# design 1

==> design_1/layer_met1.png <==
Scale bar: 20 um. Cells faint in the background.
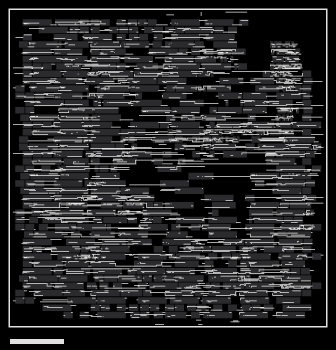
--- config.mk ---
export PLATFORM = sky130hd
export DESIGN_NAME = noc_injector_flat
export DESIGN_NICKNAME = d
export VERILOG_FILES = /design/src/rtl/noc_pkg.sv /design/src/rtl/noc_injector_if.sv /design/src/rtl/noc_injector_credit_counter.sv /design/src/rtl/noc_injector.sv /design/src/flat_wrapper.sv
export SDC_FILE = /design/constraint.sdc
export NUM_CORES = 1
export LEC_CHECK = 0
export CORE_MARGIN = 1.5
export CORE_UTILIZATION = 52
export DETAILED_ROUTE_END_ITERATION = 7
export HOLD_SLACK_MARGIN = 0.05
export PLACE_DENSITY = 0.89
export SETUP_SLACK_MARGIN = 0.4
export SLEW_MARGIN = 15
export SYNTH_ARGS = -nofsm -noshare
export SYNTH_HDL_FRONTEND = slang
export SYNTH_HIERARCHICAL = 1
export SYNTH_SLANG_ARGS = --single-unit
--- constraint.sdc ---
create_clock -name clk -period 7.2 [get_ports clk]
set_input_delay 1.44 -clock clk [delete_from_list [all_inputs] [get_ports clk]]
set_output_delay 1.44 -clock clk [all_outputs]
set_load 0.1 [all_outputs]
--- src/rtl/noc_pkg.sv ---
// Shared NoC definitions: flit types, head-field layout and the head packing helper.
// Used by the injector, the routers and the ejector.
package noc_pkg;

  localparam int COORD_W    = 2;
  localparam int LEN_W      = 3;
  localparam int SEQ_W      = 8;
  localparam int NOC_DATA_W = 32;

  // Head fields occupy the top HEAD_W bits of the payload; offsets are within that slice.
  localparam int HEAD_W         = 4 * COORD_W + LEN_W + SEQ_W;
  localparam int HEAD_DST_X_LSB = HEAD_W - COORD_W;
  localparam int HEAD_DST_Y_LSB = HEAD_DST_X_LSB - COORD_W;
  localparam int HEAD_SRC_X_LSB = HEAD_DST_Y_LSB - COORD_W;
  localparam int HEAD_SRC_Y_LSB = HEAD_SRC_X_LSB - COORD_W;
  localparam int HEAD_LEN_LSB   = HEAD_SRC_Y_LSB - LEN_W;
  localparam int HEAD_SEQ_LSB   = HEAD_LEN_LSB - SEQ_W;

  typedef enum logic [1:0] {
    FLIT_HEAD      = 2'b00,
    FLIT_BODY      = 2'b01,
    FLIT_TAIL      = 2'b10,
    FLIT_HEAD_TAIL = 2'b11
  } flit_type_e;

  typedef struct packed {
    flit_type_e                ftype;
    logic [NOC_DATA_W-1:0]     payload;
  } flit_t;

  typedef enum logic [1:0] {
    ST_IDLE,
    ST_HEAD,
    ST_BODY
  } inj_state_e;

  function automatic logic [HEAD_W-1:0] pack_head(
    input logic [COORD_W-1:0] dst_x,
    input logic [COORD_W-1:0] dst_y,
    input logic [COORD_W-1:0] src_x,
    input logic [COORD_W-1:0] src_y,
    input logic [LEN_W-1:0]   len,
    input logic [SEQ_W-1:0]   seq
  );
    logic [HEAD_W-1:0] h;
    h = '0;
    h[HEAD_DST_X_LSB +: COORD_W] = dst_x;
    h[HEAD_DST_Y_LSB +: COORD_W] = dst_y;
    h[HEAD_SRC_X_LSB +: COORD_W] = src_x;
    h[HEAD_SRC_Y_LSB +: COORD_W] = src_y;
    h[HEAD_LEN_LSB   +: LEN_W]   = len;
    h[HEAD_SEQ_LSB   +: SEQ_W]   = seq;
    return h;
  endfunction

endpackage

--- src/rtl/noc_injector_if.sv ---
// Core-side message request plus router-side flit/credit channel of one injector.
interface noc_injector_if #(
  parameter int DATA_W   = 32,
  parameter int MAX_BODY = 4
);
  import noc_pkg::*;

  logic                         req_valid;
  logic                         req_ready;
  logic [COORD_W-1:0]           req_dst_x;
  logic [COORD_W-1:0]           req_dst_y;
  logic [LEN_W-1:0]             req_len;
  logic [DATA_W*MAX_BODY-1:0]   req_data;
  logic                         flit_valid;
  logic [DATA_W+1:0]            flit_data;
  logic                         credit_ret;

  modport master (
    output req_valid, req_dst_x, req_dst_y, req_len, req_data, credit_ret,
    input  req_ready, flit_valid, flit_data
  );

  modport slave (
    input  req_valid, req_dst_x, req_dst_y, req_len, req_data, credit_ret,
    output req_ready, flit_valid, flit_data
  );

endinterface

--- src/rtl/noc_injector_credit_counter.sv ---
// Credit tracker for the router input buffer; a return and a consume in the same
// cycle cancel, and a return while already full is dropped.
module noc_credit_counter #(
  parameter int CREDITS = 4,
  parameter int CNT_W   = $clog2(CREDITS + 1)
) (
  input  logic             clk,
  input  logic             rst_n,
  input  logic             consume,
  input  logic             ret,
  output logic             has_credit,
  output logic [CNT_W-1:0] count
);

  assign has_credit = (count != '0);

  always_ff @(posedge clk or negedge rst_n) begin
    if (!rst_n) begin
      count <= CNT_W'(CREDITS);
    end else if (consume && !ret) begin
      count <= count - 1'b1;
    end else if (ret && !consume && (count != CNT_W'(CREDITS))) begin
      count <= count + 1'b1;
    end
  end

  always_ff @(posedge clk) begin
    if (rst_n) begin
      assert (!(ret && !consume && (count == CNT_W'(CREDITS))))
        else $error("credit return while credit counter already full");
      assert (!(consume && (count == '0)))
        else $error("flit consumed with no credit available");
    end
  end

endmodule

--- src/rtl/noc_injector.sv ---
// Message-to-flit serialiser with credit flow control for one mesh node.
// Optional NOC_INJ_SEQ_EN adds an 8-bit head sequence counter (seq field is 0 otherwise).
module noc_injector
  import noc_pkg::*;
#(
  parameter int NODE_X   = 0,
  parameter int NODE_Y   = 0,
  parameter int DATA_W   = 32,
  parameter int MAX_BODY = 4,
  parameter int CREDITS  = 4
) (
  input  logic           clk,
  input  logic           rst_n,
  noc_injector_if.slave  bus,
  output logic           len_err
);

  localparam int IDX_W = (MAX_BODY > 1) ? $clog2(MAX_BODY) : 1;
  localparam int CNT_W = $clog2(CREDITS + 1);

  inj_state_e          state, state_nxt;
  logic [COORD_W-1:0]  dst_x_q, dst_y_q;
  logic [LEN_W-1:0]    len_q;
  logic [DATA_W-1:0]   body_q [MAX_BODY];
  logic [IDX_W-1:0]    idx;
  logic                accept, issue, has_credit, last_body, len_over;
  logic [LEN_W-1:0]    len_clamped;
  logic [CNT_W-1:0]    credit_cnt;
  logic [SEQ_W-1:0]    seq;
  flit_type_e          ftype_nxt;
  logic [DATA_W-1:0]   payload_nxt;

  assign bus.req_ready = (state == ST_IDLE);
  assign accept        = bus.req_valid && (state == ST_IDLE);
  assign len_over      = bus.req_len > LEN_W'(MAX_BODY);
  assign len_clamped   = len_over ? LEN_W'(MAX_BODY) : bus.req_len;
  assign last_body     = (LEN_W'(idx) + LEN_W'(1)) == len_q;

  noc_credit_counter #(
    .CREDITS (CREDITS),
    .CNT_W   (CNT_W)
  ) u_credit (
    .clk        (clk),
    .rst_n      (rst_n),
    .consume    (issue),
    .ret        (bus.credit_ret),
    .has_credit (has_credit),
    .count      (credit_cnt)
  );

`ifdef NOC_INJ_SEQ_EN
  logic [SEQ_W-1:0] seq_q;

  always_ff @(posedge clk or negedge rst_n) begin
    if (!rst_n) begin
      seq_q <= '0;
    end else if (issue && (state == ST_HEAD)) begin
      seq_q <= seq_q + 1'b1;
    end
  end

  assign seq = seq_q;
`else
  assign seq = '0;
`endif

  always_ff @(posedge clk or negedge rst_n) begin
    if (!rst_n) begin
      state <= ST_IDLE;
    end else begin
      state <= state_nxt;
    end
  end

  always_comb begin
    state_nxt = state;
    case (state)
      ST_IDLE: if (accept) state_nxt = ST_HEAD;
      ST_HEAD: if (has_credit) state_nxt = (len_q == '0) ? ST_IDLE : ST_BODY;
      ST_BODY: if (has_credit && last_body) state_nxt = ST_IDLE;
      default: state_nxt = ST_IDLE;
    endcase
  end

  always_comb begin
    issue       = 1'b0;
    ftype_nxt   = FLIT_HEAD;
    payload_nxt = '0;
    case (state)
      ST_HEAD: begin
        issue     = has_credit;
        ftype_nxt = (len_q == '0) ? FLIT_HEAD_TAIL : FLIT_HEAD;
        payload_nxt[DATA_W-1 -: HEAD_W] = pack_head(dst_x_q, dst_y_q, COORD_W'(NODE_X),
                                                    COORD_W'(NODE_Y), len_q, seq);
      end
      ST_BODY: begin
        issue       = has_credit;
        ftype_nxt   = last_body ? FLIT_TAIL : FLIT_BODY;
        payload_nxt = body_q[idx];
      end
      default: ;
    endcase
  end

  // Flit output register: flit_valid pulses once per issued flit; data holds between flits.
  always_ff @(posedge clk or negedge rst_n) begin
    if (!rst_n) begin
      bus.flit_valid <= 1'b0;
      bus.flit_data  <= '0;
      idx            <= '0;
      len_err        <= 1'b0;
    end else begin
      bus.flit_valid <= issue;
      if (issue) bus.flit_data <= {ftype_nxt, payload_nxt};
      if (accept) begin
        idx <= '0;
      end else if (issue && (state == ST_BODY)) begin
        idx <= idx + 1'b1;
      end
      if (accept && len_over) len_err <= 1'b1;
    end
  end

  always_ff @(posedge clk) begin
    if (accept) begin
      dst_x_q <= bus.req_dst_x;
      dst_y_q <= bus.req_dst_y;
      len_q   <= len_clamped;
      for (int i = 0; i < MAX_BODY; i++) begin
        body_q[i] <= bus.req_data[i*DATA_W +: DATA_W];
      end
    end
  end

  always_ff @(posedge clk) begin
    if (rst_n) begin
      assert (credit_cnt <= CNT_W'(CREDITS))
        else $error("credit count above buffer depth");
    end
  end

endmodule

--- src/flat_wrapper.sv ---
// flat-port wrapper written by rule: the top's interface ports become plain ports
module noc_injector_flat import noc_pkg::*;
#(
  parameter int NODE_X   = 0,
  parameter int NODE_Y   = 0,
  parameter int DATA_W   = 32,
  parameter int MAX_BODY = 4,
  parameter int CREDITS  = 4
)
  (clk, rst_n, len_err, bus_req_valid, bus_req_dst_x, bus_req_dst_y, bus_req_len, bus_req_data, bus_credit_ret, bus_req_ready, bus_flit_valid, bus_flit_data);
  noc_injector_if #(.DATA_W(DATA_W), .MAX_BODY(MAX_BODY)) bus_i ();
  input  logic clk;
  input  logic rst_n;
  output logic len_err;
  input wire logic [$bits(bus_i.req_valid)-1:0] bus_req_valid;
  input wire logic [$bits(bus_i.req_dst_x)-1:0] bus_req_dst_x;
  input wire logic [$bits(bus_i.req_dst_y)-1:0] bus_req_dst_y;
  input wire logic [$bits(bus_i.req_len)-1:0] bus_req_len;
  input wire logic [$bits(bus_i.req_data)-1:0] bus_req_data;
  input wire logic [$bits(bus_i.credit_ret)-1:0] bus_credit_ret;
  output wire logic [$bits(bus_i.req_ready)-1:0] bus_req_ready;
  output wire logic [$bits(bus_i.flit_valid)-1:0] bus_flit_valid;
  output wire logic [$bits(bus_i.flit_data)-1:0] bus_flit_data;
  assign bus_i.req_valid = bus_req_valid;
  assign bus_i.req_dst_x = bus_req_dst_x;
  assign bus_i.req_dst_y = bus_req_dst_y;
  assign bus_i.req_len = bus_req_len;
  assign bus_i.req_data = bus_req_data;
  assign bus_i.credit_ret = bus_credit_ret;
  assign bus_req_ready = bus_i.req_ready;
  assign bus_flit_valid = bus_i.flit_valid;
  assign bus_flit_data = bus_i.flit_data;
  noc_injector #(.NODE_X(NODE_X), .NODE_Y(NODE_Y), .DATA_W(DATA_W), .MAX_BODY(MAX_BODY), .CREDITS(CREDITS)) u_core (.clk(clk), .rst_n(rst_n), .bus(bus_i), .len_err(len_err));
endmodule
==> metrics.csv <==
stage,metric,value,unit
power_and_ir_drop,Power Clock,0.910,mW
timing,Tcrit/Tclk final,51.2,%
setup_path,CP Capture Type,output pin,
floorplanning,tapcells inserted,172,
hold_path,Worst Hold Path Cells,1,
timing,Final Hold Vio Count,0,
placed_design,Port Buf Inserts,175,
global_route,first-pass GRT wire length,21.2,mm
floorplanning,IO Count,176,
floorplanning,Chip Height,118,um
timing,Fin Setup TNS,0,ns
logic_synthesis,Synth flops,178,
logic_synthesis,Mapped Nets,483,
final_layout,most instantiated logic cells after routing,"clkdlybuf4s50_1 (174), edfxtp_1 (135), dfrtp_1 (41), a22o_1 (25), mux4_2 (23)",
detailed_routing,drt first pass iters,5,
hold_path,hold crit path type,flop to flop,
setup_path,Buf/Inv on CP,2,
clocking,Clock transition at path regs,0.06,ns
logic_synthesis,cells in synth_stat.txt,339,
logic_synthesis,register area share after synthesis,75.2,%
setup_path,crit path DRT,5.76,ns
clocking,H-tree levels,4,
final_layout,logic share of the area,16.2,%
final_layout,Non-CTS inverters,9,
clocking,# Post-CTS Setup Buffers,0,
global_route,Total Routing Usage GR,20.8,%
power_and_ir_drop,Seq group,1.59,mW
clocking,CTS root buffer,clkbuf_16,
power_and_ir_drop,pwr/cell area,475,nW/um^2
final_layout,Comb gates,132,
logic_synthesis,top cells by area,"edfxtp_1 (59%), dfrtp_1 (15%), mux4_2 (7.6%)",
logic_synthesis,Synth cell types,41,
final_layout,fillers,785,
run_status,outcome,finished clean,
detailed_routing,Met2 Wirelength,7.25,mm
detailed_routing,top sig layer,met4,
clocking,hold buffers post-CTS,0,
detailed_routing,metal3 WL,1.09,mm
final_layout,dominant logic cell type in the layout,clkdlybuf4s50_1,
setup_path,maximum fanout along the worst path,3,
final_layout,final non-filler cell total,703,
setup_path,"delay-heaviest family, CP",buffers and inverters,
power_and_ir_drop,Reg power frac,36.2,%
timing,Worst Clk Skew,0.00806,ns
hold_path,Hold Path Origin,u_core/len_err,
final_layout,Signal buffers,180,
timing,Worst slew margin,27.8,%
global_route,largest net degree at the start of global routing,84,
detailed_routing,DRC Markers,0,
detailed_routing,wire per inst,19.7,um
detailed_routing,M1 WL,5.14,mm
setup_path,Critical path destination,bus_req_ready,
global_route,M3 GR Usage,7.80,%
Notes on design_1/layer_met1.png above:
- share of all routed wire: 37%
- main direction: horizontal

-- flip-flops by register name, indices dropped and copies added (netlist names), 2 cells and up --
register and count:
u_core/state 2, u_core/len_q 3, u_core/idx 2, u_core/bus.flit_data 34, u_core/dst_x_q 2, u_core/dst_y_q 2, u_core/body_q 128, u_core/u_credit/count 3
-- logic make-up (layout without fill, tap and decap cells) --
kind of cell	after synthesis	count (layout)	share of synthesized area, %
fa+ha+maj	5	5	0.917
xor+xnor	6	6	0.770
simple gates	36	36	2.62
mux	35	35	11.5
flops	178	178	75.2
buf+inv	29	221	2.86
compound gates	50	50	6.16

# design 2

==> design_2/layer_met1.png <==
Scale bar: 50 um. Cells faint in the background.
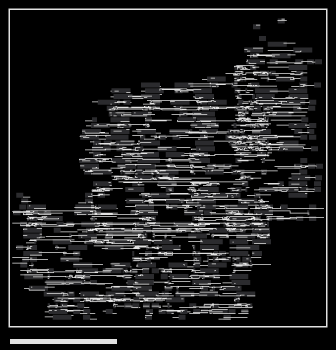
===== config.mk =====
export PLATFORM = sky130hd
export DESIGN_NAME = imem_loader_flat
export DESIGN_NICKNAME = d
export VERILOG_FILES = /design/src/rtl/loader_pkg.sv /design/src/rtl/imem_loader_if.sv /design/src/rtl/byte_assembler.sv /design/src/rtl/imem_loader.sv /design/src/flat_wrapper.sv
export SDC_FILE = /design/constraint.sdc
export NUM_CORES = 1
export LEC_CHECK = 0
export CORE_UTILIZATION = 27
export DETAILED_ROUTE_END_ITERATION = 8
export PLACE_DENSITY = 0.5
export REMOVE_ABC_BUFFERS = 1
export SYNTH_ARGS = -nofsm -noshare
export SYNTH_HDL_FRONTEND = slang
export SYNTH_HIERARCHICAL = 1
export SYNTH_SLANG_ARGS = --single-unit

===== constraint.sdc =====
create_clock -name clk -period 4.83 [get_ports clk]
set_clock_uncertainty 0.15 [all_clocks]
set_input_delay 0.7245 -clock clk [delete_from_list [all_inputs] [get_ports clk]]
set_output_delay 0.7245 -clock clk [all_outputs]
set_load 0.02 [all_outputs]

===== src/rtl/loader_pkg.sv =====
// loader_pkg: shared state encoding and stream constants for imem_loader
package loader_pkg;
    typedef enum logic [2:0] {LEN, DATA, CSUM, DONE, ERR} state_t;
    localparam int BYTES_PER_WORD = 4;
    localparam int CNT_W = 32;
endpackage


===== src/rtl/imem_loader_if.sv =====
// imem_loader_if: byte-stream handshake, instruction-memory write port and status of the loader
interface imem_loader_if #(
    parameter int ADDR_W = 10
) ();
    logic              in_valid;
    logic [7:0]        in_data;
    logic              in_ready;
    logic              we;
    logic [ADDR_W-1:0] waddr;
    logic [31:0]       wdata;
    logic              core_rst;
    logic              done;
    logic              err;
    logic [ADDR_W:0]   words_loaded;
    modport slave (
        input  in_valid, in_data,
        output in_ready, we, waddr, wdata, core_rst, done, err, words_loaded
    );
    modport master (
        output in_valid, in_data,
        input  in_ready, we, waddr, wdata, core_rst, done, err, words_loaded
    );
endinterface


===== src/rtl/byte_assembler.sv =====
// byte_assembler: little-endian 8-to-32 shift assembler; word_valid pulses the cycle after the 4th byte
module byte_assembler
    import loader_pkg::*;
(
    input  logic                        clk,
    input  logic                        rst,
    input  logic                        clr,
    input  logic                        en,
    input  logic [7:0]                  data,
    output logic [8*BYTES_PER_WORD-1:0] word,
    output logic                        last,
    output logic                        word_valid
);
    logic [1:0] idx;
    assign last = idx == 2'(BYTES_PER_WORD - 1);
    always_ff @(posedge clk or posedge rst) begin
        if (rst) begin
            idx <= '0;
            word <= '0;
            word_valid <= 1'b0;
        end else if (clr) begin
            idx <= '0;
            word <= '0;
            word_valid <= 1'b0;
        end else begin
            word_valid <= en && last;
            if (en) begin
                word <= {data, word[8*BYTES_PER_WORD-1:8]};
                idx <= idx + 2'd1;
            end
        end
    end
endmodule


===== src/rtl/imem_loader.sv =====
// imem_loader: boot loader writing a length-prefixed byte stream into imem; define LOADER_CHECKSUM_EN for a trailing XOR checksum byte
module imem_loader
    import loader_pkg::*;
#(
    parameter int ADDR_W = 10
) (
    input logic          clk,
    input logic          rst,
    imem_loader_if.slave bus
);
    localparam logic [CNT_W-1:0] CAP = CNT_W'(1) << ADDR_W;
`ifdef LOADER_CHECKSUM_EN
    localparam state_t FIN = CSUM;
    logic [7:0] csum;
`else
    localparam state_t FIN = DONE;
`endif
    state_t st, nxt;
    logic run, acc, cnt_last, cnt_valid, dat_last, dat_valid, last_word;
    logic [CNT_W-1:0] cnt_word, n_in, n;
    logic [31:0] dat_word;
    logic [ADDR_W:0] loaded;
    logic [ADDR_W-1:0] waddr;
    assign acc = bus.in_valid && bus.in_ready;
    // full count as it lands, so the LEN decision happens on the accepting edge
    assign n_in = {bus.in_data, cnt_word[CNT_W-1:8]};
    assign last_word = CNT_W'(loaded) + CNT_W'(1) == n;
    byte_assembler u_cnt (
        .clk(clk), .rst(rst), .clr(st != LEN), .en(acc && st == LEN), .data(bus.in_data),
        .word(cnt_word), .last(cnt_last), .word_valid(cnt_valid)
    );
    byte_assembler u_dat (
        .clk(clk), .rst(rst), .clr(st != DATA), .en(acc && st == DATA), .data(bus.in_data),
        .word(dat_word), .last(dat_last), .word_valid(dat_valid)
    );
    always_ff @(posedge clk or posedge rst) begin
        if (rst) st <= LEN;
        else st <= nxt;
    end
    always_comb begin
        nxt = st;
        case (st)
            LEN:  if (acc && cnt_last) nxt = n_in == '0 ? FIN : n_in > CAP ? ERR : DATA;
            DATA: if (acc && dat_last && last_word) nxt = FIN;
`ifdef LOADER_CHECKSUM_EN
            CSUM: if (acc) nxt = bus.in_data == csum ? DONE : ERR;
`endif
            default: nxt = st;
        endcase
    end
    always_comb begin
        bus.in_ready = run && (st == LEN || st == DATA || st == CSUM);
        bus.done = st == DONE;
        bus.err = st == ERR;
        bus.core_rst = st != DONE;
    end
    // the count assembler is cleared once LEN is left, so latch N while it is still valid
    always_ff @(posedge clk or posedge rst) begin
        if (rst) begin
            run <= 1'b0;
            n <= '0;
            loaded <= '0;
            waddr <= '0;
        end else begin
            run <= 1'b1;
            if (cnt_valid) n <= cnt_word;
            if (acc && st == DATA && dat_last) begin
                loaded <= loaded + 1'b1;
                waddr <= loaded[ADDR_W-1:0];
            end
        end
    end
`ifdef LOADER_CHECKSUM_EN
    always_ff @(posedge clk or posedge rst) begin
        if (rst) csum <= '0;
        else if (acc && st == DATA) csum <= csum ^ bus.in_data;
    end
`endif
    assign bus.we = dat_valid;
    assign bus.wdata = dat_word;
    assign bus.waddr = waddr;
    assign bus.words_loaded = loaded;
endmodule


===== src/flat_wrapper.sv =====
// flat-port wrapper written by rule: the top's interface ports become plain ports
module imem_loader_flat import loader_pkg::*;
#(
    parameter int ADDR_W = 10
)
  (clk, rst, bus_in_valid, bus_in_data, bus_in_ready, bus_we, bus_waddr, bus_wdata, bus_core_rst, bus_done, bus_err, bus_words_loaded);
  imem_loader_if #(.ADDR_W(ADDR_W)) bus_i ();
  input logic clk;
  input logic rst;
  input wire logic [$bits(bus_i.in_valid)-1:0] bus_in_valid;
  input wire logic [$bits(bus_i.in_data)-1:0] bus_in_data;
  output wire logic [$bits(bus_i.in_ready)-1:0] bus_in_ready;
  output wire logic [$bits(bus_i.we)-1:0] bus_we;
  output wire logic [$bits(bus_i.waddr)-1:0] bus_waddr;
  output wire logic [$bits(bus_i.wdata)-1:0] bus_wdata;
  output wire logic [$bits(bus_i.core_rst)-1:0] bus_core_rst;
  output wire logic [$bits(bus_i.done)-1:0] bus_done;
  output wire logic [$bits(bus_i.err)-1:0] bus_err;
  output wire logic [$bits(bus_i.words_loaded)-1:0] bus_words_loaded;
  assign bus_i.in_valid = bus_in_valid;
  assign bus_i.in_data = bus_in_data;
  assign bus_in_ready = bus_i.in_ready;
  assign bus_we = bus_i.we;
  assign bus_waddr = bus_i.waddr;
  assign bus_wdata = bus_i.wdata;
  assign bus_core_rst = bus_i.core_rst;
  assign bus_done = bus_i.done;
  assign bus_err = bus_i.err;
  assign bus_words_loaded = bus_i.words_loaded;
  imem_loader #(.ADDR_W(ADDR_W)) u_core (.clk(clk), .rst(rst), .bus(bus_i));
endmodule

==> metrics.csv <==
stage,metric,value,unit
logic_synthesis,"EDFF count, synth",0,
power_and_ir_drop,P_comb,0.0354,mW
final_layout,logic share of the area,31.7,%
logic_synthesis,register area share after synthesis,55.3,%
logic_synthesis,Mapped Area,5750,sq um
clocking,H-tree levels,4,
global_route,vias in the first global route,3983,
final_layout,final non-filler cell total,826,
logic_synthesis,MUX share of area,19.7,%
final_layout,design area,7250,sq um
detailed_routing,drt first pass iters,4,
setup_path,worst reg2reg path depth,7,
power_and_ir_drop,Leak,3.04,nW
hold_path,hold crit path type,flop to flop,
timing,Worst-Margin Slew,1.10,ns
final_layout,Max-area cell class,registers,
clocking,Sink Count,127,
power_and_ir_drop,Reg power frac,41.9,%
setup_path,arrival time at the worst endpoint,3.04,ns
floorplanning,tapcells inserted,275,
timing,Final Hold Vio Count,0,
logic_synthesis,most frequent cell after synthesis,dfrtp_1,
logic_synthesis,yosys adder share,0.653,%
setup_path,maximum fanout along the worst path,36,
placed_design,GP Congestion,0.778,
clocking,CTS buffer count,17,
placed_design,DP Worst Slack,1.84,ns
run_status,outcome,finished clean,
logic_synthesis,dominant cell type by area after synthesis,dfrtp_1,
floorplanning,fp util,27.4,%
## Picture notes: design_2/layer_met1.png
- main direction: horizontal
- longest straight run: 60.3 um
- share of all routed wire: 46%
- nets with wire on the layer: 498
via count: 3,778
drt total wl: 12.2 mm
met1 Resource Use GR: 15.3%

## layer usage
layer,share of wire [%],wire [um],GRT usage [%],up-vias
met1,46,5660,15.3,1914
li1,-,-,-,1779
met3,3.5,426,2.96,16
met2,48,5890,19.7,69
met4,2.1,257,6.29,0
met5,0,0,0,-
## worst max-delay path, stage by stage, from the launching register on
cell     delay, ns
dfrtp_1       0.43
or3_4         0.61
nor4b_4       0.26
buf_4         0.55
nand2_2       0.13
and2_0        0.16
a32o_2        0.26
o31ai_2       0.21

# design 3

## src/rtl/cell_next_state.sv

```systemverilog
// Life (B3/S23) next-state engine: reads a cell plus its 8 neighbours, writes the new state.
// Build option TORUS_WRAP_EN: wrap neighbours around the board edges; otherwise off-board neighbours are dead.
module cell_next_state #(
  parameter int AW = 7,
  parameter int CW = 15
) (
  input  logic            clk,
  input  logic            rst_b,
  input  logic            in_valid,
  output logic            in_ready,
  input  logic [AW-1:0]   addrR,
  input  logic [AW-1:0]   addrC,
  input  logic            in_last,
  output logic            rd_en,
  output logic [2*AW-1:0] rd_addr,
  input  logic            rd_data,
  output logic            wr_en,
  output logic [2*AW-1:0] wr_addr,
  output logic            wr_data,
  output logic            gen_done,
  output logic [CW-1:0]   pop_count
);

  typedef enum logic [1:0] {IDLE, READ, DRAIN, WRITE} state_t;

  state_t          state_q, state_d;
  logic [3:0]      k_q, k_d;
  logic [AW-1:0]   row_q, col_q;
  logic            last_q;
  logic            smp_vld_q, smp_self_q;
  logic            self_q;
  logic [3:0]      nsum_q;
  logic [CW-1:0]   run_q, pop_q;
  logic            gen_done_q;

  logic            up, dn, lf, rt, off_board, slot_on, next_bit;
  logic [AW-1:0]   nr, nc;

  // Slot k: 0 self, 1 NW, 2 N, 3 NE, 4 W, 5 E, 6 SW, 7 S, 8 SE
  always_comb begin
    up = 1'b0; dn = 1'b0; lf = 1'b0; rt = 1'b0;
    case (k_q)
      4'd1: begin up = 1'b1; lf = 1'b1; end
      4'd2: up = 1'b1;
      4'd3: begin up = 1'b1; rt = 1'b1; end
      4'd4: lf = 1'b1;
      4'd5: rt = 1'b1;
      4'd6: begin dn = 1'b1; lf = 1'b1; end
      4'd7: dn = 1'b1;
      4'd8: begin dn = 1'b1; rt = 1'b1; end
      default: ;
    endcase
  end

  always_comb begin
    nr = row_q;
    nc = col_q;
    if (up) nr = row_q - AW'(1);
    if (dn) nr = row_q + AW'(1);
    if (lf) nc = col_q - AW'(1);
    if (rt) nc = col_q + AW'(1);
    off_board = (up && row_q == '0) || (dn && &row_q) ||
                (lf && col_q == '0) || (rt && &col_q);
`ifdef TORUS_WRAP_EN
    slot_on = 1'b1;
`else
    slot_on = !off_board;
`endif
  end

  assign next_bit  = (nsum_q == 4'd3) || (self_q && nsum_q == 4'd2);

  assign in_ready  = rst_b && (state_q == IDLE);
  assign rd_en     = (state_q == READ) && slot_on;
  assign rd_addr   = rd_en ? {nr, nc} : '0;
  assign wr_en     = (state_q == WRITE);
  assign wr_addr   = wr_en ? {row_q, col_q} : '0;
  assign wr_data   = wr_en && next_bit;
  assign gen_done  = gen_done_q;
  assign pop_count = pop_q;

  always_comb begin
    state_d = state_q;
    k_d     = k_q;
    case (state_q)
      IDLE:  if (in_valid) begin state_d = READ; k_d = '0; end
      READ:  if (k_q == 4'd8) state_d = DRAIN;
             else k_d = k_q + 4'd1;
      DRAIN: state_d = WRITE;
      WRITE: state_d = IDLE;
      default: state_d = IDLE;
    endcase
  end

  always_ff @(posedge clk) begin
    if (!rst_b) begin
      state_q    <= IDLE;
      k_q        <= '0;
      row_q      <= '0;
      col_q      <= '0;
      last_q     <= 1'b0;
      smp_vld_q  <= 1'b0;
      smp_self_q <= 1'b0;
      self_q     <= 1'b0;
      nsum_q     <= '0;
      run_q      <= '0;
      pop_q      <= '0;
      gen_done_q <= 1'b0;
    end else begin
      state_q    <= state_d;
      k_q        <= k_d;
      gen_done_q <= 1'b0;
      // Remember which slot was read so its data can be routed one cycle later
      smp_vld_q  <= rd_en;
      smp_self_q <= (state_q == READ) && (k_q == 4'd0);
      if (state_q == IDLE && in_valid) begin
        row_q  <= addrR;
        col_q  <= addrC;
        last_q <= in_last;
        self_q <= 1'b0;
        nsum_q <= '0;
      end
      if (smp_vld_q) begin
        if (smp_self_q) self_q <= rd_data;
        else            nsum_q <= nsum_q + {3'b000, rd_data};
      end
      if (state_q == WRITE) begin
        if (last_q) begin
          pop_q      <= run_q + CW'(next_bit);
          run_q      <= '0;
          gen_done_q <= 1'b1;
        end else begin
          run_q <= run_q + CW'(next_bit);
        end
      end
    end
  end

endmodule

```

## config.mk

```make
export PLATFORM = sky130hd
export DESIGN_NAME = cell_next_state
export DESIGN_NICKNAME = d
export VERILOG_FILES = /design/src/rtl/cell_next_state.sv
export SDC_FILE = /design/constraint.sdc
export NUM_CORES = 1
export LEC_CHECK = 0
export CAP_MARGIN = 20
export CORE_MARGIN = 1.5
export CORE_UTILIZATION = 45
export CTS_CLUSTER_DIAMETER = 80
export DETAILED_ROUTE_END_ITERATION = 8
export GPL_TIMING_DRIVEN = 0
export PLACE_DENSITY = 0.69
export SLEW_MARGIN = 30
export SYNTH_ARGS = -nofsm -noshare
export SYNTH_HDL_FRONTEND = slang
export SYNTH_SLANG_ARGS = --single-unit
export TNS_END_PERCENT = 10
```

## constraint.sdc

```tcl
create_clock -name clk -period 2.95 [get_ports clk]
set_clock_uncertainty 0.05 [all_clocks]
set_input_delay 0.59 -clock clk [delete_from_list [all_inputs] [get_ports clk]]
set_output_delay 0.59 -clock clk [all_outputs]
set_load 0.005 [all_outputs]
```

==> metrics.csv <==
stage,metric,value,unit
run_status,outcome,"finished, violations left",
run_status,failing checks,setup timing,
final_layout,Gate Area,2220,sq um
floorplanning,Die X,90.5,um
logic_synthesis,cells in synth_stat.txt,443,
timing,post-route worst setup slack,-0.237,ns
logic_synthesis,Mapped Nets,479,
run,max_cap viols,0,
timing,worst hold slack,0.417,ns
floorplanning,Chip Height,90.5,um
setup_path,Startpoint Class,flop,
timing,Worst-Margin Slew,0.687,ns
setup_path,worst reg2reg path depth,9,
setup_path,Critical R2R Capture,run_q[14],
power_and_ir_drop,total power,2.96,mW
global_route,vias in the first global route,3428,
placed_design,post-placement cell area,4230,sq um
detailed_routing,top sig layer,met4,
timing,Tcrit/Tclk final,108,%
timing,"Slew Viols, Final",0,
setup_path,Critical path destination,rd_addr[4],
logic_synthesis,Synth flops,59,
placed_design,GP Congestion,0.877,
setup_path,Crit Path Category,flop to output pin,
final_layout,Signal buffers,116,
timing,Final Hold Vio Count,0,
logic_synthesis,Synth cell types,56,
clocking,H-tree levels,3,
final_layout,# clk buffers,12,
hold_path,Hold Path Origin,pop_count[0],
logic_synthesis,top cells by area,"dfxtp_1 (34%), nor2_1 (6.3%), ha_1 (6.2%)",
clocking,clk buf depth,2,
global_route,total congestion overflow,0,
clocking,CTS root buffer,clkbuf_8,
detailed_routing,M1 WL,4.42,mm
final_layout,final non-filler cell total,646,
clocking,# Post-CTS Setup Buffers,15,
final_layout,Reg area,1200,sq um
setup_path,crit path DRT,2.31,ns
hold_path,Worst Hold Path Cells,2,
final_layout,Non-CTS inverters,15,
detailed_routing,DRC Markers,0,
timing,Worst slew margin,54.2,%
global_route,initial antenna violation count,0,
power_and_ir_drop,pwr/cell area,627,nW/um^2
power_and_ir_drop,Leak,1.75,nW
logic_synthesis,"Compound Share, Synth",18.1,%
detailed_routing,metal3 WL,469,um
global_route,largest net degree at the start of global routing,11,
final_layout,# nets final,578,
timing,endpoints failing setup,14,
final_layout,Final non-clock buffer share,19.8,%
logic_synthesis,register area share after synthesis,34.3,%
final_layout,clock network area share,3.82,%
global_route,GRT Max-Usage Layer,met2,
setup_path,Crit. path cell count,11,
clocking,TritonCTS clock tree,yes,
[cells in the final DEF, fill, tap and decap left out, drive strengths merged, types with 5 or more instances in the layout]
cell type       n
dfxtp          59
nor2           58
clkdlybuf4s50  51
nand2          49
a21oi          42
clkbuf         37
buf            37
o21ai          19
ha             17
and2           15
nand3          15
inv            15
xor2           13
xnor2          12
nor3           10
a211oi          8
nand4           7
and3            6
nand2b          6
or3             6
nor4            5
[power by group]
group	total, mW	leakage [nW]	internal [mW]	switching, mW
clock	0.672	0.0884	0.348	0.324
sequential	0.971	0.481	0.879	0.0916
combinational	1.32	1.18	0.631	0.686
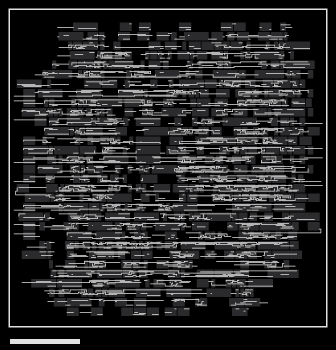
(design_3/layer_met1.png)
Scale bar: 20 um. Cells faint in the background.
- longest straight run: 29.0 um
- wire length on this layer: 4,420 um
drt total wl: 9.88 mm
met1 Resource Use GR: 30.9%
via count: 3,534

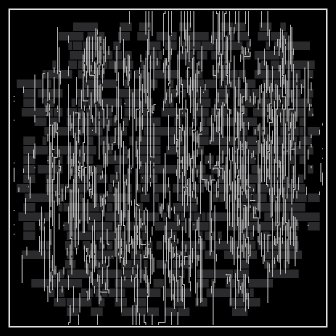
(design_3/layer_met2.png)
Cells faint in the background.
- nets with wire on the layer: 483
- wire length on this layer: 4,860 um
- main direction: vertical
- share of all routed wire: 49%


# design 4

<file path="config.mk">
export PLATFORM = sky130hd
export DESIGN_NAME = alu_muldiv_sequencer
export DESIGN_NICKNAME = d
export VERILOG_FILES = /design/src/rtl/alu_muldiv_sequencer.sv
export SDC_FILE = /design/constraint.sdc
export NUM_CORES = 1
export LEC_CHECK = 0
export CAP_MARGIN = 40
export CORE_ASPECT_RATIO = 1.5
export CORE_MARGIN = 2
export CORE_UTILIZATION = 42
export DETAILED_ROUTE_END_ITERATION = 10
export PLACE_DENSITY = 0.89
export SLEW_MARGIN = 20
export SYNTH_ARGS = -nofsm -noshare
export SYNTH_HDL_FRONTEND = slang
export SYNTH_SLANG_ARGS = --single-unit
</file>
<file path="constraint.sdc">
create_clock -name clk -period 2.01 [get_ports clk]
set_input_delay 0.402 -clock clk [delete_from_list [all_inputs] [get_ports clk]]
set_output_delay 0.402 -clock clk [all_outputs]
set_load 0.02 [all_outputs]
</file>
<file path="src/rtl/alu_muldiv_sequencer.sv">
// Sequencer for unsigned 16x16 multiply and 16/16 divide. Each step issues one add or subtract
// to the shared 74LS181-style ALU, one step per clock; shifting and counting are done locally.
module alu_muldiv_sequencer #(
    parameter int         WIDTH   = 16,
    parameter logic [3:0] ADD_SEL = 4'b1001,
    parameter logic [3:0] SUB_SEL = 4'b0110
) (
    input  logic             clk,
    input  logic             rst_n,
    input  logic             in_valid,
    output logic             in_ready,
    input  logic             in_op,
    input  logic [WIDTH-1:0] in_a,
    input  logic [WIDTH-1:0] in_b,
    output logic             out_valid,
    input  logic             out_ready,
    output logic [WIDTH-1:0] res_hi,
    output logic [WIDTH-1:0] res_lo,
    output logic             div_zero,
    output logic [WIDTH-1:0] alu_a,
    output logic [WIDTH-1:0] alu_b,
    output logic [3:0]       alu_select,
    output logic             alu_mode,
    output logic             alu_cin,
    input  logic [WIDTH-1:0] alu_f,
    input  logic             alu_cout,
    output logic [1:0]       fsm_state
);

    // Handshakes: a command transfers on a rising edge with in_valid & in_ready; a result
    // transfers on a rising edge with out_valid & out_ready. out_valid holds until taken.
    typedef enum logic [1:0] {IDLE, MUL, DIV, DONE} state_t;

    state_t           state;
    logic [4:0]       cnt;
    logic [WIDTH-1:0] m, p, q;
    logic [WIDTH-1:0] p_shl;
    logic             carry, qb;

    always_comb begin
        p_shl = {p[WIDTH-2:0], q[WIDTH-1]};
        carry = ~alu_cout;
        // A bit shifted out of P means the partial remainder already exceeds any divisor.
        qb    = p[WIDTH-1] | ~alu_cout;
    end

    always_comb begin
        alu_a      = '0;
        alu_b      = '0;
        alu_select = ADD_SEL;
        alu_mode   = 1'b0;
        alu_cin    = 1'b1;
        case (state)
            MUL: begin
                alu_a = p;
                alu_b = m;
            end
            DIV: begin
                alu_a      = p_shl;
                alu_b      = m;
                alu_select = SUB_SEL;
                alu_cin    = 1'b0;
            end
            default: ;
        endcase
    end

    always_ff @(posedge clk or negedge rst_n) begin
        if (!rst_n) begin
            state     <= IDLE;
            cnt       <= '0;
            m         <= '0;
            p         <= '0;
            q         <= '0;
            out_valid <= 1'b0;
            div_zero  <= 1'b0;
        end else begin
            case (state)
                IDLE: begin
                    if (in_valid) begin
                        m   <= in_b;
                        p   <= '0;
                        q   <= in_a;
                        cnt <= '0;
                        if (!in_op) begin
                            state <= MUL;
                        end else if (in_b != '0) begin
                            state <= DIV;
                        end else begin
                            state     <= DONE;
                            p         <= in_a;
                            q         <= '1;
                            div_zero  <= 1'b1;
                            out_valid <= 1'b1;
                        end
                    end
                end
                MUL: begin
                    if (q[0]) {p, q} <= {carry, alu_f, q[WIDTH-1:1]};
                    else      {p, q} <= {1'b0, p, q[WIDTH-1:1]};
                    cnt <= cnt + 5'd1;
                    if (cnt == 5'(WIDTH - 1)) begin
                        state     <= DONE;
                        out_valid <= 1'b1;
                    end
                end
                DIV: begin
                    p   <= qb ? alu_f : p_shl;
                    q   <= {q[WIDTH-2:0], qb};
                    cnt <= cnt + 5'd1;
                    if (cnt == 5'(WIDTH - 1)) begin
                        state     <= DONE;
                        out_valid <= 1'b1;
                    end
                end
                DONE: begin
                    if (out_ready) begin
                        state     <= IDLE;
                        out_valid <= 1'b0;
                        div_zero  <= 1'b0;
                    end
                end
                default: state <= IDLE;
            endcase
        end
    end

    assign in_ready  = (state == IDLE);
    assign res_hi    = p;
    assign res_lo    = q;
    assign fsm_state = state;

endmodule
</file>
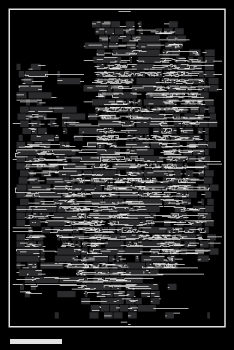
(design_4/layer_met1.png)
Scale bar: 20 um. Cells faint in the background.
- share of all routed wire: 36%
- nets with wire on the layer: 515
- longest straight run: 23.9 um
via count: 3,955
drt total wl: 12.1 mm
met1 Resource Use GR: 27.1%

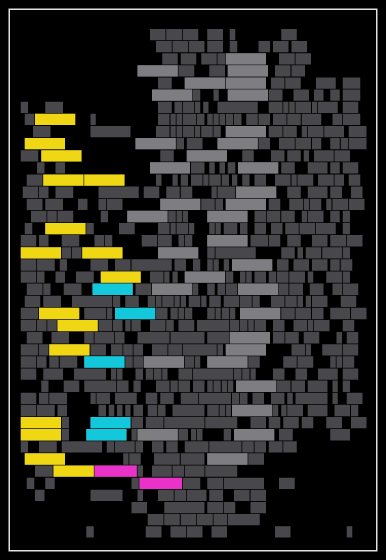
(design_4/flops_by_reg.png)
Other sequential cells in the stronger gray, the rest of the logic in the fainter gray.
- yellow: m (sequential cells 16)
- cyan: cnt (sequential cells 5)
- magenta: fsm_state (sequential cells 2)

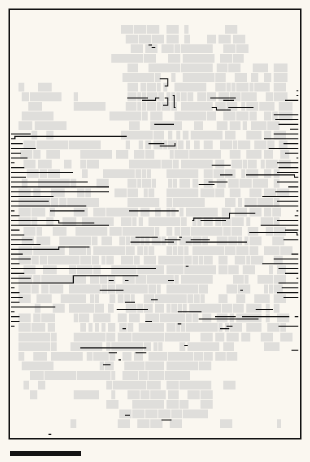
(design_4/layer_met3.png)
Scale bar: 20 um. Cells faint in the background.
- main direction: horizontal
- share of all routed wire: 7.6%
- longest straight run: 40.7 um
- wire length on this layer: 922 um

worst max path at each step:
stage,from,end,slack (ns),cells past startpoint
final,fsm_state[0],alu_a[14],0.002,6
after CTS,fsm_state[1],alu_a[13],-0.1,6
after floorplan,fsm_state[0],alu_a[10],0.0003,7
after global routing,fsm_state[0],fsm_state[0],-0.06,6
after detailed placement,in_b[12],res_hi[4],-0.20,7
after global placement,in_b[8],res_hi[3],-0.14,6
cells by family after synthesis:
group,count (synthesis)
and+or+nand+nor,132
DFF,57
muxes,32
AOI/OAI and AO/OA,133
buffers and inverters,64
other,1
adders and majority gates,7
==> metrics.csv <==
stage,metric,value,unit
logic_synthesis,Synth top cells by count,"dfrtp_1 (57), nor2_1 (50), a22oi_1 (45)",
floorplanning,Chip Height,121,um
floorplanning,fp util,43.2,%
timing,"Slew Viols, Final",0,
final_layout,# clk buffers,13,
clocking,CTS buffer count,9,
final_layout,synthesis-to-finish area growth,50.2,%
final_layout,# diodes,0,
run_status,outcome,finished clean,
logic_synthesis,xor/xnor share,0,%
detailed_routing,wire per inst,17.9,um
setup_path,reg2reg start,fsm_state[0],
setup_path,Buf/Inv on CP,3,
final_layout,# nets final,621,
timing,post-route worst setup slack,0.00204,ns
global_route,Total Routing Usage GR,25.5,%
power_and_ir_drop,Leak,2.42,nW
power_and_ir_drop,Seq group,2.36,mW
power_and_ir_drop,Pwr top,combinational logic,
setup_path,cell chain of the critical path,buf_4 > ha_2 > buf_12 > a22oi_2 > nor2_2 > buf_2,
logic_synthesis,register area share after synthesis,37.1,%
power_and_ir_drop,NetSw,5.02,mW
setup_path,maximum fanout along the worst path,18,
final_layout,most instantiated logic cells after routing,"clkdlybuf4s50_1 (88), dfrtp_1 (55), nor2_1 (40), a22oi_1 (30), buf_4 (28)",
placed_design,hpwl dp,8.77,mm
clocking,Clock transition at path regs,0.05,ns
clocking,Latency at later pin,0.32,ns
final_layout,Comb gates,305,
detailed_routing,drt first pass iters,6,
logic_synthesis,synth warn,0,
final_layout,fillers,713,
setup_path,slowest CP cell,dfrtp_2,
final_layout,Final non-clock buffer share,27.8,%
power_and_ir_drop,P_comb,7.11,mW
detailed_routing,initial DRC count,243,
clocking,hold buffers post-CTS,0,
timing,worst hold slack,0.0657,ns
detailed_routing,metal3 WL,922,um
global_route,met2 Track Usage GR,45.1,%
logic_synthesis,Synth cell types,51,
timing,fmax,498,MHz
logic_synthesis,MUX share of area,8.86,%
final_layout,dominant logic cell type in the layout,clkdlybuf4s50_1,
logic_synthesis,Synth flops,57,
floorplanning,Die X,82.1,um
setup_path,Critical R2R Capture,fsm_state[0],

# design 5

<file path="config.mk">
export PLATFORM = sky130hd
export DESIGN_NAME = bytebeat_voice_scheduler
export DESIGN_NICKNAME = d
export VERILOG_FILES = /design/src/rtl/bytebeat_pkg.sv /design/src/rtl/bytebeat_voice_scheduler_tick.sv /design/src/rtl/bytebeat_voice_scheduler.sv
export SDC_FILE = /design/constraint.sdc
export NUM_CORES = 1
export LEC_CHECK = 0
export CORE_MARGIN = 2
export CORE_UTILIZATION = 46
export DETAILED_ROUTE_END_ITERATION = 16
export PLACE_DENSITY = 0.9
export SETUP_SLACK_MARGIN = 0.4
export SYNTH_ARGS = -nofsm -noshare
export SYNTH_HDL_FRONTEND = slang
export SYNTH_SLANG_ARGS = --single-unit
export TNS_END_PERCENT = 20
</file>
<file path="constraint.sdc">
create_clock -name clk -period 2.76 [get_ports clk]
set_clock_uncertainty 0.05 [all_clocks]
set_input_delay 0.552 -clock clk [delete_from_list [all_inputs] [get_ports clk]]
set_output_delay 0.552 -clock clk [all_outputs]
set_load 0.02 [all_outputs]
</file>
<file path="src/rtl/bytebeat_pkg.sv">
// Shared types and helpers for the time-multiplexed bytebeat voice scheduler.
package bytebeat_pkg;

  localparam int PARAM_W    = 16;
  localparam int PCM_W      = 8;
  localparam int MAX_VOICES = 32;

  typedef enum logic [1:0] {
    IDLE,
    ISSUE,
    WAIT
  } sched_state_t;

  typedef struct packed {
    logic       found;
    logic [4:0] idx;
  } voice_pick_t;

  // Lowest set bit of mask strictly above cur; cur = -1 gives the lowest enabled voice.
  function automatic voice_pick_t next_voice(input logic [MAX_VOICES-1:0] mask, input int cur);
    voice_pick_t pick;
    pick = '0;
    for (int i = MAX_VOICES - 1; i >= 0; i--) begin
      if (mask[i] && (i > cur)) begin
        pick.found = 1'b1;
        pick.idx   = 5'(i);
      end
    end
    return pick;
  endfunction

endpackage

</file>
<file path="src/rtl/bytebeat_voice_scheduler_tick.sv">
// Sample-rate prescaler: one-cycle tick every div_i+1 clocks while enabled.
module sample_tick_gen #(
  parameter int DIV_W = 9
) (
  input  logic             clk,
  input  logic             rst_n,
  input  logic             en_i,
  input  logic [DIV_W-1:0] div_i,
  output logic             tick_o
);

  logic [DIV_W-1:0] cnt;

  // Registered tick; a disabled prescaler restarts from zero so the first
  // tick after enabling lands exactly div_i+1 cycles later.
  always_ff @(posedge clk or negedge rst_n) begin
    if (!rst_n) begin
      cnt    <= '0;
      tick_o <= 1'b0;
    end else if (!en_i) begin
      cnt    <= '0;
      tick_o <= 1'b0;
    end else if (cnt >= div_i) begin
      cnt    <= '0;
      tick_o <= 1'b1;
    end else begin
      cnt    <= cnt + 1'b1;
      tick_o <= 1'b0;
    end
  end

endmodule

</file>
<file path="src/rtl/bytebeat_voice_scheduler.sv">
// Shares one bytebeat core across NUM_VOICES voices: each sample tick runs a
// round of param/PCM transactions and latches one byte per enabled voice.
module bytebeat_voice_scheduler
  import bytebeat_pkg::*;
#(
  parameter int NUM_VOICES = 8,
  parameter int DIV_W      = 9,
  parameter int TIMEOUT    = 15,
  localparam int VW        = (NUM_VOICES > 1) ? $clog2(NUM_VOICES) : 1
) (
  input  logic                        clk,
  input  logic                        rst_n,
  input  logic                        en_i,
  input  logic [DIV_W-1:0]            div_i,
  input  logic [NUM_VOICES-1:0]       voice_en_i,
  input  logic [PARAM_W-1:0]          params_i,
  input  logic                        clr_i,
  output logic [VW-1:0]               core_sel_o,
  output logic [PARAM_W-1:0]          core_params_o,
  output logic                        core_params_vld_o,
  input  logic                        core_params_rdy_i,
  input  logic [PCM_W-1:0]            core_pcm_i,
  input  logic                        core_pcm_vld_i,
  output logic                        core_pcm_rdy_o,
  output logic [PCM_W*NUM_VOICES-1:0] pcm_o,
  output logic [NUM_VOICES-1:0]       pcm_stb_o,
  output logic                        busy_o,
  output logic                        overrun_o,
  output logic                        timeout_o
);

  localparam int WCNT_W = (TIMEOUT > 1) ? $clog2(TIMEOUT + 1) : 1;

  sched_state_t state_q, state_d;
  logic [VW-1:0]         sel_q, sel_d;
  logic [NUM_VOICES-1:0] mask_q;
  logic [PARAM_W-1:0]    params_q;
  logic [WCNT_W-1:0]     wcnt_q;
  logic [NUM_VOICES-1:0][PCM_W-1:0] pcm_q;
  logic [NUM_VOICES-1:0] stb_q;
  logic                  overrun_q;
  logic                  timeout_q;

  logic        tick;
  logic        start;
  logic        capture;
  logic        expire;
  logic        advance;
  voice_pick_t first_pick;
  voice_pick_t next_pick;

  sample_tick_gen #(
    .DIV_W (DIV_W)
  ) u_tick (
    .clk    (clk),
    .rst_n  (rst_n),
    .en_i   (en_i),
    .div_i  (div_i),
    .tick_o (tick)
  );

  always_ff @(posedge clk or negedge rst_n) begin
    if (!rst_n) begin
      state_q <= IDLE;
      sel_q   <= '0;
    end else begin
      state_q <= state_d;
      sel_q   <= sel_d;
    end
  end

  // The round walks the mask captured at round start, so voice_en_i changes
  // mid-round only affect the next round.
  always_comb begin
    state_d    = state_q;
    sel_d      = sel_q;
    start      = 1'b0;
    capture    = 1'b0;
    expire     = 1'b0;
    advance    = 1'b0;
    first_pick = next_voice(MAX_VOICES'(voice_en_i), -1);
    next_pick  = next_voice(MAX_VOICES'(mask_q), int'(sel_q));
    case (state_q)
      IDLE: begin
        if (tick && (|voice_en_i)) begin
          start   = 1'b1;
          sel_d   = VW'(first_pick.idx);
          state_d = ISSUE;
        end
      end
      ISSUE: begin
        if (core_params_rdy_i) begin
          state_d = WAIT;
        end
      end
      WAIT: begin
        if (core_pcm_vld_i) begin
          capture = 1'b1;
          advance = 1'b1;
        end else if (wcnt_q == WCNT_W'(TIMEOUT - 1)) begin
          expire  = 1'b1;
          advance = 1'b1;
        end
        if (advance) begin
          if (next_pick.found) begin
            sel_d   = VW'(next_pick.idx);
            state_d = ISSUE;
          end else begin
            state_d = IDLE;
          end
        end
      end
      default: state_d = IDLE;
    endcase
  end

  always_ff @(posedge clk or negedge rst_n) begin
    if (!rst_n) begin
      mask_q   <= '0;
      params_q <= '0;
      wcnt_q   <= '0;
    end else begin
      if (start) begin
        mask_q   <= voice_en_i;
        params_q <= params_i;
      end
      if (state_q == ISSUE) begin
        wcnt_q <= '0;
      end else if (state_q == WAIT) begin
        wcnt_q <= wcnt_q + 1'b1;
      end
    end
  end

  // Sample registers only change on a completed handshake; the strobe is
  // registered so it lines up with the new pcm_o value.
  always_ff @(posedge clk or negedge rst_n) begin
    if (!rst_n) begin
      pcm_q <= '0;
      stb_q <= '0;
    end else begin
      stb_q <= '0;
      if (capture) begin
        pcm_q[sel_q] <= core_pcm_i;
        stb_q[sel_q] <= 1'b1;
      end
    end
  end

  // Sticky flags: a new event in the same cycle as clr_i keeps the flag set.
  always_ff @(posedge clk or negedge rst_n) begin
    if (!rst_n) begin
      overrun_q <= 1'b0;
      timeout_q <= 1'b0;
    end else begin
      if (tick && (state_q != IDLE)) begin
        overrun_q <= 1'b1;
      end else if (clr_i) begin
        overrun_q <= 1'b0;
      end
      if (expire) begin
        timeout_q <= 1'b1;
      end else if (clr_i) begin
        timeout_q <= 1'b0;
      end
    end
  end

  assign core_sel_o        = sel_q;
  assign core_params_o     = params_q;
  assign core_params_vld_o = (state_q == ISSUE);
  assign core_pcm_rdy_o    = (state_q == WAIT);
  assign busy_o            = (state_q != IDLE);
  assign pcm_o             = pcm_q;
  assign pcm_stb_o         = stb_q;
  assign overrun_o         = overrun_q;
  assign timeout_o         = timeout_q;

endmodule

</file>
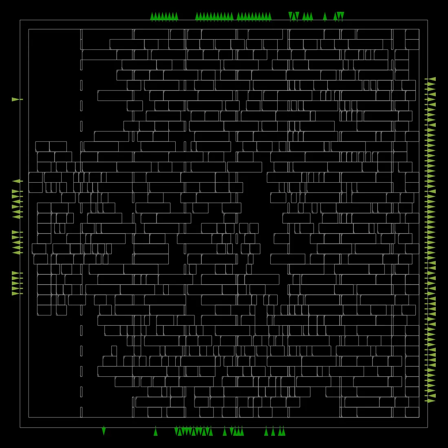
(design_5/placement.png)
flop share of the area: 40.6%
Placeable Area: 10,700 sq um
tapcells inserted: 140

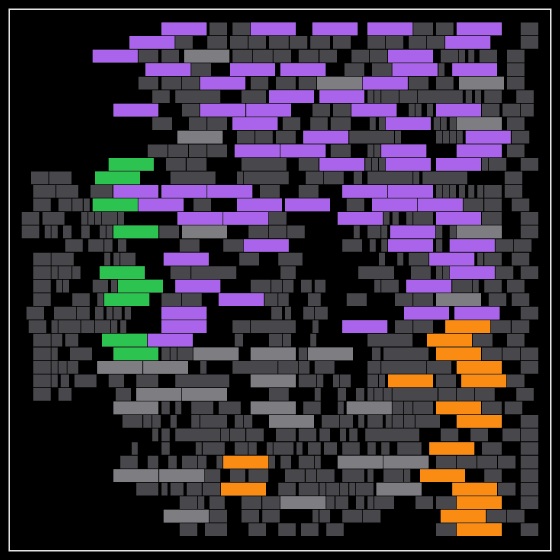
(design_5/flops_by_reg.png)
Other sequential cells in the stronger gray, the rest of the logic in the fainter gray.
- orange: core_params_o (sequential cells 16; where south-east)
- purple: pcm_o (sequential cells 64)
- green: u_tick.cnt (sequential cells 9; where west)
Reg area: 2900 sq um
Seq group: 2.44 mW
post-layout util: 66.5%

==> metrics.csv <==
stage,metric,value,unit
run_status,outcome,"finished, violations left",
run_status,failing checks,hold timing,
global_route,largest net degree at the start of global routing,56,
logic_synthesis,Mapped Avg Cell Area,12.2,sq um
power_and_ir_drop,P_comb,2.33,mW
logic_synthesis,"Compound Share, Synth",5.68,%
final_layout,Signal buffers,148,
floorplanning,IO Count,143,
power_and_ir_drop,Pint,4.60,mW
timing,worst hold slack,-0.00741,ns
timing,Final Hold Vio Count,10,
setup_path,slowest CP cell,clkdlybuf4s50_1,
final_layout,flip-flops,116,
timing,minimum clock period,2.49,ns
timing,RSZ-0062 raised after global routing,true,
hold_path,hold crit path type,primary input to async pin,
timing,Worst-Margin Slew,0.567,ns
detailed_routing,drt first pass iters,4,
setup_path,flop2flop setup slack,0.64,ns
setup_path,Startpoint Class,flop,
clocking,clk buf depth,2,
floorplanning,fp util,46.8,%
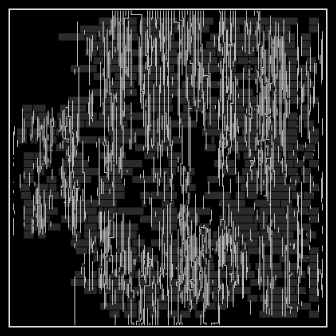
(design_5/layer_met2.png)
Cells faint in the background.
- wire length on this layer: 6,340 um
- share of all routed wire: 52%
- main direction: vertical
- longest straight run: 40.5 um
- nets with wire on the layer: 572
met2 Track Usage GR: 37.5%
drt total wl: 12.3 mm
via count: 3,675

==> metrics by stage <==
| step | cell area, sq um | cells | hold slack (ns) | worst slack, ns |
|---|---|---|---|---|
| final | 7140 | 718 | -0.00741 | 0.266 |
| after global routing | 7140 | 718 | 0.0189 | 0.175 |
| after CTS | 7140 | 718 | 0.00638 | 0.159 |
| after detailed placement | 6600 | 690 | 0.411 | 0.322 |
| after global placement | 6600 | 690 | 0.408 | 0.380 |
| after floorplan | 5030 | 411 | 0.206 | 0.661 |

# design 6

==> design_6/layer_met1.png <==
Scale bar: 20 um. Cells faint in the background.
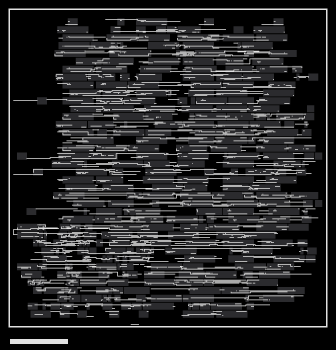
==> design_6/layer_met2.png <==
Cells faint in the background.
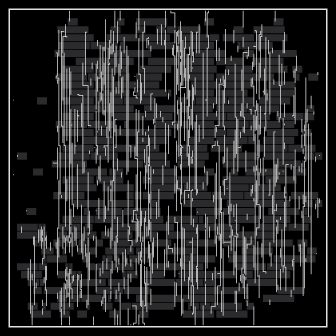
==> design_6/layer_met3.png <==
Scale bar: 20 um. Cells faint in the background.
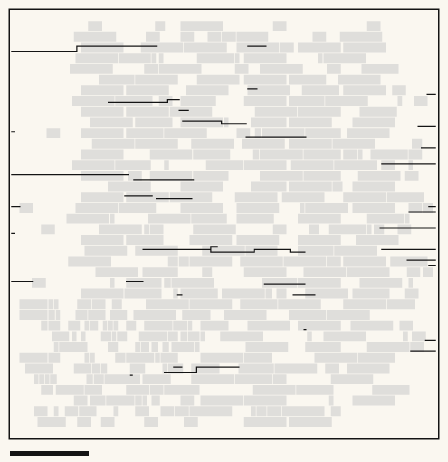
===== config.mk =====
export PLATFORM = sky130hd
export DESIGN_NAME = result_fifo
export DESIGN_NICKNAME = d
export VERILOG_FILES = /design/src/rtl/result_fifo.sv
export SDC_FILE = /design/constraint.sdc
export NUM_CORES = 1
export LEC_CHECK = 0
export CAP_MARGIN = 20
export CORE_UTILIZATION = 50
export DETAILED_ROUTE_END_ITERATION = 8
export GPL_ROUTABILITY_DRIVEN = 0
export PLACE_DENSITY = 0.67
export REMOVE_ABC_BUFFERS = 1
export SLEW_MARGIN = 5
export SYNTH_ARGS = -nofsm -noshare
export SYNTH_HDL_FRONTEND = slang
export SYNTH_SLANG_ARGS = --single-unit

===== constraint.sdc =====
create_clock -name clk -period 4.9 [get_ports clk]
set_input_delay 0.98 -clock clk [delete_from_list [all_inputs] [get_ports clk]]
set_output_delay 0.98 -clock clk [all_outputs]
set_load 0.1 [all_outputs]

===== src/rtl/result_fifo.sv =====
// Result buffer behind the affine compute stage: a circular FIFO with valid/ready readout and a sticky drop flag.
// Optional high-water-mark output enabled by defining RESULT_FIFO_PEAK_EN.
module result_fifo #(
   parameter  int W     = 16,
   parameter  int DEPTH = 8,
   localparam int AW    = $clog2(DEPTH)
) (
   input  logic                clk,
   input  logic                rst,
   input  logic                in_valid,
   input  logic signed [W-1:0] X,
   input  logic                out_ready,
   output logic                out_valid,
   output logic signed [W-1:0] Y,
   output logic [AW:0]         count,
   output logic                overflow
`ifdef RESULT_FIFO_PEAK_EN
   ,
   output logic [AW:0]         peak
`endif
);

   localparam logic [AW:0] FULL = (AW+1)'(DEPTH);

   logic [W-1:0]  mem [DEPTH];
   logic [AW-1:0] wr_ptr, rd_ptr;
   logic [AW:0]   count_nxt;
   logic          push, pop, drop;

   // The upstream cannot stall, so a full FIFO only accepts a word when the head leaves in the same cycle.
   assign out_valid = (count != '0);
   assign pop       = out_valid && out_ready;
   assign push      = in_valid && ((count != FULL) || pop);
   assign drop      = in_valid && (count == FULL) && !pop;
   assign Y         = out_valid ? mem[rd_ptr] : '0;

   always_comb begin
      count_nxt = count;
      if (push && !pop)
         count_nxt = count + 1'b1;
      else if (pop && !push)
         count_nxt = count - 1'b1;
   end

   always_ff @(posedge clk) begin
      if (rst) begin
         wr_ptr   <= '0;
         rd_ptr   <= '0;
         count    <= '0;
         overflow <= 1'b0;
      end else begin
         if (push) wr_ptr <= wr_ptr + 1'b1;
         if (pop)  rd_ptr <= rd_ptr + 1'b1;
         if (drop) overflow <= 1'b1;
         count <= count_nxt;
      end
   end

   // Storage is deliberately left uncleared on reset; Y is masked while empty instead.
   always_ff @(posedge clk) begin
      if (!rst && push)
         mem[wr_ptr] <= X;
   end

`ifdef RESULT_FIFO_PEAK_EN
   always_ff @(posedge clk) begin
      if (rst)
         peak <= '0;
      else if (count_nxt > peak)
         peak <= count_nxt;
   end
`endif

endmodule


==> metrics.csv <==
stage,metric,value,unit
run_status,outcome,finished clean,
timing,endpoints failing setup,0,
timing,Worst Clk Skew,0.00517,ns
global_route,vias in the first global route,2728,
final_layout,Max-area cell class,registers,
setup_path,cell chain of the critical path,buf_12 > mux4_1 > mux2i_1 > nor2_1 > clkdlybuf4s50_1,
setup_path,arrival time at the worst endpoint,3.24,ns
clocking,CTS root buffer,clkbuf_16,
final_layout,Comb gates,124,
power_and_ir_drop,NetSw,1.53,mW
global_route,initial antenna violation count,0,
timing,"Slew Viols, Final",0,
run,max_cap viols,0,
global_route,first-pass GRT wire length,15.3,mm
final_layout,Gate Area,1490,sq um
clocking,hold buffers post-CTS,0,
hold_path,hold crit path type,flop to flop,
logic_synthesis,yosys adder share,1.45,%
timing,worst hold slack,0.470,ns
power_and_ir_drop,Pint,2.50,mW
About design_6/layer_met1.png:
- share of all routed wire: 46%
- wire length on this layer: 4,570 um
- longest straight run: 37.3 um
- main direction: horizontal
- nets with wire on the layer: 338
drt total wl: 9.98 mm
via count: 2,729
met1 Resource Use GR: 25.2%

About design_6/layer_met2.png:
- share of all routed wire: 50%
- wire length on this layer: 4,980 um
- nets with wire on the layer: 326
met2 Track Usage GR: 29.1%

About design_6/layer_met3.png:
- nets with wire on the layer: 23
- main direction: horizontal
- longest straight run: 29.7 um

## stage by stage
step | util [%] | cell area (sq um) | total power [mW]
after floorplan | - | 5610 | 2.61
after CTS | 61.9 | 6800 | 4.06
final | 61.9 | 6800 | 4.03
after global placement | 57.3 | 6290 | 2.94
after global routing | 61.9 | 6800 | 4.18
after detailed placement | 57.3 | 6290 | 2.95
## routing by layer
metal	up-vias	track usage, %	routed length (um)
met5	-	0	0
met4	0	6.66	100
met3	9	5.98	333
met2	49	29.1	4980
met1	1402	25.2	4570
li1	1269	-	-

# design 7

### config.mk
export PLATFORM = sky130hd
export DESIGN_NAME = instruction_fetch_stage
export DESIGN_NICKNAME = d
export VERILOG_FILES = /design/src/rtl/instruction_fetch_stage_pkg.sv /design/src/rtl/instruction_fetch_stage_ifid_register.sv /design/src/rtl/instruction_fetch_stage.sv
export SDC_FILE = /design/constraint.sdc
export NUM_CORES = 1
export LEC_CHECK = 0
export ABC_AREA = 1
export CORE_MARGIN = 1
export CORE_UTILIZATION = 46
export CTS_CLUSTER_DIAMETER = 40
export DETAILED_ROUTE_END_ITERATION = 12
export PLACE_DENSITY = 0.8
export SLEW_MARGIN = 25
export SYNTH_ARGS = -nofsm -noshare
export SYNTH_HDL_FRONTEND = slang
export SYNTH_SLANG_ARGS = --single-unit
export TNS_END_PERCENT = 30
### constraint.sdc
create_clock -name Clk -period 2.55 [get_ports Clk]
set_input_delay 0.765 -clock Clk [delete_from_list [all_inputs] [get_ports Clk]]
set_output_delay 0.765 -clock Clk [all_outputs]
set_load 0.05 [all_outputs]
### src/rtl/instruction_fetch_stage_pkg.sv
// ----------------------------------------------------------------------------
// instruction_fetch_stage_pkg
// Constants shared by the fetch stage and the hazard unit:
//   - addrSel encodings (sequential / jump / branch)
//   - the NOP pattern loaded into IF/ID on a flush or bubble
//   - the fetch FSM state encoding (REQ: request outstanding, BUF: response held)
//   - a helper that decides whether the next-PC select is a taken redirect
// ----------------------------------------------------------------------------
package instruction_fetch_stage_pkg;

  localparam logic [1:0] ADDR_SEQ    = 2'b00;
  localparam logic [1:0] ADDR_JUMP   = 2'b01;
  localparam logic [1:0] ADDR_BRANCH = 2'b10;

  localparam int unsigned NOP_INSTR = 0;

  typedef enum logic {
    ST_REQ = 1'b0,
    ST_BUF = 1'b1
  } fetch_state_e;

  // A redirect only happens when the PC is allowed to move; 2'b11 falls back
  // to sequential and therefore never redirects.
  function automatic logic is_redirect(input logic pc_write, input logic [1:0] addr_sel);
    return pc_write & ((addr_sel == ADDR_JUMP) | (addr_sel == ADDR_BRANCH));
  endfunction

endpackage

### src/rtl/instruction_fetch_stage_ifid_register.sv
// ----------------------------------------------------------------------------
// ifid_register
// IF/ID pipeline register holding the fetched instruction, its PC+4 and a
// valid flag.
// Ports:
//   Clk, Rst      clock, synchronous active-high reset (clears everything)
//   enable        1 = register loads this cycle, 0 = contents held
//   flush         with enable: load a NOP (instr=0, pc4=0, valid=0)
//   next_instr    instruction to load when not flushing
//   next_pc4      PC+4 of next_instr
//   instr, pc4, valid   registered outputs to decode
// ----------------------------------------------------------------------------
module ifid_register
  import instruction_fetch_stage_pkg::*;
#(
  parameter int ADDR_W  = 32,
  parameter int INSTR_W = 32
) (
  input  logic               Clk,
  input  logic               Rst,
  input  logic               enable,
  input  logic               flush,
  input  logic [INSTR_W-1:0] next_instr,
  input  logic [ADDR_W-1:0]  next_pc4,
  output logic [INSTR_W-1:0] instr,
  output logic [ADDR_W-1:0]  pc4,
  output logic               valid
);

  // NOTE: sequential state is written with non-blocking assignments so every
  // flop samples pre-edge values regardless of process evaluation order.
  always_ff @(posedge Clk) begin
    if (Rst) begin
      instr <= INSTR_W'(NOP_INSTR);
      pc4   <= '0;
      valid <= 1'b0;
    end else if (enable) begin
      if (flush) begin
        instr <= INSTR_W'(NOP_INSTR);
        pc4   <= '0;
        valid <= 1'b0;
      end else begin
        instr <= next_instr;
        pc4   <= next_pc4;
        valid <= 1'b1;
      end
    end
  end

endmodule

### src/rtl/instruction_fetch_stage.sv
// ----------------------------------------------------------------------------
// instruction_fetch_stage
// Fetch stage of the 5-stage pipeline: PC register, next-PC select, request
// to a multi-cycle instruction memory (req/ready), one-entry hold buffer for a
// response that arrives while IF/ID is frozen, and the IF/ID register.
// Ports:
//   Clk, Rst              clock, synchronous active-high reset
//   PC_write, IF_write    hazard-unit enables for PC and IF/ID
//   addrSel               00 seq, 01 jump, 10 branch, 11 seq
//   jumpTarget            jump destination from decode
//   branchTarget          branch destination from execute
//   imem_req, imem_addr   fetch request and address (= PC)
//   imem_rdata, imem_ready  memory response
//   ifid_instr, ifid_pc4, ifid_valid   IF/ID register contents
//   fetch_stall           waiting on imem; pipeline must freeze
// ----------------------------------------------------------------------------
module instruction_fetch_stage
  import instruction_fetch_stage_pkg::*;
#(
  parameter int                ADDR_W   = 32,
  parameter int                INSTR_W  = 32,
  parameter logic [ADDR_W-1:0] RESET_PC = '0
) (
  input  logic               Clk,
  input  logic               Rst,
  input  logic               PC_write,
  input  logic               IF_write,
  input  logic [1:0]         addrSel,
  input  logic [ADDR_W-1:0]  jumpTarget,
  input  logic [ADDR_W-1:0]  branchTarget,
  output logic               imem_req,
  output logic [ADDR_W-1:0]  imem_addr,
  input  logic [INSTR_W-1:0] imem_rdata,
  input  logic               imem_ready,
  output logic [INSTR_W-1:0] ifid_instr,
  output logic [ADDR_W-1:0]  ifid_pc4,
  output logic               ifid_valid,
  output logic               fetch_stall
);

  fetch_state_e       state, state_next;
  logic [ADDR_W-1:0]  pc, pc_next, pc4, target;
  logic [INSTR_W-1:0] hold_buf, ifid_data;
  logic               hold_load, ifid_flush, redirect;

  assign pc4       = pc + ADDR_W'(4);  // wraps modulo 2^ADDR_W
  assign redirect  = is_redirect(PC_write, addrSel);
  // Targets are word-aligned by clearing the low two bits.
  assign target    = ((addrSel == ADDR_JUMP) ? jumpTarget : branchTarget) & ~ADDR_W'(3);
  assign imem_addr = pc;

  // NOTE: hold_buf is a single data register, so it is cleared on reset along
  // with the control state; nothing relies on it until BUF is entered anyway.
  always_ff @(posedge Clk) begin
    if (Rst) begin
      state    <= ST_REQ;
      pc       <= RESET_PC;
      hold_buf <= INSTR_W'(NOP_INSTR);
    end else begin
      state <= state_next;
      pc    <= pc_next;
      if (hold_load) hold_buf <= imem_rdata;
    end
  end

  // NOTE: every signal driven here gets a default first, so no path can leave
  // one unassigned and infer a latch.
  always_comb begin
    state_next  = state;
    pc_next     = pc;
    hold_load   = 1'b0;
    ifid_flush  = 1'b0;
    ifid_data   = imem_rdata;
    imem_req    = 1'b0;
    fetch_stall = 1'b0;
    unique case (state)
      ST_REQ: begin
        // Suppressed while Rst is high so no request is issued in the reset cycle.
        imem_req = ~Rst;
        if (redirect) begin
          // Any same-cycle response belongs to the abandoned path.
          pc_next    = target;
          ifid_flush = 1'b1;
        end else if (imem_ready) begin
          if (IF_write) begin
            if (PC_write) pc_next = pc4;
          end else begin
            hold_load  = 1'b1;
            state_next = ST_BUF;
          end
        end else begin
          ifid_flush  = 1'b1;  // bubble into decode while memory is busy
          fetch_stall = 1'b1;
        end
      end
      ST_BUF: begin
        ifid_data = hold_buf;
        if (redirect) begin
          pc_next    = target;
          ifid_flush = 1'b1;
          state_next = ST_REQ;
        end else if (IF_write) begin
          if (PC_write) pc_next = pc4;
          state_next = ST_REQ;
        end
      end
      default: state_next = ST_REQ;
    endcase
  end

  // IF_write alone gates the IF/ID load: in REQ with a response and IF_write=0
  // the data goes to hold_buf instead, so no other case needs masking.
  ifid_register #(
    .ADDR_W (ADDR_W),
    .INSTR_W(INSTR_W)
  ) u_ifid (
    .Clk       (Clk),
    .Rst       (Rst),
    .enable    (IF_write),
    .flush     (ifid_flush),
    .next_instr(ifid_data),
    .next_pc4  (pc4),
    .instr     (ifid_instr),
    .pc4       (ifid_pc4),
    .valid     (ifid_valid)
  );

endmodule

==> metrics.csv <==
stage,metric,value,unit
setup_path,maximum fanout along the worst path,7,
setup_path,Crit. path cell count,1,
final_layout,biggest regs,"hold_buf (32), u_ifid.instr (32)",
power_and_ir_drop,Reg power frac,36.1,%
setup_path,Buf/Inv on CP,1,
setup_path,cell chain of the critical path,clkdlybuf4s50_1,
timing,Worst Clk Skew,0.00895,ns
final_layout,synthesis-to-finish area growth,44.9,%
final_layout,dominant logic cell type in the layout,nand2_1,
final_layout,post-layout util,69.7,%
logic_synthesis,ys async rst share,0,%
final_layout,# nets final,1225,
logic_synthesis,Commonest flop,dfxtp_1,
timing,Worst slew margin,35.8,%
final_layout,clock network area share,7.37,%
power_and_ir_drop,Leak,3.44,nW
floorplanning,Chip Height,118,um
global_route,M3 GR Usage,7.27,%
clocking,CTS root buffer,clkbuf_16,
hold_path,Worst Hold Path Cells,2,
final_layout,flop share of the area,28.2,%
setup_path,Critical Path Start,imem_addr[23],
detailed_routing,initial DRC count,591,
clocking,Clock transition at path regs,0.06,ns
clocking,clk buf depth,2,
run,count of tool warnings,31,
placed_design,Inst Count DP,1273,
global_route,largest net degree at the start of global routing,91,
global_route,vias in the first global route,6288,
power_and_ir_drop,Power Clock,2.69,mW
floorplanning,Placeable Area,12800,sq um
final_layout,logic share of the area,36.5,%
detailed_routing,DRC Markers,0,
final_layout,design area,8930,sq um
logic_synthesis,register area share after synthesis,40.9,%
setup_path,Critical R2R Capture,imem_addr[24],
timing,post-route worst setup slack,0.0451,ns
power_and_ir_drop,NetSw,1.69,mW
power_and_ir_drop,P_comb,1.15,mW
logic_synthesis,top cells by area,"dfxtp_1 (41%), nand2_1 (24%), a21oi_1 (11%)",
floorplanning,die area,13900,sq um
run,max_cap viols,0,
timing,worst hold slack,0.462,ns
timing,endpoints failing setup,0,
logic_synthesis,Synth top cells by count,"nand2_1 (389), a21oi_1 (139), dfxtp_1 (126)",
run_status,outcome,finished clean,
timing,RSZ-0062 raised after global routing,false,
cell families (layout without fill, tap and decap cells):
family | count (synthesis) | in the layout | share of synthesized area, %
adder cells (fa/ha/maj) | 2 | 2 | 0.406
other | 1 | 4 | 0.0608
AND/OR/NAND/NOR | 508 | 508 | 33.0
AND-OR/OR-AND | 200 | 200 | 16.7
flip-flops | 126 | 126 | 40.9
buffers and inverters | 91 | 278 | 6.78
XOR/XNOR | 15 | 15 | 2.13
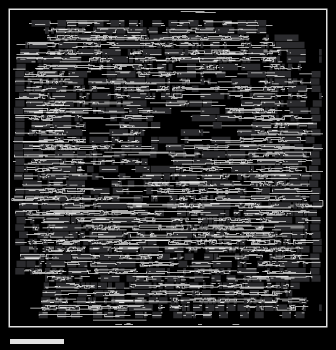
(design_7/layer_met1.png)
Scale bar: 20 um. Cells faint in the background.
- wire length on this layer: 8,180 um
- longest straight run: 36.3 um
via count: 6,764
met1 Resource Use GR: 34.7%
drt total wl: 19.3 mm

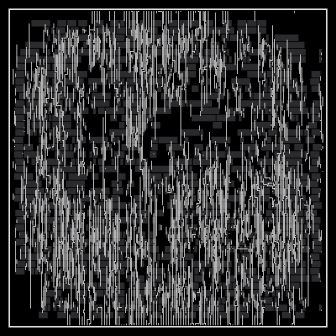
(design_7/layer_met2.png)
Cells faint in the background.
- longest straight run: 39.3 um
- wire length on this layer: 8,970 um
- main direction: vertical
- share of all routed wire: 46%
- nets with wire on the layer: 969
met2 Track Usage GR: 45.3%


# design 8

### config.mk
export PLATFORM = sky130hd
export DESIGN_NAME = pipe_stall_sequencer_flat
export DESIGN_NICKNAME = d
export VERILOG_FILES = /design/src/rtl/pipe_ctrl_pkg.sv /design/src/rtl/pipe_stall_sequencer_if.sv /design/src/rtl/pipe_stall_sequencer_md_watchdog.sv /design/src/rtl/pipe_stall_sequencer.sv /design/src/flat_wrapper.sv
export SDC_FILE = /design/constraint.sdc
export NUM_CORES = 1
export LEC_CHECK = 0
export CORE_ASPECT_RATIO = 0.8
export CORE_MARGIN = 8
export CORE_UTILIZATION = 25
export DETAILED_ROUTE_END_ITERATION = 16
export PLACE_DENSITY = 0.56
export SYNTH_ARGS = -nofsm -noshare
export SYNTH_HDL_FRONTEND = slang
export SYNTH_HIERARCHICAL = 1
export SYNTH_SLANG_ARGS = --single-unit
### constraint.sdc
create_clock -name clk -period 5.3 [get_ports clk]
set_input_delay 0.795 -clock clk [delete_from_list [all_inputs] [get_ports clk]]
set_output_delay 0.795 -clock clk [all_outputs]
set_load 0.01 [all_outputs]
### src/rtl/pipe_ctrl_pkg.sv
// Shared types and defaults for the pipeline stall sequencer and its watchdog.
package pipe_ctrl_pkg;

  typedef enum logic [0:0] {
    RUN     = 1'b0,
    MD_WAIT = 1'b1
  } seq_state_e;

  localparam int MD_TIMEOUT_DEF = 64;
  localparam int CNT_W_DEF      = 32;
  localparam int WD_W_DEF       = $clog2(MD_TIMEOUT_DEF + 1);

  function automatic int wd_width(input int timeout);
    return $clog2(timeout + 1);
  endfunction

endpackage

### src/rtl/pipe_stall_sequencer_if.sv
// Hazard/handshake inputs and stall controls between hazard detection and the sequencer.
interface pipe_stall_sequencer_if #(
  parameter int CNT_W = 32
);
  logic             haz_load_use;
  logic             haz_branch_ex;
  logic             haz_branch_mem;
  logic             branch_taken;
  logic             md_req;
  logic             md_done;
  logic             pc_write;
  logic             if_id_write;
  logic             id_ex_bubble;
  logic             if_id_flush;
  logic             ex_hold;
  logic             ex_mem_bubble;
  logic             md_start;
  logic             md_err;
  logic [CNT_W-1:0] stall_cnt;

  modport master (
    output haz_load_use, haz_branch_ex, haz_branch_mem, branch_taken, md_req, md_done,
    input  pc_write, if_id_write, id_ex_bubble, if_id_flush, ex_hold, ex_mem_bubble,
           md_start, md_err, stall_cnt
  );

  modport slave (
    input  haz_load_use, haz_branch_ex, haz_branch_mem, branch_taken, md_req, md_done,
    output pc_write, if_id_write, id_ex_bubble, if_id_flush, ex_hold, ex_mem_bubble,
           md_start, md_err, stall_cnt
  );
endinterface

### src/rtl/pipe_stall_sequencer_md_watchdog.sv
// Mult/div wait watchdog: counts MD_WAIT cycles, flags the MD_TIMEOUT-th one.
module md_watchdog
  import pipe_ctrl_pkg::*;
#(
  parameter int MD_TIMEOUT = MD_TIMEOUT_DEF
) (
  input  logic clk,
  input  logic rst_n,
  input  logic clear,
  input  logic enable,
  output logic expired
);
  localparam int W = wd_width(MD_TIMEOUT);

  logic [W-1:0] cnt;

  always_ff @(posedge clk or negedge rst_n) begin
    if (!rst_n) begin
      cnt <= '0;
    end else if (clear) begin
      cnt <= '0;
    end else if (enable) begin
      cnt <= cnt + W'(1);
    end
  end

  // cnt holds the number of MD_WAIT cycles already completed, so the current cycle is cnt+1.
  assign expired = enable && (cnt == W'(MD_TIMEOUT - 1));

endmodule

### src/rtl/pipe_stall_sequencer.sv
// Five-stage pipeline stall/flush sequencer with mult/div wait and stall counter.
// Build option: DELAY_SLOT_EN suppresses the taken-branch IF/ID flush.
module pipe_stall_sequencer
  import pipe_ctrl_pkg::*;
#(
  parameter int MD_TIMEOUT = MD_TIMEOUT_DEF,
  parameter int CNT_W      = CNT_W_DEF
) (
  input logic                   clk,
  input logic                   rst_n,
  pipe_stall_sequencer_if.slave bus
);
  // state   | meaning
  // RUN     | normal issue; hazards stall via bubble, md_req enters MD_WAIT
  // MD_WAIT | pipeline frozen until md_done or watchdog expiry

`ifdef DELAY_SLOT_EN
  localparam bit FLUSH_ON_BRANCH = 1'b0;
`else
  localparam bit FLUSH_ON_BRANCH = 1'b1;
`endif

  seq_state_e       state;
  logic             md_start_q;
  logic [CNT_W-1:0] stall_cnt_q;
  logic             wd_expired;
  logic             any_haz;
  logic             go_wait;
  logic             md_exit;

  logic pc_write, if_id_write, id_ex_bubble, if_id_flush;
  logic ex_hold, ex_mem_bubble, md_err;

  assign any_haz = bus.haz_load_use | bus.haz_branch_ex | bus.haz_branch_mem;

  md_watchdog #(.MD_TIMEOUT(MD_TIMEOUT)) u_md_watchdog (
    .clk     (clk),
    .rst_n   (rst_n),
    .clear   (state == RUN),
    .enable  (state == MD_WAIT),
    .expired (wd_expired)
  );

  always_comb begin
    pc_write      = 1'b1;
    if_id_write   = 1'b1;
    id_ex_bubble  = 1'b0;
    if_id_flush   = 1'b0;
    ex_hold       = 1'b0;
    ex_mem_bubble = 1'b0;
    md_err        = 1'b0;
    go_wait       = 1'b0;
    md_exit       = 1'b0;
    // Controls are combinational, so reset has to force the safe stall pattern directly.
    if (!rst_n) begin
      pc_write     = 1'b0;
      if_id_write  = 1'b0;
      id_ex_bubble = 1'b1;
    end else if (state == MD_WAIT) begin
      if (bus.md_done) begin
        md_exit = 1'b1;
      end else if (wd_expired) begin
        md_exit = 1'b1;
        md_err  = 1'b1;
      end else begin
        pc_write      = 1'b0;
        if_id_write   = 1'b0;
        ex_hold       = 1'b1;
        ex_mem_bubble = 1'b1;
      end
    end else begin
      if (bus.md_req) begin
        pc_write      = 1'b0;
        if_id_write   = 1'b0;
        ex_hold       = 1'b1;
        ex_mem_bubble = 1'b1;
        go_wait       = 1'b1;
      end else if (any_haz) begin
        pc_write     = 1'b0;
        if_id_write  = 1'b0;
        id_ex_bubble = 1'b1;
      end else if (bus.branch_taken) begin
        if_id_flush = FLUSH_ON_BRANCH;
      end
    end
  end

  always_ff @(posedge clk or negedge rst_n) begin
    if (!rst_n) begin
      state      <= RUN;
      md_start_q <= 1'b0;
    end else begin
      md_start_q <= 1'b0;
      case (state)
        RUN: begin
          if (go_wait) begin
            state      <= MD_WAIT;
            md_start_q <= 1'b1;
          end
        end
        MD_WAIT: begin
          if (md_exit) begin
            state <= RUN;
          end
        end
        default: state <= RUN;
      endcase
    end
  end

  always_ff @(posedge clk or negedge rst_n) begin
    if (!rst_n) begin
      stall_cnt_q <= '0;
    end else if (!pc_write) begin
      stall_cnt_q <= stall_cnt_q + CNT_W'(1);
    end
  end

  assign bus.pc_write      = pc_write;
  assign bus.if_id_write   = if_id_write;
  assign bus.id_ex_bubble  = id_ex_bubble;
  assign bus.if_id_flush   = if_id_flush;
  assign bus.ex_hold       = ex_hold;
  assign bus.ex_mem_bubble = ex_mem_bubble;
  assign bus.md_start      = md_start_q;
  assign bus.md_err        = md_err;
  assign bus.stall_cnt     = stall_cnt_q;

endmodule

### src/flat_wrapper.sv
// flat-port wrapper written by rule: the top's interface ports become plain ports
module pipe_stall_sequencer_flat import pipe_ctrl_pkg::*;
#(
  parameter int MD_TIMEOUT = MD_TIMEOUT_DEF,
  parameter int CNT_W      = CNT_W_DEF
)
  (clk, rst_n, bus_haz_load_use, bus_haz_branch_ex, bus_haz_branch_mem, bus_branch_taken, bus_md_req, bus_md_done, bus_pc_write, bus_if_id_write, bus_id_ex_bubble, bus_if_id_flush, bus_ex_hold, bus_ex_mem_bubble, bus_md_start, bus_md_err, bus_stall_cnt);
  pipe_stall_sequencer_if #(.CNT_W(CNT_W)) bus_i ();
  input logic clk;
  input logic rst_n;
  input wire logic [$bits(bus_i.haz_load_use)-1:0] bus_haz_load_use;
  input wire logic [$bits(bus_i.haz_branch_ex)-1:0] bus_haz_branch_ex;
  input wire logic [$bits(bus_i.haz_branch_mem)-1:0] bus_haz_branch_mem;
  input wire logic [$bits(bus_i.branch_taken)-1:0] bus_branch_taken;
  input wire logic [$bits(bus_i.md_req)-1:0] bus_md_req;
  input wire logic [$bits(bus_i.md_done)-1:0] bus_md_done;
  output wire logic [$bits(bus_i.pc_write)-1:0] bus_pc_write;
  output wire logic [$bits(bus_i.if_id_write)-1:0] bus_if_id_write;
  output wire logic [$bits(bus_i.id_ex_bubble)-1:0] bus_id_ex_bubble;
  output wire logic [$bits(bus_i.if_id_flush)-1:0] bus_if_id_flush;
  output wire logic [$bits(bus_i.ex_hold)-1:0] bus_ex_hold;
  output wire logic [$bits(bus_i.ex_mem_bubble)-1:0] bus_ex_mem_bubble;
  output wire logic [$bits(bus_i.md_start)-1:0] bus_md_start;
  output wire logic [$bits(bus_i.md_err)-1:0] bus_md_err;
  output wire logic [$bits(bus_i.stall_cnt)-1:0] bus_stall_cnt;
  assign bus_i.haz_load_use = bus_haz_load_use;
  assign bus_i.haz_branch_ex = bus_haz_branch_ex;
  assign bus_i.haz_branch_mem = bus_haz_branch_mem;
  assign bus_i.branch_taken = bus_branch_taken;
  assign bus_i.md_req = bus_md_req;
  assign bus_i.md_done = bus_md_done;
  assign bus_pc_write = bus_i.pc_write;
  assign bus_if_id_write = bus_i.if_id_write;
  assign bus_id_ex_bubble = bus_i.id_ex_bubble;
  assign bus_if_id_flush = bus_i.if_id_flush;
  assign bus_ex_hold = bus_i.ex_hold;
  assign bus_ex_mem_bubble = bus_i.ex_mem_bubble;
  assign bus_md_start = bus_i.md_start;
  assign bus_md_err = bus_i.md_err;
  assign bus_stall_cnt = bus_i.stall_cnt;
  pipe_stall_sequencer #(.MD_TIMEOUT(MD_TIMEOUT), .CNT_W(CNT_W)) u_core (.clk(clk), .rst_n(rst_n), .bus(bus_i));
endmodule
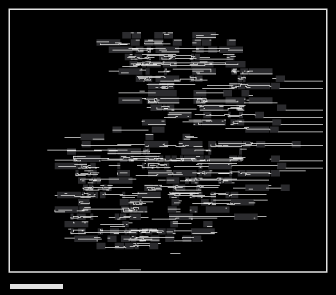
(design_8/layer_met1.png)
Scale bar: 20 um. Cells faint in the background.
- share of all routed wire: 48%
- longest straight run: 28.5 um
- main direction: horizontal
via count: 1,524
met1 Resource Use GR: 11.7%
drt total wl: 4.99 mm

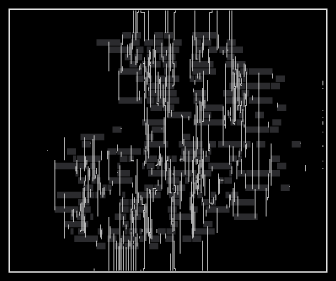
(design_8/layer_met2.png)
Cells faint in the background.
- longest straight run: 43.5 um
- wire length on this layer: 2,290 um
- main direction: vertical
- share of all routed wire: 46%
- nets with wire on the layer: 207

==> metrics.csv <==
stage,metric,value,unit
run_status,outcome,finished clean,
setup_path,Startpoint Class,primary input,
clocking,Latency at later pin,0.29,ns
logic_synthesis,cells in synth_stat.txt,184,
hold_path,hold crit path type,flop to flop,
hold_path,Hold Path Origin,u_core/bus.stall_cnt[31],
timing,endpoints failing setup,0,
clocking,CTS buffer count,5,
logic_synthesis,Mapped Area,2090,sq um
setup_path,Max stage delay on crit path,0.60,ns
logic_synthesis,most frequent cell after synthesis,dfrtp_1,
hold_path,hold endpoint,u_core/bus.stall_cnt[31],
floorplanning,Die X,118,um
clocking,CTS root buffer,clkbuf_8,
final_layout,final non-filler cell total,343,
logic_synthesis,dominant cell type by area after synthesis,dfrtp_1,
final_layout,most instantiated logic cells after routing,"clkdlybuf4s50_1 (46), dfrtp_1 (41), xor2_1 (24), nand2_1 (14)",
floorplanning,Placeable Area,8300,sq um
timing,Worst Clk Skew,0.0114,ns
setup_path,Crit Path Category,primary input to output pin,
setup_path,arrival time at the worst endpoint,2.82,ns
clocking,TritonCTS clock tree,yes,
placed_design,Port Buf Inserts,47,
logic_synthesis,Mapped Nets,194,
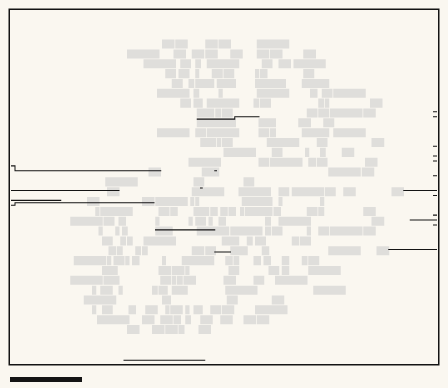
(design_8/layer_met3.png)
Scale bar: 20 um. Cells faint in the background.
- longest straight run: 40.3 um
- main direction: horizontal
- nets with wire on the layer: 18
- share of all routed wire: 4.5%
- wire length on this layer: 224 um

final cells by class:
type | count | area, sq um | area share, %
Sequential cell | 41 | 1030 | 37.3
Multi-Input combinational cell | 130 | 981 | 35.6
Timing Repair Buffer | 48 | 473 | 17.2
Tap cell | 112 | 140 | 5.09
Clock buffer | 7 | 86.3 | 3.13
Clock inverter | 1 | 30.0 | 1.09
Inverter | 4 | 17.5 | 0.636
where the power goes:
group | leakage [nW] | switching (mW) | total (mW) | internal (mW)
clock | 0.0585 | 0.105 | 0.259 | 0.154
combinational | 0.562 | 0.123 | 0.246 | 0.123
sequential | 0.495 | 0.0640 | 0.421 | 0.357

# design 9

--- config.mk ---
export PLATFORM = sky130hd
export DESIGN_NAME = sid_filter_mux
export DESIGN_NICKNAME = d
export VERILOG_FILES = /design/src/rtl/sid_filter_pkg.sv /design/src/rtl/sid_filter_mux_svf_step.sv /design/src/rtl/sid_filter_mux.sv
export SDC_FILE = /design/constraint.sdc
export NUM_CORES = 1
export LEC_CHECK = 0
export CAP_MARGIN = 10
export CORE_ASPECT_RATIO = 1.75
export CORE_UTILIZATION = 60
export CTS_CLUSTER_SIZE = 20
export DETAILED_ROUTE_END_ITERATION = 8
export GPL_TIMING_DRIVEN = 0
export PLACE_DENSITY = 0.84
export SLEW_MARGIN = 10
export SYNTH_ARGS = -nofsm -noshare
export SYNTH_HDL_FRONTEND = slang
export SYNTH_HIERARCHICAL = 1
export SYNTH_SLANG_ARGS = --single-unit
--- constraint.sdc ---
create_clock -name clk -period 13.4 [get_ports clk]
set_input_delay 4.02 -clock clk [delete_from_list [all_inputs] [get_ports clk]]
set_output_delay 4.02 -clock clk [all_outputs]
set_load 0.02 [all_outputs]
--- src/rtl/sid_filter_pkg.sv ---
// rtl/sid_filter_pkg.sv - shared FSM states, saturation helper and filter shift constants

package sid_filter_pkg;

    typedef enum logic [2:0] {
        ST_IDLE,
        ST_ACC,
        ST_HP,
        ST_BP,
        ST_LP,
        ST_OUT
    } state_t;

    localparam int A1_SHIFT = 5;
    localparam int A2_SHIFT = 3;

    // Clamp a signed value into the range of a signed field of the given width.
    function automatic logic signed [31:0] sat(input logic signed [31:0] value, input int width);
        logic signed [31:0] hi;
        logic signed [31:0] lo;
        hi = (32'sd1 <<< (width - 1)) - 32'sd1;
        lo = -(32'sd1 <<< (width - 1));
        if (value > hi) begin
            return hi;
        end else if (value < lo) begin
            return lo;
        end
        return value;
    endfunction

endpackage

--- src/rtl/sid_filter_mux_svf_step.sv ---
// rtl/sid_filter_mux_svf_step.sv - shared shift-add datapath for the HP/BP/LP filter steps

module svf_step
    import sid_filter_pkg::*;
#(
    parameter int SW = 10
) (
    input  logic signed [SW+1:0] base,
    input  logic signed [SW-1:0] x,
    input  logic [4:0]           coef,
    input  logic [2:0]           shift,
    input  logic                 sub,
    output logic signed [SW-1:0] y
);

    logic signed [31:0] base_w;
    logic signed [31:0] x_w;
    logic signed [31:0] coef_w;
    logic signed [31:0] term;
    logic signed [31:0] total;

    // The shift floors because it is applied to the signed product as a whole.
    always_comb begin
        base_w = {{(32 - SW - 2){base[SW+1]}}, base};
        x_w    = {{(32 - SW){x[SW-1]}}, x};
        coef_w = {27'd0, coef};
        term   = (x_w * coef_w) >>> shift;
        total  = sub ? (base_w - term) : (base_w + term);
        y      = SW'(sat(total, SW));
    end

endmodule

--- src/rtl/sid_filter_mux.sv ---
// rtl/sid_filter_mux.sv - N-voice SID filter router with shared state-variable filter and cutoff glide

module sid_filter_mux
    import sid_filter_pkg::*;
#(
    parameter int W     = 8,
    parameter int N     = 3,
    parameter int GLIDE = 1
) (
    input  logic             clk,
    input  logic             rst_n,
    input  logic [N*W-1:0]   sample_in,
    input  logic             sample_valid,
    input  logic [10:0]      fc,
    input  logic [3:0]       res,
    input  logic [N-1:0]     filt,
    input  logic [3:0]       mode,
    input  logic [3:0]       vol,
    output logic [W-1:0]     sample_out,
    output logic             out_valid,
    output logic             busy,
    output logic             overrun
);

    localparam int SW    = W + 2;
    localparam int CNT_W = (N > 1) ? $clog2(N) : 1;
    localparam int ACC_W = W + CNT_W + 1;

    state_t                   state_q, state_d;
    logic [CNT_W-1:0]         cnt_q, cnt_d;
    logic [N*W-1:0]           smp_q, smp_d;
    logic [4:0]               tgt_q, tgt_d;
    logic [3:0]               res_q, res_d;
    logic [N-1:0]             filt_q, filt_d;
    logic [3:0]               mode_q, mode_d;
    logic [3:0]               vol_q, vol_d;
    logic signed [ACC_W-1:0]  f_sum_q, f_sum_d;
    logic signed [ACC_W-1:0]  d_sum_q, d_sum_d;
    logic signed [SW-1:0]     hp_q, hp_d;
    logic signed [SW-1:0]     bp_q, bp_d;
    logic signed [SW-1:0]     lp_q, lp_d;
    logic [4:0]               a1_q, a1_d;
    logic [W-1:0]             sample_out_q, sample_out_d;
    logic                     out_valid_q, out_valid_d;
    logic                     overrun_q, overrun_d;

    logic                     unused_fc;
    logic                     bypass;
    logic [W-1:0]             cur_voice;
    logic signed [ACC_W-1:0]  s_ext;
    logic signed [31:0]       f_w, d_w, hp_w, bp_w, lp_w, mix_full;
    logic signed [SW-1:0]     fin;
    logic [W-1:0]             mix_w;
    logic [W-1:0]             pre_u;
    logic [W+3:0]             scaled;

    logic signed [SW+1:0]     step_base;
    logic signed [SW-1:0]     step_x;
    logic [4:0]               step_coef;
    logic [2:0]               step_shift;
    logic                     step_sub;
    logic signed [SW-1:0]     step_y;

    assign unused_fc  = ^fc[5:0];
    assign bypass     = (filt_q == '0) || (mode_q[2:0] == 3'b000);
    assign busy       = (state_q != ST_IDLE);
    assign sample_out = sample_out_q;
    assign out_valid  = out_valid_q;
    assign overrun    = overrun_q;

    // Offset-binary to two's complement is just an MSB flip.
    always_comb begin
        cur_voice = smp_q[cnt_q*W +: W];
        s_ext     = {{(ACC_W - W){~cur_voice[W-1]}}, ~cur_voice[W-1], cur_voice[W-2:0]};
        f_w       = {{(32 - ACC_W){f_sum_q[ACC_W-1]}}, f_sum_q};
        d_w       = {{(32 - ACC_W){d_sum_q[ACC_W-1]}}, d_sum_q};
        hp_w      = {{(32 - SW){hp_q[SW-1]}}, hp_q};
        bp_w      = {{(32 - SW){bp_q[SW-1]}}, bp_q};
        lp_w      = {{(32 - SW){lp_q[SW-1]}}, lp_q};
        fin       = SW'(sat(f_w, SW));
        if (bypass) begin
            mix_full = f_w + d_w;
        end else begin
            mix_full = d_w + (mode_q[0] ? lp_w : 32'sd0)
                           + (mode_q[1] ? bp_w : 32'sd0)
                           + (mode_q[2] ? hp_w : 32'sd0);
        end
        mix_w  = W'(sat(mix_full, W));
        pre_u  = {~mix_w[W-1], mix_w[W-2:0]};
        scaled = (W+4)'(pre_u) * (W+4)'(vol_q);
    end

    always_comb begin
        step_base  = {{2{bp_q[SW-1]}}, bp_q};
        step_x     = hp_q;
        step_coef  = a1_q;
        step_shift = 3'(A1_SHIFT);
        step_sub   = 1'b0;
        if (state_q == ST_HP) begin
            step_base  = {{2{fin[SW-1]}}, fin} - {{2{lp_q[SW-1]}}, lp_q};
            step_x     = bp_q;
            step_coef  = {1'b0, 4'd15 - res_q};
            step_shift = 3'(A2_SHIFT);
            step_sub   = 1'b1;
        end else if (state_q == ST_LP) begin
            step_base  = {{2{lp_q[SW-1]}}, lp_q};
            step_x     = bp_q;
        end
    end

    svf_step #(.SW(SW)) u_step (
        .base  (step_base),
        .x     (step_x),
        .coef  (step_coef),
        .shift (step_shift),
        .sub   (step_sub),
        .y     (step_y)
    );

    always_comb begin
        state_d      = state_q;
        cnt_d        = cnt_q;
        smp_d        = smp_q;
        tgt_d        = tgt_q;
        res_d        = res_q;
        filt_d       = filt_q;
        mode_d       = mode_q;
        vol_d        = vol_q;
        f_sum_d      = f_sum_q;
        d_sum_d      = d_sum_q;
        hp_d         = hp_q;
        bp_d         = bp_q;
        lp_d         = lp_q;
        a1_d         = a1_q;
        sample_out_d = sample_out_q;
        out_valid_d  = 1'b0;
        overrun_d    = sample_valid && (state_q != ST_IDLE);
        case (state_q)
            ST_IDLE: begin
                if (sample_valid) begin
                    smp_d   = sample_in;
                    tgt_d   = fc[10:6];
                    res_d   = res;
                    filt_d  = filt;
                    mode_d  = mode;
                    vol_d   = vol;
                    f_sum_d = '0;
                    d_sum_d = '0;
                    cnt_d   = '0;
                    state_d = ST_ACC;
                end
            end
            ST_ACC: begin
                if (filt_q[cnt_q]) begin
                    f_sum_d = f_sum_q + s_ext;
                end else if (!((cnt_q == CNT_W'(N - 1)) && mode_q[3])) begin
                    d_sum_d = d_sum_q + s_ext;
                end
                if (cnt_q == CNT_W'(N - 1)) begin
                    state_d = ST_HP;
                end else begin
                    cnt_d = cnt_q + 1'b1;
                end
            end
            ST_HP: begin
                if (!bypass) hp_d = step_y;
                state_d = ST_BP;
            end
            ST_BP: begin
                if (!bypass) bp_d = step_y;
                state_d = ST_LP;
            end
            ST_LP: begin
                if (!bypass) lp_d = step_y;
                state_d = ST_OUT;
            end
            ST_OUT: begin
                sample_out_d = W'(scaled >> 4);
                out_valid_d  = 1'b1;
                if (GLIDE != 0) begin
                    if (a1_q < tgt_q) begin
                        a1_d = a1_q + 5'd1;
                    end else if (a1_q > tgt_q) begin
                        a1_d = a1_q - 5'd1;
                    end
                end else begin
                    a1_d = tgt_q;
                end
                state_d = ST_IDLE;
            end
            default: state_d = ST_IDLE;
        endcase
    end

    always_ff @(posedge clk or negedge rst_n) begin
        if (!rst_n) begin
            state_q      <= ST_IDLE;
            cnt_q        <= '0;
            smp_q        <= '0;
            tgt_q        <= '0;
            res_q        <= '0;
            filt_q       <= '0;
            mode_q       <= '0;
            vol_q        <= '0;
            f_sum_q      <= '0;
            d_sum_q      <= '0;
            hp_q         <= '0;
            bp_q         <= '0;
            lp_q         <= '0;
            a1_q         <= '0;
            sample_out_q <= '0;
            out_valid_q  <= 1'b0;
            overrun_q    <= 1'b0;
        end else begin
            state_q      <= state_d;
            cnt_q        <= cnt_d;
            smp_q        <= smp_d;
            tgt_q        <= tgt_d;
            res_q        <= res_d;
            filt_q       <= filt_d;
            mode_q       <= mode_d;
            vol_q        <= vol_d;
            f_sum_q      <= f_sum_d;
            d_sum_q      <= d_sum_d;
            hp_q         <= hp_d;
            bp_q         <= bp_d;
            lp_q         <= lp_d;
            a1_q         <= a1_d;
            sample_out_q <= sample_out_d;
            out_valid_q  <= out_valid_d;
            overrun_q    <= overrun_d;
        end
    end

endmodule
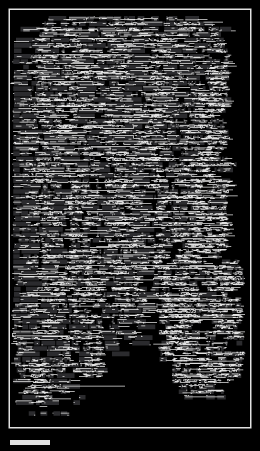
(design_9/layer_met1.png)
Scale bar: 20 um. Cells faint in the background.
- wire length on this layer: 13,600 um
- nets with wire on the layer: 1,944
- main direction: horizontal
- share of all routed wire: 35%

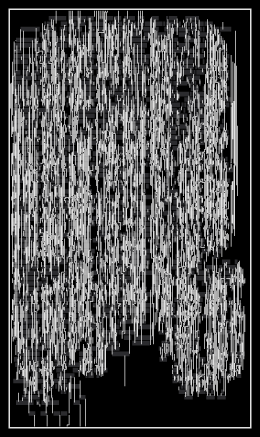
(design_9/layer_met2.png)
Cells faint in the background.
- share of all routed wire: 55%
- wire length on this layer: 21.7 mm
- longest straight run: 117 um
- nets with wire on the layer: 1,845
- main direction: vertical
via count: 13,300
met2 Track Usage GR: 61.8%
drt total wl: 39.3 mm

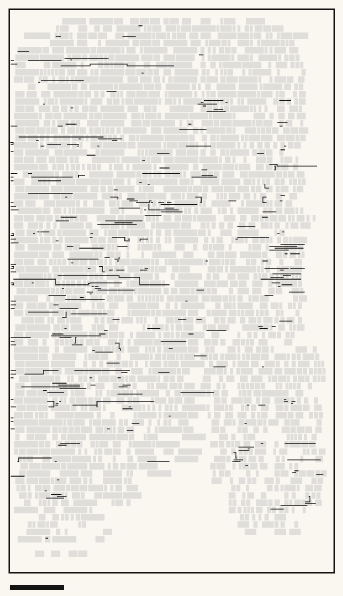
(design_9/layer_met3.png)
Scale bar: 20 um. Cells faint in the background.
- share of all routed wire: 3.2%
- main direction: horizontal
- nets with wire on the layer: 173
- longest straight run: 31.3 um

==> metrics.csv <==
stage,metric,value,unit
floorplanning,num rows,75,
clocking,hold buffers post-CTS,0,
logic_synthesis,ys async rst share,100,%
timing,Worst slew margin,15.8,%
run_status,outcome,finished clean,
placed_design,Port Buf Inserts,57,
logic_synthesis,YS chip area,14800,sq um
floorplanning,die area,25300,sq um
logic_synthesis,and+or+nand+nor area frac,16.9,%
hold_path,hold crit path type,flop to flop,
setup_path,Startpoint Class,flop,
setup_path,worst reg2reg path depth,38,
logic_synthesis,dominant cell type by area after synthesis,dfrtp_1,
detailed_routing,Met2 Wirelength,21.7,mm
final_layout,final non-filler cell total,2110,
detailed_routing,Vias/cell,6.28,
global_route,total congestion overflow,0,
clocking,# Post-CTS Setup Buffers,0,
setup_path,Critical R2R Capture,hp_q[1],
clocking,H-tree levels,4,
global_route,Total Routing Usage GR,32.5,%
final_layout,Signal buffers,122,
floorplanning,Placeable Area,24000,sq um
final_layout,post-layout util,68.2,%
final_layout,Comb gates,1360,
clocking,CTS buffer count,17,
setup_path,Critical Path Start,state_q[2],
logic_synthesis,xor/xnor share,5.57,%
placed_design,post-placement cell area,15800,sq um
final_layout,flip-flops,116,
clocking,post-cts sizing count,0,
logic_synthesis,Commonest flop,dfrtp_1,
final_layout,# clk buffers,18,
setup_path,CP Capture Type,flop,
timing,minimum clock period,11.71,ns
logic_synthesis,Mapped Area,14800,sq um
final_layout,Gate Area,11000,sq um
setup_path,Critical path destination,hp_q[1],
final_layout,clock network area share,3.70,%
placed_design,Inst Count DP,2078,
global_route,vias in the first global route,13900,
-- critical path, delay by kind of cell (launching register included) --
family | cells | cell delay, ns
mux | 2 | 0.62
flops | 1 | 0.34
compound gates | 10 | 2.88
buf+inv | 8 | 2.16
xor+xnor | 2 | 0.71
fa+ha+maj | 6 | 2.44
simple gates | 10 | 2.42
-- logic make-up after synthesis --
logic type / count (synthesis)
simple gates: 474
compound gates: 461
buf+inv: 235
fa+ha+maj: 222
flops: 116
mux: 106
xor+xnor: 93
other cells: 1

# design 10

==> design_10/layer_met1.png <==
Scale bar: 200 um. Cells faint in the background.
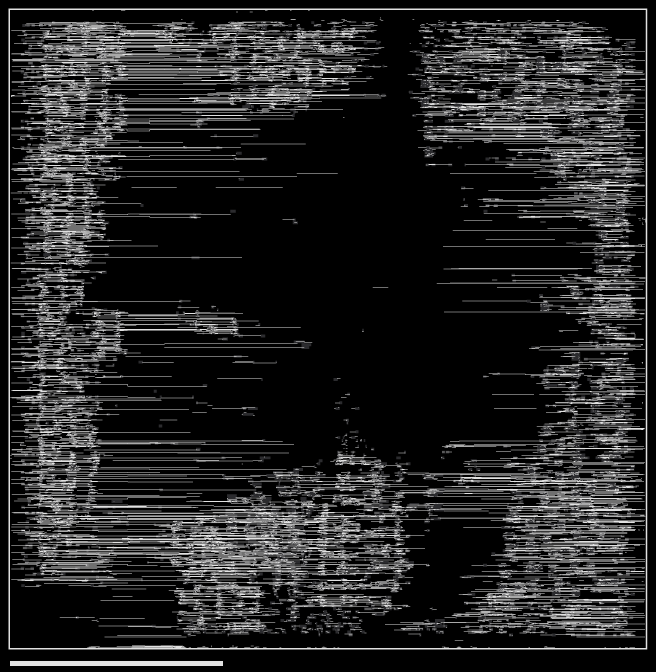
==> design_10/layer_met2.png <==
Cells faint in the background.
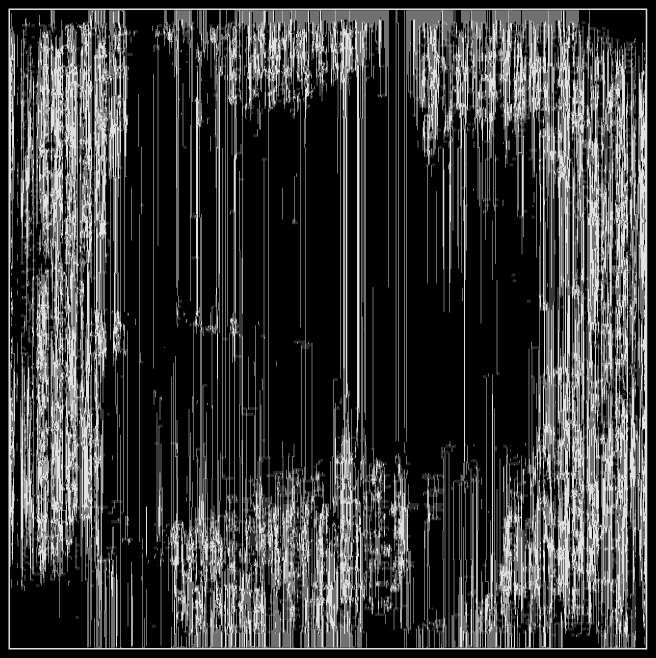
File: config.mk
export PLATFORM = sky130hd
export DESIGN_NAME = vrf_bank_arbiter
export DESIGN_NICKNAME = d
export VERILOG_FILES = /design/src/rtl/vrf_bank_arbiter.sv
export SDC_FILE = /design/constraint.sdc
export NUM_CORES = 1
export LEC_CHECK = 0
export CORE_AREA = 10 10 586 588
export DETAILED_ROUTE_END_ITERATION = 10
export DIE_AREA = 0 0 596 598
export GPL_TIMING_DRIVEN = 0
export PLACE_DENSITY = 0.3
export SLEW_MARGIN = 20
export SYNTH_ARGS = -nofsm -noshare
export SYNTH_HDL_FRONTEND = slang
export SYNTH_SLANG_ARGS = --single-unit
File: constraint.sdc
create_clock -name clk_i -period 3.49 [get_ports clk_i]
set_input_delay 0.5235 -clock clk_i [delete_from_list [all_inputs] [get_ports clk_i]]
set_output_delay 0.5235 -clock clk_i [all_outputs]
set_load 0.01 [all_outputs]
File: src/rtl/vrf_bank_arbiter.sv
// VRF bank arbiter: per-bank arbitration between operand-queue readers and
// VFU write-back requesters. Grants are combinational; writes win by default,
// a per-bank starvation counter forces a read through after StarveLimit
// consecutive write wins. Read data returns one cycle after the grant.
module vrf_bank_arbiter #(
  parameter int NumRd       = 3,
  parameter int NumWr       = 2,
  parameter int NrBank      = 8,
  parameter int AddrW       = 6,
  parameter int DataW       = 64,
  parameter int StarveLimit = 4,
  localparam int BW         = $clog2(NrBank),
  localparam int StrbW      = DataW / 8
) (
  input  logic                     clk_i,
  input  logic                     rst_ni,

  input  logic [NumRd-1:0]         rd_req_i,
  input  logic [NumRd*BW-1:0]      rd_bank_i,
  input  logic [NumRd*AddrW-1:0]   rd_addr_i,
  output logic [NumRd-1:0]         rd_gnt_o,

  input  logic [NumWr-1:0]         wr_req_i,
  input  logic [NumWr*BW-1:0]      wr_bank_i,
  input  logic [NumWr*AddrW-1:0]   wr_addr_i,
  input  logic [NumWr*DataW-1:0]   wr_data_i,
  input  logic [NumWr*StrbW-1:0]   wr_strb_i,
  output logic [NumWr-1:0]         wr_gnt_o,

  output logic [NrBank-1:0]        bank_req_o,
  output logic [NrBank-1:0]        bank_wen_o,
  output logic [NrBank*AddrW-1:0]  bank_addr_o,
  output logic [NrBank*DataW-1:0]  bank_wdata_o,
  output logic [NrBank*StrbW-1:0]  bank_wstrb_o,
  input  logic [NrBank*DataW-1:0]  bank_rdata_i,

  output logic [NumRd-1:0]         rd_valid_o,
  output logic [NumRd*DataW-1:0]   rd_data_o
);

  localparam int         RdPtrW    = (NumRd > 1) ? $clog2(NumRd) : 1;
  localparam int         WrPtrW    = (NumWr > 1) ? $clog2(NumWr) : 1;
  localparam logic [3:0] StarveMax = 4'(StarveLimit);

  logic [RdPtrW-1:0] rd_ptr_q  [NrBank];
  logic [RdPtrW-1:0] rd_ptr_d  [NrBank];
  logic [WrPtrW-1:0] wr_ptr_q  [NrBank];
  logic [WrPtrW-1:0] wr_ptr_d  [NrBank];
  logic [3:0]        starve_q  [NrBank];
  logic [3:0]        starve_d  [NrBank];

  logic [NumRd-1:0]  rd_valid_q;
  logic [BW-1:0]     rd_bank_q [NumRd];
  logic [DataW-1:0]  rdata_arr [NrBank];

  // Per-bank arbitration: candidate selection, class priority, round-robin
  // winner search, bank port muxing and next-state of pointers/counters.
  always_comb begin : p_arb
    logic [NumRd-1:0]  rd_cand;
    logic [NumRd-1:0]  rd_oh;
    logic [NumWr-1:0]  wr_cand;
    logic [NumWr-1:0]  wr_oh;
    logic              rd_found;
    logic              wr_found;
    logic              wr_win;
    logic [RdPtrW-1:0] rd_ptr_nxt;
    logic [WrPtrW-1:0] wr_ptr_nxt;
    logic [AddrW-1:0]  sel_addr;
    logic [DataW-1:0]  sel_wdata;
    logic [StrbW-1:0]  sel_wstrb;

    rd_gnt_o     = '0;
    wr_gnt_o     = '0;
    bank_req_o   = '0;
    bank_wen_o   = '0;
    bank_addr_o  = '0;
    bank_wdata_o = '0;
    bank_wstrb_o = '0;
    rd_cand      = '0;
    rd_oh        = '0;
    wr_cand      = '0;
    wr_oh        = '0;
    rd_found     = 1'b0;
    wr_found     = 1'b0;
    wr_win       = 1'b0;
    rd_ptr_nxt   = '0;
    wr_ptr_nxt   = '0;
    sel_addr     = '0;
    sel_wdata    = '0;
    sel_wstrb    = '0;
    for (int b = 0; b < NrBank; b++) begin
      rd_ptr_d[b] = rd_ptr_q[b];
      wr_ptr_d[b] = wr_ptr_q[b];
      starve_d[b] = starve_q[b];
    end

    for (int b = 0; b < NrBank; b++) begin
      for (int k = 0; k < NumRd; k++) begin
        rd_cand[k] = rd_req_i[k] && (rd_bank_i[k*BW +: BW] == BW'(b));
      end
      for (int j = 0; j < NumWr; j++) begin
        wr_cand[j] = wr_req_i[j] && (wr_bank_i[j*BW +: BW] == BW'(b));
      end

      // Writes win unless a read has been passed over StarveLimit times.
      wr_win = (|wr_cand) && (~|rd_cand || (starve_q[b] < StarveMax));

      // Round-robin search: first indices at/after the pointer, then wrap.
      rd_oh      = '0;
      rd_found   = 1'b0;
      rd_ptr_nxt = rd_ptr_q[b];
      for (int k = 0; k < NumRd; k++) begin
        if (!rd_found && rd_cand[k] && (k >= int'(rd_ptr_q[b]))) begin
          rd_found   = 1'b1;
          rd_oh[k]   = 1'b1;
          rd_ptr_nxt = (k == NumRd - 1) ? '0 : RdPtrW'(k + 1);
        end
      end
      for (int k = 0; k < NumRd; k++) begin
        if (!rd_found && rd_cand[k]) begin
          rd_found   = 1'b1;
          rd_oh[k]   = 1'b1;
          rd_ptr_nxt = (k == NumRd - 1) ? '0 : RdPtrW'(k + 1);
        end
      end

      wr_oh      = '0;
      wr_found   = 1'b0;
      wr_ptr_nxt = wr_ptr_q[b];
      for (int j = 0; j < NumWr; j++) begin
        if (!wr_found && wr_cand[j] && (j >= int'(wr_ptr_q[b]))) begin
          wr_found   = 1'b1;
          wr_oh[j]   = 1'b1;
          wr_ptr_nxt = (j == NumWr - 1) ? '0 : WrPtrW'(j + 1);
        end
      end
      for (int j = 0; j < NumWr; j++) begin
        if (!wr_found && wr_cand[j]) begin
          wr_found   = 1'b1;
          wr_oh[j]   = 1'b1;
          wr_ptr_nxt = (j == NumWr - 1) ? '0 : WrPtrW'(j + 1);
        end
      end

      sel_addr  = '0;
      sel_wdata = '0;
      sel_wstrb = '0;
      if (wr_win) begin
        for (int j = 0; j < NumWr; j++) begin
          if (wr_oh[j]) begin
            sel_addr  = wr_addr_i[j*AddrW +: AddrW];
            sel_wdata = wr_data_i[j*DataW +: DataW];
            sel_wstrb = wr_strb_i[j*StrbW +: StrbW];
          end
        end
        wr_gnt_o      = wr_gnt_o | wr_oh;
        wr_ptr_d[b]   = wr_ptr_nxt;
        bank_req_o[b] = 1'b1;
        bank_wen_o[b] = 1'b1;
      end else if (rd_found) begin
        for (int k = 0; k < NumRd; k++) begin
          if (rd_oh[k]) begin
            sel_addr = rd_addr_i[k*AddrW +: AddrW];
          end
        end
        rd_gnt_o      = rd_gnt_o | rd_oh;
        rd_ptr_d[b]   = rd_ptr_nxt;
        bank_req_o[b] = 1'b1;
      end

      bank_addr_o[b*AddrW +: AddrW]  = sel_addr;
      bank_wdata_o[b*DataW +: DataW] = sel_wdata;
      bank_wstrb_o[b*StrbW +: StrbW] = sel_wstrb;

      // A write can only beat a waiting read while below the limit, so the
      // increment saturates at StarveLimit by construction.
      starve_d[b] = ((|rd_cand) && wr_win) ? (starve_q[b] + 4'd1) : 4'd0;
    end
  end

  // Round-robin pointers and starvation counters.
  always_ff @(posedge clk_i or negedge rst_ni) begin
    if (!rst_ni) begin
      for (int b = 0; b < NrBank; b++) begin
        rd_ptr_q[b] <= '0;
        wr_ptr_q[b] <= '0;
        starve_q[b] <= '0;
      end
    end else begin
      for (int b = 0; b < NrBank; b++) begin
        rd_ptr_q[b] <= rd_ptr_d[b];
        wr_ptr_q[b] <= wr_ptr_d[b];
        starve_q[b] <= starve_d[b];
      end
    end
  end

  // Read-return tracking: remember which bank each granted reader hit.
  always_ff @(posedge clk_i or negedge rst_ni) begin
    if (!rst_ni) begin
      rd_valid_q <= '0;
      for (int k = 0; k < NumRd; k++) begin
        rd_bank_q[k] <= '0;
      end
    end else begin
      rd_valid_q <= rd_gnt_o;
      for (int k = 0; k < NumRd; k++) begin
        if (rd_gnt_o[k]) begin
          rd_bank_q[k] <= rd_bank_i[k*BW +: BW];
        end
      end
    end
  end

  // Unpack bank read data for indexed selection.
  always_comb begin
    for (int b = 0; b < NrBank; b++) begin
      rdata_arr[b] = bank_rdata_i[b*DataW +: DataW];
    end
  end

  // Route the registered bank's data to each reader; zero when not valid.
  always_comb begin
    rd_data_o = '0;
    for (int k = 0; k < NumRd; k++) begin
      if (rd_valid_q[k]) begin
        rd_data_o[k*DataW +: DataW] = rdata_arr[rd_bank_q[k]];
      end
    end
  end

  assign rd_valid_o = rd_valid_q;

endmodule

==> metrics.csv <==
stage,metric,value,unit
run_status,outcome,"finished, violations left",
run_status,failing checks,setup timing,
setup_path,"delay-heaviest family, CP",buffers and inverters,
logic_synthesis,Commonest flop,dfrtp_1,
logic_synthesis,Synth flops,68,
logic_synthesis,and+or+nand+nor area frac,27.9,%
timing,post-route worst setup slack,-0.00157,ns
floorplanning,Chip Height,598,um
timing,"Slew Viols, Final",0,
logic_synthesis,Top-area cell share,31.5,%
timing,Worst-Margin Slew,1.07,ns
final_layout,dominant logic cell type in the layout,clkdlybuf4s50_1,
final_layout,Comb gates,3023,
final_layout,# clk buffers,9,
detailed_routing,ANT nets after route,0,
global_route,GRT Max-Usage Layer,met2,
final_layout,flop share of the area,3.25,%
setup_path,Critical R2R Capture,rd_bank_q[1],
final_layout,Gate Area,25300,sq um
setup_path,Crit. path cell count,9,
timing,endpoints failing setup,1,
logic_synthesis,Mapped Cells,3687,
final_layout,biggest regs,"starve_q (32), rd_ptr_q (16), rd_bank_q (9)",
logic_synthesis,ys async rst share,100,%
final_layout,logic share of the area,48.3,%
final_layout,# nets final,5938,
final_layout,flip-flops,68,
logic_synthesis,cells in synth_stat.txt,3687,
floorplanning,fp util,8.27,%
## Picture notes: design_10/layer_met1.png
- nets with wire on the layer: 5,553
- wire length on this layer: 124 mm
- share of all routed wire: 33%
via count: 40,900
drt total wl: 380 mm
met1 Resource Use GR: 19.2%

## Picture notes: design_10/layer_met2.png
- longest straight run: 404 um
- wire length on this layer: 202 mm
- share of all routed wire: 53%
met2 Track Usage GR: 38.4%

stage by stage:
| stage | setup slack (ns) | TNS, ns | cells | total power [mW] |
|---|---|---|---|---|
| 4_1_cts | -0.230 | -5.64 | 9603 | 16.1 |
| 3_5_place_dp | -2.13 | -1021.76 | 9493 | 14.1 |
| 2_1_floorplan | 0.485 | 0 | 3694 | 7.84 |
| 3_3_place_gp | -4.42 | -2327.00 | 9451 | 13.9 |
| 6_report | -0.00157 | -0.00157 | 9690 | 16.0 |
| 5_1_grt | -0.0265 | -0.0265 | 9661 | 16.5 |

# design 11

==> design_11/layer_met1.png <==
Scale bar: 50 um. Cells faint in the background.
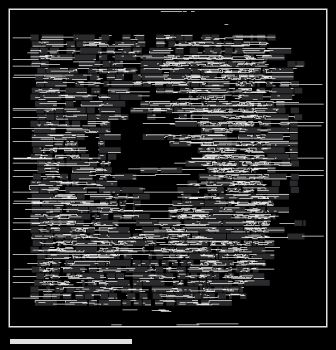
## src/rtl/lsu_pkg.sv

```systemverilog
// Shared definitions for the load/store responder: memory access types and FSM states.
package lsu_pkg;

    localparam logic [2:0] MT_B  = 3'b000;
    localparam logic [2:0] MT_H  = 3'b001;
    localparam logic [2:0] MT_W  = 3'b010;
    localparam logic [2:0] MT_BU = 3'b011;
    localparam logic [2:0] MT_HU = 3'b100;

    typedef enum logic [1:0] {
        IDLE = 2'd0,
        REQ  = 2'd1,
        WAIT = 2'd2,
        DONE = 2'd3
    } lsu_state_e;

endpackage

```

## src/rtl/lsu_align.sv

```systemverilog
// Combinational byte-lane logic: store replication/strobes, access legality, load shift and extension.
module lsu_align
    import lsu_pkg::*;
(
    input  logic [2:0]  mem_type,
    input  logic [1:0]  addr_lo,
    input  logic [31:0] wdata,
    input  logic        is_store,
    output logic [31:0] st_wdata,
    output logic [3:0]  st_wstrb,
    output logic        access_ok,
    input  logic [2:0]  ld_type,
    input  logic [1:0]  ld_off,
    input  logic [31:0] ld_word,
    output logic [31:0] ld_data
);

    logic        type_ok;
    logic        aligned;
    logic [31:0] shifted;

    always_comb begin
        st_wdata = wdata;
        st_wstrb = '0;
        type_ok  = 1'b0;
        aligned  = 1'b1;
        case (mem_type)
            MT_B: begin
                st_wdata = {4{wdata[7:0]}};
                st_wstrb = 4'b0001 << addr_lo;
                type_ok  = 1'b1;
            end
            MT_H: begin
                st_wdata = {2{wdata[15:0]}};
                st_wstrb = addr_lo[1] ? 4'b1100 : 4'b0011;
                type_ok  = 1'b1;
                aligned  = ~addr_lo[0];
            end
            MT_W: begin
                st_wstrb = 4'b1111;
                type_ok  = 1'b1;
                aligned  = (addr_lo == 2'b00);
            end
            MT_BU: type_ok = ~is_store;
            MT_HU: begin
                type_ok = ~is_store;
                aligned = ~addr_lo[0];
            end
            default: type_ok = 1'b0;
        endcase
        if (!is_store) begin
            st_wstrb = '0;
        end
        access_ok = type_ok & aligned;
    end

    always_comb begin
        shifted = ld_word >> {ld_off, 3'b000};
        case (ld_type)
            MT_B:    ld_data = {{24{shifted[7]}}, shifted[7:0]};
            MT_BU:   ld_data = {24'd0, shifted[7:0]};
            MT_H:    ld_data = {{16{shifted[15]}}, shifted[15:0]};
            MT_HU:   ld_data = {16'd0, shifted[15:0]};
            default: ld_data = shifted;
        endcase
    end

endmodule

```

## src/rtl/lsu_mem_responder.sv

```systemverilog
// Execute-stage load/store responder: one valid/ready bus transaction per access, with
// pipeline stall, load extension and error/timeout reporting.
module lsu_mem_responder
    import lsu_pkg::*;
#(
    parameter int unsigned TIMEOUT_CYCLES = 255
) (
    input  logic        clk,
    input  logic        rst_n,
    input  logic        rd_en,
    input  logic        wr_en,
    input  logic [2:0]  mem_type,
    input  logic [31:0] addr,
    input  logic [31:0] wdata,
    output logic [31:0] rdata,
    output logic        stall,
    output logic        mem_err,
    output logic        bus_req_valid,
    input  logic        bus_req_ready,
    output logic        bus_we,
    output logic [31:0] bus_addr,
    output logic [31:0] bus_wdata,
    output logic [3:0]  bus_wstrb,
    input  logic        bus_rsp_valid,
    input  logic [31:0] bus_rdata
);

    localparam int unsigned CW = $clog2(TIMEOUT_CYCLES + 1);

    lsu_state_e  state_q, state_d;
    logic [31:0] rdata_q, rdata_d;
    logic        mem_err_q, mem_err_d;
    logic        req_valid_q, req_valid_d;
    logic        we_q, we_d;
    logic [31:0] addr_q, addr_d;
    logic [31:0] wdata_q, wdata_d;
    logic [3:0]  wstrb_q, wstrb_d;
    logic [2:0]  type_q, type_d;
    logic [1:0]  off_q, off_d;
    logic [CW-1:0] cnt_q, cnt_d;

    logic [31:0] st_wdata;
    logic [3:0]  st_wstrb;
    logic        access_ok;
    logic [31:0] ld_data;
    logic        req_legal;
    logic [CW-1:0] cnt_inc;
    logic        timed_out;
    logic        stall_c;

    lsu_align u_align (
        .mem_type  (mem_type),
        .addr_lo   (addr[1:0]),
        .wdata     (wdata),
        .is_store  (wr_en),
        .st_wdata  (st_wdata),
        .st_wstrb  (st_wstrb),
        .access_ok (access_ok),
        .ld_type   (type_q),
        .ld_off    (off_q),
        .ld_word   (bus_rdata),
        .ld_data   (ld_data)
    );

    assign req_legal = (rd_en ^ wr_en) & access_ok;
    assign cnt_inc   = cnt_q + CW'(1);
    assign timed_out = (cnt_inc == CW'(TIMEOUT_CYCLES));

    always_comb begin
        state_d     = state_q;
        rdata_d     = rdata_q;
        mem_err_d   = 1'b0;
        req_valid_d = req_valid_q;
        we_d        = we_q;
        addr_d      = addr_q;
        wdata_d     = wdata_q;
        wstrb_d     = wstrb_q;
        type_d      = type_q;
        off_d       = off_q;
        cnt_d       = cnt_q;
        stall_c     = 1'b0;
        case (state_q)
            IDLE: begin
                if (rd_en || wr_en) begin
                    if (req_legal) begin
                        stall_c     = 1'b1;
                        state_d     = REQ;
                        req_valid_d = 1'b1;
                        we_d        = wr_en;
                        addr_d      = {addr[31:2], 2'b00};
                        wdata_d     = st_wdata;
                        wstrb_d     = st_wstrb;
                        type_d      = mem_type;
                        off_d       = addr[1:0];
                        cnt_d       = '0;
                    end else begin
                        mem_err_d = 1'b1;
                        rdata_d   = '0;
                    end
                end
            end
            REQ, WAIT: begin
                stall_c = 1'b1;
                cnt_d   = cnt_inc;
                // timeout wins over a handshake or response landing in the same cycle
                if (timed_out) begin
                    state_d     = DONE;
                    req_valid_d = 1'b0;
                    rdata_d     = '0;
                    mem_err_d   = 1'b1;
                end else if (state_q == REQ) begin
                    if (bus_req_ready) begin
                        req_valid_d = 1'b0;
                        state_d     = WAIT;
                    end
                end else if (bus_rsp_valid) begin
                    if (!we_q) begin
                        rdata_d = ld_data;
                    end
                    state_d = DONE;
                end
            end
            default: state_d = IDLE;
        endcase
        stall = stall_c & rst_n;
    end

    always_ff @(posedge clk or negedge rst_n) begin
        if (!rst_n) begin
            state_q     <= IDLE;
            rdata_q     <= '0;
            mem_err_q   <= 1'b0;
            req_valid_q <= 1'b0;
            we_q        <= 1'b0;
            addr_q      <= '0;
            wdata_q     <= '0;
            wstrb_q     <= '0;
            type_q      <= '0;
            off_q       <= '0;
            cnt_q       <= '0;
        end else begin
            state_q     <= state_d;
            rdata_q     <= rdata_d;
            mem_err_q   <= mem_err_d;
            req_valid_q <= req_valid_d;
            we_q        <= we_d;
            addr_q      <= addr_d;
            wdata_q     <= wdata_d;
            wstrb_q     <= wstrb_d;
            type_q      <= type_d;
            off_q       <= off_d;
            cnt_q       <= cnt_d;
        end
    end

    assign rdata         = rdata_q;
    assign mem_err       = mem_err_q;
    assign bus_req_valid = req_valid_q;
    assign bus_we        = we_q;
    assign bus_addr      = addr_q;
    assign bus_wdata     = wdata_q;
    assign bus_wstrb     = wstrb_q;

endmodule

```

## config.mk

```make
export PLATFORM = sky130hd
export DESIGN_NAME = lsu_mem_responder
export DESIGN_NICKNAME = d
export VERILOG_FILES = /design/src/rtl/lsu_pkg.sv /design/src/rtl/lsu_align.sv /design/src/rtl/lsu_mem_responder.sv
export SDC_FILE = /design/constraint.sdc
export NUM_CORES = 1
export LEC_CHECK = 0
export CAP_MARGIN = 30
export CORE_MARGIN = 8
export CORE_UTILIZATION = 45
export DETAILED_ROUTE_END_ITERATION = 10
export GPL_ROUTABILITY_DRIVEN = 0
export PLACE_DENSITY = 0.8
export SETUP_SLACK_MARGIN = 0.4
export SYNTH_ARGS = -nofsm -noshare
export SYNTH_HDL_FRONTEND = slang
export SYNTH_SLANG_ARGS = --single-unit
```

## constraint.sdc

```tcl
create_clock -name clk -period 2.75 [get_ports clk]
set_input_delay 0.55 -clock clk [delete_from_list [all_inputs] [get_ports clk]]
set_output_delay 0.55 -clock clk [all_outputs]
set_load 0.05 [all_outputs]
```

==> metrics.csv <==
stage,metric,value,unit
power_and_ir_drop,pwr/cell area,1390,nW/um^2
placed_design,hpwl dp,13.7,mm
power_and_ir_drop,switching part of the total,46.8,%
logic_synthesis,most frequent cell after synthesis,dfrtp_1,
global_route,M3 GR Usage,9.74,%
detailed_routing,initial DRC count,457,
timing,Worst slew margin,55.2,%
floorplanning,Chip Height,130,um
final_layout,fillers,931,
final_layout,Max-area cell class,registers,
detailed_routing,wire per inst,20.0,um
floorplanning,tapcells inserted,172,
floorplanning,IO Count,209,
global_route,total congestion overflow,0,
floorplanning,die area,16800,sq um
final_layout,# nets final,879,
final_layout,post-layout util,70.5,%
final_layout,final non-filler cell total,950,
floorplanning,Placeable Area,12600,sq um
logic_synthesis,Top-area cell share,50.0,%
final_layout,logic share of the area,30.9,%
setup_path,"delay-heaviest family, CP",simple AND/OR/NAND/NOR gates,
detailed_routing,ANT nets after route,0,
power_and_ir_drop,Comb pwr share,58.1,%
final_layout,# diodes,0,
run_status,outcome,finished clean,
setup_path,Critical R2R Capture,rdata[18],
clocking,clk buf depth,2,
detailed_routing,M1 WL,7.26,mm
clocking,H-tree levels,4,
About design_11/layer_met1.png:
- share of all routed wire: 38%
- nets with wire on the layer: 782
met1 Resource Use GR: 25.0%
via count: 5,181
drt total wl: 19.0 mm

## repair_timing
action                     CTS  global route
setup buffers                8             3
setup endpoints to repair   17            10
gates resized               24             2
cloned                       0             0
pin swaps                    5             4
## logic make-up after synthesis
kind of cell / Yosys count
flops: 116
compound gates: 136
fa+ha+maj: 7
buf+inv: 45
other cells: 1
mux: 91
simple gates: 143
## sequential cells by signal, indices dropped and copies added, names as in the netlist
register,count
bus_addr,30
bus_req_valid,1
bus_wdata,32
bus_we,1
bus_wstrb,4
cnt_q,8
mem_err,1
off_q,2
rdata,32
state_q,2
type_q,3

# design 12

==> design_12/layer_met1.png <==
Scale bar: 50 um. Cells faint in the background.
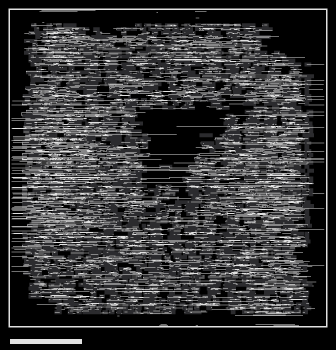
==> design_12/layer_met2.png <==
Cells faint in the background.
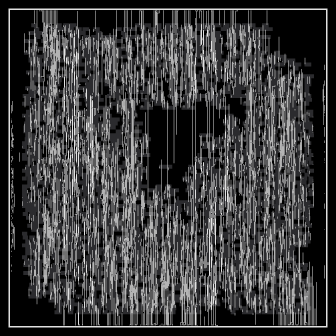
### src/rtl/fft8_input_framer.sv
// Serial-to-parallel framer for the 8-point FFT: collects 8 complex samples per frame
// into a ping-pong register bank pair and presents the held bank in natural slot order.
module fft8_input_framer #(
  parameter int DW = 16
) (
  input  logic            clk,
  input  logic            rst_n,
  input  logic            s_valid,
  output logic            s_ready,
  input  logic [DW-1:0]   s_re,
  input  logic [DW-1:0]   s_im,
  input  logic            s_last,
  output logic [8*DW-1:0] frame_re,
  output logic [8*DW-1:0] frame_im,
  output logic            frame_valid,
  input  logic            frame_ready,
  output logic            frame_err
);

  logic [DW-1:0] bank_re [0:1][0:7];
  logic [DW-1:0] bank_im [0:1][0:7];
  logic [1:0]    full;
  logic          wr_bank;
  logic [2:0]    wr_idx;
  logic          rd_bank;
  logic          err_q;

  logic [1:0]    full_next;
  logic          wr_bank_next;
  logic [2:0]    wr_idx_next;
  logic          rd_bank_next;
  logic          err_next;
  logic          accept;
  logic          rd_take;

  // s_ready and frame_valid decode registers only, so neither handshake side sees the other combinationally
  assign s_ready     = ~full[wr_bank];
  assign frame_valid = full[rd_bank];
  assign frame_err   = err_q;
  assign accept      = s_valid & s_ready;
  assign rd_take     = frame_valid & frame_ready;

  // Next-state for occupancy, bank pointers, write index and misalignment flag
  always_comb begin
    full_next    = full;
    wr_bank_next = wr_bank;
    wr_idx_next  = wr_idx;
    rd_bank_next = rd_bank;
    err_next     = 1'b0;
    if (rd_take) begin
      full_next[rd_bank] = 1'b0;
      rd_bank_next       = ~rd_bank;
    end else begin
      rd_bank_next = rd_bank;
    end
    if (accept) begin
      if (wr_idx == 3'd7) begin
        // Slot 7 always commits; a missing s_last only raises the error flag
        full_next[wr_bank] = 1'b1;
        wr_bank_next       = ~wr_bank;
        wr_idx_next        = 3'd0;
        err_next           = ~s_last;
      end else if (s_last) begin
        wr_idx_next = 3'd0;
        err_next    = 1'b1;
      end else begin
        wr_idx_next = wr_idx + 3'd1;
      end
    end else begin
      wr_idx_next = wr_idx;
    end
  end

  // Control state registers
  always_ff @(posedge clk or negedge rst_n) begin
    if (!rst_n) begin
      full    <= 2'b00;
      wr_bank <= 1'b0;
      wr_idx  <= 3'd0;
      rd_bank <= 1'b0;
      err_q   <= 1'b0;
    end else begin
      full    <= full_next;
      wr_bank <= wr_bank_next;
      wr_idx  <= wr_idx_next;
      rd_bank <= rd_bank_next;
      err_q   <= err_next;
    end
  end

  // Sample storage; only the bank being filled is ever written
  always_ff @(posedge clk or negedge rst_n) begin
    if (!rst_n) begin
      for (int b = 0; b < 2; b++) begin
        for (int k = 0; k < 8; k++) begin
          bank_re[b][k] <= {DW{1'b0}};
          bank_im[b][k] <= {DW{1'b0}};
        end
      end
    end else if (accept) begin
      bank_re[wr_bank][wr_idx] <= s_re;
      bank_im[wr_bank][wr_idx] <= s_im;
    end else begin
      for (int b = 0; b < 2; b++) begin
        for (int k = 0; k < 8; k++) begin
          bank_re[b][k] <= bank_re[b][k];
          bank_im[b][k] <= bank_im[b][k];
        end
      end
    end
  end

  // Parallel presentation of the read bank, slot k at bits [k*DW +: DW]
  always_comb begin
    frame_re = {8*DW{1'b0}};
    frame_im = {8*DW{1'b0}};
    for (int k = 0; k < 8; k++) begin
      frame_re[k*DW +: DW] = bank_re[rd_bank][k];
      frame_im[k*DW +: DW] = bank_im[rd_bank][k];
    end
  end

endmodule

### config.mk
export PLATFORM = sky130hd
export DESIGN_NAME = fft8_input_framer
export DESIGN_NICKNAME = d
export VERILOG_FILES = /design/src/rtl/fft8_input_framer.sv
export SDC_FILE = /design/constraint.sdc
export NUM_CORES = 1
export LEC_CHECK = 0
export CAP_MARGIN = 30
export CORE_MARGIN = 8
export CORE_UTILIZATION = 55
export CTS_CLUSTER_DIAMETER = 60
export DETAILED_ROUTE_END_ITERATION = 10
export MAX_ROUTING_LAYER = met4
export PLACE_DENSITY = 0.8
export RECOVER_POWER = 25
export SYNTH_ARGS = -nofsm -noshare
export SYNTH_HDL_FRONTEND = slang
export SYNTH_SLANG_ARGS = --single-unit
### constraint.sdc
create_clock -name clk -period 3.85 [get_ports clk]
set_clock_uncertainty 0.15 [all_clocks]
set_input_delay 1.155 -clock clk [delete_from_list [all_inputs] [get_ports clk]]
set_output_delay 1.155 -clock clk [all_outputs]
set_load 0.03 [all_outputs]
==> metrics.csv <==
stage,metric,value,unit
detailed_routing,Met2 Wirelength,27.8,mm
final_layout,design area,28200,sq um
hold_path,hold crit path type,flop to flop,
timing,endpoints failing setup,0,
setup_path,cell chain of the critical path,buf_16 > mux2_2 > clkdlybuf4s50_1,
power_and_ir_drop,Leak,15.2,nW
floorplanning,Chip Height,219,um
placed_design,Port Buf Inserts,295,
final_layout,biggest regs,"bank_im (256), bank_re (256), wr_idx (3)",
floorplanning,Die X,219,um
run_status,outcome,"finished, violations left",
floorplanning,IO Count,296,
timing,"Slew Viols, Final",83,
logic_synthesis,Synth cell types,27,
logic_synthesis,"EDFF count, synth",0,
timing,Worst-Margin Slew,2.56,ns
run_status,failing checks,"capacitance limit, slew limit",
logic_synthesis,"Compound Share, Synth",0.144,%
run,max_cap viols,1,
About design_12/layer_met1.png:
- nets with wire on the layer: 1,645
- share of all routed wire: 44%
- main direction: horizontal
met1 Resource Use GR: 31.5%
via count: 13,100
drt total wl: 56.4 mm

About design_12/layer_met2.png:
- longest straight run: 100 um
- share of all routed wire: 49%
- nets with wire on the layer: 1,707
- wire length on this layer: 27.8 mm
met2 Track Usage GR: 39.1%

## power by group
group          switching, mW  internal (mW)
sequential             0.914           7.25
combinational           5.55           4.88
clock                   2.07           3.00
## worst paths after layout
kind | startpoint | to | slack [ns] | cells past startpoint
worst min-delay path | bank_re[147] | bank_re[147] | 0.34 | 1
max in group asynchronous | rst_n | rd_bank | 0.49 | 1
worst max-delay path | rd_bank | frame_im[11] | 0.06 | 3
worst max register to register | wr_bank | bank_re[154] | 1.63 | 4
min in group asynchronous | rst_n | bank_re[140] | 1.16 | 1
worst min register to register | bank_re[147] | bank_re[147] | 0.34 | 1

# design 13

==> design_13/layer_met1.png <==
Scale bar: 50 um. Cells faint in the background.
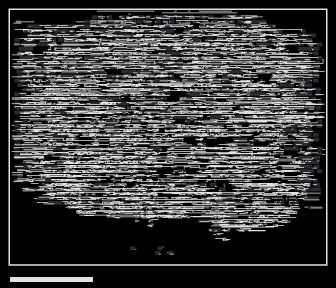
==> design_13/layer_met2.png <==
Cells faint in the background.
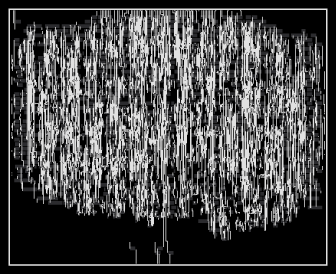
[src/rtl/mult_div_unit_if.sv]
// Core <-> multiply/divide unit bundle: command, operands, Hi/Lo direct
// writes (master = core side) and Busy/Done/DivByZero/Hi/Lo (slave = unit).
interface mult_div_unit_if #(
  parameter int WIDTH = 32
);
  logic             Start;
  logic             OpDiv;
  logic             Signed;
  logic [WIDTH-1:0] OperandA;
  logic [WIDTH-1:0] OperandB;
  logic             HiWriteEnable;
  logic             LoWriteEnable;
  logic [WIDTH-1:0] WriteData;
  logic             Busy;
  logic             Done;
  logic             DivByZero;
  logic [WIDTH-1:0] Hi;
  logic [WIDTH-1:0] Lo;

  modport master (
    output Start, OpDiv, Signed, OperandA, OperandB,
    output HiWriteEnable, LoWriteEnable, WriteData,
    input  Busy, Done, DivByZero, Hi, Lo
  );

  modport slave (
    input  Start, OpDiv, Signed, OperandA, OperandB,
    input  HiWriteEnable, LoWriteEnable, WriteData,
    output Busy, Done, DivByZero, Hi, Lo
  );
endinterface

[src/rtl/mult_div_unit.sv]
// Iterative WIDTH-cycle shift-add multiplier / restoring divider with HI/LO.
// Ports: clk, rst_n, bus (slave). Signed ops only with MULDIV_SIGNED_EN.
module mult_div_unit #(
  parameter int WIDTH = 32
) (
  input  logic           clk,
  input  logic           rst_n,
  mult_div_unit_if.slave bus
);

  localparam int CW = (WIDTH > 1) ? $clog2(WIDTH) : 1;
  localparam logic [CW-1:0] LAST = CW'(WIDTH - 1);

  typedef enum logic {
    IDLE,
    RUN
  } state_t;

  state_t state_q, state_d;

  logic [CW-1:0]        cnt_q, cnt_d;
  logic [2*WIDTH-1:0]   acc_q, acc_d;
  logic [WIDTH-1:0]     mc_q, mc_d;
  logic                 div_q, div_d;
  logic                 nega_q, nega_d;
  logic                 negb_q, negb_d;
  logic                 dz_q, dz_d;
  logic [WIDTH-1:0]     hi_q, hi_d;
  logic [WIDTH-1:0]     lo_q, lo_d;
  logic                 done_q, done_d;
  logic                 dbz_q, dbz_d;

  logic                 sgn;
  logic                 a_neg, b_neg;
  logic [WIDTH-1:0]     a_mag, b_mag;
  logic [WIDTH:0]       madd;
  logic [WIDTH:0]       dsub;
  logic [2*WIDTH-1:0]   step;
  logic [2*WIDTH-1:0]   prod;
  logic [WIDTH-1:0]     res_hi, res_lo;

`ifdef MULDIV_SIGNED_EN
  assign sgn = bus.Signed;
`else
  logic unused_signed;
  assign sgn = 1'b0;
  assign unused_signed = bus.Signed;
`endif

  // Signed operands are reduced to magnitudes; the core datapath is unsigned.
  assign a_neg = sgn & bus.OperandA[WIDTH-1];
  assign b_neg = sgn & bus.OperandB[WIDTH-1];
  assign a_mag = a_neg ? -bus.OperandA : bus.OperandA;
  assign b_mag = b_neg ? -bus.OperandB : bus.OperandB;

  // Multiply: acc = {partial, multiplier}; add mc on lsb, shift right.
  // Divide:   acc = {remainder, dividend}; trial-subtract mc from the
  //           remainder with the next dividend bit shifted in.
  always_comb begin
    madd = {1'b0, acc_q[2*WIDTH-1:WIDTH]}
         + (acc_q[0] ? {1'b0, mc_q} : '0);
    dsub = acc_q[2*WIDTH-1:WIDTH-1] - {1'b0, mc_q};
    step = {madd, acc_q[WIDTH-1:1]};
    if (div_q) begin
      if (!dsub[WIDTH]) begin
        step = {dsub[WIDTH-1:0], acc_q[WIDTH-2:0], 1'b1};
      end else begin
        step = {acc_q[2*WIDTH-2:0], 1'b0};
      end
    end
  end

  // Sign fix-up lands in the same edge as the result load.
  always_comb begin
    prod   = (nega_q ^ negb_q) ? -step : step;
    res_hi = prod[2*WIDTH-1:WIDTH];
    res_lo = prod[WIDTH-1:0];
    if (div_q) begin
      res_lo = (nega_q ^ negb_q) ? -step[WIDTH-1:0] : step[WIDTH-1:0];
      res_hi = nega_q ? -step[2*WIDTH-1:WIDTH] : step[2*WIDTH-1:WIDTH];
      // A zero divisor leaves the dividend in the remainder half, so
      // after fix-up Hi is OperandA as given; the quotient is forced.
      if (dz_q) begin
        res_lo = '1;
      end
    end
  end

  always_comb begin
    state_d = state_q;
    cnt_d   = cnt_q;
    acc_d   = acc_q;
    mc_d    = mc_q;
    div_d   = div_q;
    nega_d  = nega_q;
    negb_d  = negb_q;
    dz_d    = dz_q;
    hi_d    = hi_q;
    lo_d    = lo_q;
    done_d  = 1'b0;
    dbz_d   = 1'b0;
    unique case (state_q)
      IDLE: begin
        if (bus.Start) begin
          state_d = RUN;
          cnt_d   = '0;
          div_d   = bus.OpDiv;
          nega_d  = a_neg;
          negb_d  = b_neg;
          dz_d    = bus.OpDiv & (bus.OperandB == '0);
          if (bus.OpDiv) begin
            acc_d = {{WIDTH{1'b0}}, a_mag};
            mc_d  = b_mag;
          end else begin
            acc_d = {{WIDTH{1'b0}}, b_mag};
            mc_d  = a_mag;
          end
        end else begin
          if (bus.HiWriteEnable) begin
            hi_d = bus.WriteData;
          end
          if (bus.LoWriteEnable) begin
            lo_d = bus.WriteData;
          end
        end
      end
      RUN: begin
        acc_d = step;
        cnt_d = cnt_q + 1'b1;
        if (cnt_q == LAST) begin
          state_d = IDLE;
          hi_d    = res_hi;
          lo_d    = res_lo;
          done_d  = 1'b1;
          dbz_d   = div_q & dz_q;
        end
      end
      default: state_d = IDLE;
    endcase
  end

  always_ff @(posedge clk or negedge rst_n) begin
    if (!rst_n) begin
      state_q <= IDLE;
      cnt_q   <= '0;
      acc_q   <= '0;
      mc_q    <= '0;
      div_q   <= 1'b0;
      nega_q  <= 1'b0;
      negb_q  <= 1'b0;
      dz_q    <= 1'b0;
      hi_q    <= '0;
      lo_q    <= '0;
      done_q  <= 1'b0;
      dbz_q   <= 1'b0;
    end else begin
      state_q <= state_d;
      cnt_q   <= cnt_d;
      acc_q   <= acc_d;
      mc_q    <= mc_d;
      div_q   <= div_d;
      nega_q  <= nega_d;
      negb_q  <= negb_d;
      dz_q    <= dz_d;
      hi_q    <= hi_d;
      lo_q    <= lo_d;
      done_q  <= done_d;
      dbz_q   <= dbz_d;
    end
  end

  assign bus.Busy      = (state_q == RUN);
  assign bus.Done      = done_q;
  assign bus.DivByZero = dbz_q;
  assign bus.Hi        = hi_q;
  assign bus.Lo        = lo_q;

endmodule

[src/flat_wrapper.sv]
// flat-port wrapper written by rule: the top's interface ports become plain ports
module mult_div_unit_flat 
#(
  parameter int WIDTH = 32
)
  (clk, rst_n, bus_Start, bus_OpDiv, bus_Signed, bus_OperandA, bus_OperandB, bus_HiWriteEnable, bus_LoWriteEnable, bus_WriteData, bus_Busy, bus_Done, bus_DivByZero, bus_Hi, bus_Lo);
  mult_div_unit_if #(.WIDTH(WIDTH)) bus_i ();
  input  logic clk;
  input  logic rst_n;
  input wire logic [$bits(bus_i.Start)-1:0] bus_Start;
  input wire logic [$bits(bus_i.OpDiv)-1:0] bus_OpDiv;
  input wire logic [$bits(bus_i.Signed)-1:0] bus_Signed;
  input wire logic [$bits(bus_i.OperandA)-1:0] bus_OperandA;
  input wire logic [$bits(bus_i.OperandB)-1:0] bus_OperandB;
  input wire logic [$bits(bus_i.HiWriteEnable)-1:0] bus_HiWriteEnable;
  input wire logic [$bits(bus_i.LoWriteEnable)-1:0] bus_LoWriteEnable;
  input wire logic [$bits(bus_i.WriteData)-1:0] bus_WriteData;
  output wire logic [$bits(bus_i.Busy)-1:0] bus_Busy;
  output wire logic [$bits(bus_i.Done)-1:0] bus_Done;
  output wire logic [$bits(bus_i.DivByZero)-1:0] bus_DivByZero;
  output wire logic [$bits(bus_i.Hi)-1:0] bus_Hi;
  output wire logic [$bits(bus_i.Lo)-1:0] bus_Lo;
  assign bus_i.Start = bus_Start;
  assign bus_i.OpDiv = bus_OpDiv;
  assign bus_i.Signed = bus_Signed;
  assign bus_i.OperandA = bus_OperandA;
  assign bus_i.OperandB = bus_OperandB;
  assign bus_i.HiWriteEnable = bus_HiWriteEnable;
  assign bus_i.LoWriteEnable = bus_LoWriteEnable;
  assign bus_i.WriteData = bus_WriteData;
  assign bus_Busy = bus_i.Busy;
  assign bus_Done = bus_i.Done;
  assign bus_DivByZero = bus_i.DivByZero;
  assign bus_Hi = bus_i.Hi;
  assign bus_Lo = bus_i.Lo;
  mult_div_unit #(.WIDTH(WIDTH)) u_core (.clk(clk), .rst_n(rst_n), .bus(bus_i));
endmodule
[config.mk]
export PLATFORM = sky130hd
export DESIGN_NAME = mult_div_unit_flat
export DESIGN_NICKNAME = d
export VERILOG_FILES = /design/src/rtl/mult_div_unit_if.sv /design/src/rtl/mult_div_unit.sv /design/src/flat_wrapper.sv
export SDC_FILE = /design/constraint.sdc
export NUM_CORES = 1
export LEC_CHECK = 0
export CAP_MARGIN = 20
export CORE_ASPECT_RATIO = 0.8
export CORE_MARGIN = 2
export CORE_UTILIZATION = 45
export CTS_CLUSTER_DIAMETER = 150
export DETAILED_ROUTE_END_ITERATION = 16
export MAX_ROUTING_LAYER = met4
export PLACE_DENSITY = 0.79
export SYNTH_ARGS = -nofsm -noshare
export SYNTH_HDL_FRONTEND = slang
export SYNTH_SLANG_ARGS = --single-unit
[constraint.sdc]
create_clock -name clk -period 3.79 [get_ports clk]
set_input_delay 0.758 -clock clk [delete_from_list [all_inputs] [get_ports clk]]
set_output_delay 0.758 -clock clk [all_outputs]
set_load 0.005 [all_outputs]
==> metrics.csv <==
stage,metric,value,unit
floorplanning,tapcells inserted,364,
final_layout,# nets final,1833,
timing,endpoints failing setup,0,
placed_design,hpwl dp,32.0,mm
power_and_ir_drop,Pint,8.54,mW
power_and_ir_drop,Leak,6.76,nW
floorplanning,fp util,45.6,%
setup_path,cell chain of the critical path,and2_1 > ha_1 > inv_1 > fa_1 > nor2b_1 > o31ai_1 > a211oi_1 > buf_4 > o21ai_0 > a21oi_1 > o21bai_1 > o31a_1 > a311o_1 > a31oi_1,
power_and_ir_drop,Reg power frac,22.1,%
power_and_ir_drop,Pwr top,combinational logic,
detailed_routing,metal3 WL,3.14,mm
final_layout,# clk buffers,19,
final_layout,Signal buffers,222,
setup_path,Startpoint Class,flop,
global_route,Total Routing Usage GR,30.0,%
logic_synthesis,cells in synth_stat.txt,1510,
setup_path,Crit Path Category,flop to flop,
detailed_routing,top sig layer,met4,
clocking,CTS root buffer,clkbuf_16,
final_layout,Comb gates,1203,
placed_design,Port Buf Inserts,168,
clocking,TritonCTS clock tree,yes,
power_and_ir_drop,Power Clock,1.74,mW
setup_path,Crit. path cell count,14,
clocking,post-cts sizing count,0,
clocking,H-tree levels,4,
clocking,clk buf depth,2,
detailed_routing,Met2 Wirelength,19.4,mm
clocking,Latency at later pin,0.45,ns
logic_synthesis,Synth top cells by count,"nand2_1 (217), dfrtp_1 (170), o21ai_0 (156)",
timing,Tcrit/Tclk final,95.8,%
logic_synthesis,Mapped Nets,1681,
global_route,met1 Resource Use GR,39.6,%
clocking,# Post-CTS Setup Buffers,0,
logic_synthesis,Synth cell types,69,
placed_design,GP Congestion,0.986,
timing,fmax,275,MHz
floorplanning,num rows,54,
run,count of tool warnings,27,
detailed_routing,initial DRC count,1064,
timing,RSZ-0062 raised after global routing,false,
run_status,outcome,finished clean,
logic_synthesis,"Compound Share, Synth",24.8,%
timing,minimum clock period,3.63,ns
About design_13/layer_met1.png:
- main direction: horizontal
- wire length on this layer: 18,300 um
- share of all routed wire: 43%
- longest straight run: 49.7 um
- nets with wire on the layer: 1,683
via count: 12,400
drt total wl: 42.5 mm

About design_13/layer_met2.png:
- main direction: vertical
- nets with wire on the layer: 1,577
- wire length on this layer: 19,400 um
- share of all routed wire: 46%
met2 Track Usage GR: 45.7%

state kept, by name, summed over array words and instances (netlist names):
signal                flops
u_core.dz_q               1
u_core.bus.DivByZero      1
u_core.acc_q             64
u_core.bus.Lo            32
u_core.bus.Hi            32
u_core.bus.Done           1
u_core.cnt_q              5
u_core.bus.Busy           1
u_core.div_q              1
u_core.mc_q              32
through the flow:
step	std cells	power, mW	utilization [%]
global route	2039	17.7	56.1
detailed placement	2005	14.4	53.7
floorplan	1510	10.7	-
CTS	2037	16.2	55.8
global placement	2005	14.2	53.7
finish	2039	16.5	56.1

# design 14

==> design_14/layer_met1.png <==
Scale bar: 20 um. Cells faint in the background.
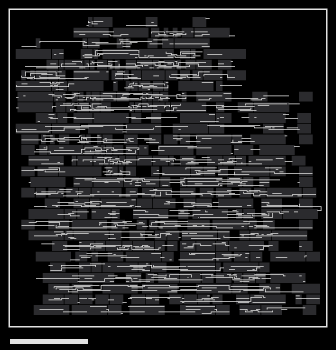
===== src/rtl/uart_cmd_pkg.sv =====
// Shared constants, FSM state encoding and helpers for the UART command parser.
package uart_cmd_pkg;

  localparam logic [7:0] HDR        = 8'hA5;
  localparam logic [7:0] CMD_MODE   = 8'h01;
  localparam logic [7:0] CMD_FACTOR = 8'h02;

  localparam logic [2:0] MODE_555  = 3'b001;
  localparam logic [2:0] MODE_SINE = 3'b010;

  typedef enum logic [2:0] {
    StIdle,
    StGetCmd,
    StGetHi,
    StGetLo,
    StGetChk
  } state_e;

  function automatic logic mode_ok(input logic [2:0] m);
    return (m == MODE_555) || (m == MODE_SINE);
  endfunction

endpackage


===== src/rtl/byte_timeout.sv =====
// Inter-byte watchdog: counts enabled cycles since the last clear and flags expiry.
module byte_timeout #(
  parameter int unsigned TIMEOUT_CYCLES = 100000
) (
  input  logic clk,
  input  logic rst_n,
  input  logic clear_i,
  input  logic enable_i,
  output logic expired_o
);

  localparam int unsigned CntW = $clog2(TIMEOUT_CYCLES + 1);
  localparam logic [CntW-1:0] Limit = CntW'(TIMEOUT_CYCLES - 1);

  logic [CntW-1:0] cnt_q, cnt_d;

  always_comb begin
    cnt_d = cnt_q;
    if (clear_i) begin
      cnt_d = '0;
    end else if (enable_i) begin
      cnt_d = cnt_q + 1'b1;
    end
  end

  always_ff @(posedge clk or negedge rst_n) begin
    if (!rst_n) begin
      cnt_q <= '0;
    end else begin
      cnt_q <= cnt_d;
    end
  end

  assign expired_o = enable_i && (cnt_q == Limit);

endmodule


===== src/rtl/uart_cmd_parser.sv =====
// Parses 5-byte framed UART commands (A5, CMD, P_HI, P_LO, CHK) into mode/factor updates.
module uart_cmd_parser
  import uart_cmd_pkg::*;
#(
  parameter int unsigned TIMEOUT_CYCLES = 100000,
  parameter logic [15:0] FACTOR_RST     = 16'd2
) (
  input  logic        clk,
  input  logic        rst_n,
  input  logic [7:0]  rx_data,
  input  logic        rx_valid,
  output logic [2:0]  mode,
  output logic [15:0] factor,
  output logic        flag,
  output logic        err,
  output logic        busy
);

  state_e      state_q, state_d;
  logic [2:0]  mode_q, mode_d;
  logic [15:0] factor_q, factor_d;
  logic        flag_q, flag_d;
  logic        err_q, err_d;
  logic        upd_q, upd_d;
  logic [7:0]  cmd_q, cmd_d;
  logic [7:0]  hi_q, hi_d;
  logic [7:0]  lo_q, lo_d;
  logic        expired;

  byte_timeout #(
    .TIMEOUT_CYCLES(TIMEOUT_CYCLES)
  ) u_byte_timeout (
    .clk      (clk),
    .rst_n    (rst_n),
    .clear_i  (rx_valid || (state_q == StIdle) || expired),
    .enable_i (state_q != StIdle),
    .expired_o(expired)
  );

  always_comb begin
    state_d  = state_q;
    mode_d   = mode_q;
    factor_d = factor_q;
    cmd_d    = cmd_q;
    hi_d     = hi_q;
    lo_d     = lo_q;
    err_d    = 1'b0;
    upd_d    = 1'b0;
    // flag trails the register update by one cycle
    flag_d   = upd_q;

    // Expiry beats a coincident byte; 0xA5 mid-frame is plain data.
    if (expired) begin
      state_d = StIdle;
      err_d   = 1'b1;
    end else if (rx_valid) begin
      unique case (state_q)
        StIdle: begin
          if (rx_data == HDR) state_d = StGetCmd;
        end
        StGetCmd: begin
          cmd_d   = rx_data;
          state_d = StGetHi;
        end
        StGetHi: begin
          hi_d    = rx_data;
          state_d = StGetLo;
        end
        StGetLo: begin
          lo_d    = rx_data;
          state_d = StGetChk;
        end
        StGetChk: begin
          state_d = StIdle;
          if (rx_data != (cmd_q ^ hi_q ^ lo_q)) begin
            err_d = 1'b1;
          end else if ((cmd_q == CMD_MODE) && mode_ok(lo_q[2:0])) begin
            mode_d = lo_q[2:0];
            upd_d  = 1'b1;
          end else if ((cmd_q == CMD_FACTOR) && ({hi_q, lo_q} != 16'd0)) begin
            factor_d = {hi_q, lo_q};
            upd_d    = 1'b1;
          end else begin
            err_d = 1'b1;
          end
        end
        default: state_d = StIdle;
      endcase
    end
  end

  always_ff @(posedge clk or negedge rst_n) begin
    if (!rst_n) begin
      state_q  <= StIdle;
      mode_q   <= MODE_SINE;
      factor_q <= FACTOR_RST;
      flag_q   <= 1'b0;
      err_q    <= 1'b0;
      upd_q    <= 1'b0;
      cmd_q    <= 8'h00;
      hi_q     <= 8'h00;
      lo_q     <= 8'h00;
    end else begin
      state_q  <= state_d;
      mode_q   <= mode_d;
      factor_q <= factor_d;
      flag_q   <= flag_d;
      err_q    <= err_d;
      upd_q    <= upd_d;
      cmd_q    <= cmd_d;
      hi_q     <= hi_d;
      lo_q     <= lo_d;
    end
  end

  assign mode   = mode_q;
  assign factor = factor_q;
  assign flag   = flag_q;
  assign err    = err_q;
  assign busy   = (state_q != StIdle);

endmodule


===== config.mk =====
export PLATFORM = sky130hd
export DESIGN_NAME = uart_cmd_parser
export DESIGN_NICKNAME = d
export VERILOG_FILES = /design/src/rtl/uart_cmd_pkg.sv /design/src/rtl/byte_timeout.sv /design/src/rtl/uart_cmd_parser.sv
export SDC_FILE = /design/constraint.sdc
export NUM_CORES = 1
export LEC_CHECK = 0
export CORE_UTILIZATION = 50
export CTS_CLUSTER_DIAMETER = 120
export DETAILED_ROUTE_END_ITERATION = 10
export HOLD_SLACK_MARGIN = 0.15
export PLACE_DENSITY = 0.8
export SLEW_MARGIN = 20
export SYNTH_ARGS = -nofsm -noshare
export SYNTH_HDL_FRONTEND = slang
export SYNTH_SLANG_ARGS = --single-unit
export TNS_END_PERCENT = 10

===== constraint.sdc =====
create_clock -name clk -period 2.1 [get_ports clk]
set_input_delay 0.315 -clock clk [delete_from_list [all_inputs] [get_ports clk]]
set_output_delay 0.315 -clock clk [all_outputs]
set_load 0.02 [all_outputs]

==> metrics.csv <==
stage,metric,value,unit
run_status,outcome,"finished, violations left",
run_status,failing checks,setup timing,
logic_synthesis,Synth flops,66,
floorplanning,Placeable Area,5920,sq um
detailed_routing,initial DRC count,108,
logic_synthesis,dominant cell type by area after synthesis,dfrtp_1,
timing,RSZ-0062 raised after global routing,true,
hold_path,Hold Path Origin,flag_d,
floorplanning,Chip Height,80.6,um
final_layout,Signal buffers,82,
final_layout,clock network area share,5.24,%
final_layout,Reg area,1650,sq um
global_route,initial antenna violation count,0,
floorplanning,die area,6490,sq um
logic_synthesis,Commonest flop,dfrtp_1,
power_and_ir_drop,maximum resistive drop on vdd,0.964,mV
final_layout,Comb gates,170,
setup_path,reg2reg start,cmd_q[4],
global_route,largest net degree at the start of global routing,67,
logic_synthesis,xor/xnor share,11.3,%
timing,endpoints failing setup,16,
clocking,CTS root buffer,clkbuf_8,
setup_path,Critical Path Start,cmd_q[4],
final_layout,logic share of the area,35.0,%
placed_design,GP Congestion,0.802,
power_and_ir_drop,Seq group,1.83,mW
logic_synthesis,"EDFF count, synth",0,
logic_synthesis,and+or+nand+nor area frac,15.2,%
power_and_ir_drop,clock group share of total power,24.9,%
final_layout,Top reg by flops,u_byte_timeout.cnt_q,
hold_path,hold endpoint,flag,
floorplanning,IO Count,33,
timing,post-route worst setup slack,-0.101,ns
clocking,CTS buffer count,9,
timing,Tcrit/Tclk final,105,%
setup_path,arrival time at the worst endpoint,2.42,ns
power_and_ir_drop,Leak,1.87,nW
floorplanning,fp util,52.1,%
power_and_ir_drop,Pint,3.18,mW
setup_path,crit path DRT,2.32,ns
final_layout,layout cell share with drive strength beyond 1,37.7,%
final_layout,Max-area cell class,registers,
detailed_routing,wire per inst,15.1,um
setup_path,Crit Path Category,flop to flop,
setup_path,cell chain of the critical path,or4_4 > nor3_4 > nand4b_1 > nor3_4 > buf_12 > mux2_4,
logic_synthesis,Mapped Area,3090,sq um
detailed_routing,Met2 Wirelength,3.06,mm
setup_path,Max stage delay on crit path,0.56,ns
logic_synthesis,cells in synth_stat.txt,243,
clocking,Latency at later pin,0.34,ns
floorplanning,num rows,28,
## Picture notes: design_14/layer_met1.png
- share of all routed wire: 47%
- nets with wire on the layer: 310
- longest straight run: 22.1 um
- wire length on this layer: 2,900 um
- main direction: horizontal
via count: 2,136
met1 Resource Use GR: 28.0%
drt total wl: 6.23 mm

[metrics by stage]
stage	cells	setup TNS, ns	utilization, %	cell area [sq um]	hold slack (ns)
finish	412	-1.38	70.6	4180	0.381
global route	412	-3.16	70.6	4180	0.391
CTS	412	-0.873	70.1	4150	0.375
detailed placement	393	-9.11	65.2	3860	0.356
global placement	393	-8.13	65.2	3860	0.346
floorplan	243	-1.29	-	3110	0.0194
[worst max-delay path, delay by kind of cell (launching register included)]
family        cells  cell delay (ns)
buf+inv           1             0.21
mux               1             0.31
simple gates      4             1.15
flops             1             0.40

# design 15

==> design_15/layer_met1.png <==
Scale bar: 20 um. Cells faint in the background.
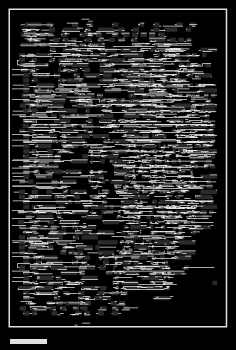
==> design_15/layer_met2.png <==
Cells faint in the background.
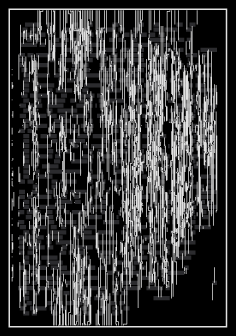
==> design_15/layer_met3.png <==
Scale bar: 20 um. Cells faint in the background.
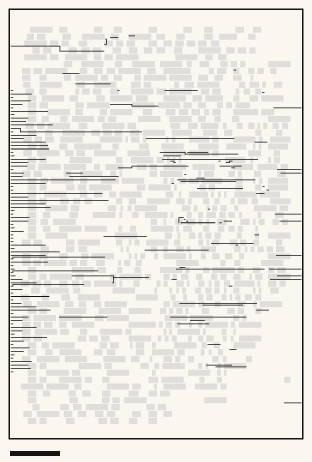
`config.mk`:
```
export PLATFORM = sky130hd
export DESIGN_NAME = regfile_sequencer
export DESIGN_NICKNAME = d
export VERILOG_FILES = /design/src/rtl/regfile_sequencer.sv
export SDC_FILE = /design/constraint.sdc
export NUM_CORES = 1
export LEC_CHECK = 0
export CAP_MARGIN = 15
export CELL_PAD_IN_SITES_DETAIL_PLACEMENT = 1
export CELL_PAD_IN_SITES_GLOBAL_PLACEMENT = 1
export CORE_ASPECT_RATIO = 1.5
export CORE_MARGIN = 4
export CORE_UTILIZATION = 33
export DETAILED_ROUTE_END_ITERATION = 10
export PLACE_DENSITY_LB_ADDON = 0.1
export SYNTH_ARGS = -nofsm -noshare
export SYNTH_HDL_FRONTEND = slang
export SYNTH_SLANG_ARGS = --single-unit
```
`constraint.sdc`:
```
create_clock -name clk_i -period 2.9 [get_ports clk_i]
set_input_delay 0.29 -clock clk_i [delete_from_list [all_inputs] [get_ports clk_i]]
set_output_delay 0.29 -clock clk_i [all_outputs]
set_load 0.05 [all_outputs]
```
`src/rtl/regfile_sequencer.sv`:
```
`default_nettype none
// ============================================================================
// Module   : regfile_sequencer
// Brief    : Strobe-protocol initiator for register-file reads/writebacks,
//            with a 32-entry lock scoreboard blocking RAW/WAW hazards.
// Revision : 1.0 - initial release
// ============================================================================
module regfile_sequencer #(
    parameter int DataWidth = 32
) (
    input  logic                 clk_i,
    input  logic                 rst_ni,
    input  logic                 dec_valid_i,
    output logic                 dec_ready_o,
    input  logic [4:0]           dec_raddr_a_i,
    input  logic [4:0]           dec_raddr_b_i,
    input  logic                 dec_use_a_i,
    input  logic                 dec_use_b_i,
    input  logic [4:0]           dec_waddr_i,
    input  logic                 dec_we_i,
    output logic                 op_valid_o,
    input  logic                 op_ready_i,
    output logic [DataWidth-1:0] op_a_o,
    output logic [DataWidth-1:0] op_b_o,
    output logic                 rf_en_r_o,
    output logic                 rf_req_ra_o,
    output logic                 rf_req_rb_o,
    output logic [4:0]           rf_raddr_a_o,
    output logic [4:0]           rf_raddr_b_o,
    input  logic [DataWidth-1:0] rf_rdata_a_i,
    input  logic [DataWidth-1:0] rf_rdata_b_i,
    output logic                 rf_en_w_o,
    output logic                 rf_req_w_o,
    output logic [4:0]           rf_waddr_o,
    output logic                 rf_soursel_o,
    input  logic                 wb_valid_i,
    input  logic [4:0]           wb_addr_i,
    input  logic                 wb_src_alu_i,
    output logic                 wb_ready_o
);

    localparam logic [2:0] c_IDLE      = 3'd0;
    localparam logic [2:0] c_RD_SETUP  = 3'd1;
    localparam logic [2:0] c_RD_STROBE = 3'd2;
    localparam logic [2:0] c_OP_HOLD   = 3'd3;
    localparam logic [2:0] c_WR_SETUP  = 3'd4;
    localparam logic [2:0] c_WR_STROBE = 3'd5;

    logic [2:0]           r_state;
    logic [2:0]           w_state_next;
    logic [31:0]          r_lock;
    logic [4:0]           r_raddr_a;
    logic [4:0]           r_raddr_b;
    logic                 r_use_a;
    logic                 r_use_b;
    logic [4:0]           r_wb_addr;
    logic                 r_wb_src;
    logic [DataWidth-1:0] r_op_a;
    logic [DataWidth-1:0] r_op_b;
    logic                 r_en_r;
    logic                 r_req_ra;
    logic                 r_req_rb;
    logic                 r_en_w;
    logic                 r_req_w;
    logic                 r_wb_ready;
    logic                 r_op_valid;

    logic                 w_hazard;
    logic                 w_dec_ready;
    logic                 w_accept;
    logic                 w_wb_take;
    logic                 w_use_a_n;
    logic                 w_use_b_n;
    logic [4:0]           w_wb_addr_n;
    logic                 w_en_r_d;
    logic                 w_req_ra_d;
    logic                 w_req_rb_d;
    logic                 w_en_w_d;
    logic                 w_req_w_d;
    logic                 w_wb_ready_d;
    logic                 w_op_valid_d;

    assign w_hazard = (dec_use_a_i && (dec_raddr_a_i != 5'd0) && r_lock[dec_raddr_a_i])
                   || (dec_use_b_i && (dec_raddr_b_i != 5'd0) && r_lock[dec_raddr_b_i])
                   || (dec_we_i    && (dec_waddr_i   != 5'd0) && r_lock[dec_waddr_i]);

    // Gated by reset so the handshake output also reads 0 while held in reset.
    assign w_dec_ready = rst_ni && (r_state == c_IDLE) && !wb_valid_i && !w_hazard;
    assign w_accept    = dec_valid_i && w_dec_ready;
    assign w_wb_take   = (r_state == c_IDLE) && wb_valid_i;

    always_ff @(posedge clk_i or negedge rst_ni) begin
        if (!rst_ni) begin
            r_state <= c_IDLE;
        end else begin
            r_state <= w_state_next;
        end
    end

    always_comb begin
        w_state_next = r_state;
        case (r_state)
            c_IDLE: begin
                if (w_wb_take) begin
                    w_state_next = c_WR_SETUP;
                end else if (w_accept) begin
                    w_state_next = (dec_use_a_i || dec_use_b_i) ? c_RD_SETUP : c_OP_HOLD;
                end
            end
            c_RD_SETUP:  w_state_next = c_RD_STROBE;
            c_RD_STROBE: w_state_next = c_OP_HOLD;
            c_OP_HOLD:   w_state_next = op_ready_i ? c_IDLE : c_OP_HOLD;
            c_WR_SETUP:  w_state_next = c_WR_STROBE;
            c_WR_STROBE: w_state_next = c_IDLE;
            default:     w_state_next = c_IDLE;
        endcase
    end

    // Strobe/request flops are loaded from the upcoming state so each pin is a clean flop output.
    assign w_use_a_n   = w_accept  ? dec_use_a_i : r_use_a;
    assign w_use_b_n   = w_accept  ? dec_use_b_i : r_use_b;
    assign w_wb_addr_n = w_wb_take ? wb_addr_i   : r_wb_addr;

    always_comb begin
        w_en_r_d     = 1'b0;
        w_req_ra_d   = 1'b0;
        w_req_rb_d   = 1'b0;
        w_en_w_d     = 1'b0;
        w_req_w_d    = 1'b0;
        w_wb_ready_d = 1'b0;
        w_op_valid_d = 1'b0;
        case (w_state_next)
            c_RD_SETUP: begin
                w_req_ra_d = w_use_a_n;
                w_req_rb_d = w_use_b_n;
            end
            c_RD_STROBE: begin
                w_en_r_d   = 1'b1;
                w_req_ra_d = w_use_a_n;
                w_req_rb_d = w_use_b_n;
            end
            c_OP_HOLD: w_op_valid_d = 1'b1;
            c_WR_SETUP: w_req_w_d = (w_wb_addr_n != 5'd0);
            c_WR_STROBE: begin
                w_req_w_d    = (w_wb_addr_n != 5'd0);
                w_en_w_d     = 1'b1;
                w_wb_ready_d = 1'b1;
            end
            default: ;
        endcase
    end

    always_ff @(posedge clk_i or negedge rst_ni) begin
        if (!rst_ni) begin
            r_en_r     <= 1'b0;
            r_req_ra   <= 1'b0;
            r_req_rb   <= 1'b0;
            r_en_w     <= 1'b0;
            r_req_w    <= 1'b0;
            r_wb_ready <= 1'b0;
            r_op_valid <= 1'b0;
        end else begin
            r_en_r     <= w_en_r_d;
            r_req_ra   <= w_req_ra_d;
            r_req_rb   <= w_req_rb_d;
            r_en_w     <= w_en_w_d;
            r_req_w    <= w_req_w_d;
            r_wb_ready <= w_wb_ready_d;
            r_op_valid <= w_op_valid_d;
        end
    end

    always_ff @(posedge clk_i or negedge rst_ni) begin
        if (!rst_ni) begin
            r_lock    <= '0;
            r_raddr_a <= '0;
            r_raddr_b <= '0;
            r_use_a   <= 1'b0;
            r_use_b   <= 1'b0;
            r_wb_addr <= '0;
            r_wb_src  <= 1'b0;
            r_op_a    <= '0;
            r_op_b    <= '0;
        end else begin
            if (w_wb_take) begin
                r_wb_addr <= wb_addr_i;
                r_wb_src  <= wb_src_alu_i;
            end
            if (w_accept) begin
                r_raddr_a <= dec_raddr_a_i;
                r_raddr_b <= dec_raddr_b_i;
                r_use_a   <= dec_use_a_i;
                r_use_b   <= dec_use_b_i;
                r_op_a    <= '0;
                r_op_b    <= '0;
                if (dec_we_i && (dec_waddr_i != 5'd0)) begin
                    r_lock[dec_waddr_i] <= 1'b1;
                end
            end
            if (r_state == c_RD_STROBE) begin
                r_op_a <= (r_use_a && (r_raddr_a != 5'd0)) ? rf_rdata_a_i : '0;
                r_op_b <= (r_use_b && (r_raddr_b != 5'd0)) ? rf_rdata_b_i : '0;
            end
            if (r_state == c_WR_STROBE) begin
                r_lock[r_wb_addr] <= 1'b0;
            end
        end
    end

    assign dec_ready_o  = w_dec_ready;
    assign op_valid_o   = r_op_valid;
    assign op_a_o       = r_op_a;
    assign op_b_o       = r_op_b;
    assign rf_en_r_o    = r_en_r;
    assign rf_req_ra_o  = r_req_ra;
    assign rf_req_rb_o  = r_req_rb;
    assign rf_raddr_a_o = r_raddr_a;
    assign rf_raddr_b_o = r_raddr_b;
    assign rf_en_w_o    = r_en_w;
    assign rf_req_w_o   = r_req_w;
    assign rf_waddr_o   = r_wb_addr;
    assign rf_soursel_o = r_wb_src;
    assign wb_ready_o   = r_wb_ready;

endmodule
`default_nettype wire

```
==> metrics.csv <==
stage,metric,value,unit
run_status,outcome,finished clean,
power_and_ir_drop,total power,8.42,mW
logic_synthesis,Synth cell types,48,
final_layout,post-layout util,52.8,%
setup_path,Buf/Inv on CP,2,
timing,Worst-Margin Slew,0.838,ns
clocking,post-cts sizing count,9,
setup_path,Max stage delay on crit path,0.48,ns
timing,endpoints failing setup,0,
global_route,Total Routing Usage GR,22.5,%
clocking,Latency at later pin,0.42,ns
timing,Tcrit/Tclk final,98.5,%
global_route,first-pass GRT wire length,33.5,mm
setup_path,reg2reg start,r_lock[6],
setup_path,maximum fanout along the worst path,2,
logic_synthesis,top cells by area,"dfrtp_1 (54%), a22o_1 (10%), mux4_2 (6.3%)",
detailed_routing,initial DRC count,222,
clocking,CTS root buffer,clkbuf_16,
logic_synthesis,Synth top cells by count,"dfrtp_1 (123), a22o_1 (67), inv_1 (31)",
floorplanning,num rows,58,
logic_synthesis,ys async rst share,100,%
global_route,initial antenna violation count,0,
placed_design,Inst Count DP,911,
logic_synthesis,"EDFF count, synth",0,
clocking,Sink Count,123,
placed_design,DP Worst Slack,-0.742,ns
final_layout,layout cell share with drive strength beyond 1,21.3,%
timing,Fin Setup TNS,0,ns
setup_path,Critical Path Start,r_lock[11],
logic_synthesis,YS chip area,5750,sq um
global_route,total congestion overflow,0,
logic_synthesis,Commonest flop,dfrtp_1,
timing,post-route worst setup slack,0.0442,ns
setup_path,worst reg2reg path depth,10,
placed_design,Port Buf Inserts,180,
floorplanning,Chip Height,170,um
power_and_ir_drop,Seq group,2.51,mW
detailed_routing,M1 WL,7.76,mm
power_and_ir_drop,Pint,4.92,mW
timing,"Slew Viols, Final",0,
power_and_ir_drop,P_comb,3.66,mW
## Picture notes: design_15/layer_met1.png
- wire length on this layer: 7,760 um
- nets with wire on the layer: 747
- longest straight run: 35.9 um
- share of all routed wire: 36%
drt total wl: 21.5 mm
met1 Resource Use GR: 24.4%
via count: 5,158

## Picture notes: design_15/layer_met2.png
- longest straight run: 62.6 um
- main direction: vertical
- nets with wire on the layer: 755
- share of all routed wire: 54%
met2 Track Usage GR: 39.8%

## Picture notes: design_15/layer_met3.png
- longest straight run: 48.1 um
- share of all routed wire: 6.9%
M3 GR Usage: 8.21%

-- final cells by class --
cell class / count / area (sq um) / area share (%)
inverter: 31 / 116 / 1.30
timing repair buffer: 254 / 2400 / 26.8
tap: 210 / 263 / 2.93
sequential: 123 / 3080 / 34.3
multi-input combinational: 294 / 2490 / 27.7
clock buffer: 18 / 439 / 4.89
clock inverter: 14 / 184 / 2.05
-- cells by family after synthesis --
kind of cell / synth area share (%)
buffers and inverters: 4.48
AND-OR/OR-AND: 20.1
flip-flops: 53.5
AND/OR/NAND/NOR: 9.59
multiplexers: 12.3

# design 16

==> design_16/layer_met1.png <==
Scale bar: 100 um. Cells faint in the background.
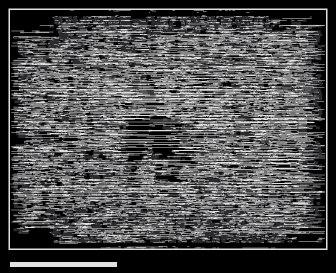
==> design_16/layer_met2.png <==
Cells faint in the background.
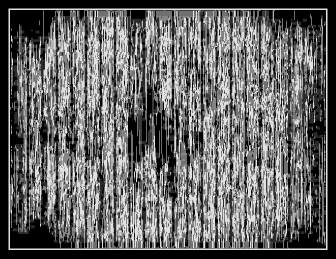
[src/rtl/axi_lite_reg_slave_if.sv]
// ============================================================================
// Module : axi_lite_reg_slave_if
// Brief  : AXI4-Lite channel bundle with master and slave views.
// Rev    : 1.0
// ============================================================================
`default_nettype none

interface axi_lite_reg_slave_if #(
    parameter int DATA_WIDTH = 32,
    parameter int ADDR_WIDTH = 32
);
    logic [ADDR_WIDTH-1:0]   awaddr;
    logic [2:0]              awprot;
    logic                    awvalid;
    logic                    awready;
    logic [DATA_WIDTH-1:0]   wdata;
    logic [DATA_WIDTH/8-1:0] wstrb;
    logic                    wvalid;
    logic                    wready;
    logic [1:0]              bresp;
    logic                    bvalid;
    logic                    bready;
    logic [ADDR_WIDTH-1:0]   araddr;
    logic [2:0]              arprot;
    logic                    arvalid;
    logic                    arready;
    logic [DATA_WIDTH-1:0]   rdata;
    logic [1:0]              rresp;
    logic                    rvalid;
    logic                    rready;

    modport slave (
        input  awaddr, awprot, awvalid,
        output awready,
        input  wdata, wstrb, wvalid,
        output wready,
        output bresp, bvalid,
        input  bready,
        input  araddr, arprot, arvalid,
        output arready,
        output rdata, rresp, rvalid,
        input  rready
    );

    modport master (
        output awaddr, awprot, awvalid,
        input  awready,
        output wdata, wstrb, wvalid,
        input  wready,
        input  bresp, bvalid,
        output bready,
        output araddr, arprot, arvalid,
        input  arready,
        input  rdata, rresp, rvalid,
        output rready
    );
endinterface

`default_nettype wire

[src/rtl/axi_lite_reg_slave.sv]
// ============================================================================
// Module : axi_lite_reg_slave
// Brief  : AXI4-Lite slave with a bank of byte-writable registers.
// Rev    : 1.0
// ============================================================================
`default_nettype none

module axi_lite_reg_slave #(
    parameter int                    DATA_WIDTH = 32,
    parameter int                    ADDR_WIDTH = 32,
    parameter int                    NUM_REGS   = 16,
    parameter logic [DATA_WIDTH-1:0] RESET_VAL  = '0
) (
    input  wire logic                           aclk,
    input  wire logic                           aresetn,
    axi_lite_reg_slave_if.slave                 bus,
    output logic [NUM_REGS*DATA_WIDTH-1:0]      reg_out,
    output logic [NUM_REGS-1:0]                 wr_pulse
);
    localparam int               STRB_W      = DATA_WIDTH / 8;
    localparam int               ADDR_LSB    = $clog2(STRB_W);
    localparam int               IDX_W       = ADDR_WIDTH - ADDR_LSB;
    localparam logic [IDX_W-1:0] NUM_REGS_IX = IDX_W'(NUM_REGS);
    localparam logic [1:0]       RESP_OKAY   = 2'b00;
    localparam logic [1:0]       RESP_SLVERR = 2'b10;

    logic                  ready_en_q;
    logic                  aw_held_q, aw_held_d;
    logic [IDX_W-1:0]      aw_idx_q, aw_idx_d;
    logic                  w_held_q, w_held_d;
    logic [DATA_WIDTH-1:0] wdata_q, wdata_d;
    logic [STRB_W-1:0]     wstrb_q, wstrb_d;
    logic                  bvalid_q, bvalid_d;
    logic [1:0]            bresp_q, bresp_d;
    logic [NUM_REGS-1:0]   wr_pulse_q, wr_pulse_d;
    logic                  rvalid_q, rvalid_d;
    logic [DATA_WIDTH-1:0] rdata_q, rdata_d;
    logic [1:0]            rresp_q, rresp_d;
    logic [DATA_WIDTH-1:0] regs_q [NUM_REGS];

    logic                  aw_hs, w_hs, ar_hs, commit;
    logic [IDX_W-1:0]      wr_idx, rd_idx;
    logic [DATA_WIDTH-1:0] wr_data, rd_word;
    logic [STRB_W-1:0]     wr_strb;
    logic [NUM_REGS-1:0]   wr_sel;
    logic                  unused_bits;

    // ready_en_q keeps every ready low until the first edge after reset release
    assign bus.awready = ready_en_q & ~aw_held_q & ~bvalid_q;
    assign bus.wready  = ready_en_q & ~w_held_q & ~bvalid_q;
    assign bus.arready = ready_en_q & ~rvalid_q;
    assign bus.bvalid  = bvalid_q;
    assign bus.bresp   = bresp_q;
    assign bus.rvalid  = rvalid_q;
    assign bus.rdata   = rdata_q;
    assign bus.rresp   = rresp_q;
    assign wr_pulse    = wr_pulse_q;

    assign aw_hs   = bus.awvalid & bus.awready;
    assign w_hs    = bus.wvalid & bus.wready;
    assign ar_hs   = bus.arvalid & bus.arready;
    assign commit  = (aw_held_q | aw_hs) & (w_held_q | w_hs);
    assign wr_idx  = aw_held_q ? aw_idx_q : bus.awaddr[ADDR_WIDTH-1:ADDR_LSB];
    assign wr_data = w_held_q ? wdata_q : bus.wdata;
    assign wr_strb = w_held_q ? wstrb_q : bus.wstrb;
    assign rd_idx  = bus.araddr[ADDR_WIDTH-1:ADDR_LSB];

    assign unused_bits = ^{bus.awprot, bus.arprot,
                           bus.awaddr[ADDR_LSB-1:0], bus.araddr[ADDR_LSB-1:0]};

    always_comb begin
        wr_sel  = '0;
        rd_word = '0;
        for (int i = 0; i < NUM_REGS; i++) begin
            wr_sel[i] = commit && (wr_idx == IDX_W'(i));
            if (rd_idx == IDX_W'(i)) begin
                rd_word = regs_q[i];
            end
        end
    end

    always_comb begin
        aw_held_d  = aw_held_q;
        aw_idx_d   = aw_idx_q;
        w_held_d   = w_held_q;
        wdata_d    = wdata_q;
        wstrb_d    = wstrb_q;
        bvalid_d   = bvalid_q;
        bresp_d    = bresp_q;
        wr_pulse_d = wr_sel;
        rvalid_d   = rvalid_q;
        rdata_d    = rdata_q;
        rresp_d    = rresp_q;

        if (commit) begin
            aw_held_d = 1'b0;
            w_held_d  = 1'b0;
            bvalid_d  = 1'b1;
            bresp_d   = (wr_idx < NUM_REGS_IX) ? RESP_OKAY : RESP_SLVERR;
        end else begin
            if (aw_hs) begin
                aw_held_d = 1'b1;
                aw_idx_d  = bus.awaddr[ADDR_WIDTH-1:ADDR_LSB];
            end
            if (w_hs) begin
                w_held_d = 1'b1;
                wdata_d  = bus.wdata;
                wstrb_d  = bus.wstrb;
            end
        end
        if (bvalid_q && bus.bready) begin
            bvalid_d = 1'b0;
        end

        // regs_q is sampled before this edge's write lands, so a colliding read sees the old value
        if (ar_hs) begin
            rvalid_d = 1'b1;
            rdata_d  = rd_word;
            rresp_d  = (rd_idx < NUM_REGS_IX) ? RESP_OKAY : RESP_SLVERR;
        end else if (rvalid_q && bus.rready) begin
            rvalid_d = 1'b0;
        end
    end

    always_ff @(posedge aclk or negedge aresetn) begin
        if (!aresetn) begin
            ready_en_q <= 1'b0;
            aw_held_q  <= 1'b0;
            aw_idx_q   <= '0;
            w_held_q   <= 1'b0;
            wdata_q    <= '0;
            wstrb_q    <= '0;
            bvalid_q   <= 1'b0;
            bresp_q    <= 2'b00;
            wr_pulse_q <= '0;
            rvalid_q   <= 1'b0;
            rdata_q    <= '0;
            rresp_q    <= 2'b00;
        end else begin
            ready_en_q <= 1'b1;
            aw_held_q  <= aw_held_d;
            aw_idx_q   <= aw_idx_d;
            w_held_q   <= w_held_d;
            wdata_q    <= wdata_d;
            wstrb_q    <= wstrb_d;
            bvalid_q   <= bvalid_d;
            bresp_q    <= bresp_d;
            wr_pulse_q <= wr_pulse_d;
            rvalid_q   <= rvalid_d;
            rdata_q    <= rdata_d;
            rresp_q    <= rresp_d;
        end
    end

    always_ff @(posedge aclk or negedge aresetn) begin
        if (!aresetn) begin
            for (int i = 0; i < NUM_REGS; i++) begin
                regs_q[i] <= RESET_VAL;
            end
        end else begin
            for (int i = 0; i < NUM_REGS; i++) begin
                if (wr_sel[i]) begin
                    for (int k = 0; k < STRB_W; k++) begin
                        if (wr_strb[k]) begin
                            regs_q[i][k*8 +: 8] <= wr_data[k*8 +: 8];
                        end
                    end
                end
            end
        end
    end

    for (genvar i = 0; i < NUM_REGS; i++) begin : g_reg_out
        assign reg_out[i*DATA_WIDTH +: DATA_WIDTH] = regs_q[i];
    end

endmodule

`default_nettype wire

[src/flat_wrapper.sv]
// flat-port wrapper written by rule: the top's interface ports become plain ports
module axi_lite_reg_slave_flat 
#(
    parameter int                    DATA_WIDTH = 32,
    parameter int                    ADDR_WIDTH = 32,
    parameter int                    NUM_REGS   = 16,
    parameter logic [DATA_WIDTH-1:0] RESET_VAL  = '0
)
  (aclk, aresetn, reg_out, wr_pulse, bus_awaddr, bus_awprot, bus_awvalid, bus_awready, bus_wdata, bus_wstrb, bus_wvalid, bus_wready, bus_bresp, bus_bvalid, bus_bready, bus_araddr, bus_arprot, bus_arvalid, bus_arready, bus_rdata, bus_rresp, bus_rvalid, bus_rready);
  axi_lite_reg_slave_if #(.DATA_WIDTH(DATA_WIDTH), .ADDR_WIDTH(ADDR_WIDTH)) bus_i ();
  input  wire logic aclk;
  input  wire logic aresetn;
  output logic [NUM_REGS*DATA_WIDTH-1:0] reg_out;
  output logic [NUM_REGS-1:0] wr_pulse;
  input wire logic [$bits(bus_i.awaddr)-1:0] bus_awaddr;
  input wire logic [$bits(bus_i.awprot)-1:0] bus_awprot;
  input wire logic [$bits(bus_i.awvalid)-1:0] bus_awvalid;
  output wire logic [$bits(bus_i.awready)-1:0] bus_awready;
  input wire logic [$bits(bus_i.wdata)-1:0] bus_wdata;
  input wire logic [$bits(bus_i.wstrb)-1:0] bus_wstrb;
  input wire logic [$bits(bus_i.wvalid)-1:0] bus_wvalid;
  output wire logic [$bits(bus_i.wready)-1:0] bus_wready;
  output wire logic [$bits(bus_i.bresp)-1:0] bus_bresp;
  output wire logic [$bits(bus_i.bvalid)-1:0] bus_bvalid;
  input wire logic [$bits(bus_i.bready)-1:0] bus_bready;
  input wire logic [$bits(bus_i.araddr)-1:0] bus_araddr;
  input wire logic [$bits(bus_i.arprot)-1:0] bus_arprot;
  input wire logic [$bits(bus_i.arvalid)-1:0] bus_arvalid;
  output wire logic [$bits(bus_i.arready)-1:0] bus_arready;
  output wire logic [$bits(bus_i.rdata)-1:0] bus_rdata;
  output wire logic [$bits(bus_i.rresp)-1:0] bus_rresp;
  output wire logic [$bits(bus_i.rvalid)-1:0] bus_rvalid;
  input wire logic [$bits(bus_i.rready)-1:0] bus_rready;
  assign bus_i.awaddr = bus_awaddr;
  assign bus_i.awprot = bus_awprot;
  assign bus_i.awvalid = bus_awvalid;
  assign bus_awready = bus_i.awready;
  assign bus_i.wdata = bus_wdata;
  assign bus_i.wstrb = bus_wstrb;
  assign bus_i.wvalid = bus_wvalid;
  assign bus_wready = bus_i.wready;
  assign bus_bresp = bus_i.bresp;
  assign bus_bvalid = bus_i.bvalid;
  assign bus_i.bready = bus_bready;
  assign bus_i.araddr = bus_araddr;
  assign bus_i.arprot = bus_arprot;
  assign bus_i.arvalid = bus_arvalid;
  assign bus_arready = bus_i.arready;
  assign bus_rdata = bus_i.rdata;
  assign bus_rresp = bus_i.rresp;
  assign bus_rvalid = bus_i.rvalid;
  assign bus_i.rready = bus_rready;
  axi_lite_reg_slave #(.DATA_WIDTH(DATA_WIDTH), .ADDR_WIDTH(ADDR_WIDTH), .NUM_REGS(NUM_REGS), .RESET_VAL(RESET_VAL)) u_core (.aclk(aclk), .aresetn(aresetn), .bus(bus_i), .reg_out(reg_out), .wr_pulse(wr_pulse));
endmodule
[config.mk]
export PLATFORM = sky130hd
export DESIGN_NAME = axi_lite_reg_slave_flat
export DESIGN_NICKNAME = d
export VERILOG_FILES = /design/src/rtl/axi_lite_reg_slave_if.sv /design/src/rtl/axi_lite_reg_slave.sv /design/src/flat_wrapper.sv
export SDC_FILE = /design/constraint.sdc
export NUM_CORES = 1
export LEC_CHECK = 0
export CORE_ASPECT_RATIO = 0.75
export CORE_MARGIN = 3
export CORE_UTILIZATION = 46
export CTS_CLUSTER_SIZE = 24
export DETAILED_ROUTE_END_ITERATION = 10
export PLACE_DENSITY = 0.78
export SETUP_SLACK_MARGIN = 0.1
export SLEW_MARGIN = 25
export SYNTH_ARGS = -nofsm -noshare
export SYNTH_HDL_FRONTEND = slang
export SYNTH_SLANG_ARGS = --single-unit
[constraint.sdc]
create_clock -name aclk -period 2.65 [get_ports aclk]
set_input_delay 0.3975 -clock aclk [delete_from_list [all_inputs] [get_ports aclk]]
set_output_delay 0.3975 -clock aclk [all_outputs]
set_load 0.01 [all_outputs]
==> metrics.csv <==
stage,metric,value,unit
setup_path,Max stage delay on crit path,0.42,ns
detailed_routing,ANT nets after route,0,
floorplanning,Die X,296,um
logic_synthesis,Commonest flop,dfrtp_1,
placed_design,DP Worst Slack,-0.709,ns
run_status,outcome,"finished, violations left",
logic_synthesis,YS chip area,28900,sq um
placed_design,hpwl dp,101,mm
setup_path,Startpoint Class,flop,
logic_synthesis,Mapped Area,28900,sq um
run_status,failing checks,setup timing,
detailed_routing,initial DRC count,2590,
final_layout,layout cell share with drive strength beyond 1,37.5,%
floorplanning,fp util,47.2,%
logic_synthesis,Mapped Avg Cell Area,13.1,sq um
setup_path,reg2reg start,u_core.aw_idx_q[14],
timing,Worst-Margin Slew,0.867,ns
power_and_ir_drop,Seq group,10.7,mW
setup_path,Critical path destination,u_core.reg_out[227],
hold_path,hold crit path type,primary input to async pin,
power_and_ir_drop,maximum resistive drop on vdd,0.487,mV
timing,endpoints failing setup,385,
final_layout,dominant logic cell type in the layout,clkdlybuf4s50_1,
timing,minimum clock period,2.75,ns
global_route,M3 GR Usage,10.5,%
final_layout,# nets final,3251,
power_and_ir_drop,total power,24.2,mW
final_layout,post-layout util,69.5,%
timing,post-route worst setup slack,-0.100,ns
Notes on design_16/layer_met1.png above:
- main direction: horizontal
- share of all routed wire: 38%
- nets with wire on the layer: 2,935
- longest straight run: 86.0 um

Notes on design_16/layer_met2.png above:
- share of all routed wire: 47%
- longest straight run: 121 um
- main direction: vertical
met2 Track Usage GR: 63.4%
via count: 25,100
drt total wl: 130 mm

[cell families after synthesis]
| kind of cell | share of synthesized area (%) |
|---|---|
| AND-OR/OR-AND | 10.5 |
| buffers and inverters | 2.38 |
| AND/OR/NAND/NOR | 7.07 |
| multiplexers | 25.3 |
| flip-flops | 54.8 |
| other | 0.0260 |
[final cells by class]
cell class | count | share of cell area, %
Multi-Input combinational cell | 1400 | 30.6
Inverter | 30 | 0.264
Clock inverter | 36 | 0.999
Sequential cell | 633 | 37.2
Timing Repair Buffer | 1012 | 24.6
Clock buffer | 78 | 3.97
Tap cell | 800 | 2.35

# design 17

==> design_17/layer_met1.png <==
Scale bar: 20 um. Cells faint in the background.
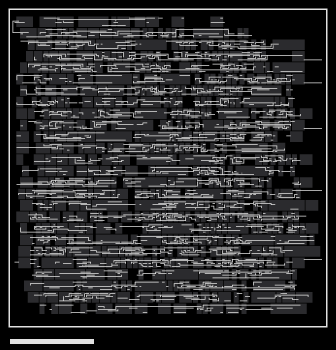
==> design_17/layer_met2.png <==
Cells faint in the background.
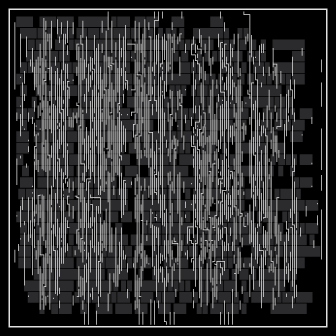
==> design_17/layer_met3.png <==
Scale bar: 20 um. Cells faint in the background.
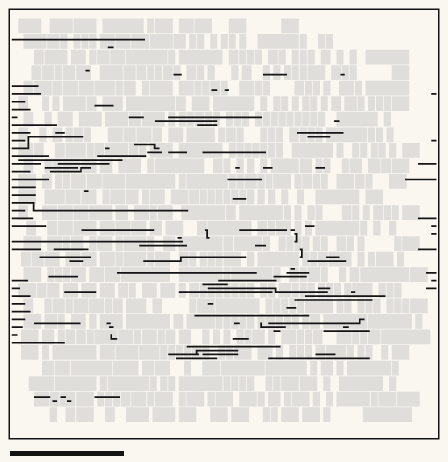
## config.mk

```make
export PLATFORM = sky130hd
export DESIGN_NAME = multicycle_control_flat
export DESIGN_NICKNAME = d
export VERILOG_FILES = /design/src/rtl/multicycle_control_pkg.sv /design/src/rtl/multicycle_control_if.sv /design/src/rtl/multicycle_control.sv /design/src/flat_wrapper.sv
export SDC_FILE = /design/constraint.sdc
export NUM_CORES = 1
export LEC_CHECK = 0
export ABC_AREA = 1
export CAP_MARGIN = 30
export CORE_UTILIZATION = 50
export CTS_CLUSTER_DIAMETER = 30
export DETAILED_ROUTE_END_ITERATION = 12
export PLACE_DENSITY = 0.81
export SKIP_LAST_GASP = 1
export SLEW_MARGIN = 30
export SYNTH_ARGS = -nofsm -noshare
export SYNTH_HDL_FRONTEND = slang
export SYNTH_SLANG_ARGS = --single-unit
```

## constraint.sdc

```tcl
create_clock -name clk -period 1.6 [get_ports clk]
set_input_delay 0.32 -clock clk [delete_from_list [all_inputs] [get_ports clk]]
set_output_delay 0.32 -clock clk [all_outputs]
set_load 0.01 [all_outputs]
```

## src/rtl/multicycle_control_pkg.sv

```systemverilog
// Shared encodings for the multi-cycle sequencing controller: opcodes, state codes,
// datapath select codes and the per-state control decode.
package multicycle_control_pkg;

   localparam int unsigned StateW = 4;

   localparam logic [5:0] OpRtype = 6'h00;
   localparam logic [5:0] OpLw    = 6'h23;
   localparam logic [5:0] OpSw    = 6'h2B;
   localparam logic [5:0] OpBeq   = 6'h04;
   localparam logic [5:0] OpJ     = 6'h02;
   localparam logic [5:0] OpAddi  = 6'h08;

   localparam logic [StateW-1:0] StFetch  = 4'd0;
   localparam logic [StateW-1:0] StDecode = 4'd1;
   localparam logic [StateW-1:0] StMemAdr = 4'd2;
   localparam logic [StateW-1:0] StMemRd  = 4'd3;
   localparam logic [StateW-1:0] StMemWb  = 4'd4;
   localparam logic [StateW-1:0] StMemWr  = 4'd5;
   localparam logic [StateW-1:0] StExec   = 4'd6;
   localparam logic [StateW-1:0] StRwb    = 4'd7;
   localparam logic [StateW-1:0] StBranch = 4'd8;
   localparam logic [StateW-1:0] StJump   = 4'd9;
   localparam logic [StateW-1:0] StAddiEx = 4'd10;
   localparam logic [StateW-1:0] StAddiWb = 4'd11;

   localparam logic [1:0] AluOpAdd   = 2'b00;
   localparam logic [1:0] AluOpSub   = 2'b01;
   localparam logic [1:0] AluOpFunct = 2'b10;

   localparam logic [1:0] SrcBReg    = 2'b00;
   localparam logic [1:0] SrcBFour   = 2'b01;
   localparam logic [1:0] SrcBImm    = 2'b10;
   localparam logic [1:0] SrcBImmSh2 = 2'b11;

   localparam logic [1:0] PcSrcAlu    = 2'b00;
   localparam logic [1:0] PcSrcAluOut = 2'b01;
   localparam logic [1:0] PcSrcJump   = 2'b10;

   typedef struct packed {
      logic       pc_write;
      logic       pc_write_cond;
      logic       i_or_d;
      logic       mem_read;
      logic       mem_write;
      logic       ir_write;
      logic       mem_to_reg;
      logic       reg_dst;
      logic       reg_write;
      logic       alu_src_a;
      logic [1:0] alu_src_b;
      logic [1:0] alu_op;
      logic [1:0] pc_source;
      logic       instr_done;
   } ctrl_t;

   // Moore decode; mem_ready only qualifies the FETCH loads and the MEMWR completion.
   function automatic ctrl_t state_ctrl(input logic [StateW-1:0] st, input logic mem_ready);
      ctrl_t c;
      c = '0;
      case (st)
         StFetch: begin
            c.mem_read  = 1'b1;
            c.alu_src_b = SrcBFour;
            c.alu_op    = AluOpAdd;
            c.pc_source = PcSrcAlu;
            c.ir_write  = mem_ready;
            c.pc_write  = mem_ready;
         end
         StDecode: begin
            c.alu_src_b = SrcBImmSh2;
            c.alu_op    = AluOpAdd;
         end
         StMemAdr: begin
            c.alu_src_a = 1'b1;
            c.alu_src_b = SrcBImm;
            c.alu_op    = AluOpAdd;
         end
         StMemRd: begin
            c.mem_read = 1'b1;
            c.i_or_d   = 1'b1;
         end
         StMemWb: begin
            c.reg_write  = 1'b1;
            c.mem_to_reg = 1'b1;
            c.instr_done = 1'b1;
         end
         StMemWr: begin
            c.mem_write  = 1'b1;
            c.i_or_d     = 1'b1;
            c.instr_done = mem_ready;
         end
         StExec: begin
            c.alu_src_a = 1'b1;
            c.alu_src_b = SrcBReg;
            c.alu_op    = AluOpFunct;
         end
         StRwb: begin
            c.reg_write  = 1'b1;
            c.reg_dst    = 1'b1;
            c.instr_done = 1'b1;
         end
         StBranch: begin
            c.alu_src_a     = 1'b1;
            c.alu_src_b     = SrcBReg;
            c.alu_op        = AluOpSub;
            c.pc_write_cond = 1'b1;
            c.pc_source     = PcSrcAluOut;
            c.instr_done    = 1'b1;
         end
         StJump: begin
            c.pc_write   = 1'b1;
            c.pc_source  = PcSrcJump;
            c.instr_done = 1'b1;
         end
         StAddiEx: begin
            c.alu_src_a = 1'b1;
            c.alu_src_b = SrcBImm;
            c.alu_op    = AluOpAdd;
         end
         StAddiWb: begin
            c.reg_write  = 1'b1;
            c.instr_done = 1'b1;
         end
         default: c = '0;
      endcase
      return c;
   endfunction

endpackage

```

## src/rtl/multicycle_control_if.sv

```systemverilog
// Control bundle between the sequencing controller and the multi-cycle datapath/memory.
interface multicycle_control_if #(
   parameter int unsigned COUNT_WIDTH = 32
);
   import multicycle_control_pkg::*;

   logic [5:0]             opcode;
   logic                   mem_ready;
   logic                   pc_write;
   logic                   pc_write_cond;
   logic                   i_or_d;
   logic                   mem_read;
   logic                   mem_write;
   logic                   ir_write;
   logic                   mem_to_reg;
   logic                   reg_dst;
   logic                   reg_write;
   logic                   alu_src_a;
   logic [1:0]             alu_src_b;
   logic [1:0]             alu_op;
   logic [1:0]             pc_source;
   logic                   instr_done;
   logic                   illegal_op;
   logic [COUNT_WIDTH-1:0] instr_count;
   logic [StateW-1:0]      state;

   modport master (
      input  opcode, mem_ready,
      output pc_write, pc_write_cond, i_or_d, mem_read, mem_write, ir_write, mem_to_reg,
             reg_dst, reg_write, alu_src_a, alu_src_b, alu_op, pc_source, instr_done,
             illegal_op, instr_count, state
   );

   modport slave (
      output opcode, mem_ready,
      input  pc_write, pc_write_cond, i_or_d, mem_read, mem_write, ir_write, mem_to_reg,
             reg_dst, reg_write, alu_src_a, alu_src_b, alu_op, pc_source, instr_done,
             illegal_op, instr_count, state
   );

endinterface

```

## src/rtl/multicycle_control.sv

```systemverilog
// Moore sequencing FSM for the multi-cycle datapath: next-state logic, output decode
// and a retired-instruction counter.
module multicycle_control
   import multicycle_control_pkg::*;
#(
   parameter int unsigned COUNT_WIDTH = 32
) (
   input  logic                 clk,
   input  logic                 rst,
   multicycle_control_if.master bus
);

   logic [StateW-1:0]      state_q, state_d;
   logic [COUNT_WIDTH-1:0] count_q, count_d;
   logic                   illegal;
   ctrl_t                  ctrl_raw;
   ctrl_t                  ctrl;

   always_comb begin
      state_d = state_q;
      illegal = 1'b0;
      case (state_q)
         StFetch:  if (bus.mem_ready) state_d = StDecode;
         StDecode: begin
            case (bus.opcode)
               OpLw, OpSw: state_d = StMemAdr;
               OpRtype:    state_d = StExec;
               OpBeq:      state_d = StBranch;
               OpJ:        state_d = StJump;
               OpAddi:     state_d = StAddiEx;
               default: begin
                  state_d = StFetch;
                  illegal = 1'b1;
               end
            endcase
         end
         StMemAdr: state_d = (bus.opcode == OpLw) ? StMemRd : StMemWr;
         StMemRd:  if (bus.mem_ready) state_d = StMemWb;
         StMemWr:  if (bus.mem_ready) state_d = StFetch;
         StExec:   state_d = StRwb;
         StAddiEx: state_d = StAddiWb;
         StMemWb, StRwb, StBranch, StJump, StAddiWb: state_d = StFetch;
         default:  state_d = StFetch;
      endcase
   end

   assign ctrl_raw = state_ctrl(state_q, bus.mem_ready);
   // Reset masks every output combinationally so a request in flight drops immediately.
   assign ctrl     = rst ? '0 : ctrl_raw;
   assign count_d  = ctrl_raw.instr_done ? count_q + COUNT_WIDTH'(1) : count_q;

   always_ff @(posedge clk) begin
      if (rst) begin
         state_q <= StFetch;
         count_q <= '0;
      end else begin
         state_q <= state_d;
         count_q <= count_d;
      end
   end

   assign bus.pc_write      = ctrl.pc_write;
   assign bus.pc_write_cond = ctrl.pc_write_cond;
   assign bus.i_or_d        = ctrl.i_or_d;
   assign bus.mem_read      = ctrl.mem_read;
   assign bus.mem_write     = ctrl.mem_write;
   assign bus.ir_write      = ctrl.ir_write;
   assign bus.mem_to_reg    = ctrl.mem_to_reg;
   assign bus.reg_dst       = ctrl.reg_dst;
   assign bus.reg_write     = ctrl.reg_write;
   assign bus.alu_src_a     = ctrl.alu_src_a;
   assign bus.alu_src_b     = ctrl.alu_src_b;
   assign bus.alu_op        = ctrl.alu_op;
   assign bus.pc_source     = ctrl.pc_source;
   assign bus.instr_done    = ctrl.instr_done;
   assign bus.illegal_op    = illegal & ~rst;
   assign bus.instr_count   = rst ? '0 : count_q;
   assign bus.state         = state_q;

endmodule

```

## src/flat_wrapper.sv

```systemverilog
// flat-port wrapper written by rule: the top's interface ports become plain ports
module multicycle_control_flat import multicycle_control_pkg::*;
#(
   parameter int unsigned COUNT_WIDTH = 32
)
  (clk, rst, bus_opcode, bus_mem_ready, bus_pc_write, bus_pc_write_cond, bus_i_or_d, bus_mem_read, bus_mem_write, bus_ir_write, bus_mem_to_reg, bus_reg_dst, bus_reg_write, bus_alu_src_a, bus_alu_src_b, bus_alu_op, bus_pc_source, bus_instr_done, bus_illegal_op, bus_instr_count, bus_state);
  multicycle_control_if #(.COUNT_WIDTH(COUNT_WIDTH)) bus_i ();
  input  logic clk;
  input  logic rst;
  input wire logic [$bits(bus_i.opcode)-1:0] bus_opcode;
  input wire logic [$bits(bus_i.mem_ready)-1:0] bus_mem_ready;
  output wire logic [$bits(bus_i.pc_write)-1:0] bus_pc_write;
  output wire logic [$bits(bus_i.pc_write_cond)-1:0] bus_pc_write_cond;
  output wire logic [$bits(bus_i.i_or_d)-1:0] bus_i_or_d;
  output wire logic [$bits(bus_i.mem_read)-1:0] bus_mem_read;
  output wire logic [$bits(bus_i.mem_write)-1:0] bus_mem_write;
  output wire logic [$bits(bus_i.ir_write)-1:0] bus_ir_write;
  output wire logic [$bits(bus_i.mem_to_reg)-1:0] bus_mem_to_reg;
  output wire logic [$bits(bus_i.reg_dst)-1:0] bus_reg_dst;
  output wire logic [$bits(bus_i.reg_write)-1:0] bus_reg_write;
  output wire logic [$bits(bus_i.alu_src_a)-1:0] bus_alu_src_a;
  output wire logic [$bits(bus_i.alu_src_b)-1:0] bus_alu_src_b;
  output wire logic [$bits(bus_i.alu_op)-1:0] bus_alu_op;
  output wire logic [$bits(bus_i.pc_source)-1:0] bus_pc_source;
  output wire logic [$bits(bus_i.instr_done)-1:0] bus_instr_done;
  output wire logic [$bits(bus_i.illegal_op)-1:0] bus_illegal_op;
  output wire logic [$bits(bus_i.instr_count)-1:0] bus_instr_count;
  output wire logic [$bits(bus_i.state)-1:0] bus_state;
  assign bus_i.opcode = bus_opcode;
  assign bus_i.mem_ready = bus_mem_ready;
  assign bus_pc_write = bus_i.pc_write;
  assign bus_pc_write_cond = bus_i.pc_write_cond;
  assign bus_i_or_d = bus_i.i_or_d;
  assign bus_mem_read = bus_i.mem_read;
  assign bus_mem_write = bus_i.mem_write;
  assign bus_ir_write = bus_i.ir_write;
  assign bus_mem_to_reg = bus_i.mem_to_reg;
  assign bus_reg_dst = bus_i.reg_dst;
  assign bus_reg_write = bus_i.reg_write;
  assign bus_alu_src_a = bus_i.alu_src_a;
  assign bus_alu_src_b = bus_i.alu_src_b;
  assign bus_alu_op = bus_i.alu_op;
  assign bus_pc_source = bus_i.pc_source;
  assign bus_instr_done = bus_i.instr_done;
  assign bus_illegal_op = bus_i.illegal_op;
  assign bus_instr_count = bus_i.instr_count;
  assign bus_state = bus_i.state;
  multicycle_control #(.COUNT_WIDTH(COUNT_WIDTH)) u_core (.clk(clk), .rst(rst), .bus(bus_i));
endmodule
```

==> metrics.csv <==
stage,metric,value,unit
run_status,outcome,"finished, violations left",
run_status,failing checks,setup timing,
detailed_routing,initial DRC count,243,
final_layout,design area,4090,sq um
placed_design,Port Buf Inserts,62,
clocking,H-tree levels,2,
detailed_routing,drt first pass iters,5,
power_and_ir_drop,NetSw,0.487,mW
timing,post-route worst setup slack,-0.169,ns
logic_synthesis,Mapped Avg Cell Area,5.49,sq um
power_and_ir_drop,Pint,1.31,mW
clocking,CTS root buffer,clkbuf_8,
final_layout,fillers,376,
timing,Final Hold Vio Count,0,
detailed_routing,metal3 WL,694,um
global_route,met2 Track Usage GR,55.6,%
timing,endpoints failing setup,39,
timing,RSZ-0062 raised after global routing,true,
Notes on design_17/layer_met1.png above:
- main direction: horizontal
- wire length on this layer: 3,490 um
- nets with wire on the layer: 559
- share of all routed wire: 38%

Notes on design_17/layer_met2.png above:
- longest straight run: 31.6 um
- nets with wire on the layer: 514
- share of all routed wire: 48%
- main direction: vertical

Notes on design_17/layer_met3.png above:
- wire length on this layer: 694 um
- share of all routed wire: 7.6%
- main direction: horizontal
- longest straight run: 29.7 um
via count: 3,522
M3 GR Usage: 5.76%

## cell families after synthesis
kind of cell	after synthesis	synth area share (%)
AND/OR/NAND/NOR	342	53.3
XOR/XNOR	5	1.65
buffers and inverters	66	10.7
AND-OR/OR-AND	34	6.74
adder cells (fa/ha/maj)	1	0.471
flip-flops	36	27.1
## sequential cells by signal (all words and copies together), names as in the netlist
name / count
u_core.bus.state: 4
u_core.count_q: 32
## timing repair
item	CTS	global route
pin swaps	10	24
hold buffers	0	0
setup buffers	10	10
gates cloned	0	2
resized	177	56
endpoints found under the setup margin	80	47

# design 18

==> design_18/layer_met2.png <==
Cells faint in the background.
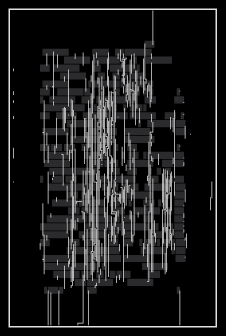
==> design_18/flops_by_reg.png <==
Other sequential cells in the stronger gray, the rest of the logic in the fainter gray.
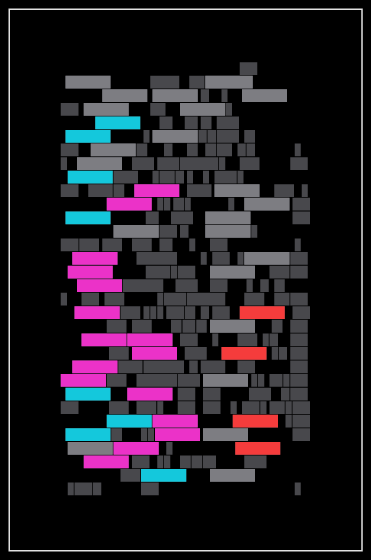
### config.mk
export PLATFORM = sky130hd
export DESIGN_NAME = nway_extremum_finder
export DESIGN_NICKNAME = d
export VERILOG_FILES = /design/src/rtl/lcd_pkg.sv /design/src/rtl/btn_sync_edge.sv /design/src/rtl/nway_extremum_finder.sv
export SDC_FILE = /design/constraint.sdc
export NUM_CORES = 1
export LEC_CHECK = 0
export CORE_ASPECT_RATIO = 1.75
export CORE_MARGIN = 10
export CORE_UTILIZATION = 53
export DETAILED_ROUTE_END_ITERATION = 8
export PLACE_DENSITY = 0.78
export SYNTH_ARGS = -nofsm -noshare
export SYNTH_HDL_FRONTEND = slang
export SYNTH_SLANG_ARGS = --single-unit
### constraint.sdc
create_clock -name clk -period 3.55 [get_ports clk]
set_clock_uncertainty 0.1 [all_clocks]
set_input_delay 0.71 -clock clk [delete_from_list [all_inputs] [get_ports clk]]
set_output_delay 0.71 -clock clk [all_outputs]
set_load 0.005 [all_outputs]
### src/rtl/lcd_pkg.sv
`default_nettype none
// ============================================================================
// Package     : lcd_pkg
// Description : Shared definitions for the extremum finder and its LCD text
//               feed: scan FSM state encoding, ASCII anchors and a hex-digit
//               to ASCII helper.
// Revision    : 1.0  initial release
// ============================================================================
package lcd_pkg;

    // Scan controller states, explicitly 2 bits wide.
    typedef enum logic [1:0] {
        IDLE   = 2'd0,
        SCAN   = 2'd1,
        COMMIT = 2'd2
    } fsm_state_t;

    localparam logic [7:0] ASCII_ZERO = 8'h30;
    localparam logic [7:0] ASCII_A    = 8'h41;

    // Uppercase hex digit: 0-9 -> '0'..'9', A-F -> 'A'..'F'.
    function automatic logic [7:0] nibble_to_ascii(input logic [3:0] nib);
        if (nib < 4'd10) begin
            return ASCII_ZERO + {4'h0, nib};
        end else begin
            return ASCII_A + {4'h0, nib - 4'd10};
        end
    endfunction

endpackage : lcd_pkg
`default_nettype wire

### src/rtl/btn_sync_edge.sv
`default_nettype none
// ============================================================================
// Module      : btn_sync_edge
// Description : Multi-stage synchroniser for an asynchronous switch or push
//               button followed by a one-cycle edge pulse.
//               BOTH_EDGES = 0 : pulse on rising edge only (sync & ~prev)
//               BOTH_EDGES = 1 : pulse on any change    (sync ^  prev)
// Ports       : clk    in  system clock
//               rst_n  in  asynchronous active-low reset
//               din    in  raw asynchronous input
//               pulse  out single-cycle edge indication
// Revision    : 1.0  initial release
// ============================================================================
module btn_sync_edge #(
    parameter int SYNC_STAGES = 2,      // >= 2
    parameter bit BOTH_EDGES  = 1'b0
) (
    input  logic clk,
    input  logic rst_n,
    input  logic din,
    output logic pulse
);

    logic [SYNC_STAGES-1:0] r_sync;
    logic                   r_prev;
    logic                   w_level;

    always_ff @(posedge clk or negedge rst_n) begin
        if (!rst_n) begin
            r_sync <= '0;
            r_prev <= 1'b0;
        end else begin
            r_sync <= {r_sync[SYNC_STAGES-2:0], din};
            r_prev <= r_sync[SYNC_STAGES-1];
        end
    end

    assign w_level = r_sync[SYNC_STAGES-1];
    assign pulse   = BOTH_EDGES ? (w_level ^ r_prev) : (w_level & ~r_prev);

endmodule : btn_sync_edge
`default_nettype wire

### src/rtl/nway_extremum_finder.sv
`default_nettype none
// ============================================================================
// Module      : nway_extremum_finder
// Description : Holds N_ENTRIES operands loaded from shared switches by
//               individual push buttons, sequentially scans them (one compare
//               per cycle) for the minimum or maximum, and presents the
//               winner's index and value both as binary and as ASCII text.
// Ports       : clk           in   system clock
//               rst_n         in   asynchronous active-low reset
//               load_btn      in   raw buttons, bit i loads entry i
//               holder        in   operand value to load
//               mode          in   raw switch, 0 = min, 1 = max
//               busy          out  scan in progress
//               result_valid  out  result matches current entries and mode
//               result_idx    out  index of the extremum
//               result_val    out  value of the extremum
//               idx_char      out  ASCII digit of result_idx
//               val_chars     out  result_val as uppercase hex ASCII, MS first
// Revision    : 1.0  initial release
// ============================================================================
module nway_extremum_finder
    import lcd_pkg::*;
#(
    parameter  int N_ENTRIES   = 4,     // 2..10
    parameter  int WIDTH       = 4,     // 1..16
    parameter  int SYNC_STAGES = 2,     // >= 2
    localparam int IDX_W       = $clog2(N_ENTRIES),
    localparam int NIBBLES     = (WIDTH + 3) / 4
) (
    input  logic                   clk,
    input  logic                   rst_n,
    input  logic [N_ENTRIES-1:0]   load_btn,
    input  logic [WIDTH-1:0]       holder,
    input  logic                   mode,
    output logic                   busy,
    output logic                   result_valid,
    output logic [IDX_W-1:0]       result_idx,
    output logic [WIDTH-1:0]       result_val,
    output logic [7:0]             idx_char,
    output logic [8*NIBBLES-1:0]   val_chars
);

    localparam logic [IDX_W-1:0] LAST_IDX = IDX_W'(N_ENTRIES - 1);

    // ------------------------------------------------------------------
    // Input conditioning
    // ------------------------------------------------------------------
    logic [N_ENTRIES-1:0] w_load_edge;
    logic                 w_mode_change;
    logic                 r_mode;

    generate
        for (genvar i = 0; i < N_ENTRIES; i++) begin : g_btn
            btn_sync_edge #(
                .SYNC_STAGES (SYNC_STAGES),
                .BOTH_EDGES  (1'b0)
            ) u_btn (
                .clk   (clk),
                .rst_n (rst_n),
                .din   (load_btn[i]),
                .pulse (w_load_edge[i])
            );
        end
    endgenerate

    btn_sync_edge #(
        .SYNC_STAGES (SYNC_STAGES),
        .BOTH_EDGES  (1'b1)
    ) u_mode_sync (
        .clk   (clk),
        .rst_n (rst_n),
        .din   (mode),
        .pulse (w_mode_change)
    );

    // The effective compare mode is rebuilt from the change pulses: both it
    // and the synchroniser start at 0, so toggling on every change tracks the
    // synchronised level one cycle later, which is exactly when a scan that
    // was triggered by the change begins comparing.
    always_ff @(posedge clk or negedge rst_n) begin
        if (!rst_n) begin
            r_mode <= 1'b0;
        end else if (w_mode_change) begin
            r_mode <= ~r_mode;
        end
    end

    // ------------------------------------------------------------------
    // Operand registers
    // ------------------------------------------------------------------
    logic [WIDTH-1:0] r_entry [N_ENTRIES];
    logic [WIDTH-1:0] w_entry0_next;

    always_ff @(posedge clk or negedge rst_n) begin
        if (!rst_n) begin
            for (int i = 0; i < N_ENTRIES; i++) begin
                r_entry[i] <= '0;
            end
        end else begin
            for (int i = 0; i < N_ENTRIES; i++) begin
                if (w_load_edge[i]) begin
                    r_entry[i] <= holder;
                end
            end
        end
    end

    // A scan may start in the same cycle entry 0 is being written; seed the
    // running best with the value entry 0 is about to take.
    assign w_entry0_next = w_load_edge[0] ? holder : r_entry[0];

    // ------------------------------------------------------------------
    // Scan controller
    // ------------------------------------------------------------------
    fsm_state_t       r_state;
    fsm_state_t       w_state_next;
    logic             r_pending;
    logic [IDX_W-1:0] r_cnt;
    logic [IDX_W-1:0] r_best_idx;
    logic [WIDTH-1:0] r_best_val;
    logic [IDX_W-1:0] r_result_idx;
    logic [WIDTH-1:0] r_result_val;
    logic             r_valid;

    logic             w_event;
    logic             w_start;
    logic             w_last;
    logic             w_win;
    logic [WIDTH-1:0] w_cand;

    assign w_event = (|w_load_edge) | w_mode_change;
    // An event seen while idle starts the scan directly so the first compare
    // happens the cycle after the load.
    assign w_start = r_pending | w_event;
    assign w_last  = (r_cnt == LAST_IDX);
    assign w_cand  = r_entry[r_cnt];
    // Strict compares keep the earlier (lower) index on ties.
    assign w_win   = r_mode ? (w_cand > r_best_val) : (w_cand < r_best_val);

    // State register
    always_ff @(posedge clk or negedge rst_n) begin
        if (!rst_n) begin
            r_state <= IDLE;
        end else begin
            r_state <= w_state_next;
        end
    end

    // Next-state logic
    always_comb begin
        w_state_next = r_state;
        case (r_state)
            IDLE: begin
                if (w_start) begin
                    w_state_next = SCAN;
                end
            end
            SCAN: begin
                if (w_event) begin
                    w_state_next = IDLE;
                end else if (w_last) begin
                    w_state_next = COMMIT;
                end
            end
            COMMIT: begin
                w_state_next = IDLE;
            end
            default: begin
                w_state_next = IDLE;
            end
        endcase
    end

    // Output logic
    always_comb begin
        busy = (r_state != IDLE);
    end

    // Datapath registers steered by the controller. An event while scanning
    // or committing abandons the pass (no publish) and leaves a request that
    // restarts it from IDLE.
    always_ff @(posedge clk or negedge rst_n) begin
        if (!rst_n) begin
            r_pending    <= 1'b1;
            r_cnt        <= '0;
            r_best_idx   <= '0;
            r_best_val   <= '0;
            r_result_idx <= '0;
            r_result_val <= '0;
            r_valid      <= 1'b0;
        end else begin
            case (r_state)
                IDLE: begin
                    if (w_start) begin
                        r_pending  <= 1'b0;
                        r_valid    <= 1'b0;
                        r_best_idx <= '0;
                        r_best_val <= w_entry0_next;
                        r_cnt      <= IDX_W'(1);
                    end
                end
                SCAN: begin
                    if (w_event) begin
                        r_pending <= 1'b1;
                    end else begin
                        if (w_win) begin
                            r_best_val <= w_cand;
                            r_best_idx <= r_cnt;
                        end
                        if (!w_last) begin
                            r_cnt <= r_cnt + IDX_W'(1);
                        end
                    end
                end
                COMMIT: begin
                    if (w_event) begin
                        r_pending <= 1'b1;
                    end else begin
                        r_result_idx <= r_best_idx;
                        r_result_val <= r_best_val;
                        r_valid      <= 1'b1;
                    end
                end
                default: begin
                    r_pending <= 1'b1;
                end
            endcase
        end
    end

    // ------------------------------------------------------------------
    // Result and ASCII presentation
    // ------------------------------------------------------------------
    logic [4*NIBBLES-1:0] w_val_ext;

    assign result_valid = r_valid;
    assign result_idx   = r_result_idx;
    assign result_val   = r_result_val;
    assign idx_char     = ASCII_ZERO + 8'(r_result_idx);
    assign w_val_ext    = (4*NIBBLES)'(r_result_val);

    generate
        for (genvar k = 0; k < NIBBLES; k++) begin : g_hex
            assign val_chars[8*k +: 8] = nibble_to_ascii(w_val_ext[4*k +: 4]);
        end
    endgenerate

endmodule : nway_extremum_finder
`default_nettype wire

==> metrics.csv <==
stage,metric,value,unit
global_route,first-pass GRT wire length,7.20,mm
run_status,outcome,finished clean,
timing,Worst slew margin,61.2,%
timing,"Slew Viols, Final",0,
run,count of tool warnings,28,
floorplanning,die area,7630,sq um
detailed_routing,via count,1459,
setup_path,worst reg2reg path depth,7,
timing,worst hold slack,0.252,ns
final_layout,Top reg by flops,r_entry,
detailed_routing,top sig layer,met4,
setup_path,CP Capture Type,output pin,
global_route,met2 Track Usage GR,21.1,%
logic_synthesis,Mapped Cells,191,
clocking,clk buf depth,2,
global_route,initial antenna violation count,0,
detailed_routing,ANT nets after route,0,
floorplanning,fp util,54.1,%
power_and_ir_drop,Reg power frac,44.4,%
logic_synthesis,cells in synth_stat.txt,191,
hold_path,Hold Path Origin,g_btn[1].u_btn.r_sync[0],
global_route,Total Routing Usage GR,11.6,%
final_layout,most instantiated logic cells after routing,"dfrtp_1 (49), clkdlybuf4s50_1 (26), inv_1 (17), nand2_1 (17), mux2_2 (17)",
placed_design,Inst Count DP,263,
final_layout,fillers,367,
setup_path,Buf/Inv on CP,2,
## Picture notes: design_18/layer_met2.png
- wire length on this layer: 2,270 um
- share of all routed wire: 54%

## Picture notes: design_18/flops_by_reg.png
- magenta: r_entry (sequential cells 16)
- red: result_val (sequential cells 4)
- cyan: g_btn.u_btn.r_sync (sequential cells 8)
- not colored: 22
Reg area: 1250 sq um
post-layout util: 62.6%

## stage by stage
step | setup WS (ns) | util, %
after floorplan | 0.978 | -
after global placement | 1.02 | 60.5
after detailed placement | 0.935 | 60.5
after CTS | 0.756 | 62.6
after global routing | 0.663 | 62.6
final | 0.772 | 62.6
## cell type report
class	count	share of cell area (%)
Clock buffer	7	3.16
Timing Repair Buffer	29	10.3
Tap cell	51	2.34
Clock inverter	1	0.183
Sequential cell	50	45.8
Multi-Input combinational cell	116	35.9
Inverter	17	2.34

# design 19

==> design_19/layer_met1.png <==
Scale bar: 20 um. Cells faint in the background.
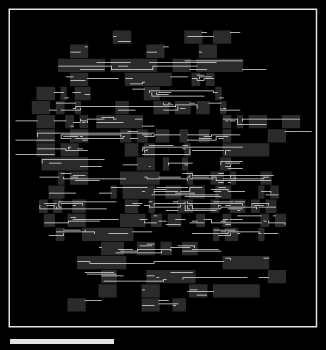
$ cat src/rtl/updown_digit_pair.sv
// Two-digit modulo up/down counter (e.g. a seconds field) stepped by request edges,
// rippling carry/borrow from the low digit into the high digit and flagging end wraps.
module updown_digit_pair #(
  parameter int L_LO = 10,
  parameter int L_HI = 6,
  parameter int W_LO = $clog2(L_LO),
  parameter int W_HI = $clog2(L_HI),
  parameter bit SAT  = 1'b0
) (
  input  logic            clk,
  input  logic            reset,
  input  logic            en,
  input  logic            inc_req,
  input  logic            dec_req,
  input  logic            load,
  input  logic [W_LO-1:0] load_lo,
  input  logic [W_HI-1:0] load_hi,
  output logic [W_LO-1:0] digit_lo,
  output logic [W_HI-1:0] digit_hi,
  output logic            wrap_up,
  output logic            wrap_dn,
  output logic            is_zero
);

  localparam logic [W_LO-1:0] LO_MAX = W_LO'(L_LO - 1);
  localparam logic [W_HI-1:0] HI_MAX = W_HI'(L_HI - 1);

  logic            r_inc_q;
  logic            r_dec_q;
  logic [W_LO-1:0] r_lo;
  logic [W_HI-1:0] r_hi;
  logic            r_wrap_up;
  logic            r_wrap_dn;

  logic            w_up_ev;
  logic            w_dn_ev;
  logic [W_LO-1:0] w_lo_nxt;
  logic [W_HI-1:0] w_hi_nxt;
  logic            w_wrap_up_nxt;
  logic            w_wrap_dn_nxt;

  function automatic logic [W_LO-1:0] clamp_lo(input logic [W_LO-1:0] v);
    return (v > LO_MAX) ? LO_MAX : v;
  endfunction

  function automatic logic [W_HI-1:0] clamp_hi(input logic [W_HI-1:0] v);
    return (v > HI_MAX) ? HI_MAX : v;
  endfunction

  assign w_up_ev = inc_req & ~r_inc_q;
  assign w_dn_ev = dec_req & ~r_dec_q;

  always_comb begin
    w_lo_nxt      = r_lo;
    w_hi_nxt      = r_hi;
    w_wrap_up_nxt = 1'b0;
    w_wrap_dn_nxt = 1'b0;
    if (load) begin
      w_lo_nxt = clamp_lo(load_lo);
      w_hi_nxt = clamp_hi(load_hi);
    end else if (en && (w_up_ev != w_dn_ev)) begin
      if (w_up_ev) begin
        if (r_lo != LO_MAX) begin
          w_lo_nxt = r_lo + W_LO'(1);
        end else if (r_hi != HI_MAX) begin
          w_lo_nxt = '0;
          w_hi_nxt = r_hi + W_HI'(1);
        end else begin
          // Full-scale: either hold (saturating) or roll over to 00.
          w_wrap_up_nxt = 1'b1;
          if (!SAT) begin
            w_lo_nxt = '0;
            w_hi_nxt = '0;
          end
        end
      end else begin
        if (r_lo != '0) begin
          w_lo_nxt = r_lo - W_LO'(1);
        end else if (r_hi != '0) begin
          w_lo_nxt = LO_MAX;
          w_hi_nxt = r_hi - W_HI'(1);
        end else begin
          w_wrap_dn_nxt = 1'b1;
          if (!SAT) begin
            w_lo_nxt = LO_MAX;
            w_hi_nxt = HI_MAX;
          end
        end
      end
    end
  end

  // Edge trackers come out of reset high so a level held through reset is not a step.
  always_ff @(posedge clk or negedge reset) begin
    if (!reset) begin
      r_inc_q   <= 1'b1;
      r_dec_q   <= 1'b1;
      r_lo      <= '0;
      r_hi      <= '0;
      r_wrap_up <= 1'b0;
      r_wrap_dn <= 1'b0;
    end else begin
      r_inc_q   <= inc_req;
      r_dec_q   <= dec_req;
      r_lo      <= w_lo_nxt;
      r_hi      <= w_hi_nxt;
      r_wrap_up <= w_wrap_up_nxt;
      r_wrap_dn <= w_wrap_dn_nxt;
    end
  end

  assign digit_lo = r_lo;
  assign digit_hi = r_hi;
  assign wrap_up  = r_wrap_up;
  assign wrap_dn  = r_wrap_dn;
  assign is_zero  = (r_lo == '0) && (r_hi == '0);

endmodule
$ cat config.mk
export PLATFORM = sky130hd
export DESIGN_NAME = updown_digit_pair
export DESIGN_NICKNAME = d
export VERILOG_FILES = /design/src/rtl/updown_digit_pair.sv
export SDC_FILE = /design/constraint.sdc
export NUM_CORES = 1
export LEC_CHECK = 0
export CELL_PAD_IN_SITES_DETAIL_PLACEMENT = 1
export CELL_PAD_IN_SITES_GLOBAL_PLACEMENT = 1
export CORE_AREA = 2 2 57 59
export DETAILED_ROUTE_END_ITERATION = 16
export DIE_AREA = 0 0 59 61
export PLACE_DENSITY_LB_ADDON = 0.15
export SLEW_MARGIN = 25
export SYNTH_ARGS = -nofsm -noshare
export SYNTH_HDL_FRONTEND = slang
export SYNTH_SLANG_ARGS = --single-unit
$ cat constraint.sdc
create_clock -name clk -period 2.3 [get_ports clk]
set_input_delay 0.345 -clock clk [delete_from_list [all_inputs] [get_ports clk]]
set_output_delay 0.345 -clock clk [all_outputs]
set_load 0.05 [all_outputs]
==> metrics.csv <==
stage,metric,value,unit
placed_design,DP Worst Slack,0.0714,ns
floorplanning,die area,3600,sq um
detailed_routing,M1 WL,979,um
logic_synthesis,dominant cell type by area after synthesis,dfrtp_1,
setup_path,Critical Path Start,digit_lo[0],
clocking,TritonCTS clock tree,yes,
final_layout,flip-flops,11,
timing,worst hold slack,0.431,ns
detailed_routing,initial DRC count,21,
global_route,met2 Track Usage GR,24.1,%
final_layout,most instantiated logic cells after routing,"clkdlybuf4s50_1 (21), nor2_1 (10), o21ai_0 (9), dfrtp_1 (9), buf_4 (4)",
timing,Final Hold Vio Count,0,
global_route,met1 Resource Use GR,18.2,%
detailed_routing,Met2 Wirelength,1.10,mm
logic_synthesis,Mapped Avg Cell Area,9.58,sq um
run_status,outcome,finished clean,
logic_synthesis,top cells by area,"dfrtp_1 (27%), dfstp_2 (6.2%), o21ai_0 (5.3%)",
final_layout,synthesis-to-finish area growth,28.8,%
timing,minimum clock period,2.07,ns
global_route,first-pass GRT wire length,3.80,mm
placed_design,Inst Count DP,139,
run,count of tool warnings,26,
final_layout,Non-CTS inverters,3,
setup_path,Max stage delay on crit path,0.88,ns
final_layout,# nets final,124,
logic_synthesis,Mapped Area,843,sq um
setup_path,arrival time at the worst endpoint,1.73,ns
About design_19/layer_met1.png:
- main direction: horizontal
- wire length on this layer: 979 um
- longest straight run: 22.5 um

-- cell families (layout without fill, tap and decap cells) --
kind of cell	Yosys count	count (layout)	share of synthesized area [%]
multiplexers	3	3	3.56
AND-OR/OR-AND	23	23	18.8
XOR/XNOR	5	5	7.42
flip-flops	11	11	32.9
buffers and inverters	10	32	9.05
AND/OR/NAND/NOR	36	36	28.2
-- power groups by stage --
stage	Sequential, mW	Combinational, mW	Clock [mW]
after global placement	0.256	0.242	0
after detailed placement	0.258	0.242	0
after floorplan	0.286	0.139	0
after CTS	0.254	0.243	0.147
final	0.253	0.240	0.140
after global routing	0.260	0.262	0.161

# design 20

==> design_20/layer_met1.png <==
Scale bar: 10 um. Cells faint in the background.
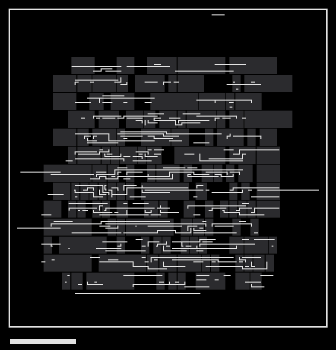
===== src/rtl/rdyack_pkg.sv =====
// Shared definitions for the rdy/ack round-robin arbiter slice.
// Holds the FSM state constants, a matching enum typedef for code that
// prefers a named type, and a width helper that keeps index ports at
// least one bit wide.
package rdyack_pkg;

    localparam logic [0:0] ST_IDLE   = 1'b0;
    localparam logic [0:0] ST_LOCKED = 1'b1;

    typedef enum logic [0:0] {
        IDLE   = ST_IDLE,
        LOCKED = ST_LOCKED
    } state_t;

    // Width of an index into n requesters.
    function automatic int p_c_width(input int n);
        return (n > 1) ? $clog2(n) : 1;
    endfunction

endpackage


===== src/rtl/rr_pick.sv =====
// Combinational round-robin picker.
// Finds the first set bit of req, starting the search at ptr and wrapping
// around to bit 0. It is reusable by any scheduler that keeps its own
// rotating pointer.
// Ports:
//   req - request vector, one bit per requester
//   ptr - index that currently has the highest priority
//   idx - chosen index; equals ptr when nothing is requesting
//   any - high when at least one request bit is set
module rr_pick
    import rdyack_pkg::*;
#(
    parameter int N = 4,
    localparam int W = p_c_width(N)
) (
    input  logic [N-1:0] req,
    input  logic [W-1:0] ptr,
    output logic [W-1:0] idx,
    output logic         any
);

    localparam logic [2*N-1:0] ONE = {{(2*N-1){1'b0}}, 1'b1};

    logic [2*N-1:0] keep;
    logic [2*N-1:0] dbl;

    // The request vector is doubled so that the wrapped search becomes a
    // plain lowest-set-bit search. Bits below ptr in the lower copy are
    // masked off; the upper copy supplies the wrapped-around candidates.
    always_comb begin
        keep = ~((ONE << ptr) - ONE);
        dbl  = {req, req} & keep;
        any  = |req;
        idx  = ptr;
        // Descending scan so the lowest set position is the one that sticks.
        for (int i = 2*N-1; i >= 0; i--) begin
            if (dbl[i]) begin
                idx = (i >= N) ? W'(i - N) : W'(i);
            end
        end
    end

endmodule


===== src/rtl/rdyack_rr_arbiter.sv =====
// Round-robin arbiter sharing one rdy/ack destination among N requesters.
// A granted requester keeps the grant until its transaction completes:
// one acked beat when PACKET=0, or an acked beat flagged last when
// PACKET=1. The consumer muxes payload with dst_sel; no data passes here.
// Ports:
//   clk, rst  - clock and synchronous active-high reset
//   src_rdys  - per-requester ready, held until acked
//   src_acks  - per-requester ack, one-hot or zero
//   src_lasts - per-requester last-beat flag
//   dst_rdy   - ready toward the shared resource
//   dst_ack   - ack from the shared resource
//   dst_last  - last flag of the presented requester (1 when PACKET=0)
//   dst_sel   - index of the presented requester
//   busy      - high while the grant is locked on one requester
module rdyack_rr_arbiter
    import rdyack_pkg::*;
#(
    parameter int N      = 4,
    parameter bit PACKET = 1'b1,
    localparam int _C_N  = p_c_width(N)
) (
    input  logic            clk,
    input  logic            rst,
    input  logic [N-1:0]    src_rdys,
    output logic [N-1:0]    src_acks,
    input  logic [N-1:0]    src_lasts,
    output logic            dst_rdy,
    input  logic            dst_ack,
    output logic            dst_last,
    output logic [_C_N-1:0] dst_sel,
    output logic            busy
);

    logic [0:0]      state;
    logic [_C_N-1:0] ptr;
    logic [_C_N-1:0] lock_sel;
    logic [_C_N-1:0] pick_idx;
    logic            pick_any;
    logic            done;

    function automatic logic [_C_N-1:0] next_idx(input logic [_C_N-1:0] i);
        return (int'(i) == N - 1) ? '0 : i + 1'b1;
    endfunction

    rr_pick #(
        .N (N)
    ) u_pick (
        .req (src_rdys),
        .ptr (ptr),
        .idx (pick_idx),
        .any (pick_any)
    );

    // Presentation toward the shared resource. While idle the picker result
    // is passed straight through so a lone request sees no latency; once
    // locked only the owner is looked at. Reset forces everything quiet.
    always_comb begin
        dst_sel = '0;
        dst_rdy = 1'b0;
        busy    = 1'b0;
        if (!rst) begin
            if (state == ST_LOCKED) begin
                dst_sel = lock_sel;
                dst_rdy = src_rdys[lock_sel];
                busy    = 1'b1;
            end else begin
                dst_sel = pick_idx;
                dst_rdy = pick_any;
            end
        end
    end

    // The destination ack is steered back to whichever requester is shown.
    always_comb begin
        src_acks = '0;
        if (!rst && dst_ack) begin
            src_acks[dst_sel] = 1'b1;
        end
    end

    assign dst_last = PACKET ? src_lasts[dst_sel] : 1'b1;
    assign done     = dst_ack && dst_last;

    // Grant FSM. A completed transaction moves the pointer just past the
    // winner so it drops to lowest priority; anything that does not finish
    // in the cycle it is first presented locks the grant on that requester.
    always_ff @(posedge clk) begin
        if (rst) begin
            state    <= ST_IDLE;
            ptr      <= '0;
            lock_sel <= '0;
        end else if (state == ST_IDLE) begin
            if (dst_rdy) begin
                if (done) begin
                    ptr <= next_idx(dst_sel);
                end else begin
                    state    <= ST_LOCKED;
                    lock_sel <= dst_sel;
                end
            end
        end else begin
            if (done) begin
                state <= ST_IDLE;
                ptr   <= next_idx(lock_sel);
            end
        end
    end

    // The resource must never ack a beat that was not offered.
    dst_ack_needs_rdy: assert property (@(posedge clk) disable iff (rst) dst_ack |-> dst_rdy);

endmodule

===== config.mk =====
export PLATFORM = sky130hd
export DESIGN_NAME = rdyack_rr_arbiter
export DESIGN_NICKNAME = d
export VERILOG_FILES = /design/src/rtl/rdyack_pkg.sv /design/src/rtl/rr_pick.sv /design/src/rtl/rdyack_rr_arbiter.sv
export SDC_FILE = /design/constraint.sdc
export NUM_CORES = 1
export LEC_CHECK = 0
export ABC_AREA = 1
export CAP_MARGIN = 5
export CORE_MARGIN = 5
export CORE_UTILIZATION = 45
export DETAILED_ROUTE_END_ITERATION = 12
export PLACE_DENSITY_LB_ADDON = 0.08
export SYNTH_ARGS = -nofsm -noshare
export SYNTH_HDL_FRONTEND = slang
export SYNTH_SLANG_ARGS = --single-unit

===== constraint.sdc =====
create_clock -name clk -period 2.7 [get_ports clk]
set_input_delay 0.27 -clock clk [delete_from_list [all_inputs] [get_ports clk]]
set_output_delay 0.27 -clock clk [all_outputs]
set_load 0.1 [all_outputs]

==> metrics.csv <==
stage,metric,value,unit
power_and_ir_drop,switching part of the total,50.7,%
run_status,outcome,finished clean,
setup_path,crit path DRT,2.43,ns
final_layout,final non-filler cell total,147,
logic_synthesis,synth warn,0,
run,max_cap viols,0,
floorplanning,Placeable Area,1330,sq um
setup_path,worst reg2reg path depth,19,
clocking,# Post-CTS Setup Buffers,0,
global_route,M3 GR Usage,4.51,%
clocking,hold buffers post-CTS,0,
timing,Worst slew margin,77.6,%
logic_synthesis,"Compound Share, Synth",10.7,%
timing,RSZ-0062 raised after global routing,false,
floorplanning,Chip Height,47.8,um
logic_synthesis,ys async rst share,0,%
final_layout,Gate Area,483,sq um
clocking,post-cts sizing count,0,
setup_path,Critical R2R Capture,ptr[1],
final_layout,# nets final,149,
final_layout,clock network area share,2.62,%
clocking,CTS buffer count,3,
final_layout,Signal buffers,21,
logic_synthesis,"EDFF count, synth",0,
power_and_ir_drop,total power,0.530,mW
detailed_routing,top sig layer,met4,
global_route,total congestion overflow,0,
clocking,TritonCTS clock tree,yes,
final_layout,layout cell share with drive strength beyond 1,29.5,%
About design_20/layer_met1.png:
- wire length on this layer: 765 um
- main direction: horizontal
- longest straight run: 19.3 um
- nets with wire on the layer: 126
via count: 747
met1 Resource Use GR: 22.4%
drt total wl: 1.81 mm

==> sequential cells by signal, indices dropped and copies added (netlist names) <==
signal and count:
ptr 2, lock_sel 2, state 1
==> worst min-delay path by stage <==
stage / from / end / slack (ns) / depth (start not counted)
floorplan: rst / lock_sel[1] / 0.44 / 3
finish: ptr[0] / ptr[0] / 0.58 / 4
global placement: ptr[0] / ptr[0] / 0.56 / 4
CTS: ptr[0] / ptr[0] / 0.57 / 4
global route: ptr[0] / ptr[0] / 0.63 / 4
detailed placement: ptr[0] / ptr[0] / 0.56 / 4

# design 21

==> design_21/flops_by_reg.png <==
Other sequential cells in the stronger gray, the rest of the logic in the fainter gray.
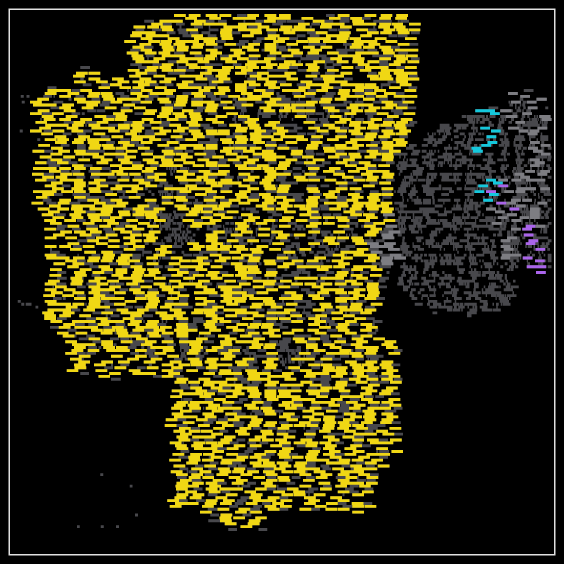
==> design_21/placement.png <==
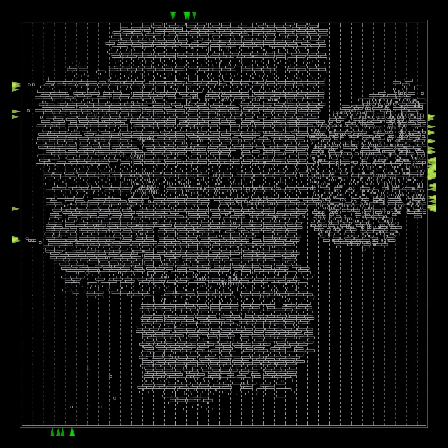
==> design_21/layer_met2.png <==
Cells faint in the background.
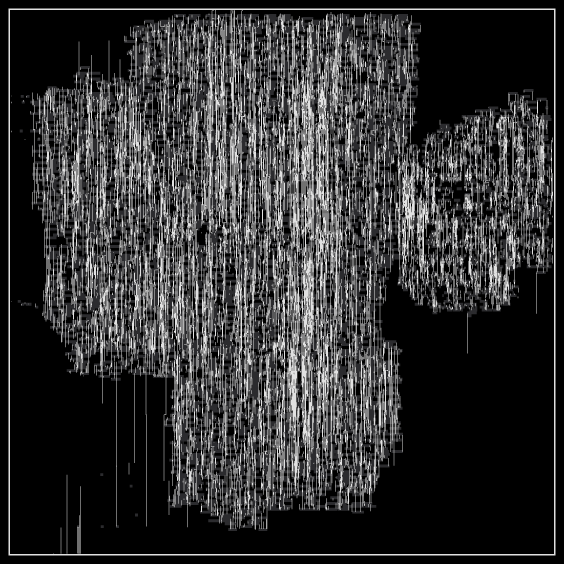
$ cat config.mk
export PLATFORM = sky130hd
export DESIGN_NAME = quantizer_pipe
export DESIGN_NICKNAME = d
export VERILOG_FILES = /design/src/rtl/quantizer_pipe.sv
export SDC_FILE = /design/constraint.sdc
export NUM_CORES = 2
export LEC_CHECK = 0
export CAP_MARGIN = 0
export CORE_MARGIN = 2
export CORE_UTILIZATION = 35
export DETAILED_ROUTE_END_ITERATION = 6
export SLEW_MARGIN = 20
export SYNTH_ARGS = -nofsm -noshare
export SYNTH_HDL_FRONTEND = slang
export SYNTH_SLANG_ARGS = --single-unit
$ cat constraint.sdc
create_clock -name clk -period 14.7 [get_ports clk]
set_input_delay 2.94 -clock clk [delete_from_list [all_inputs] [get_ports clk]]
set_output_delay 2.94 -clock clk [all_outputs]
set_load 0.05 [all_outputs]
$ cat src/rtl/quantizer_pipe.sv
// quantizer_pipe: pipelined coefficient quantizer (reciprocal multiply, round
// half away from zero, symmetric saturation) with runtime-loadable per-block
// reciprocal tables and a valid/ready handshake with a global stall.
module quantizer_pipe #(
    parameter int IN_W       = 15,
    parameter int OUT_W      = 11,
    parameter int RECIP_W    = 16,
    parameter int SHIFT      = 16,
    parameter int BLK_LEN    = 64,
    parameter int NUM_TABLES = 2,
    localparam int IDX_W     = $clog2(BLK_LEN),
    localparam int SEL_W     = (NUM_TABLES > 1) ? $clog2(NUM_TABLES) : 1
) (
    input  logic                     clk,
    input  logic                     rst,
    input  logic                     ena_in,
    output logic                     rdy_out,
    input  logic signed [IN_W-1:0]   in,
    input  logic [SEL_W-1:0]         tbl_sel,
    output logic                     ena_out,
    input  logic                     rdy_in,
    output logic signed [OUT_W-1:0]  out,
    output logic [IDX_W-1:0]         out_idx,
    output logic                     out_last,
    input  logic                     tbl_we,
    input  logic [SEL_W+IDX_W-1:0]   tbl_waddr,
    input  logic [RECIP_W-1:0]       tbl_wdata
);

    localparam int AW    = SEL_W + IDX_W;
    localparam int DEPTH = NUM_TABLES * BLK_LEN;
    localparam int P_W   = IN_W + RECIP_W;

    localparam logic [P_W:0]       HALF     = (P_W+1)'(1) << (SHIFT-1);
    localparam logic [P_W:0]       QMAX_W   = (P_W+1)'((1 << (OUT_W-1)) - 1);
    localparam logic [OUT_W-1:0]   QMAX     = OUT_W'((1 << (OUT_W-1)) - 1);
    localparam logic [IDX_W-1:0]   IDX_LAST = IDX_W'(BLK_LEN - 1);

    logic               adv;
    logic               accept;
    logic [IDX_W-1:0]   idx;
    logic [SEL_W-1:0]   cur_sel;
    logic [SEL_W-1:0]   sel_now;

    // Accept stage: captured input plus the table address it will read.
    logic               s0_v;
    logic [IN_W-1:0]    s0_in;
    logic [IDX_W-1:0]   s0_idx;
    logic [AW-1:0]      s0_addr;

    logic [RECIP_W-1:0] mem [DEPTH];

    logic               s1_v;
    logic [IN_W-1:0]    s1_in;
    logic [IDX_W-1:0]   s1_idx;
    logic [RECIP_W-1:0] s1_r;

    logic               s2_v;
    logic               s2_sign;
    logic [IDX_W-1:0]   s2_idx;
    logic [P_W-1:0]     s2_prod;

    logic [IN_W-1:0]    mag;
    logic [P_W:0]       rnd;
    logic [P_W:0]       q_full;
    logic [OUT_W-1:0]   q_sat;
    logic [OUT_W-1:0]   q_signed;

    assign adv     = !ena_out || rdy_in;
    assign rdy_out = adv;
    assign accept  = ena_in && adv;
    assign sel_now = (idx == '0) ? tbl_sel : cur_sel;

    // Block index counter and per-block table selection latch.
    always_ff @(posedge clk or negedge rst) begin
        if (!rst) begin
            idx     <= '0;
            cur_sel <= '0;
        end else if (accept) begin
            idx <= idx + 1'b1;
            if (idx == '0) begin
                cur_sel <= tbl_sel;
            end
        end
    end

    // Accept stage: register the coefficient, its index and table address.
    always_ff @(posedge clk or negedge rst) begin
        if (!rst) begin
            s0_v    <= 1'b0;
            s0_in   <= '0;
            s0_idx  <= '0;
            s0_addr <= '0;
        end else if (adv) begin
            s0_v    <= accept;
            s0_in   <= in;
            s0_idx  <= idx;
            s0_addr <= {sel_now, idx};
        end
    end

    // Table write port; contents are not reset and writes ignore the stall.
    always_ff @(posedge clk) begin
        if (tbl_we) begin
            mem[tbl_waddr] <= tbl_wdata;
        end
    end

    // Synchronous table read; same-edge write to the address returns old data.
    always_ff @(posedge clk) begin
        if (adv) begin
            s1_r <= mem[s0_addr];
        end
    end

    // S1 control/data alongside the registered table read.
    always_ff @(posedge clk or negedge rst) begin
        if (!rst) begin
            s1_v   <= 1'b0;
            s1_in  <= '0;
            s1_idx <= '0;
        end else if (adv) begin
            s1_v   <= s0_v;
            s1_in  <= s0_in;
            s1_idx <= s0_idx;
        end
    end

    // Magnitude as IN_W-bit unsigned so the most negative input stays exact.
    always_comb begin
        mag = s1_in[IN_W-1] ? (~s1_in + 1'b1) : s1_in;
    end

    // S2: sign and unsigned magnitude-times-reciprocal product.
    always_ff @(posedge clk or negedge rst) begin
        if (!rst) begin
            s2_v    <= 1'b0;
            s2_sign <= 1'b0;
            s2_idx  <= '0;
            s2_prod <= '0;
        end else if (adv) begin
            s2_v    <= s1_v;
            s2_sign <= s1_in[IN_W-1];
            s2_idx  <= s1_idx;
            s2_prod <= P_W'(mag) * P_W'(s1_r);
        end
    end

    // Rounding on the magnitude gives half-away-from-zero; negating a zero
    // magnitude yields zero, so there is no negative zero.
    always_comb begin
        rnd      = {1'b0, s2_prod} + HALF;
        q_full   = rnd >> SHIFT;
        q_sat    = (q_full > QMAX_W) ? QMAX : q_full[OUT_W-1:0];
        q_signed = s2_sign ? (~q_sat + 1'b1) : q_sat;
    end

    // S3: output register, held while the downstream stalls.
    always_ff @(posedge clk or negedge rst) begin
        if (!rst) begin
            ena_out  <= 1'b0;
            out      <= '0;
            out_idx  <= '0;
            out_last <= 1'b0;
        end else if (adv) begin
            ena_out  <= s2_v;
            out      <= q_signed;
            out_idx  <= s2_idx;
            out_last <= s2_v && (s2_idx == IDX_LAST);
        end
    end

endmodule

==> metrics.csv <==
stage,metric,value,unit
run_status,outcome,finished clean,
setup_path,crit path DRT,11.76,ns
logic_synthesis,cells in synth_stat.txt,4401,
clocking,clk buf depth,3,
final_layout,dominant logic cell type in the layout,edfxtp_1,
timing,Worst-Margin Slew,1.15,ns
floorplanning,num rows,186,
timing,"Slew Viols, Final",0,
logic_synthesis,xor/xnor share,0.445,%
setup_path,Crit. path cell count,5,
floorplanning,fp util,35.2,%
floorplanning,tapcells inserted,3384,
timing,Fin Setup TNS,0,ns
final_layout,Reg area,64400,sq um
hold_path,hold crit path type,flop to flop,
setup_path,"delay-heaviest family, CP",buffers and inverters,
clocking,Sink Count,2159,
final_layout,final non-filler cell total,8225,
setup_path,most frequent CP cell,clkdlybuf4s50_1,
logic_synthesis,synth warn,0,
setup_path,CP Capture Type,output pin,
final_layout,layout cell share with drive strength beyond 1,25.7,%
logic_synthesis,dominant cell type by area after synthesis,edfxtp_1,
timing,Worst slew margin,23.2,%
detailed_routing,DRC Markers,0,
logic_synthesis,yosys adder share,5.30,%
setup_path,cell chain of the critical path,clkdlybuf4s50_1 > nor2b_4 > buf_4 > clkinv_2 > clkdlybuf4s50_1,
setup_path,Max stage delay on crit path,0.90,ns
logic_synthesis,Commonest flop,edfxtp_1,
final_layout,design area,103000,sq um
final_layout,Non-CTS inverters,202,
logic_synthesis,register area share after synthesis,71.1,%
detailed_routing,wire per inst,26.0,um
placed_design,GP Congestion,0.792,
timing,Final Hold Vio Count,0,
logic_synthesis,Synth top cells by count,"edfxtp_1 (2,064), mux4_2 (672), nand2_1 (311)",
setup_path,Critical Path Start,rdy_in,
clocking,post-cts sizing count,0,
placed_design,post-placement cell area,95900,sq um
detailed_routing,Vias/cell,5.24,
clocking,TritonCTS clock tree,yes,
final_layout,Signal buffers,249,
logic_synthesis,top cells by area,"edfxtp_1 (69%), mux4_2 (17%), fa_1 (4.0%)",
run,count of tool warnings,31,
setup_path,maximum fanout along the worst path,83,
global_route,first-pass GRT wire length,314,mm
detailed_routing,initial DRC count,5179,
clocking,hold buffers post-CTS,0,
detailed_routing,ANT nets after route,0,
Notes on design_21/flops_by_reg.png above:
- purple: s0_in (sequential cells 15; where east)
- cyan: s2_prod (sequential cells 16; where north-east)
- yellow: mem (sequential cells 2,048)
- not colored: 80

Notes on design_21/placement.png above:
fillers: 22,600
Placeable Area: 257,000 sq um

Notes on design_21/layer_met2.png above:
- nets with wire on the layer: 4,381
- longest straight run: 136 um
met2 Track Usage GR: 25.4%
via count: 43,100
drt total wl: 214 mm

-- per-layer routing --
layer / vias up / GRT usage (%) / wire length [um]
met5: - / 0 / 13
met4: 2 / 3.31 / 3470
met3: 245 / 2.87 / 14400
met2: 1393 / 25.4 / 101000
met1: 23400 / 24.0 / 95000
li1: 18000 / - / -

# design 22

==> src/rtl/scan_pkg.sv <==
// Shared definitions for the LED scan monitor: state encoding and default bus sizes.
package scan_pkg;

    localparam int WIDTH_DEF = 18;
    localparam int POSW_DEF  = 5;

    typedef enum logic [2:0] {
        ST_IDLE = 3'd0,
        ST_ACQ  = 3'd1,
        ST_UP   = 3'd2,
        ST_DOWN = 3'd3,
        ST_ERR  = 3'd4
    } scan_state_t;

endpackage

==> src/rtl/onehot_enc.sv <==
// Combinational one-hot to binary index encoder with a legality flag.
module onehot_enc #(
    parameter int WIDTH = 18,
    parameter int POSW  = 5
) (
    input  logic [WIDTH-1:0] i_vec,
    output logic [POSW-1:0]  o_idx,
    output logic             o_onehot
);

    logic [WIDTH-1:0] w_low;

    // Clearing the lowest set bit leaves zero only for a single-bit vector.
    assign w_low    = i_vec & (i_vec - WIDTH'(1));
    assign o_onehot = (i_vec != '0) && (w_low == '0);

    always_comb begin
        o_idx = '0;
        for (int i = 0; i < WIDTH; i++) begin
            if (i_vec[i]) o_idx = o_idx | POSW'(i);
        end
    end

endmodule

==> src/rtl/scan_monitor.sv <==
// Locks onto a bouncing one-hot LED scan, tracks position/direction, counts end
// reversals and flags any step the scan pattern could not legally make.
module scan_monitor
    import scan_pkg::*;
#(
    parameter int WIDTH = WIDTH_DEF,
    parameter int POSW  = POSW_DEF
) (
    input  logic             clk,
    input  logic             R,
    input  logic [WIDTH-1:0] qin,
    output logic [POSW-1:0]  pos,
    output logic             dir,
    output logic             valid,
    output logic             bounce,
    output logic [7:0]       sweeps,
    output logic             err
);

    localparam logic [POSW:0] TOP = (POSW+1)'(WIDTH - 1);
    localparam logic [POSW:0] ONE = (POSW+1)'(1);

    scan_state_t     r_state;
    logic [POSW-1:0] r_pos;
    logic            r_dir, r_valid, r_bounce, r_err;
    logic [7:0]      r_sweeps;

    scan_state_t     w_state_n;
    logic [POSW-1:0] w_pos_n;
    logic            w_bounce_n;
    logic [POSW-1:0] w_idx;
    logic            w_oh;
    logic [POSW:0]   w_idx_x, w_pos_x;
    logic            w_fwd, w_bwd, w_same, w_top, w_bot;

    onehot_enc #(.WIDTH(WIDTH), .POSW(POSW)) u_enc (
        .i_vec    (qin),
        .o_idx    (w_idx),
        .o_onehot (w_oh)
    );

    // One extra bit so pos-1 at 0 and pos+1 at the top never alias.
    assign w_idx_x = {1'b0, w_idx};
    assign w_pos_x = {1'b0, r_pos};
    assign w_fwd   = w_oh && (w_idx_x == w_pos_x + ONE);
    assign w_bwd   = w_oh && (w_idx_x + ONE == w_pos_x);
    assign w_same  = w_oh && (w_idx == r_pos);
    assign w_top   = (w_pos_x == TOP);
    assign w_bot   = (r_pos == '0);

    always_comb begin
        w_state_n  = r_state;
        w_pos_n    = r_pos;
        w_bounce_n = 1'b0;
        case (r_state)
            ST_IDLE, ST_ERR: begin
                if (w_oh) begin
                    w_state_n = ST_ACQ;
                    w_pos_n   = w_idx;
                end else begin
                    w_state_n = ST_ERR;
                end
            end
            ST_ACQ: begin
                if (w_same) begin
                    w_state_n = ST_ACQ;
                end else if (w_fwd) begin
                    w_state_n = ST_UP;
                    w_pos_n   = w_idx;
                end else if (w_bwd) begin
                    w_state_n = ST_DOWN;
                    w_pos_n   = w_idx;
                end else begin
                    w_state_n = ST_ERR;
                end
            end
            ST_UP: begin
                if (w_same) begin
                    w_state_n = ST_UP;
                end else if (w_fwd) begin
                    w_pos_n = w_idx;
                end else if (w_bwd && w_top) begin
                    w_state_n  = ST_DOWN;
                    w_pos_n    = w_idx;
                    w_bounce_n = 1'b1;
                end else begin
                    w_state_n = ST_ERR;
                end
            end
            ST_DOWN: begin
                if (w_same) begin
                    w_state_n = ST_DOWN;
                end else if (w_bwd) begin
                    w_pos_n = w_idx;
                end else if (w_fwd && w_bot) begin
                    w_state_n  = ST_UP;
                    w_pos_n    = w_idx;
                    w_bounce_n = 1'b1;
                end else begin
                    w_state_n = ST_ERR;
                end
            end
            default: w_state_n = ST_IDLE;
        endcase
    end

    always_ff @(posedge clk or posedge R) begin
        if (R) begin
            r_state  <= ST_IDLE;
            r_pos    <= '0;
            r_dir    <= 1'b0;
            r_valid  <= 1'b0;
            r_bounce <= 1'b0;
            r_sweeps <= 8'd0;
            r_err    <= 1'b0;
        end else begin
            r_state  <= w_state_n;
            r_pos    <= w_pos_n;
            r_valid  <= (w_state_n == ST_UP) || (w_state_n == ST_DOWN);
            r_bounce <= w_bounce_n;
            r_sweeps <= r_sweeps + {7'd0, w_bounce_n};
            r_err    <= r_err | (w_state_n == ST_ERR);
            if (w_state_n == ST_UP)        r_dir <= 1'b0;
            else if (w_state_n == ST_DOWN) r_dir <= 1'b1;
        end
    end

    assign pos    = r_pos;
    assign dir    = r_dir;
    assign valid  = r_valid;
    assign bounce = r_bounce;
    assign sweeps = r_sweeps;
    assign err    = r_err;

endmodule
==> config.mk <==
export PLATFORM = sky130hd
export DESIGN_NAME = scan_monitor
export DESIGN_NICKNAME = d
export VERILOG_FILES = /design/src/rtl/scan_pkg.sv /design/src/rtl/onehot_enc.sv /design/src/rtl/scan_monitor.sv
export SDC_FILE = /design/constraint.sdc
export NUM_CORES = 1
export LEC_CHECK = 0
export CAP_MARGIN = 10
export CORE_UTILIZATION = 47
export DETAILED_ROUTE_END_ITERATION = 6
export PLACE_DENSITY = 0.81
export SLEW_MARGIN = 20
export SYNTH_ARGS = -nofsm -noshare
export SYNTH_HDL_FRONTEND = slang
export SYNTH_SLANG_ARGS = --single-unit
==> constraint.sdc <==
create_clock -name clk -period 2.7 [get_ports clk]
set_input_delay 0.54 -clock clk [delete_from_list [all_inputs] [get_ports clk]]
set_output_delay 0.54 -clock clk [all_outputs]
set_load 0.1 [all_outputs]
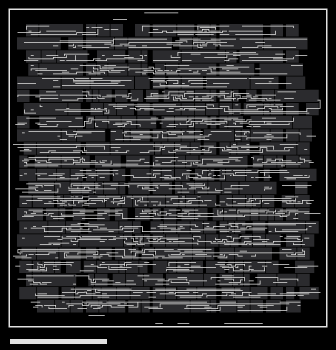
(design_22/layer_met1.png)
Scale bar: 20 um. Cells faint in the background.
- share of all routed wire: 37%
- wire length on this layer: 3,300 um
- nets with wire on the layer: 353

==> metrics.csv <==
stage,metric,value,unit
setup_path,Buf/Inv on CP,3,
placed_design,post-placement cell area,2790,sq um
clocking,Sink Count,20,
global_route,initial antenna violation count,0,
run_status,failing checks,setup timing,
setup_path,Critical Path Start,qin[3],
final_layout,# diodes,0,
timing,RSZ-0062 raised after global routing,true,
setup_path,arrival time at the worst endpoint,3.65,ns
floorplanning,die area,4270,sq um
final_layout,max reg flops,8,
logic_synthesis,dominant cell type by area after synthesis,dfrtp_1,
logic_synthesis,ys async rst share,100,%
setup_path,Crit. path cell count,18,
final_layout,# nets final,374,
detailed_routing,Vias/cell,6.59,
logic_synthesis,Synth top cells by count,"dfrtp_1 (20), nand2_1 (19), nor2_1 (17)",
logic_synthesis,Top-area cell share,26.5,%
clocking,CTS root buffer,clkbuf_8,
power_and_ir_drop,Pwr top,registers,
timing,Tcrit/Tclk final,129,%
run_status,outcome,"finished, violations left",
detailed_routing,drt total wl,8.98,mm
timing,post-route worst setup slack,-0.776,ns
floorplanning,fp util,50.4,%
final_layout,layout cell share with drive strength beyond 1,55.5,%
floorplanning,Placeable Area,3740,sq um
timing,endpoints failing setup,20,
power_and_ir_drop,total power,0.671,mW
setup_path,Max stage delay on crit path,0.52,ns
power_and_ir_drop,P_comb,0.171,mW
clocking,hold buffers post-CTS,0,
timing,"Slew Viols, Final",0,
placed_design,Inst Count DP,360,
clocking,Clock transition at path regs,0.07,ns
setup_path,crit path DRT,2.87,ns
logic_synthesis,and+or+nand+nor area frac,32.6,%
placed_design,Port Buf Inserts,36,
power_and_ir_drop,Power Clock,0.201,mW
logic_synthesis,Synth cell types,65,
floorplanning,IO Count,37,
floorplanning,Die X,65.4,um
logic_synthesis,Top non-seq family,simple AND/OR/NAND/NOR gates,
clocking,Latency at later pin,0.26,ns
power_and_ir_drop,Comb pwr share,25.4,%
timing,Worst-Margin Slew,0.793,ns
## per-layer routing
metal	GRT usage [%]	vias up	part of all wire, %
li1	-	1083	-
met1	43.0	1280	37
met2	62.6	177	50
met3	5.56	57	8.2
met4	16.3	0	5.0
met5	0	-	0
## cell type report
cell class / count / area (sq um) / share of cell area (%)
tap: 48 / 60.1 / 1.79
sequential: 20 / 500 / 14.9
clock buffer: 3 / 41.3 / 1.23
timing repair buffer: 138 / 1090 / 32.5
multi-input combinational: 176 / 1630 / 48.4
inverter: 9 / 38.8 / 1.15

# design 23

--- src/rtl/minicpu_serpcu_seq_if.sv ---
// Bus bundle for the serial program-counter unit: command handshake,
// Op shift controls, serial data in/out, status and the debug port.
interface minicpu_serpcu_seq_if #(
   parameter int pWidth = 16
);
   logic                  Start;
   logic [2:0]            Cmd;
   logic                  Op_En;
   logic                  Op_Inv;
   logic                  PCU_DI;
   logic                  PCU_DO;
   logic                  Busy;
   logic                  Done;
   logic                  Cy;
   logic [3*pWidth-1:0]   TstPort;

   modport master (
      output Start, Cmd, Op_En, Op_Inv, PCU_DI,
      input  PCU_DO, Busy, Done, Cy, TstPort
   );

   modport slave (
      input  Start, Cmd, Op_En, Op_Inv, PCU_DI,
      output PCU_DO, Busy, Done, Cy, TstPort
   );
endinterface

--- src/rtl/minicpu_serpcu_seq.sv ---
// Bit-serial program-counter unit. Holds the instruction pointer (IP), a
// workspace pointer (W) and an operand register (Op). Word operations walk
// the target register one bit per clock, LSB first, by right-rotating it and
// feeding the result bit into the MSB, so a full word takes pWidth cycles.
module minicpu_serpcu_seq #(
   parameter int              pWidth  = 16,
   parameter logic [pWidth-1:0] pIP_Rst = '0,
   parameter logic [pWidth-1:0] pW_Rst  = '0
) (
   input  logic                 Clk,
   input  logic                 Rst,
   minicpu_serpcu_seq_if.slave  bus
);

   localparam int cCntW = $clog2(pWidth);
   localparam logic [cCntW-1:0] cLastBit = cCntW'(pWidth - 1);

   typedef enum logic [2:0] {
      cmdNop    = 3'd0,
      cmdIpInc  = 3'd1,
      cmdIpAdd  = 3'd2,
      cmdWAdd   = 3'd3,
      cmdIpLd   = 3'd4,
      cmdWLd    = 3'd5,
      cmdIpOut  = 3'd6,
      cmdWOut   = 3'd7
   } cmd_t;

   typedef enum logic {
      stIdle = 1'b0,
      stRun  = 1'b1
   } state_t;

   state_t              state_q, state_d;
   cmd_t                cmd_q, cmd_d;
   logic [cCntW-1:0]    cnt_q, cnt_d;
   logic                carry_q, carry_d;
   logic [pWidth-1:0]   ip_q, ip_d;
   logic [pWidth-1:0]   w_q, w_d;
   logic [pWidth-1:0]   op_q, op_d;
   logic                cy_q, cy_d;
   logic                done_q, done_d;
   logic                doBit;

   logic                ipTarget;
   logic                isArith;
   logic                isAddOp;
   logic [pWidth-1:0]   target;
   logic                addend;
   logic                sumBit;
   logic                carryOut;
   logic [pWidth-1:0]   newTarget;
   logic [pWidth-1:0]   shiftedOp;

   // State register; reset is asynchronous so an abort takes effect at once.
   always_ff @(posedge Clk or posedge Rst) begin
      if (Rst) begin
         state_q <= stIdle;
         cmd_q   <= cmdNop;
         cnt_q   <= '0;
         carry_q <= 1'b0;
         ip_q    <= pIP_Rst;
         w_q     <= pW_Rst;
         op_q    <= '0;
         cy_q    <= 1'b0;
         done_q  <= 1'b0;
      end else begin
         state_q <= state_d;
         cmd_q   <= cmd_d;
         cnt_q   <= cnt_d;
         carry_q <= carry_d;
         ip_q    <= ip_d;
         w_q     <= w_d;
         op_q    <= op_d;
         cy_q    <= cy_d;
         done_q  <= done_d;
      end
   end

   // Next-state logic: command acceptance, one serial bit step per cycle while
   // running, and the Op shifter which runs alongside anything except ADD_OP.
   always_comb begin
      state_d   = state_q;
      cmd_d     = cmd_q;
      cnt_d     = cnt_q;
      carry_d   = carry_q;
      ip_d      = ip_q;
      w_d       = w_q;
      op_d      = op_q;
      cy_d      = cy_q;
      done_d    = 1'b0;
      doBit     = 1'b0;

      ipTarget  = (cmd_q == cmdIpInc) || (cmd_q == cmdIpAdd) ||
                  (cmd_q == cmdIpLd)  || (cmd_q == cmdIpOut);
      isAddOp   = (cmd_q == cmdIpAdd) || (cmd_q == cmdWAdd);
      isArith   = isAddOp || (cmd_q == cmdIpInc);
      target    = ipTarget ? ip_q : w_q;
      addend    = isAddOp ? op_q[0] : 1'b0;
      sumBit    = target[0] ^ addend ^ carry_q;
      carryOut  = (target[0] & addend) | (carry_q & (target[0] ^ addend));
      newTarget = {target[0], target[pWidth-1:1]};
      shiftedOp = {op_q[pWidth-2:0], bus.PCU_DI};

      if (bus.Op_En && !((state_q == stRun) && isAddOp)) begin
         op_d = bus.Op_Inv ? ~shiftedOp : shiftedOp;
      end

      case (state_q)
         stIdle: begin
            if (bus.Start && (bus.Cmd != 3'd0)) begin
               cmd_d   = cmd_t'(bus.Cmd);
               state_d = stRun;
               cnt_d   = '0;
               carry_d = (cmd_t'(bus.Cmd) == cmdIpInc);
            end
         end
         stRun: begin
            case (cmd_q)
               cmdIpInc, cmdIpAdd, cmdWAdd: begin
                  newTarget = {sumBit, target[pWidth-1:1]};
                  doBit     = sumBit;
               end
               cmdIpLd, cmdWLd: begin
                  newTarget = {bus.PCU_DI, target[pWidth-1:1]};
               end
               cmdIpOut, cmdWOut: begin
                  doBit     = target[0];
               end
               default: begin
                  newTarget = target;
               end
            endcase

            if (ipTarget) begin
               ip_d = newTarget;
            end else begin
               w_d = newTarget;
            end

            if (isAddOp) begin
               op_d = {op_q[0], op_q[pWidth-1:1]};
            end

            carry_d = carryOut;
            cnt_d   = cnt_q + cCntW'(1);

            if (cnt_q == cLastBit) begin
               state_d = stIdle;
               done_d  = 1'b1;
               cnt_d   = '0;
               if (isArith) begin
                  cy_d = carryOut;
               end
               if (isAddOp) begin
                  op_d = '0;
               end
            end
         end
         default: begin
            state_d = stIdle;
         end
      endcase
   end

   assign bus.PCU_DO  = doBit;
   assign bus.Busy    = (state_q == stRun);
   assign bus.Done    = done_q;
   assign bus.Cy      = cy_q;
   assign bus.TstPort = {ip_q, w_q, op_q};

endmodule

--- src/flat_wrapper.sv ---
// flat-port wrapper written by rule: the top's interface ports become plain ports
module minicpu_serpcu_seq_flat 
#(
   parameter int              pWidth  = 16,
   parameter logic [pWidth-1:0] pIP_Rst = '0,
   parameter logic [pWidth-1:0] pW_Rst  = '0
)
  (Clk, Rst, bus_Start, bus_Cmd, bus_Op_En, bus_Op_Inv, bus_PCU_DI, bus_PCU_DO, bus_Busy, bus_Done, bus_Cy, bus_TstPort);
  minicpu_serpcu_seq_if #(.pWidth(pWidth)) bus_i ();
  input  logic Clk;
  input  logic Rst;
  input wire logic [$bits(bus_i.Start)-1:0] bus_Start;
  input wire logic [$bits(bus_i.Cmd)-1:0] bus_Cmd;
  input wire logic [$bits(bus_i.Op_En)-1:0] bus_Op_En;
  input wire logic [$bits(bus_i.Op_Inv)-1:0] bus_Op_Inv;
  input wire logic [$bits(bus_i.PCU_DI)-1:0] bus_PCU_DI;
  output wire logic [$bits(bus_i.PCU_DO)-1:0] bus_PCU_DO;
  output wire logic [$bits(bus_i.Busy)-1:0] bus_Busy;
  output wire logic [$bits(bus_i.Done)-1:0] bus_Done;
  output wire logic [$bits(bus_i.Cy)-1:0] bus_Cy;
  output wire logic [$bits(bus_i.TstPort)-1:0] bus_TstPort;
  assign bus_i.Start = bus_Start;
  assign bus_i.Cmd = bus_Cmd;
  assign bus_i.Op_En = bus_Op_En;
  assign bus_i.Op_Inv = bus_Op_Inv;
  assign bus_i.PCU_DI = bus_PCU_DI;
  assign bus_PCU_DO = bus_i.PCU_DO;
  assign bus_Busy = bus_i.Busy;
  assign bus_Done = bus_i.Done;
  assign bus_Cy = bus_i.Cy;
  assign bus_TstPort = bus_i.TstPort;
  minicpu_serpcu_seq #(.pWidth(pWidth), .pIP_Rst(pIP_Rst), .pW_Rst(pW_Rst)) u_core (.Clk(Clk), .Rst(Rst), .bus(bus_i));
endmodule
--- config.mk ---
export PLATFORM = sky130hd
export DESIGN_NAME = minicpu_serpcu_seq_flat
export DESIGN_NICKNAME = d
export VERILOG_FILES = /design/src/rtl/minicpu_serpcu_seq_if.sv /design/src/rtl/minicpu_serpcu_seq.sv /design/src/flat_wrapper.sv
export SDC_FILE = /design/constraint.sdc
export NUM_CORES = 1
export LEC_CHECK = 0
export CAP_MARGIN = 20
export CORE_AREA = 8 8 84 86
export DETAILED_ROUTE_END_ITERATION = 7
export DIE_AREA = 0 0 92 94
export DONT_BUFFER_PORTS = 1
export PLACE_DENSITY = 0.62
export SYNTH_ARGS = -nofsm -noshare
export SYNTH_HDL_FRONTEND = slang
export SYNTH_SLANG_ARGS = --single-unit
export TNS_END_PERCENT = 5
--- constraint.sdc ---
create_clock -name Clk -period 3.2 [get_ports Clk]
set_clock_uncertainty 0.15 [all_clocks]
set_input_delay 0.64 -clock Clk [delete_from_list [all_inputs] [get_ports Clk]]
set_output_delay 0.64 -clock Clk [all_outputs]
set_load 0.01 [all_outputs]
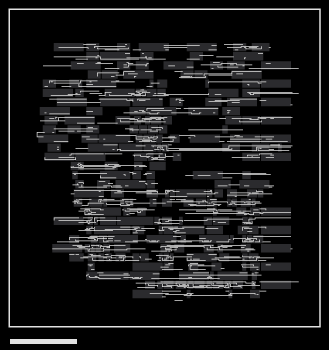
(design_23/layer_met1.png)
Scale bar: 20 um. Cells faint in the background.
- main direction: horizontal
- wire length on this layer: 2,410 um
- nets with wire on the layer: 231
- share of all routed wire: 43%
- longest straight run: 26.7 um

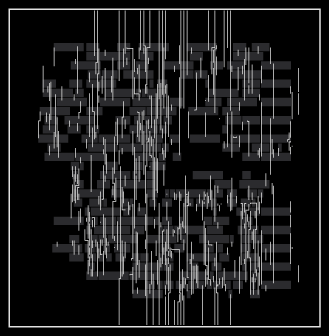
(design_23/layer_met2.png)
Cells faint in the background.
- nets with wire on the layer: 207
- longest straight run: 38.9 um

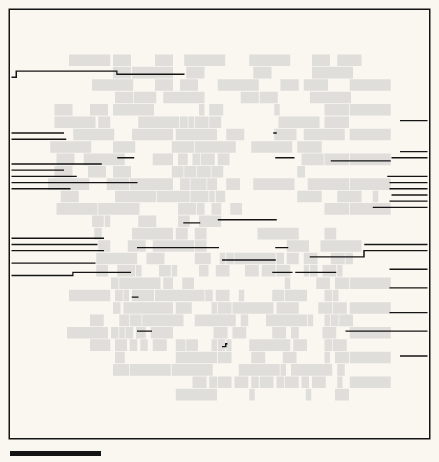
(design_23/layer_met3.png)
Scale bar: 20 um. Cells faint in the background.
- main direction: horizontal
- wire length on this layer: 497 um

==> metrics.csv <==
stage,metric,value,unit
final_layout,logic share of the area,38.4,%
run_status,outcome,"finished, violations left",
timing,fmax,303,MHz
logic_synthesis,Synth flops,59,
timing,post-route worst setup slack,-0.0950,ns
clocking,clk buf depth,2,
power_and_ir_drop,Reg power frac,42.6,%
floorplanning,Placeable Area,5750,sq um
final_layout,post-layout util,54.2,%
final_layout,Non-CTS inverters,4,
logic_synthesis,"EDFF count, synth",0,
detailed_routing,ANT nets after route,0,
global_route,met1 Resource Use GR,16.5,%
final_layout,Comb gates,147,
logic_synthesis,top cells by area,"dfrtp_1 (53%), mux2_2 (10%), a22o_1 (5.1%)",
timing,RSZ-0062 raised after global routing,true,
logic_synthesis,cells in synth_stat.txt,225,
final_layout,Signal buffers,14,
logic_synthesis,Top-area cell share,53.5,%
timing,Final Hold Vio Count,0,
hold_path,hold crit path type,primary input to async pin,
final_layout,design area,3110,sq um
logic_synthesis,Synth top cells by count,"dfrtp_1 (59), mux2_2 (25), a21oi_1 (18)",
run_status,failing checks,setup timing,
setup_path,crit path DRT,2.41,ns
setup_path,worst reg2reg path depth,9,
setup_path,Crit Path Category,flop to output pin,
timing,endpoints failing setup,1,
timing,worst hold slack,0.0983,ns
logic_synthesis,MUX share of area,15.1,%
setup_path,reg2reg start,u_core.cmd_q[1],
clocking,TritonCTS clock tree,yes,
power groups by stage:
stage / combinational [mW] / sequential [mW] / clock [mW]
6_report: 1.46 / 1.66 / 0.768
5_1_grt: 1.63 / 1.73 / 0.818
4_1_cts: 1.46 / 1.68 / 0.788
3_5_place_dp: 1.39 / 1.70 / 0
3_3_place_gp: 1.36 / 1.69 / 0
2_1_floorplan: 1.26 / 1.53 / 0


==> screenshots <==
Placement view.
(a)
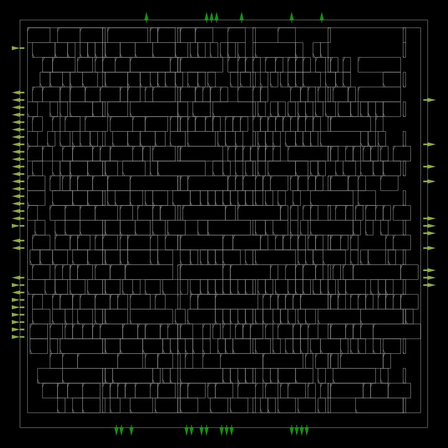
(b)
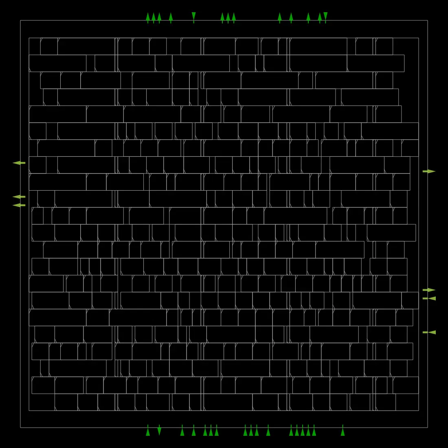
(c)
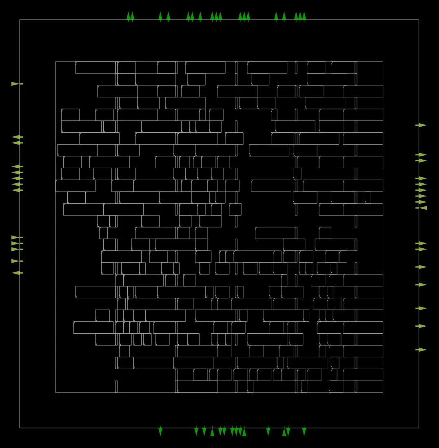
(d)
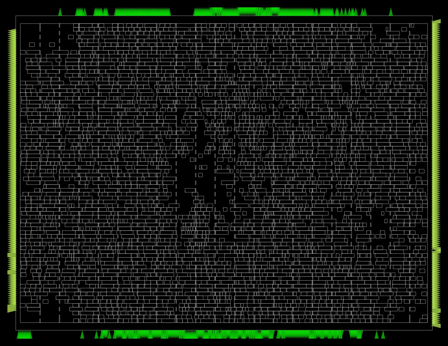
(e)
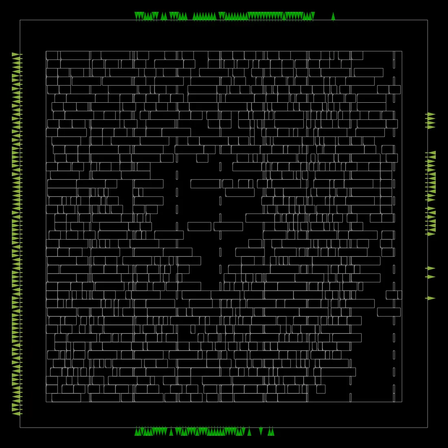
(f)
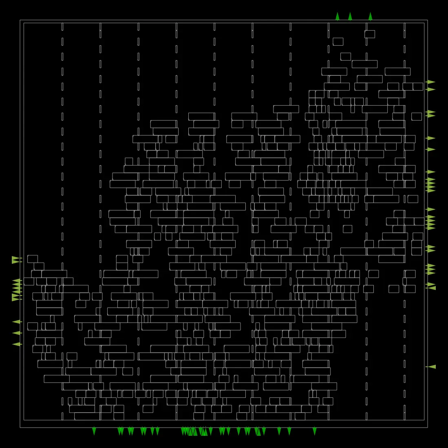
- (f) = design 2
- (a) = design 17
- (d) = design 16
- (c) = design 23
- (e) = design 11
- (b) = design 22


==> layout pictures side by side <==
Signal wires on met1.
Plate I
Scale bar: 20 um. Cells faint in the background.
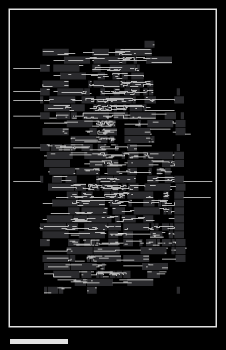
Plate II
Scale bar: 200 um. Cells faint in the background.
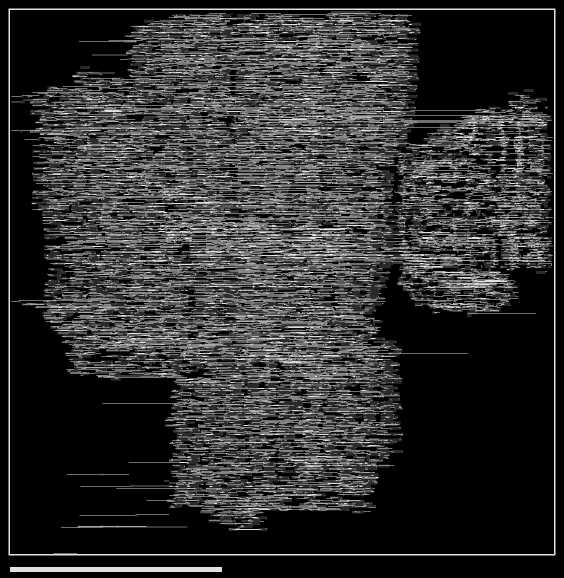
Plate III
Scale bar: 20 um. Cells faint in the background.
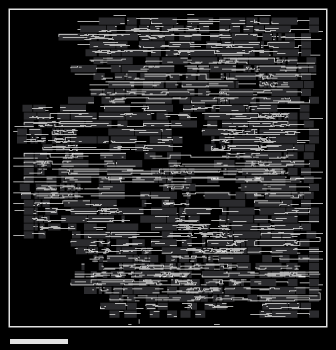
Design 21 is Plate II.
Design 5 is Plate III.
Design 18 is Plate I.
- smallest die: Plate I
- largest die: Plate II

Power figures rest on the tool's default switching activity, not on a simulated workload.
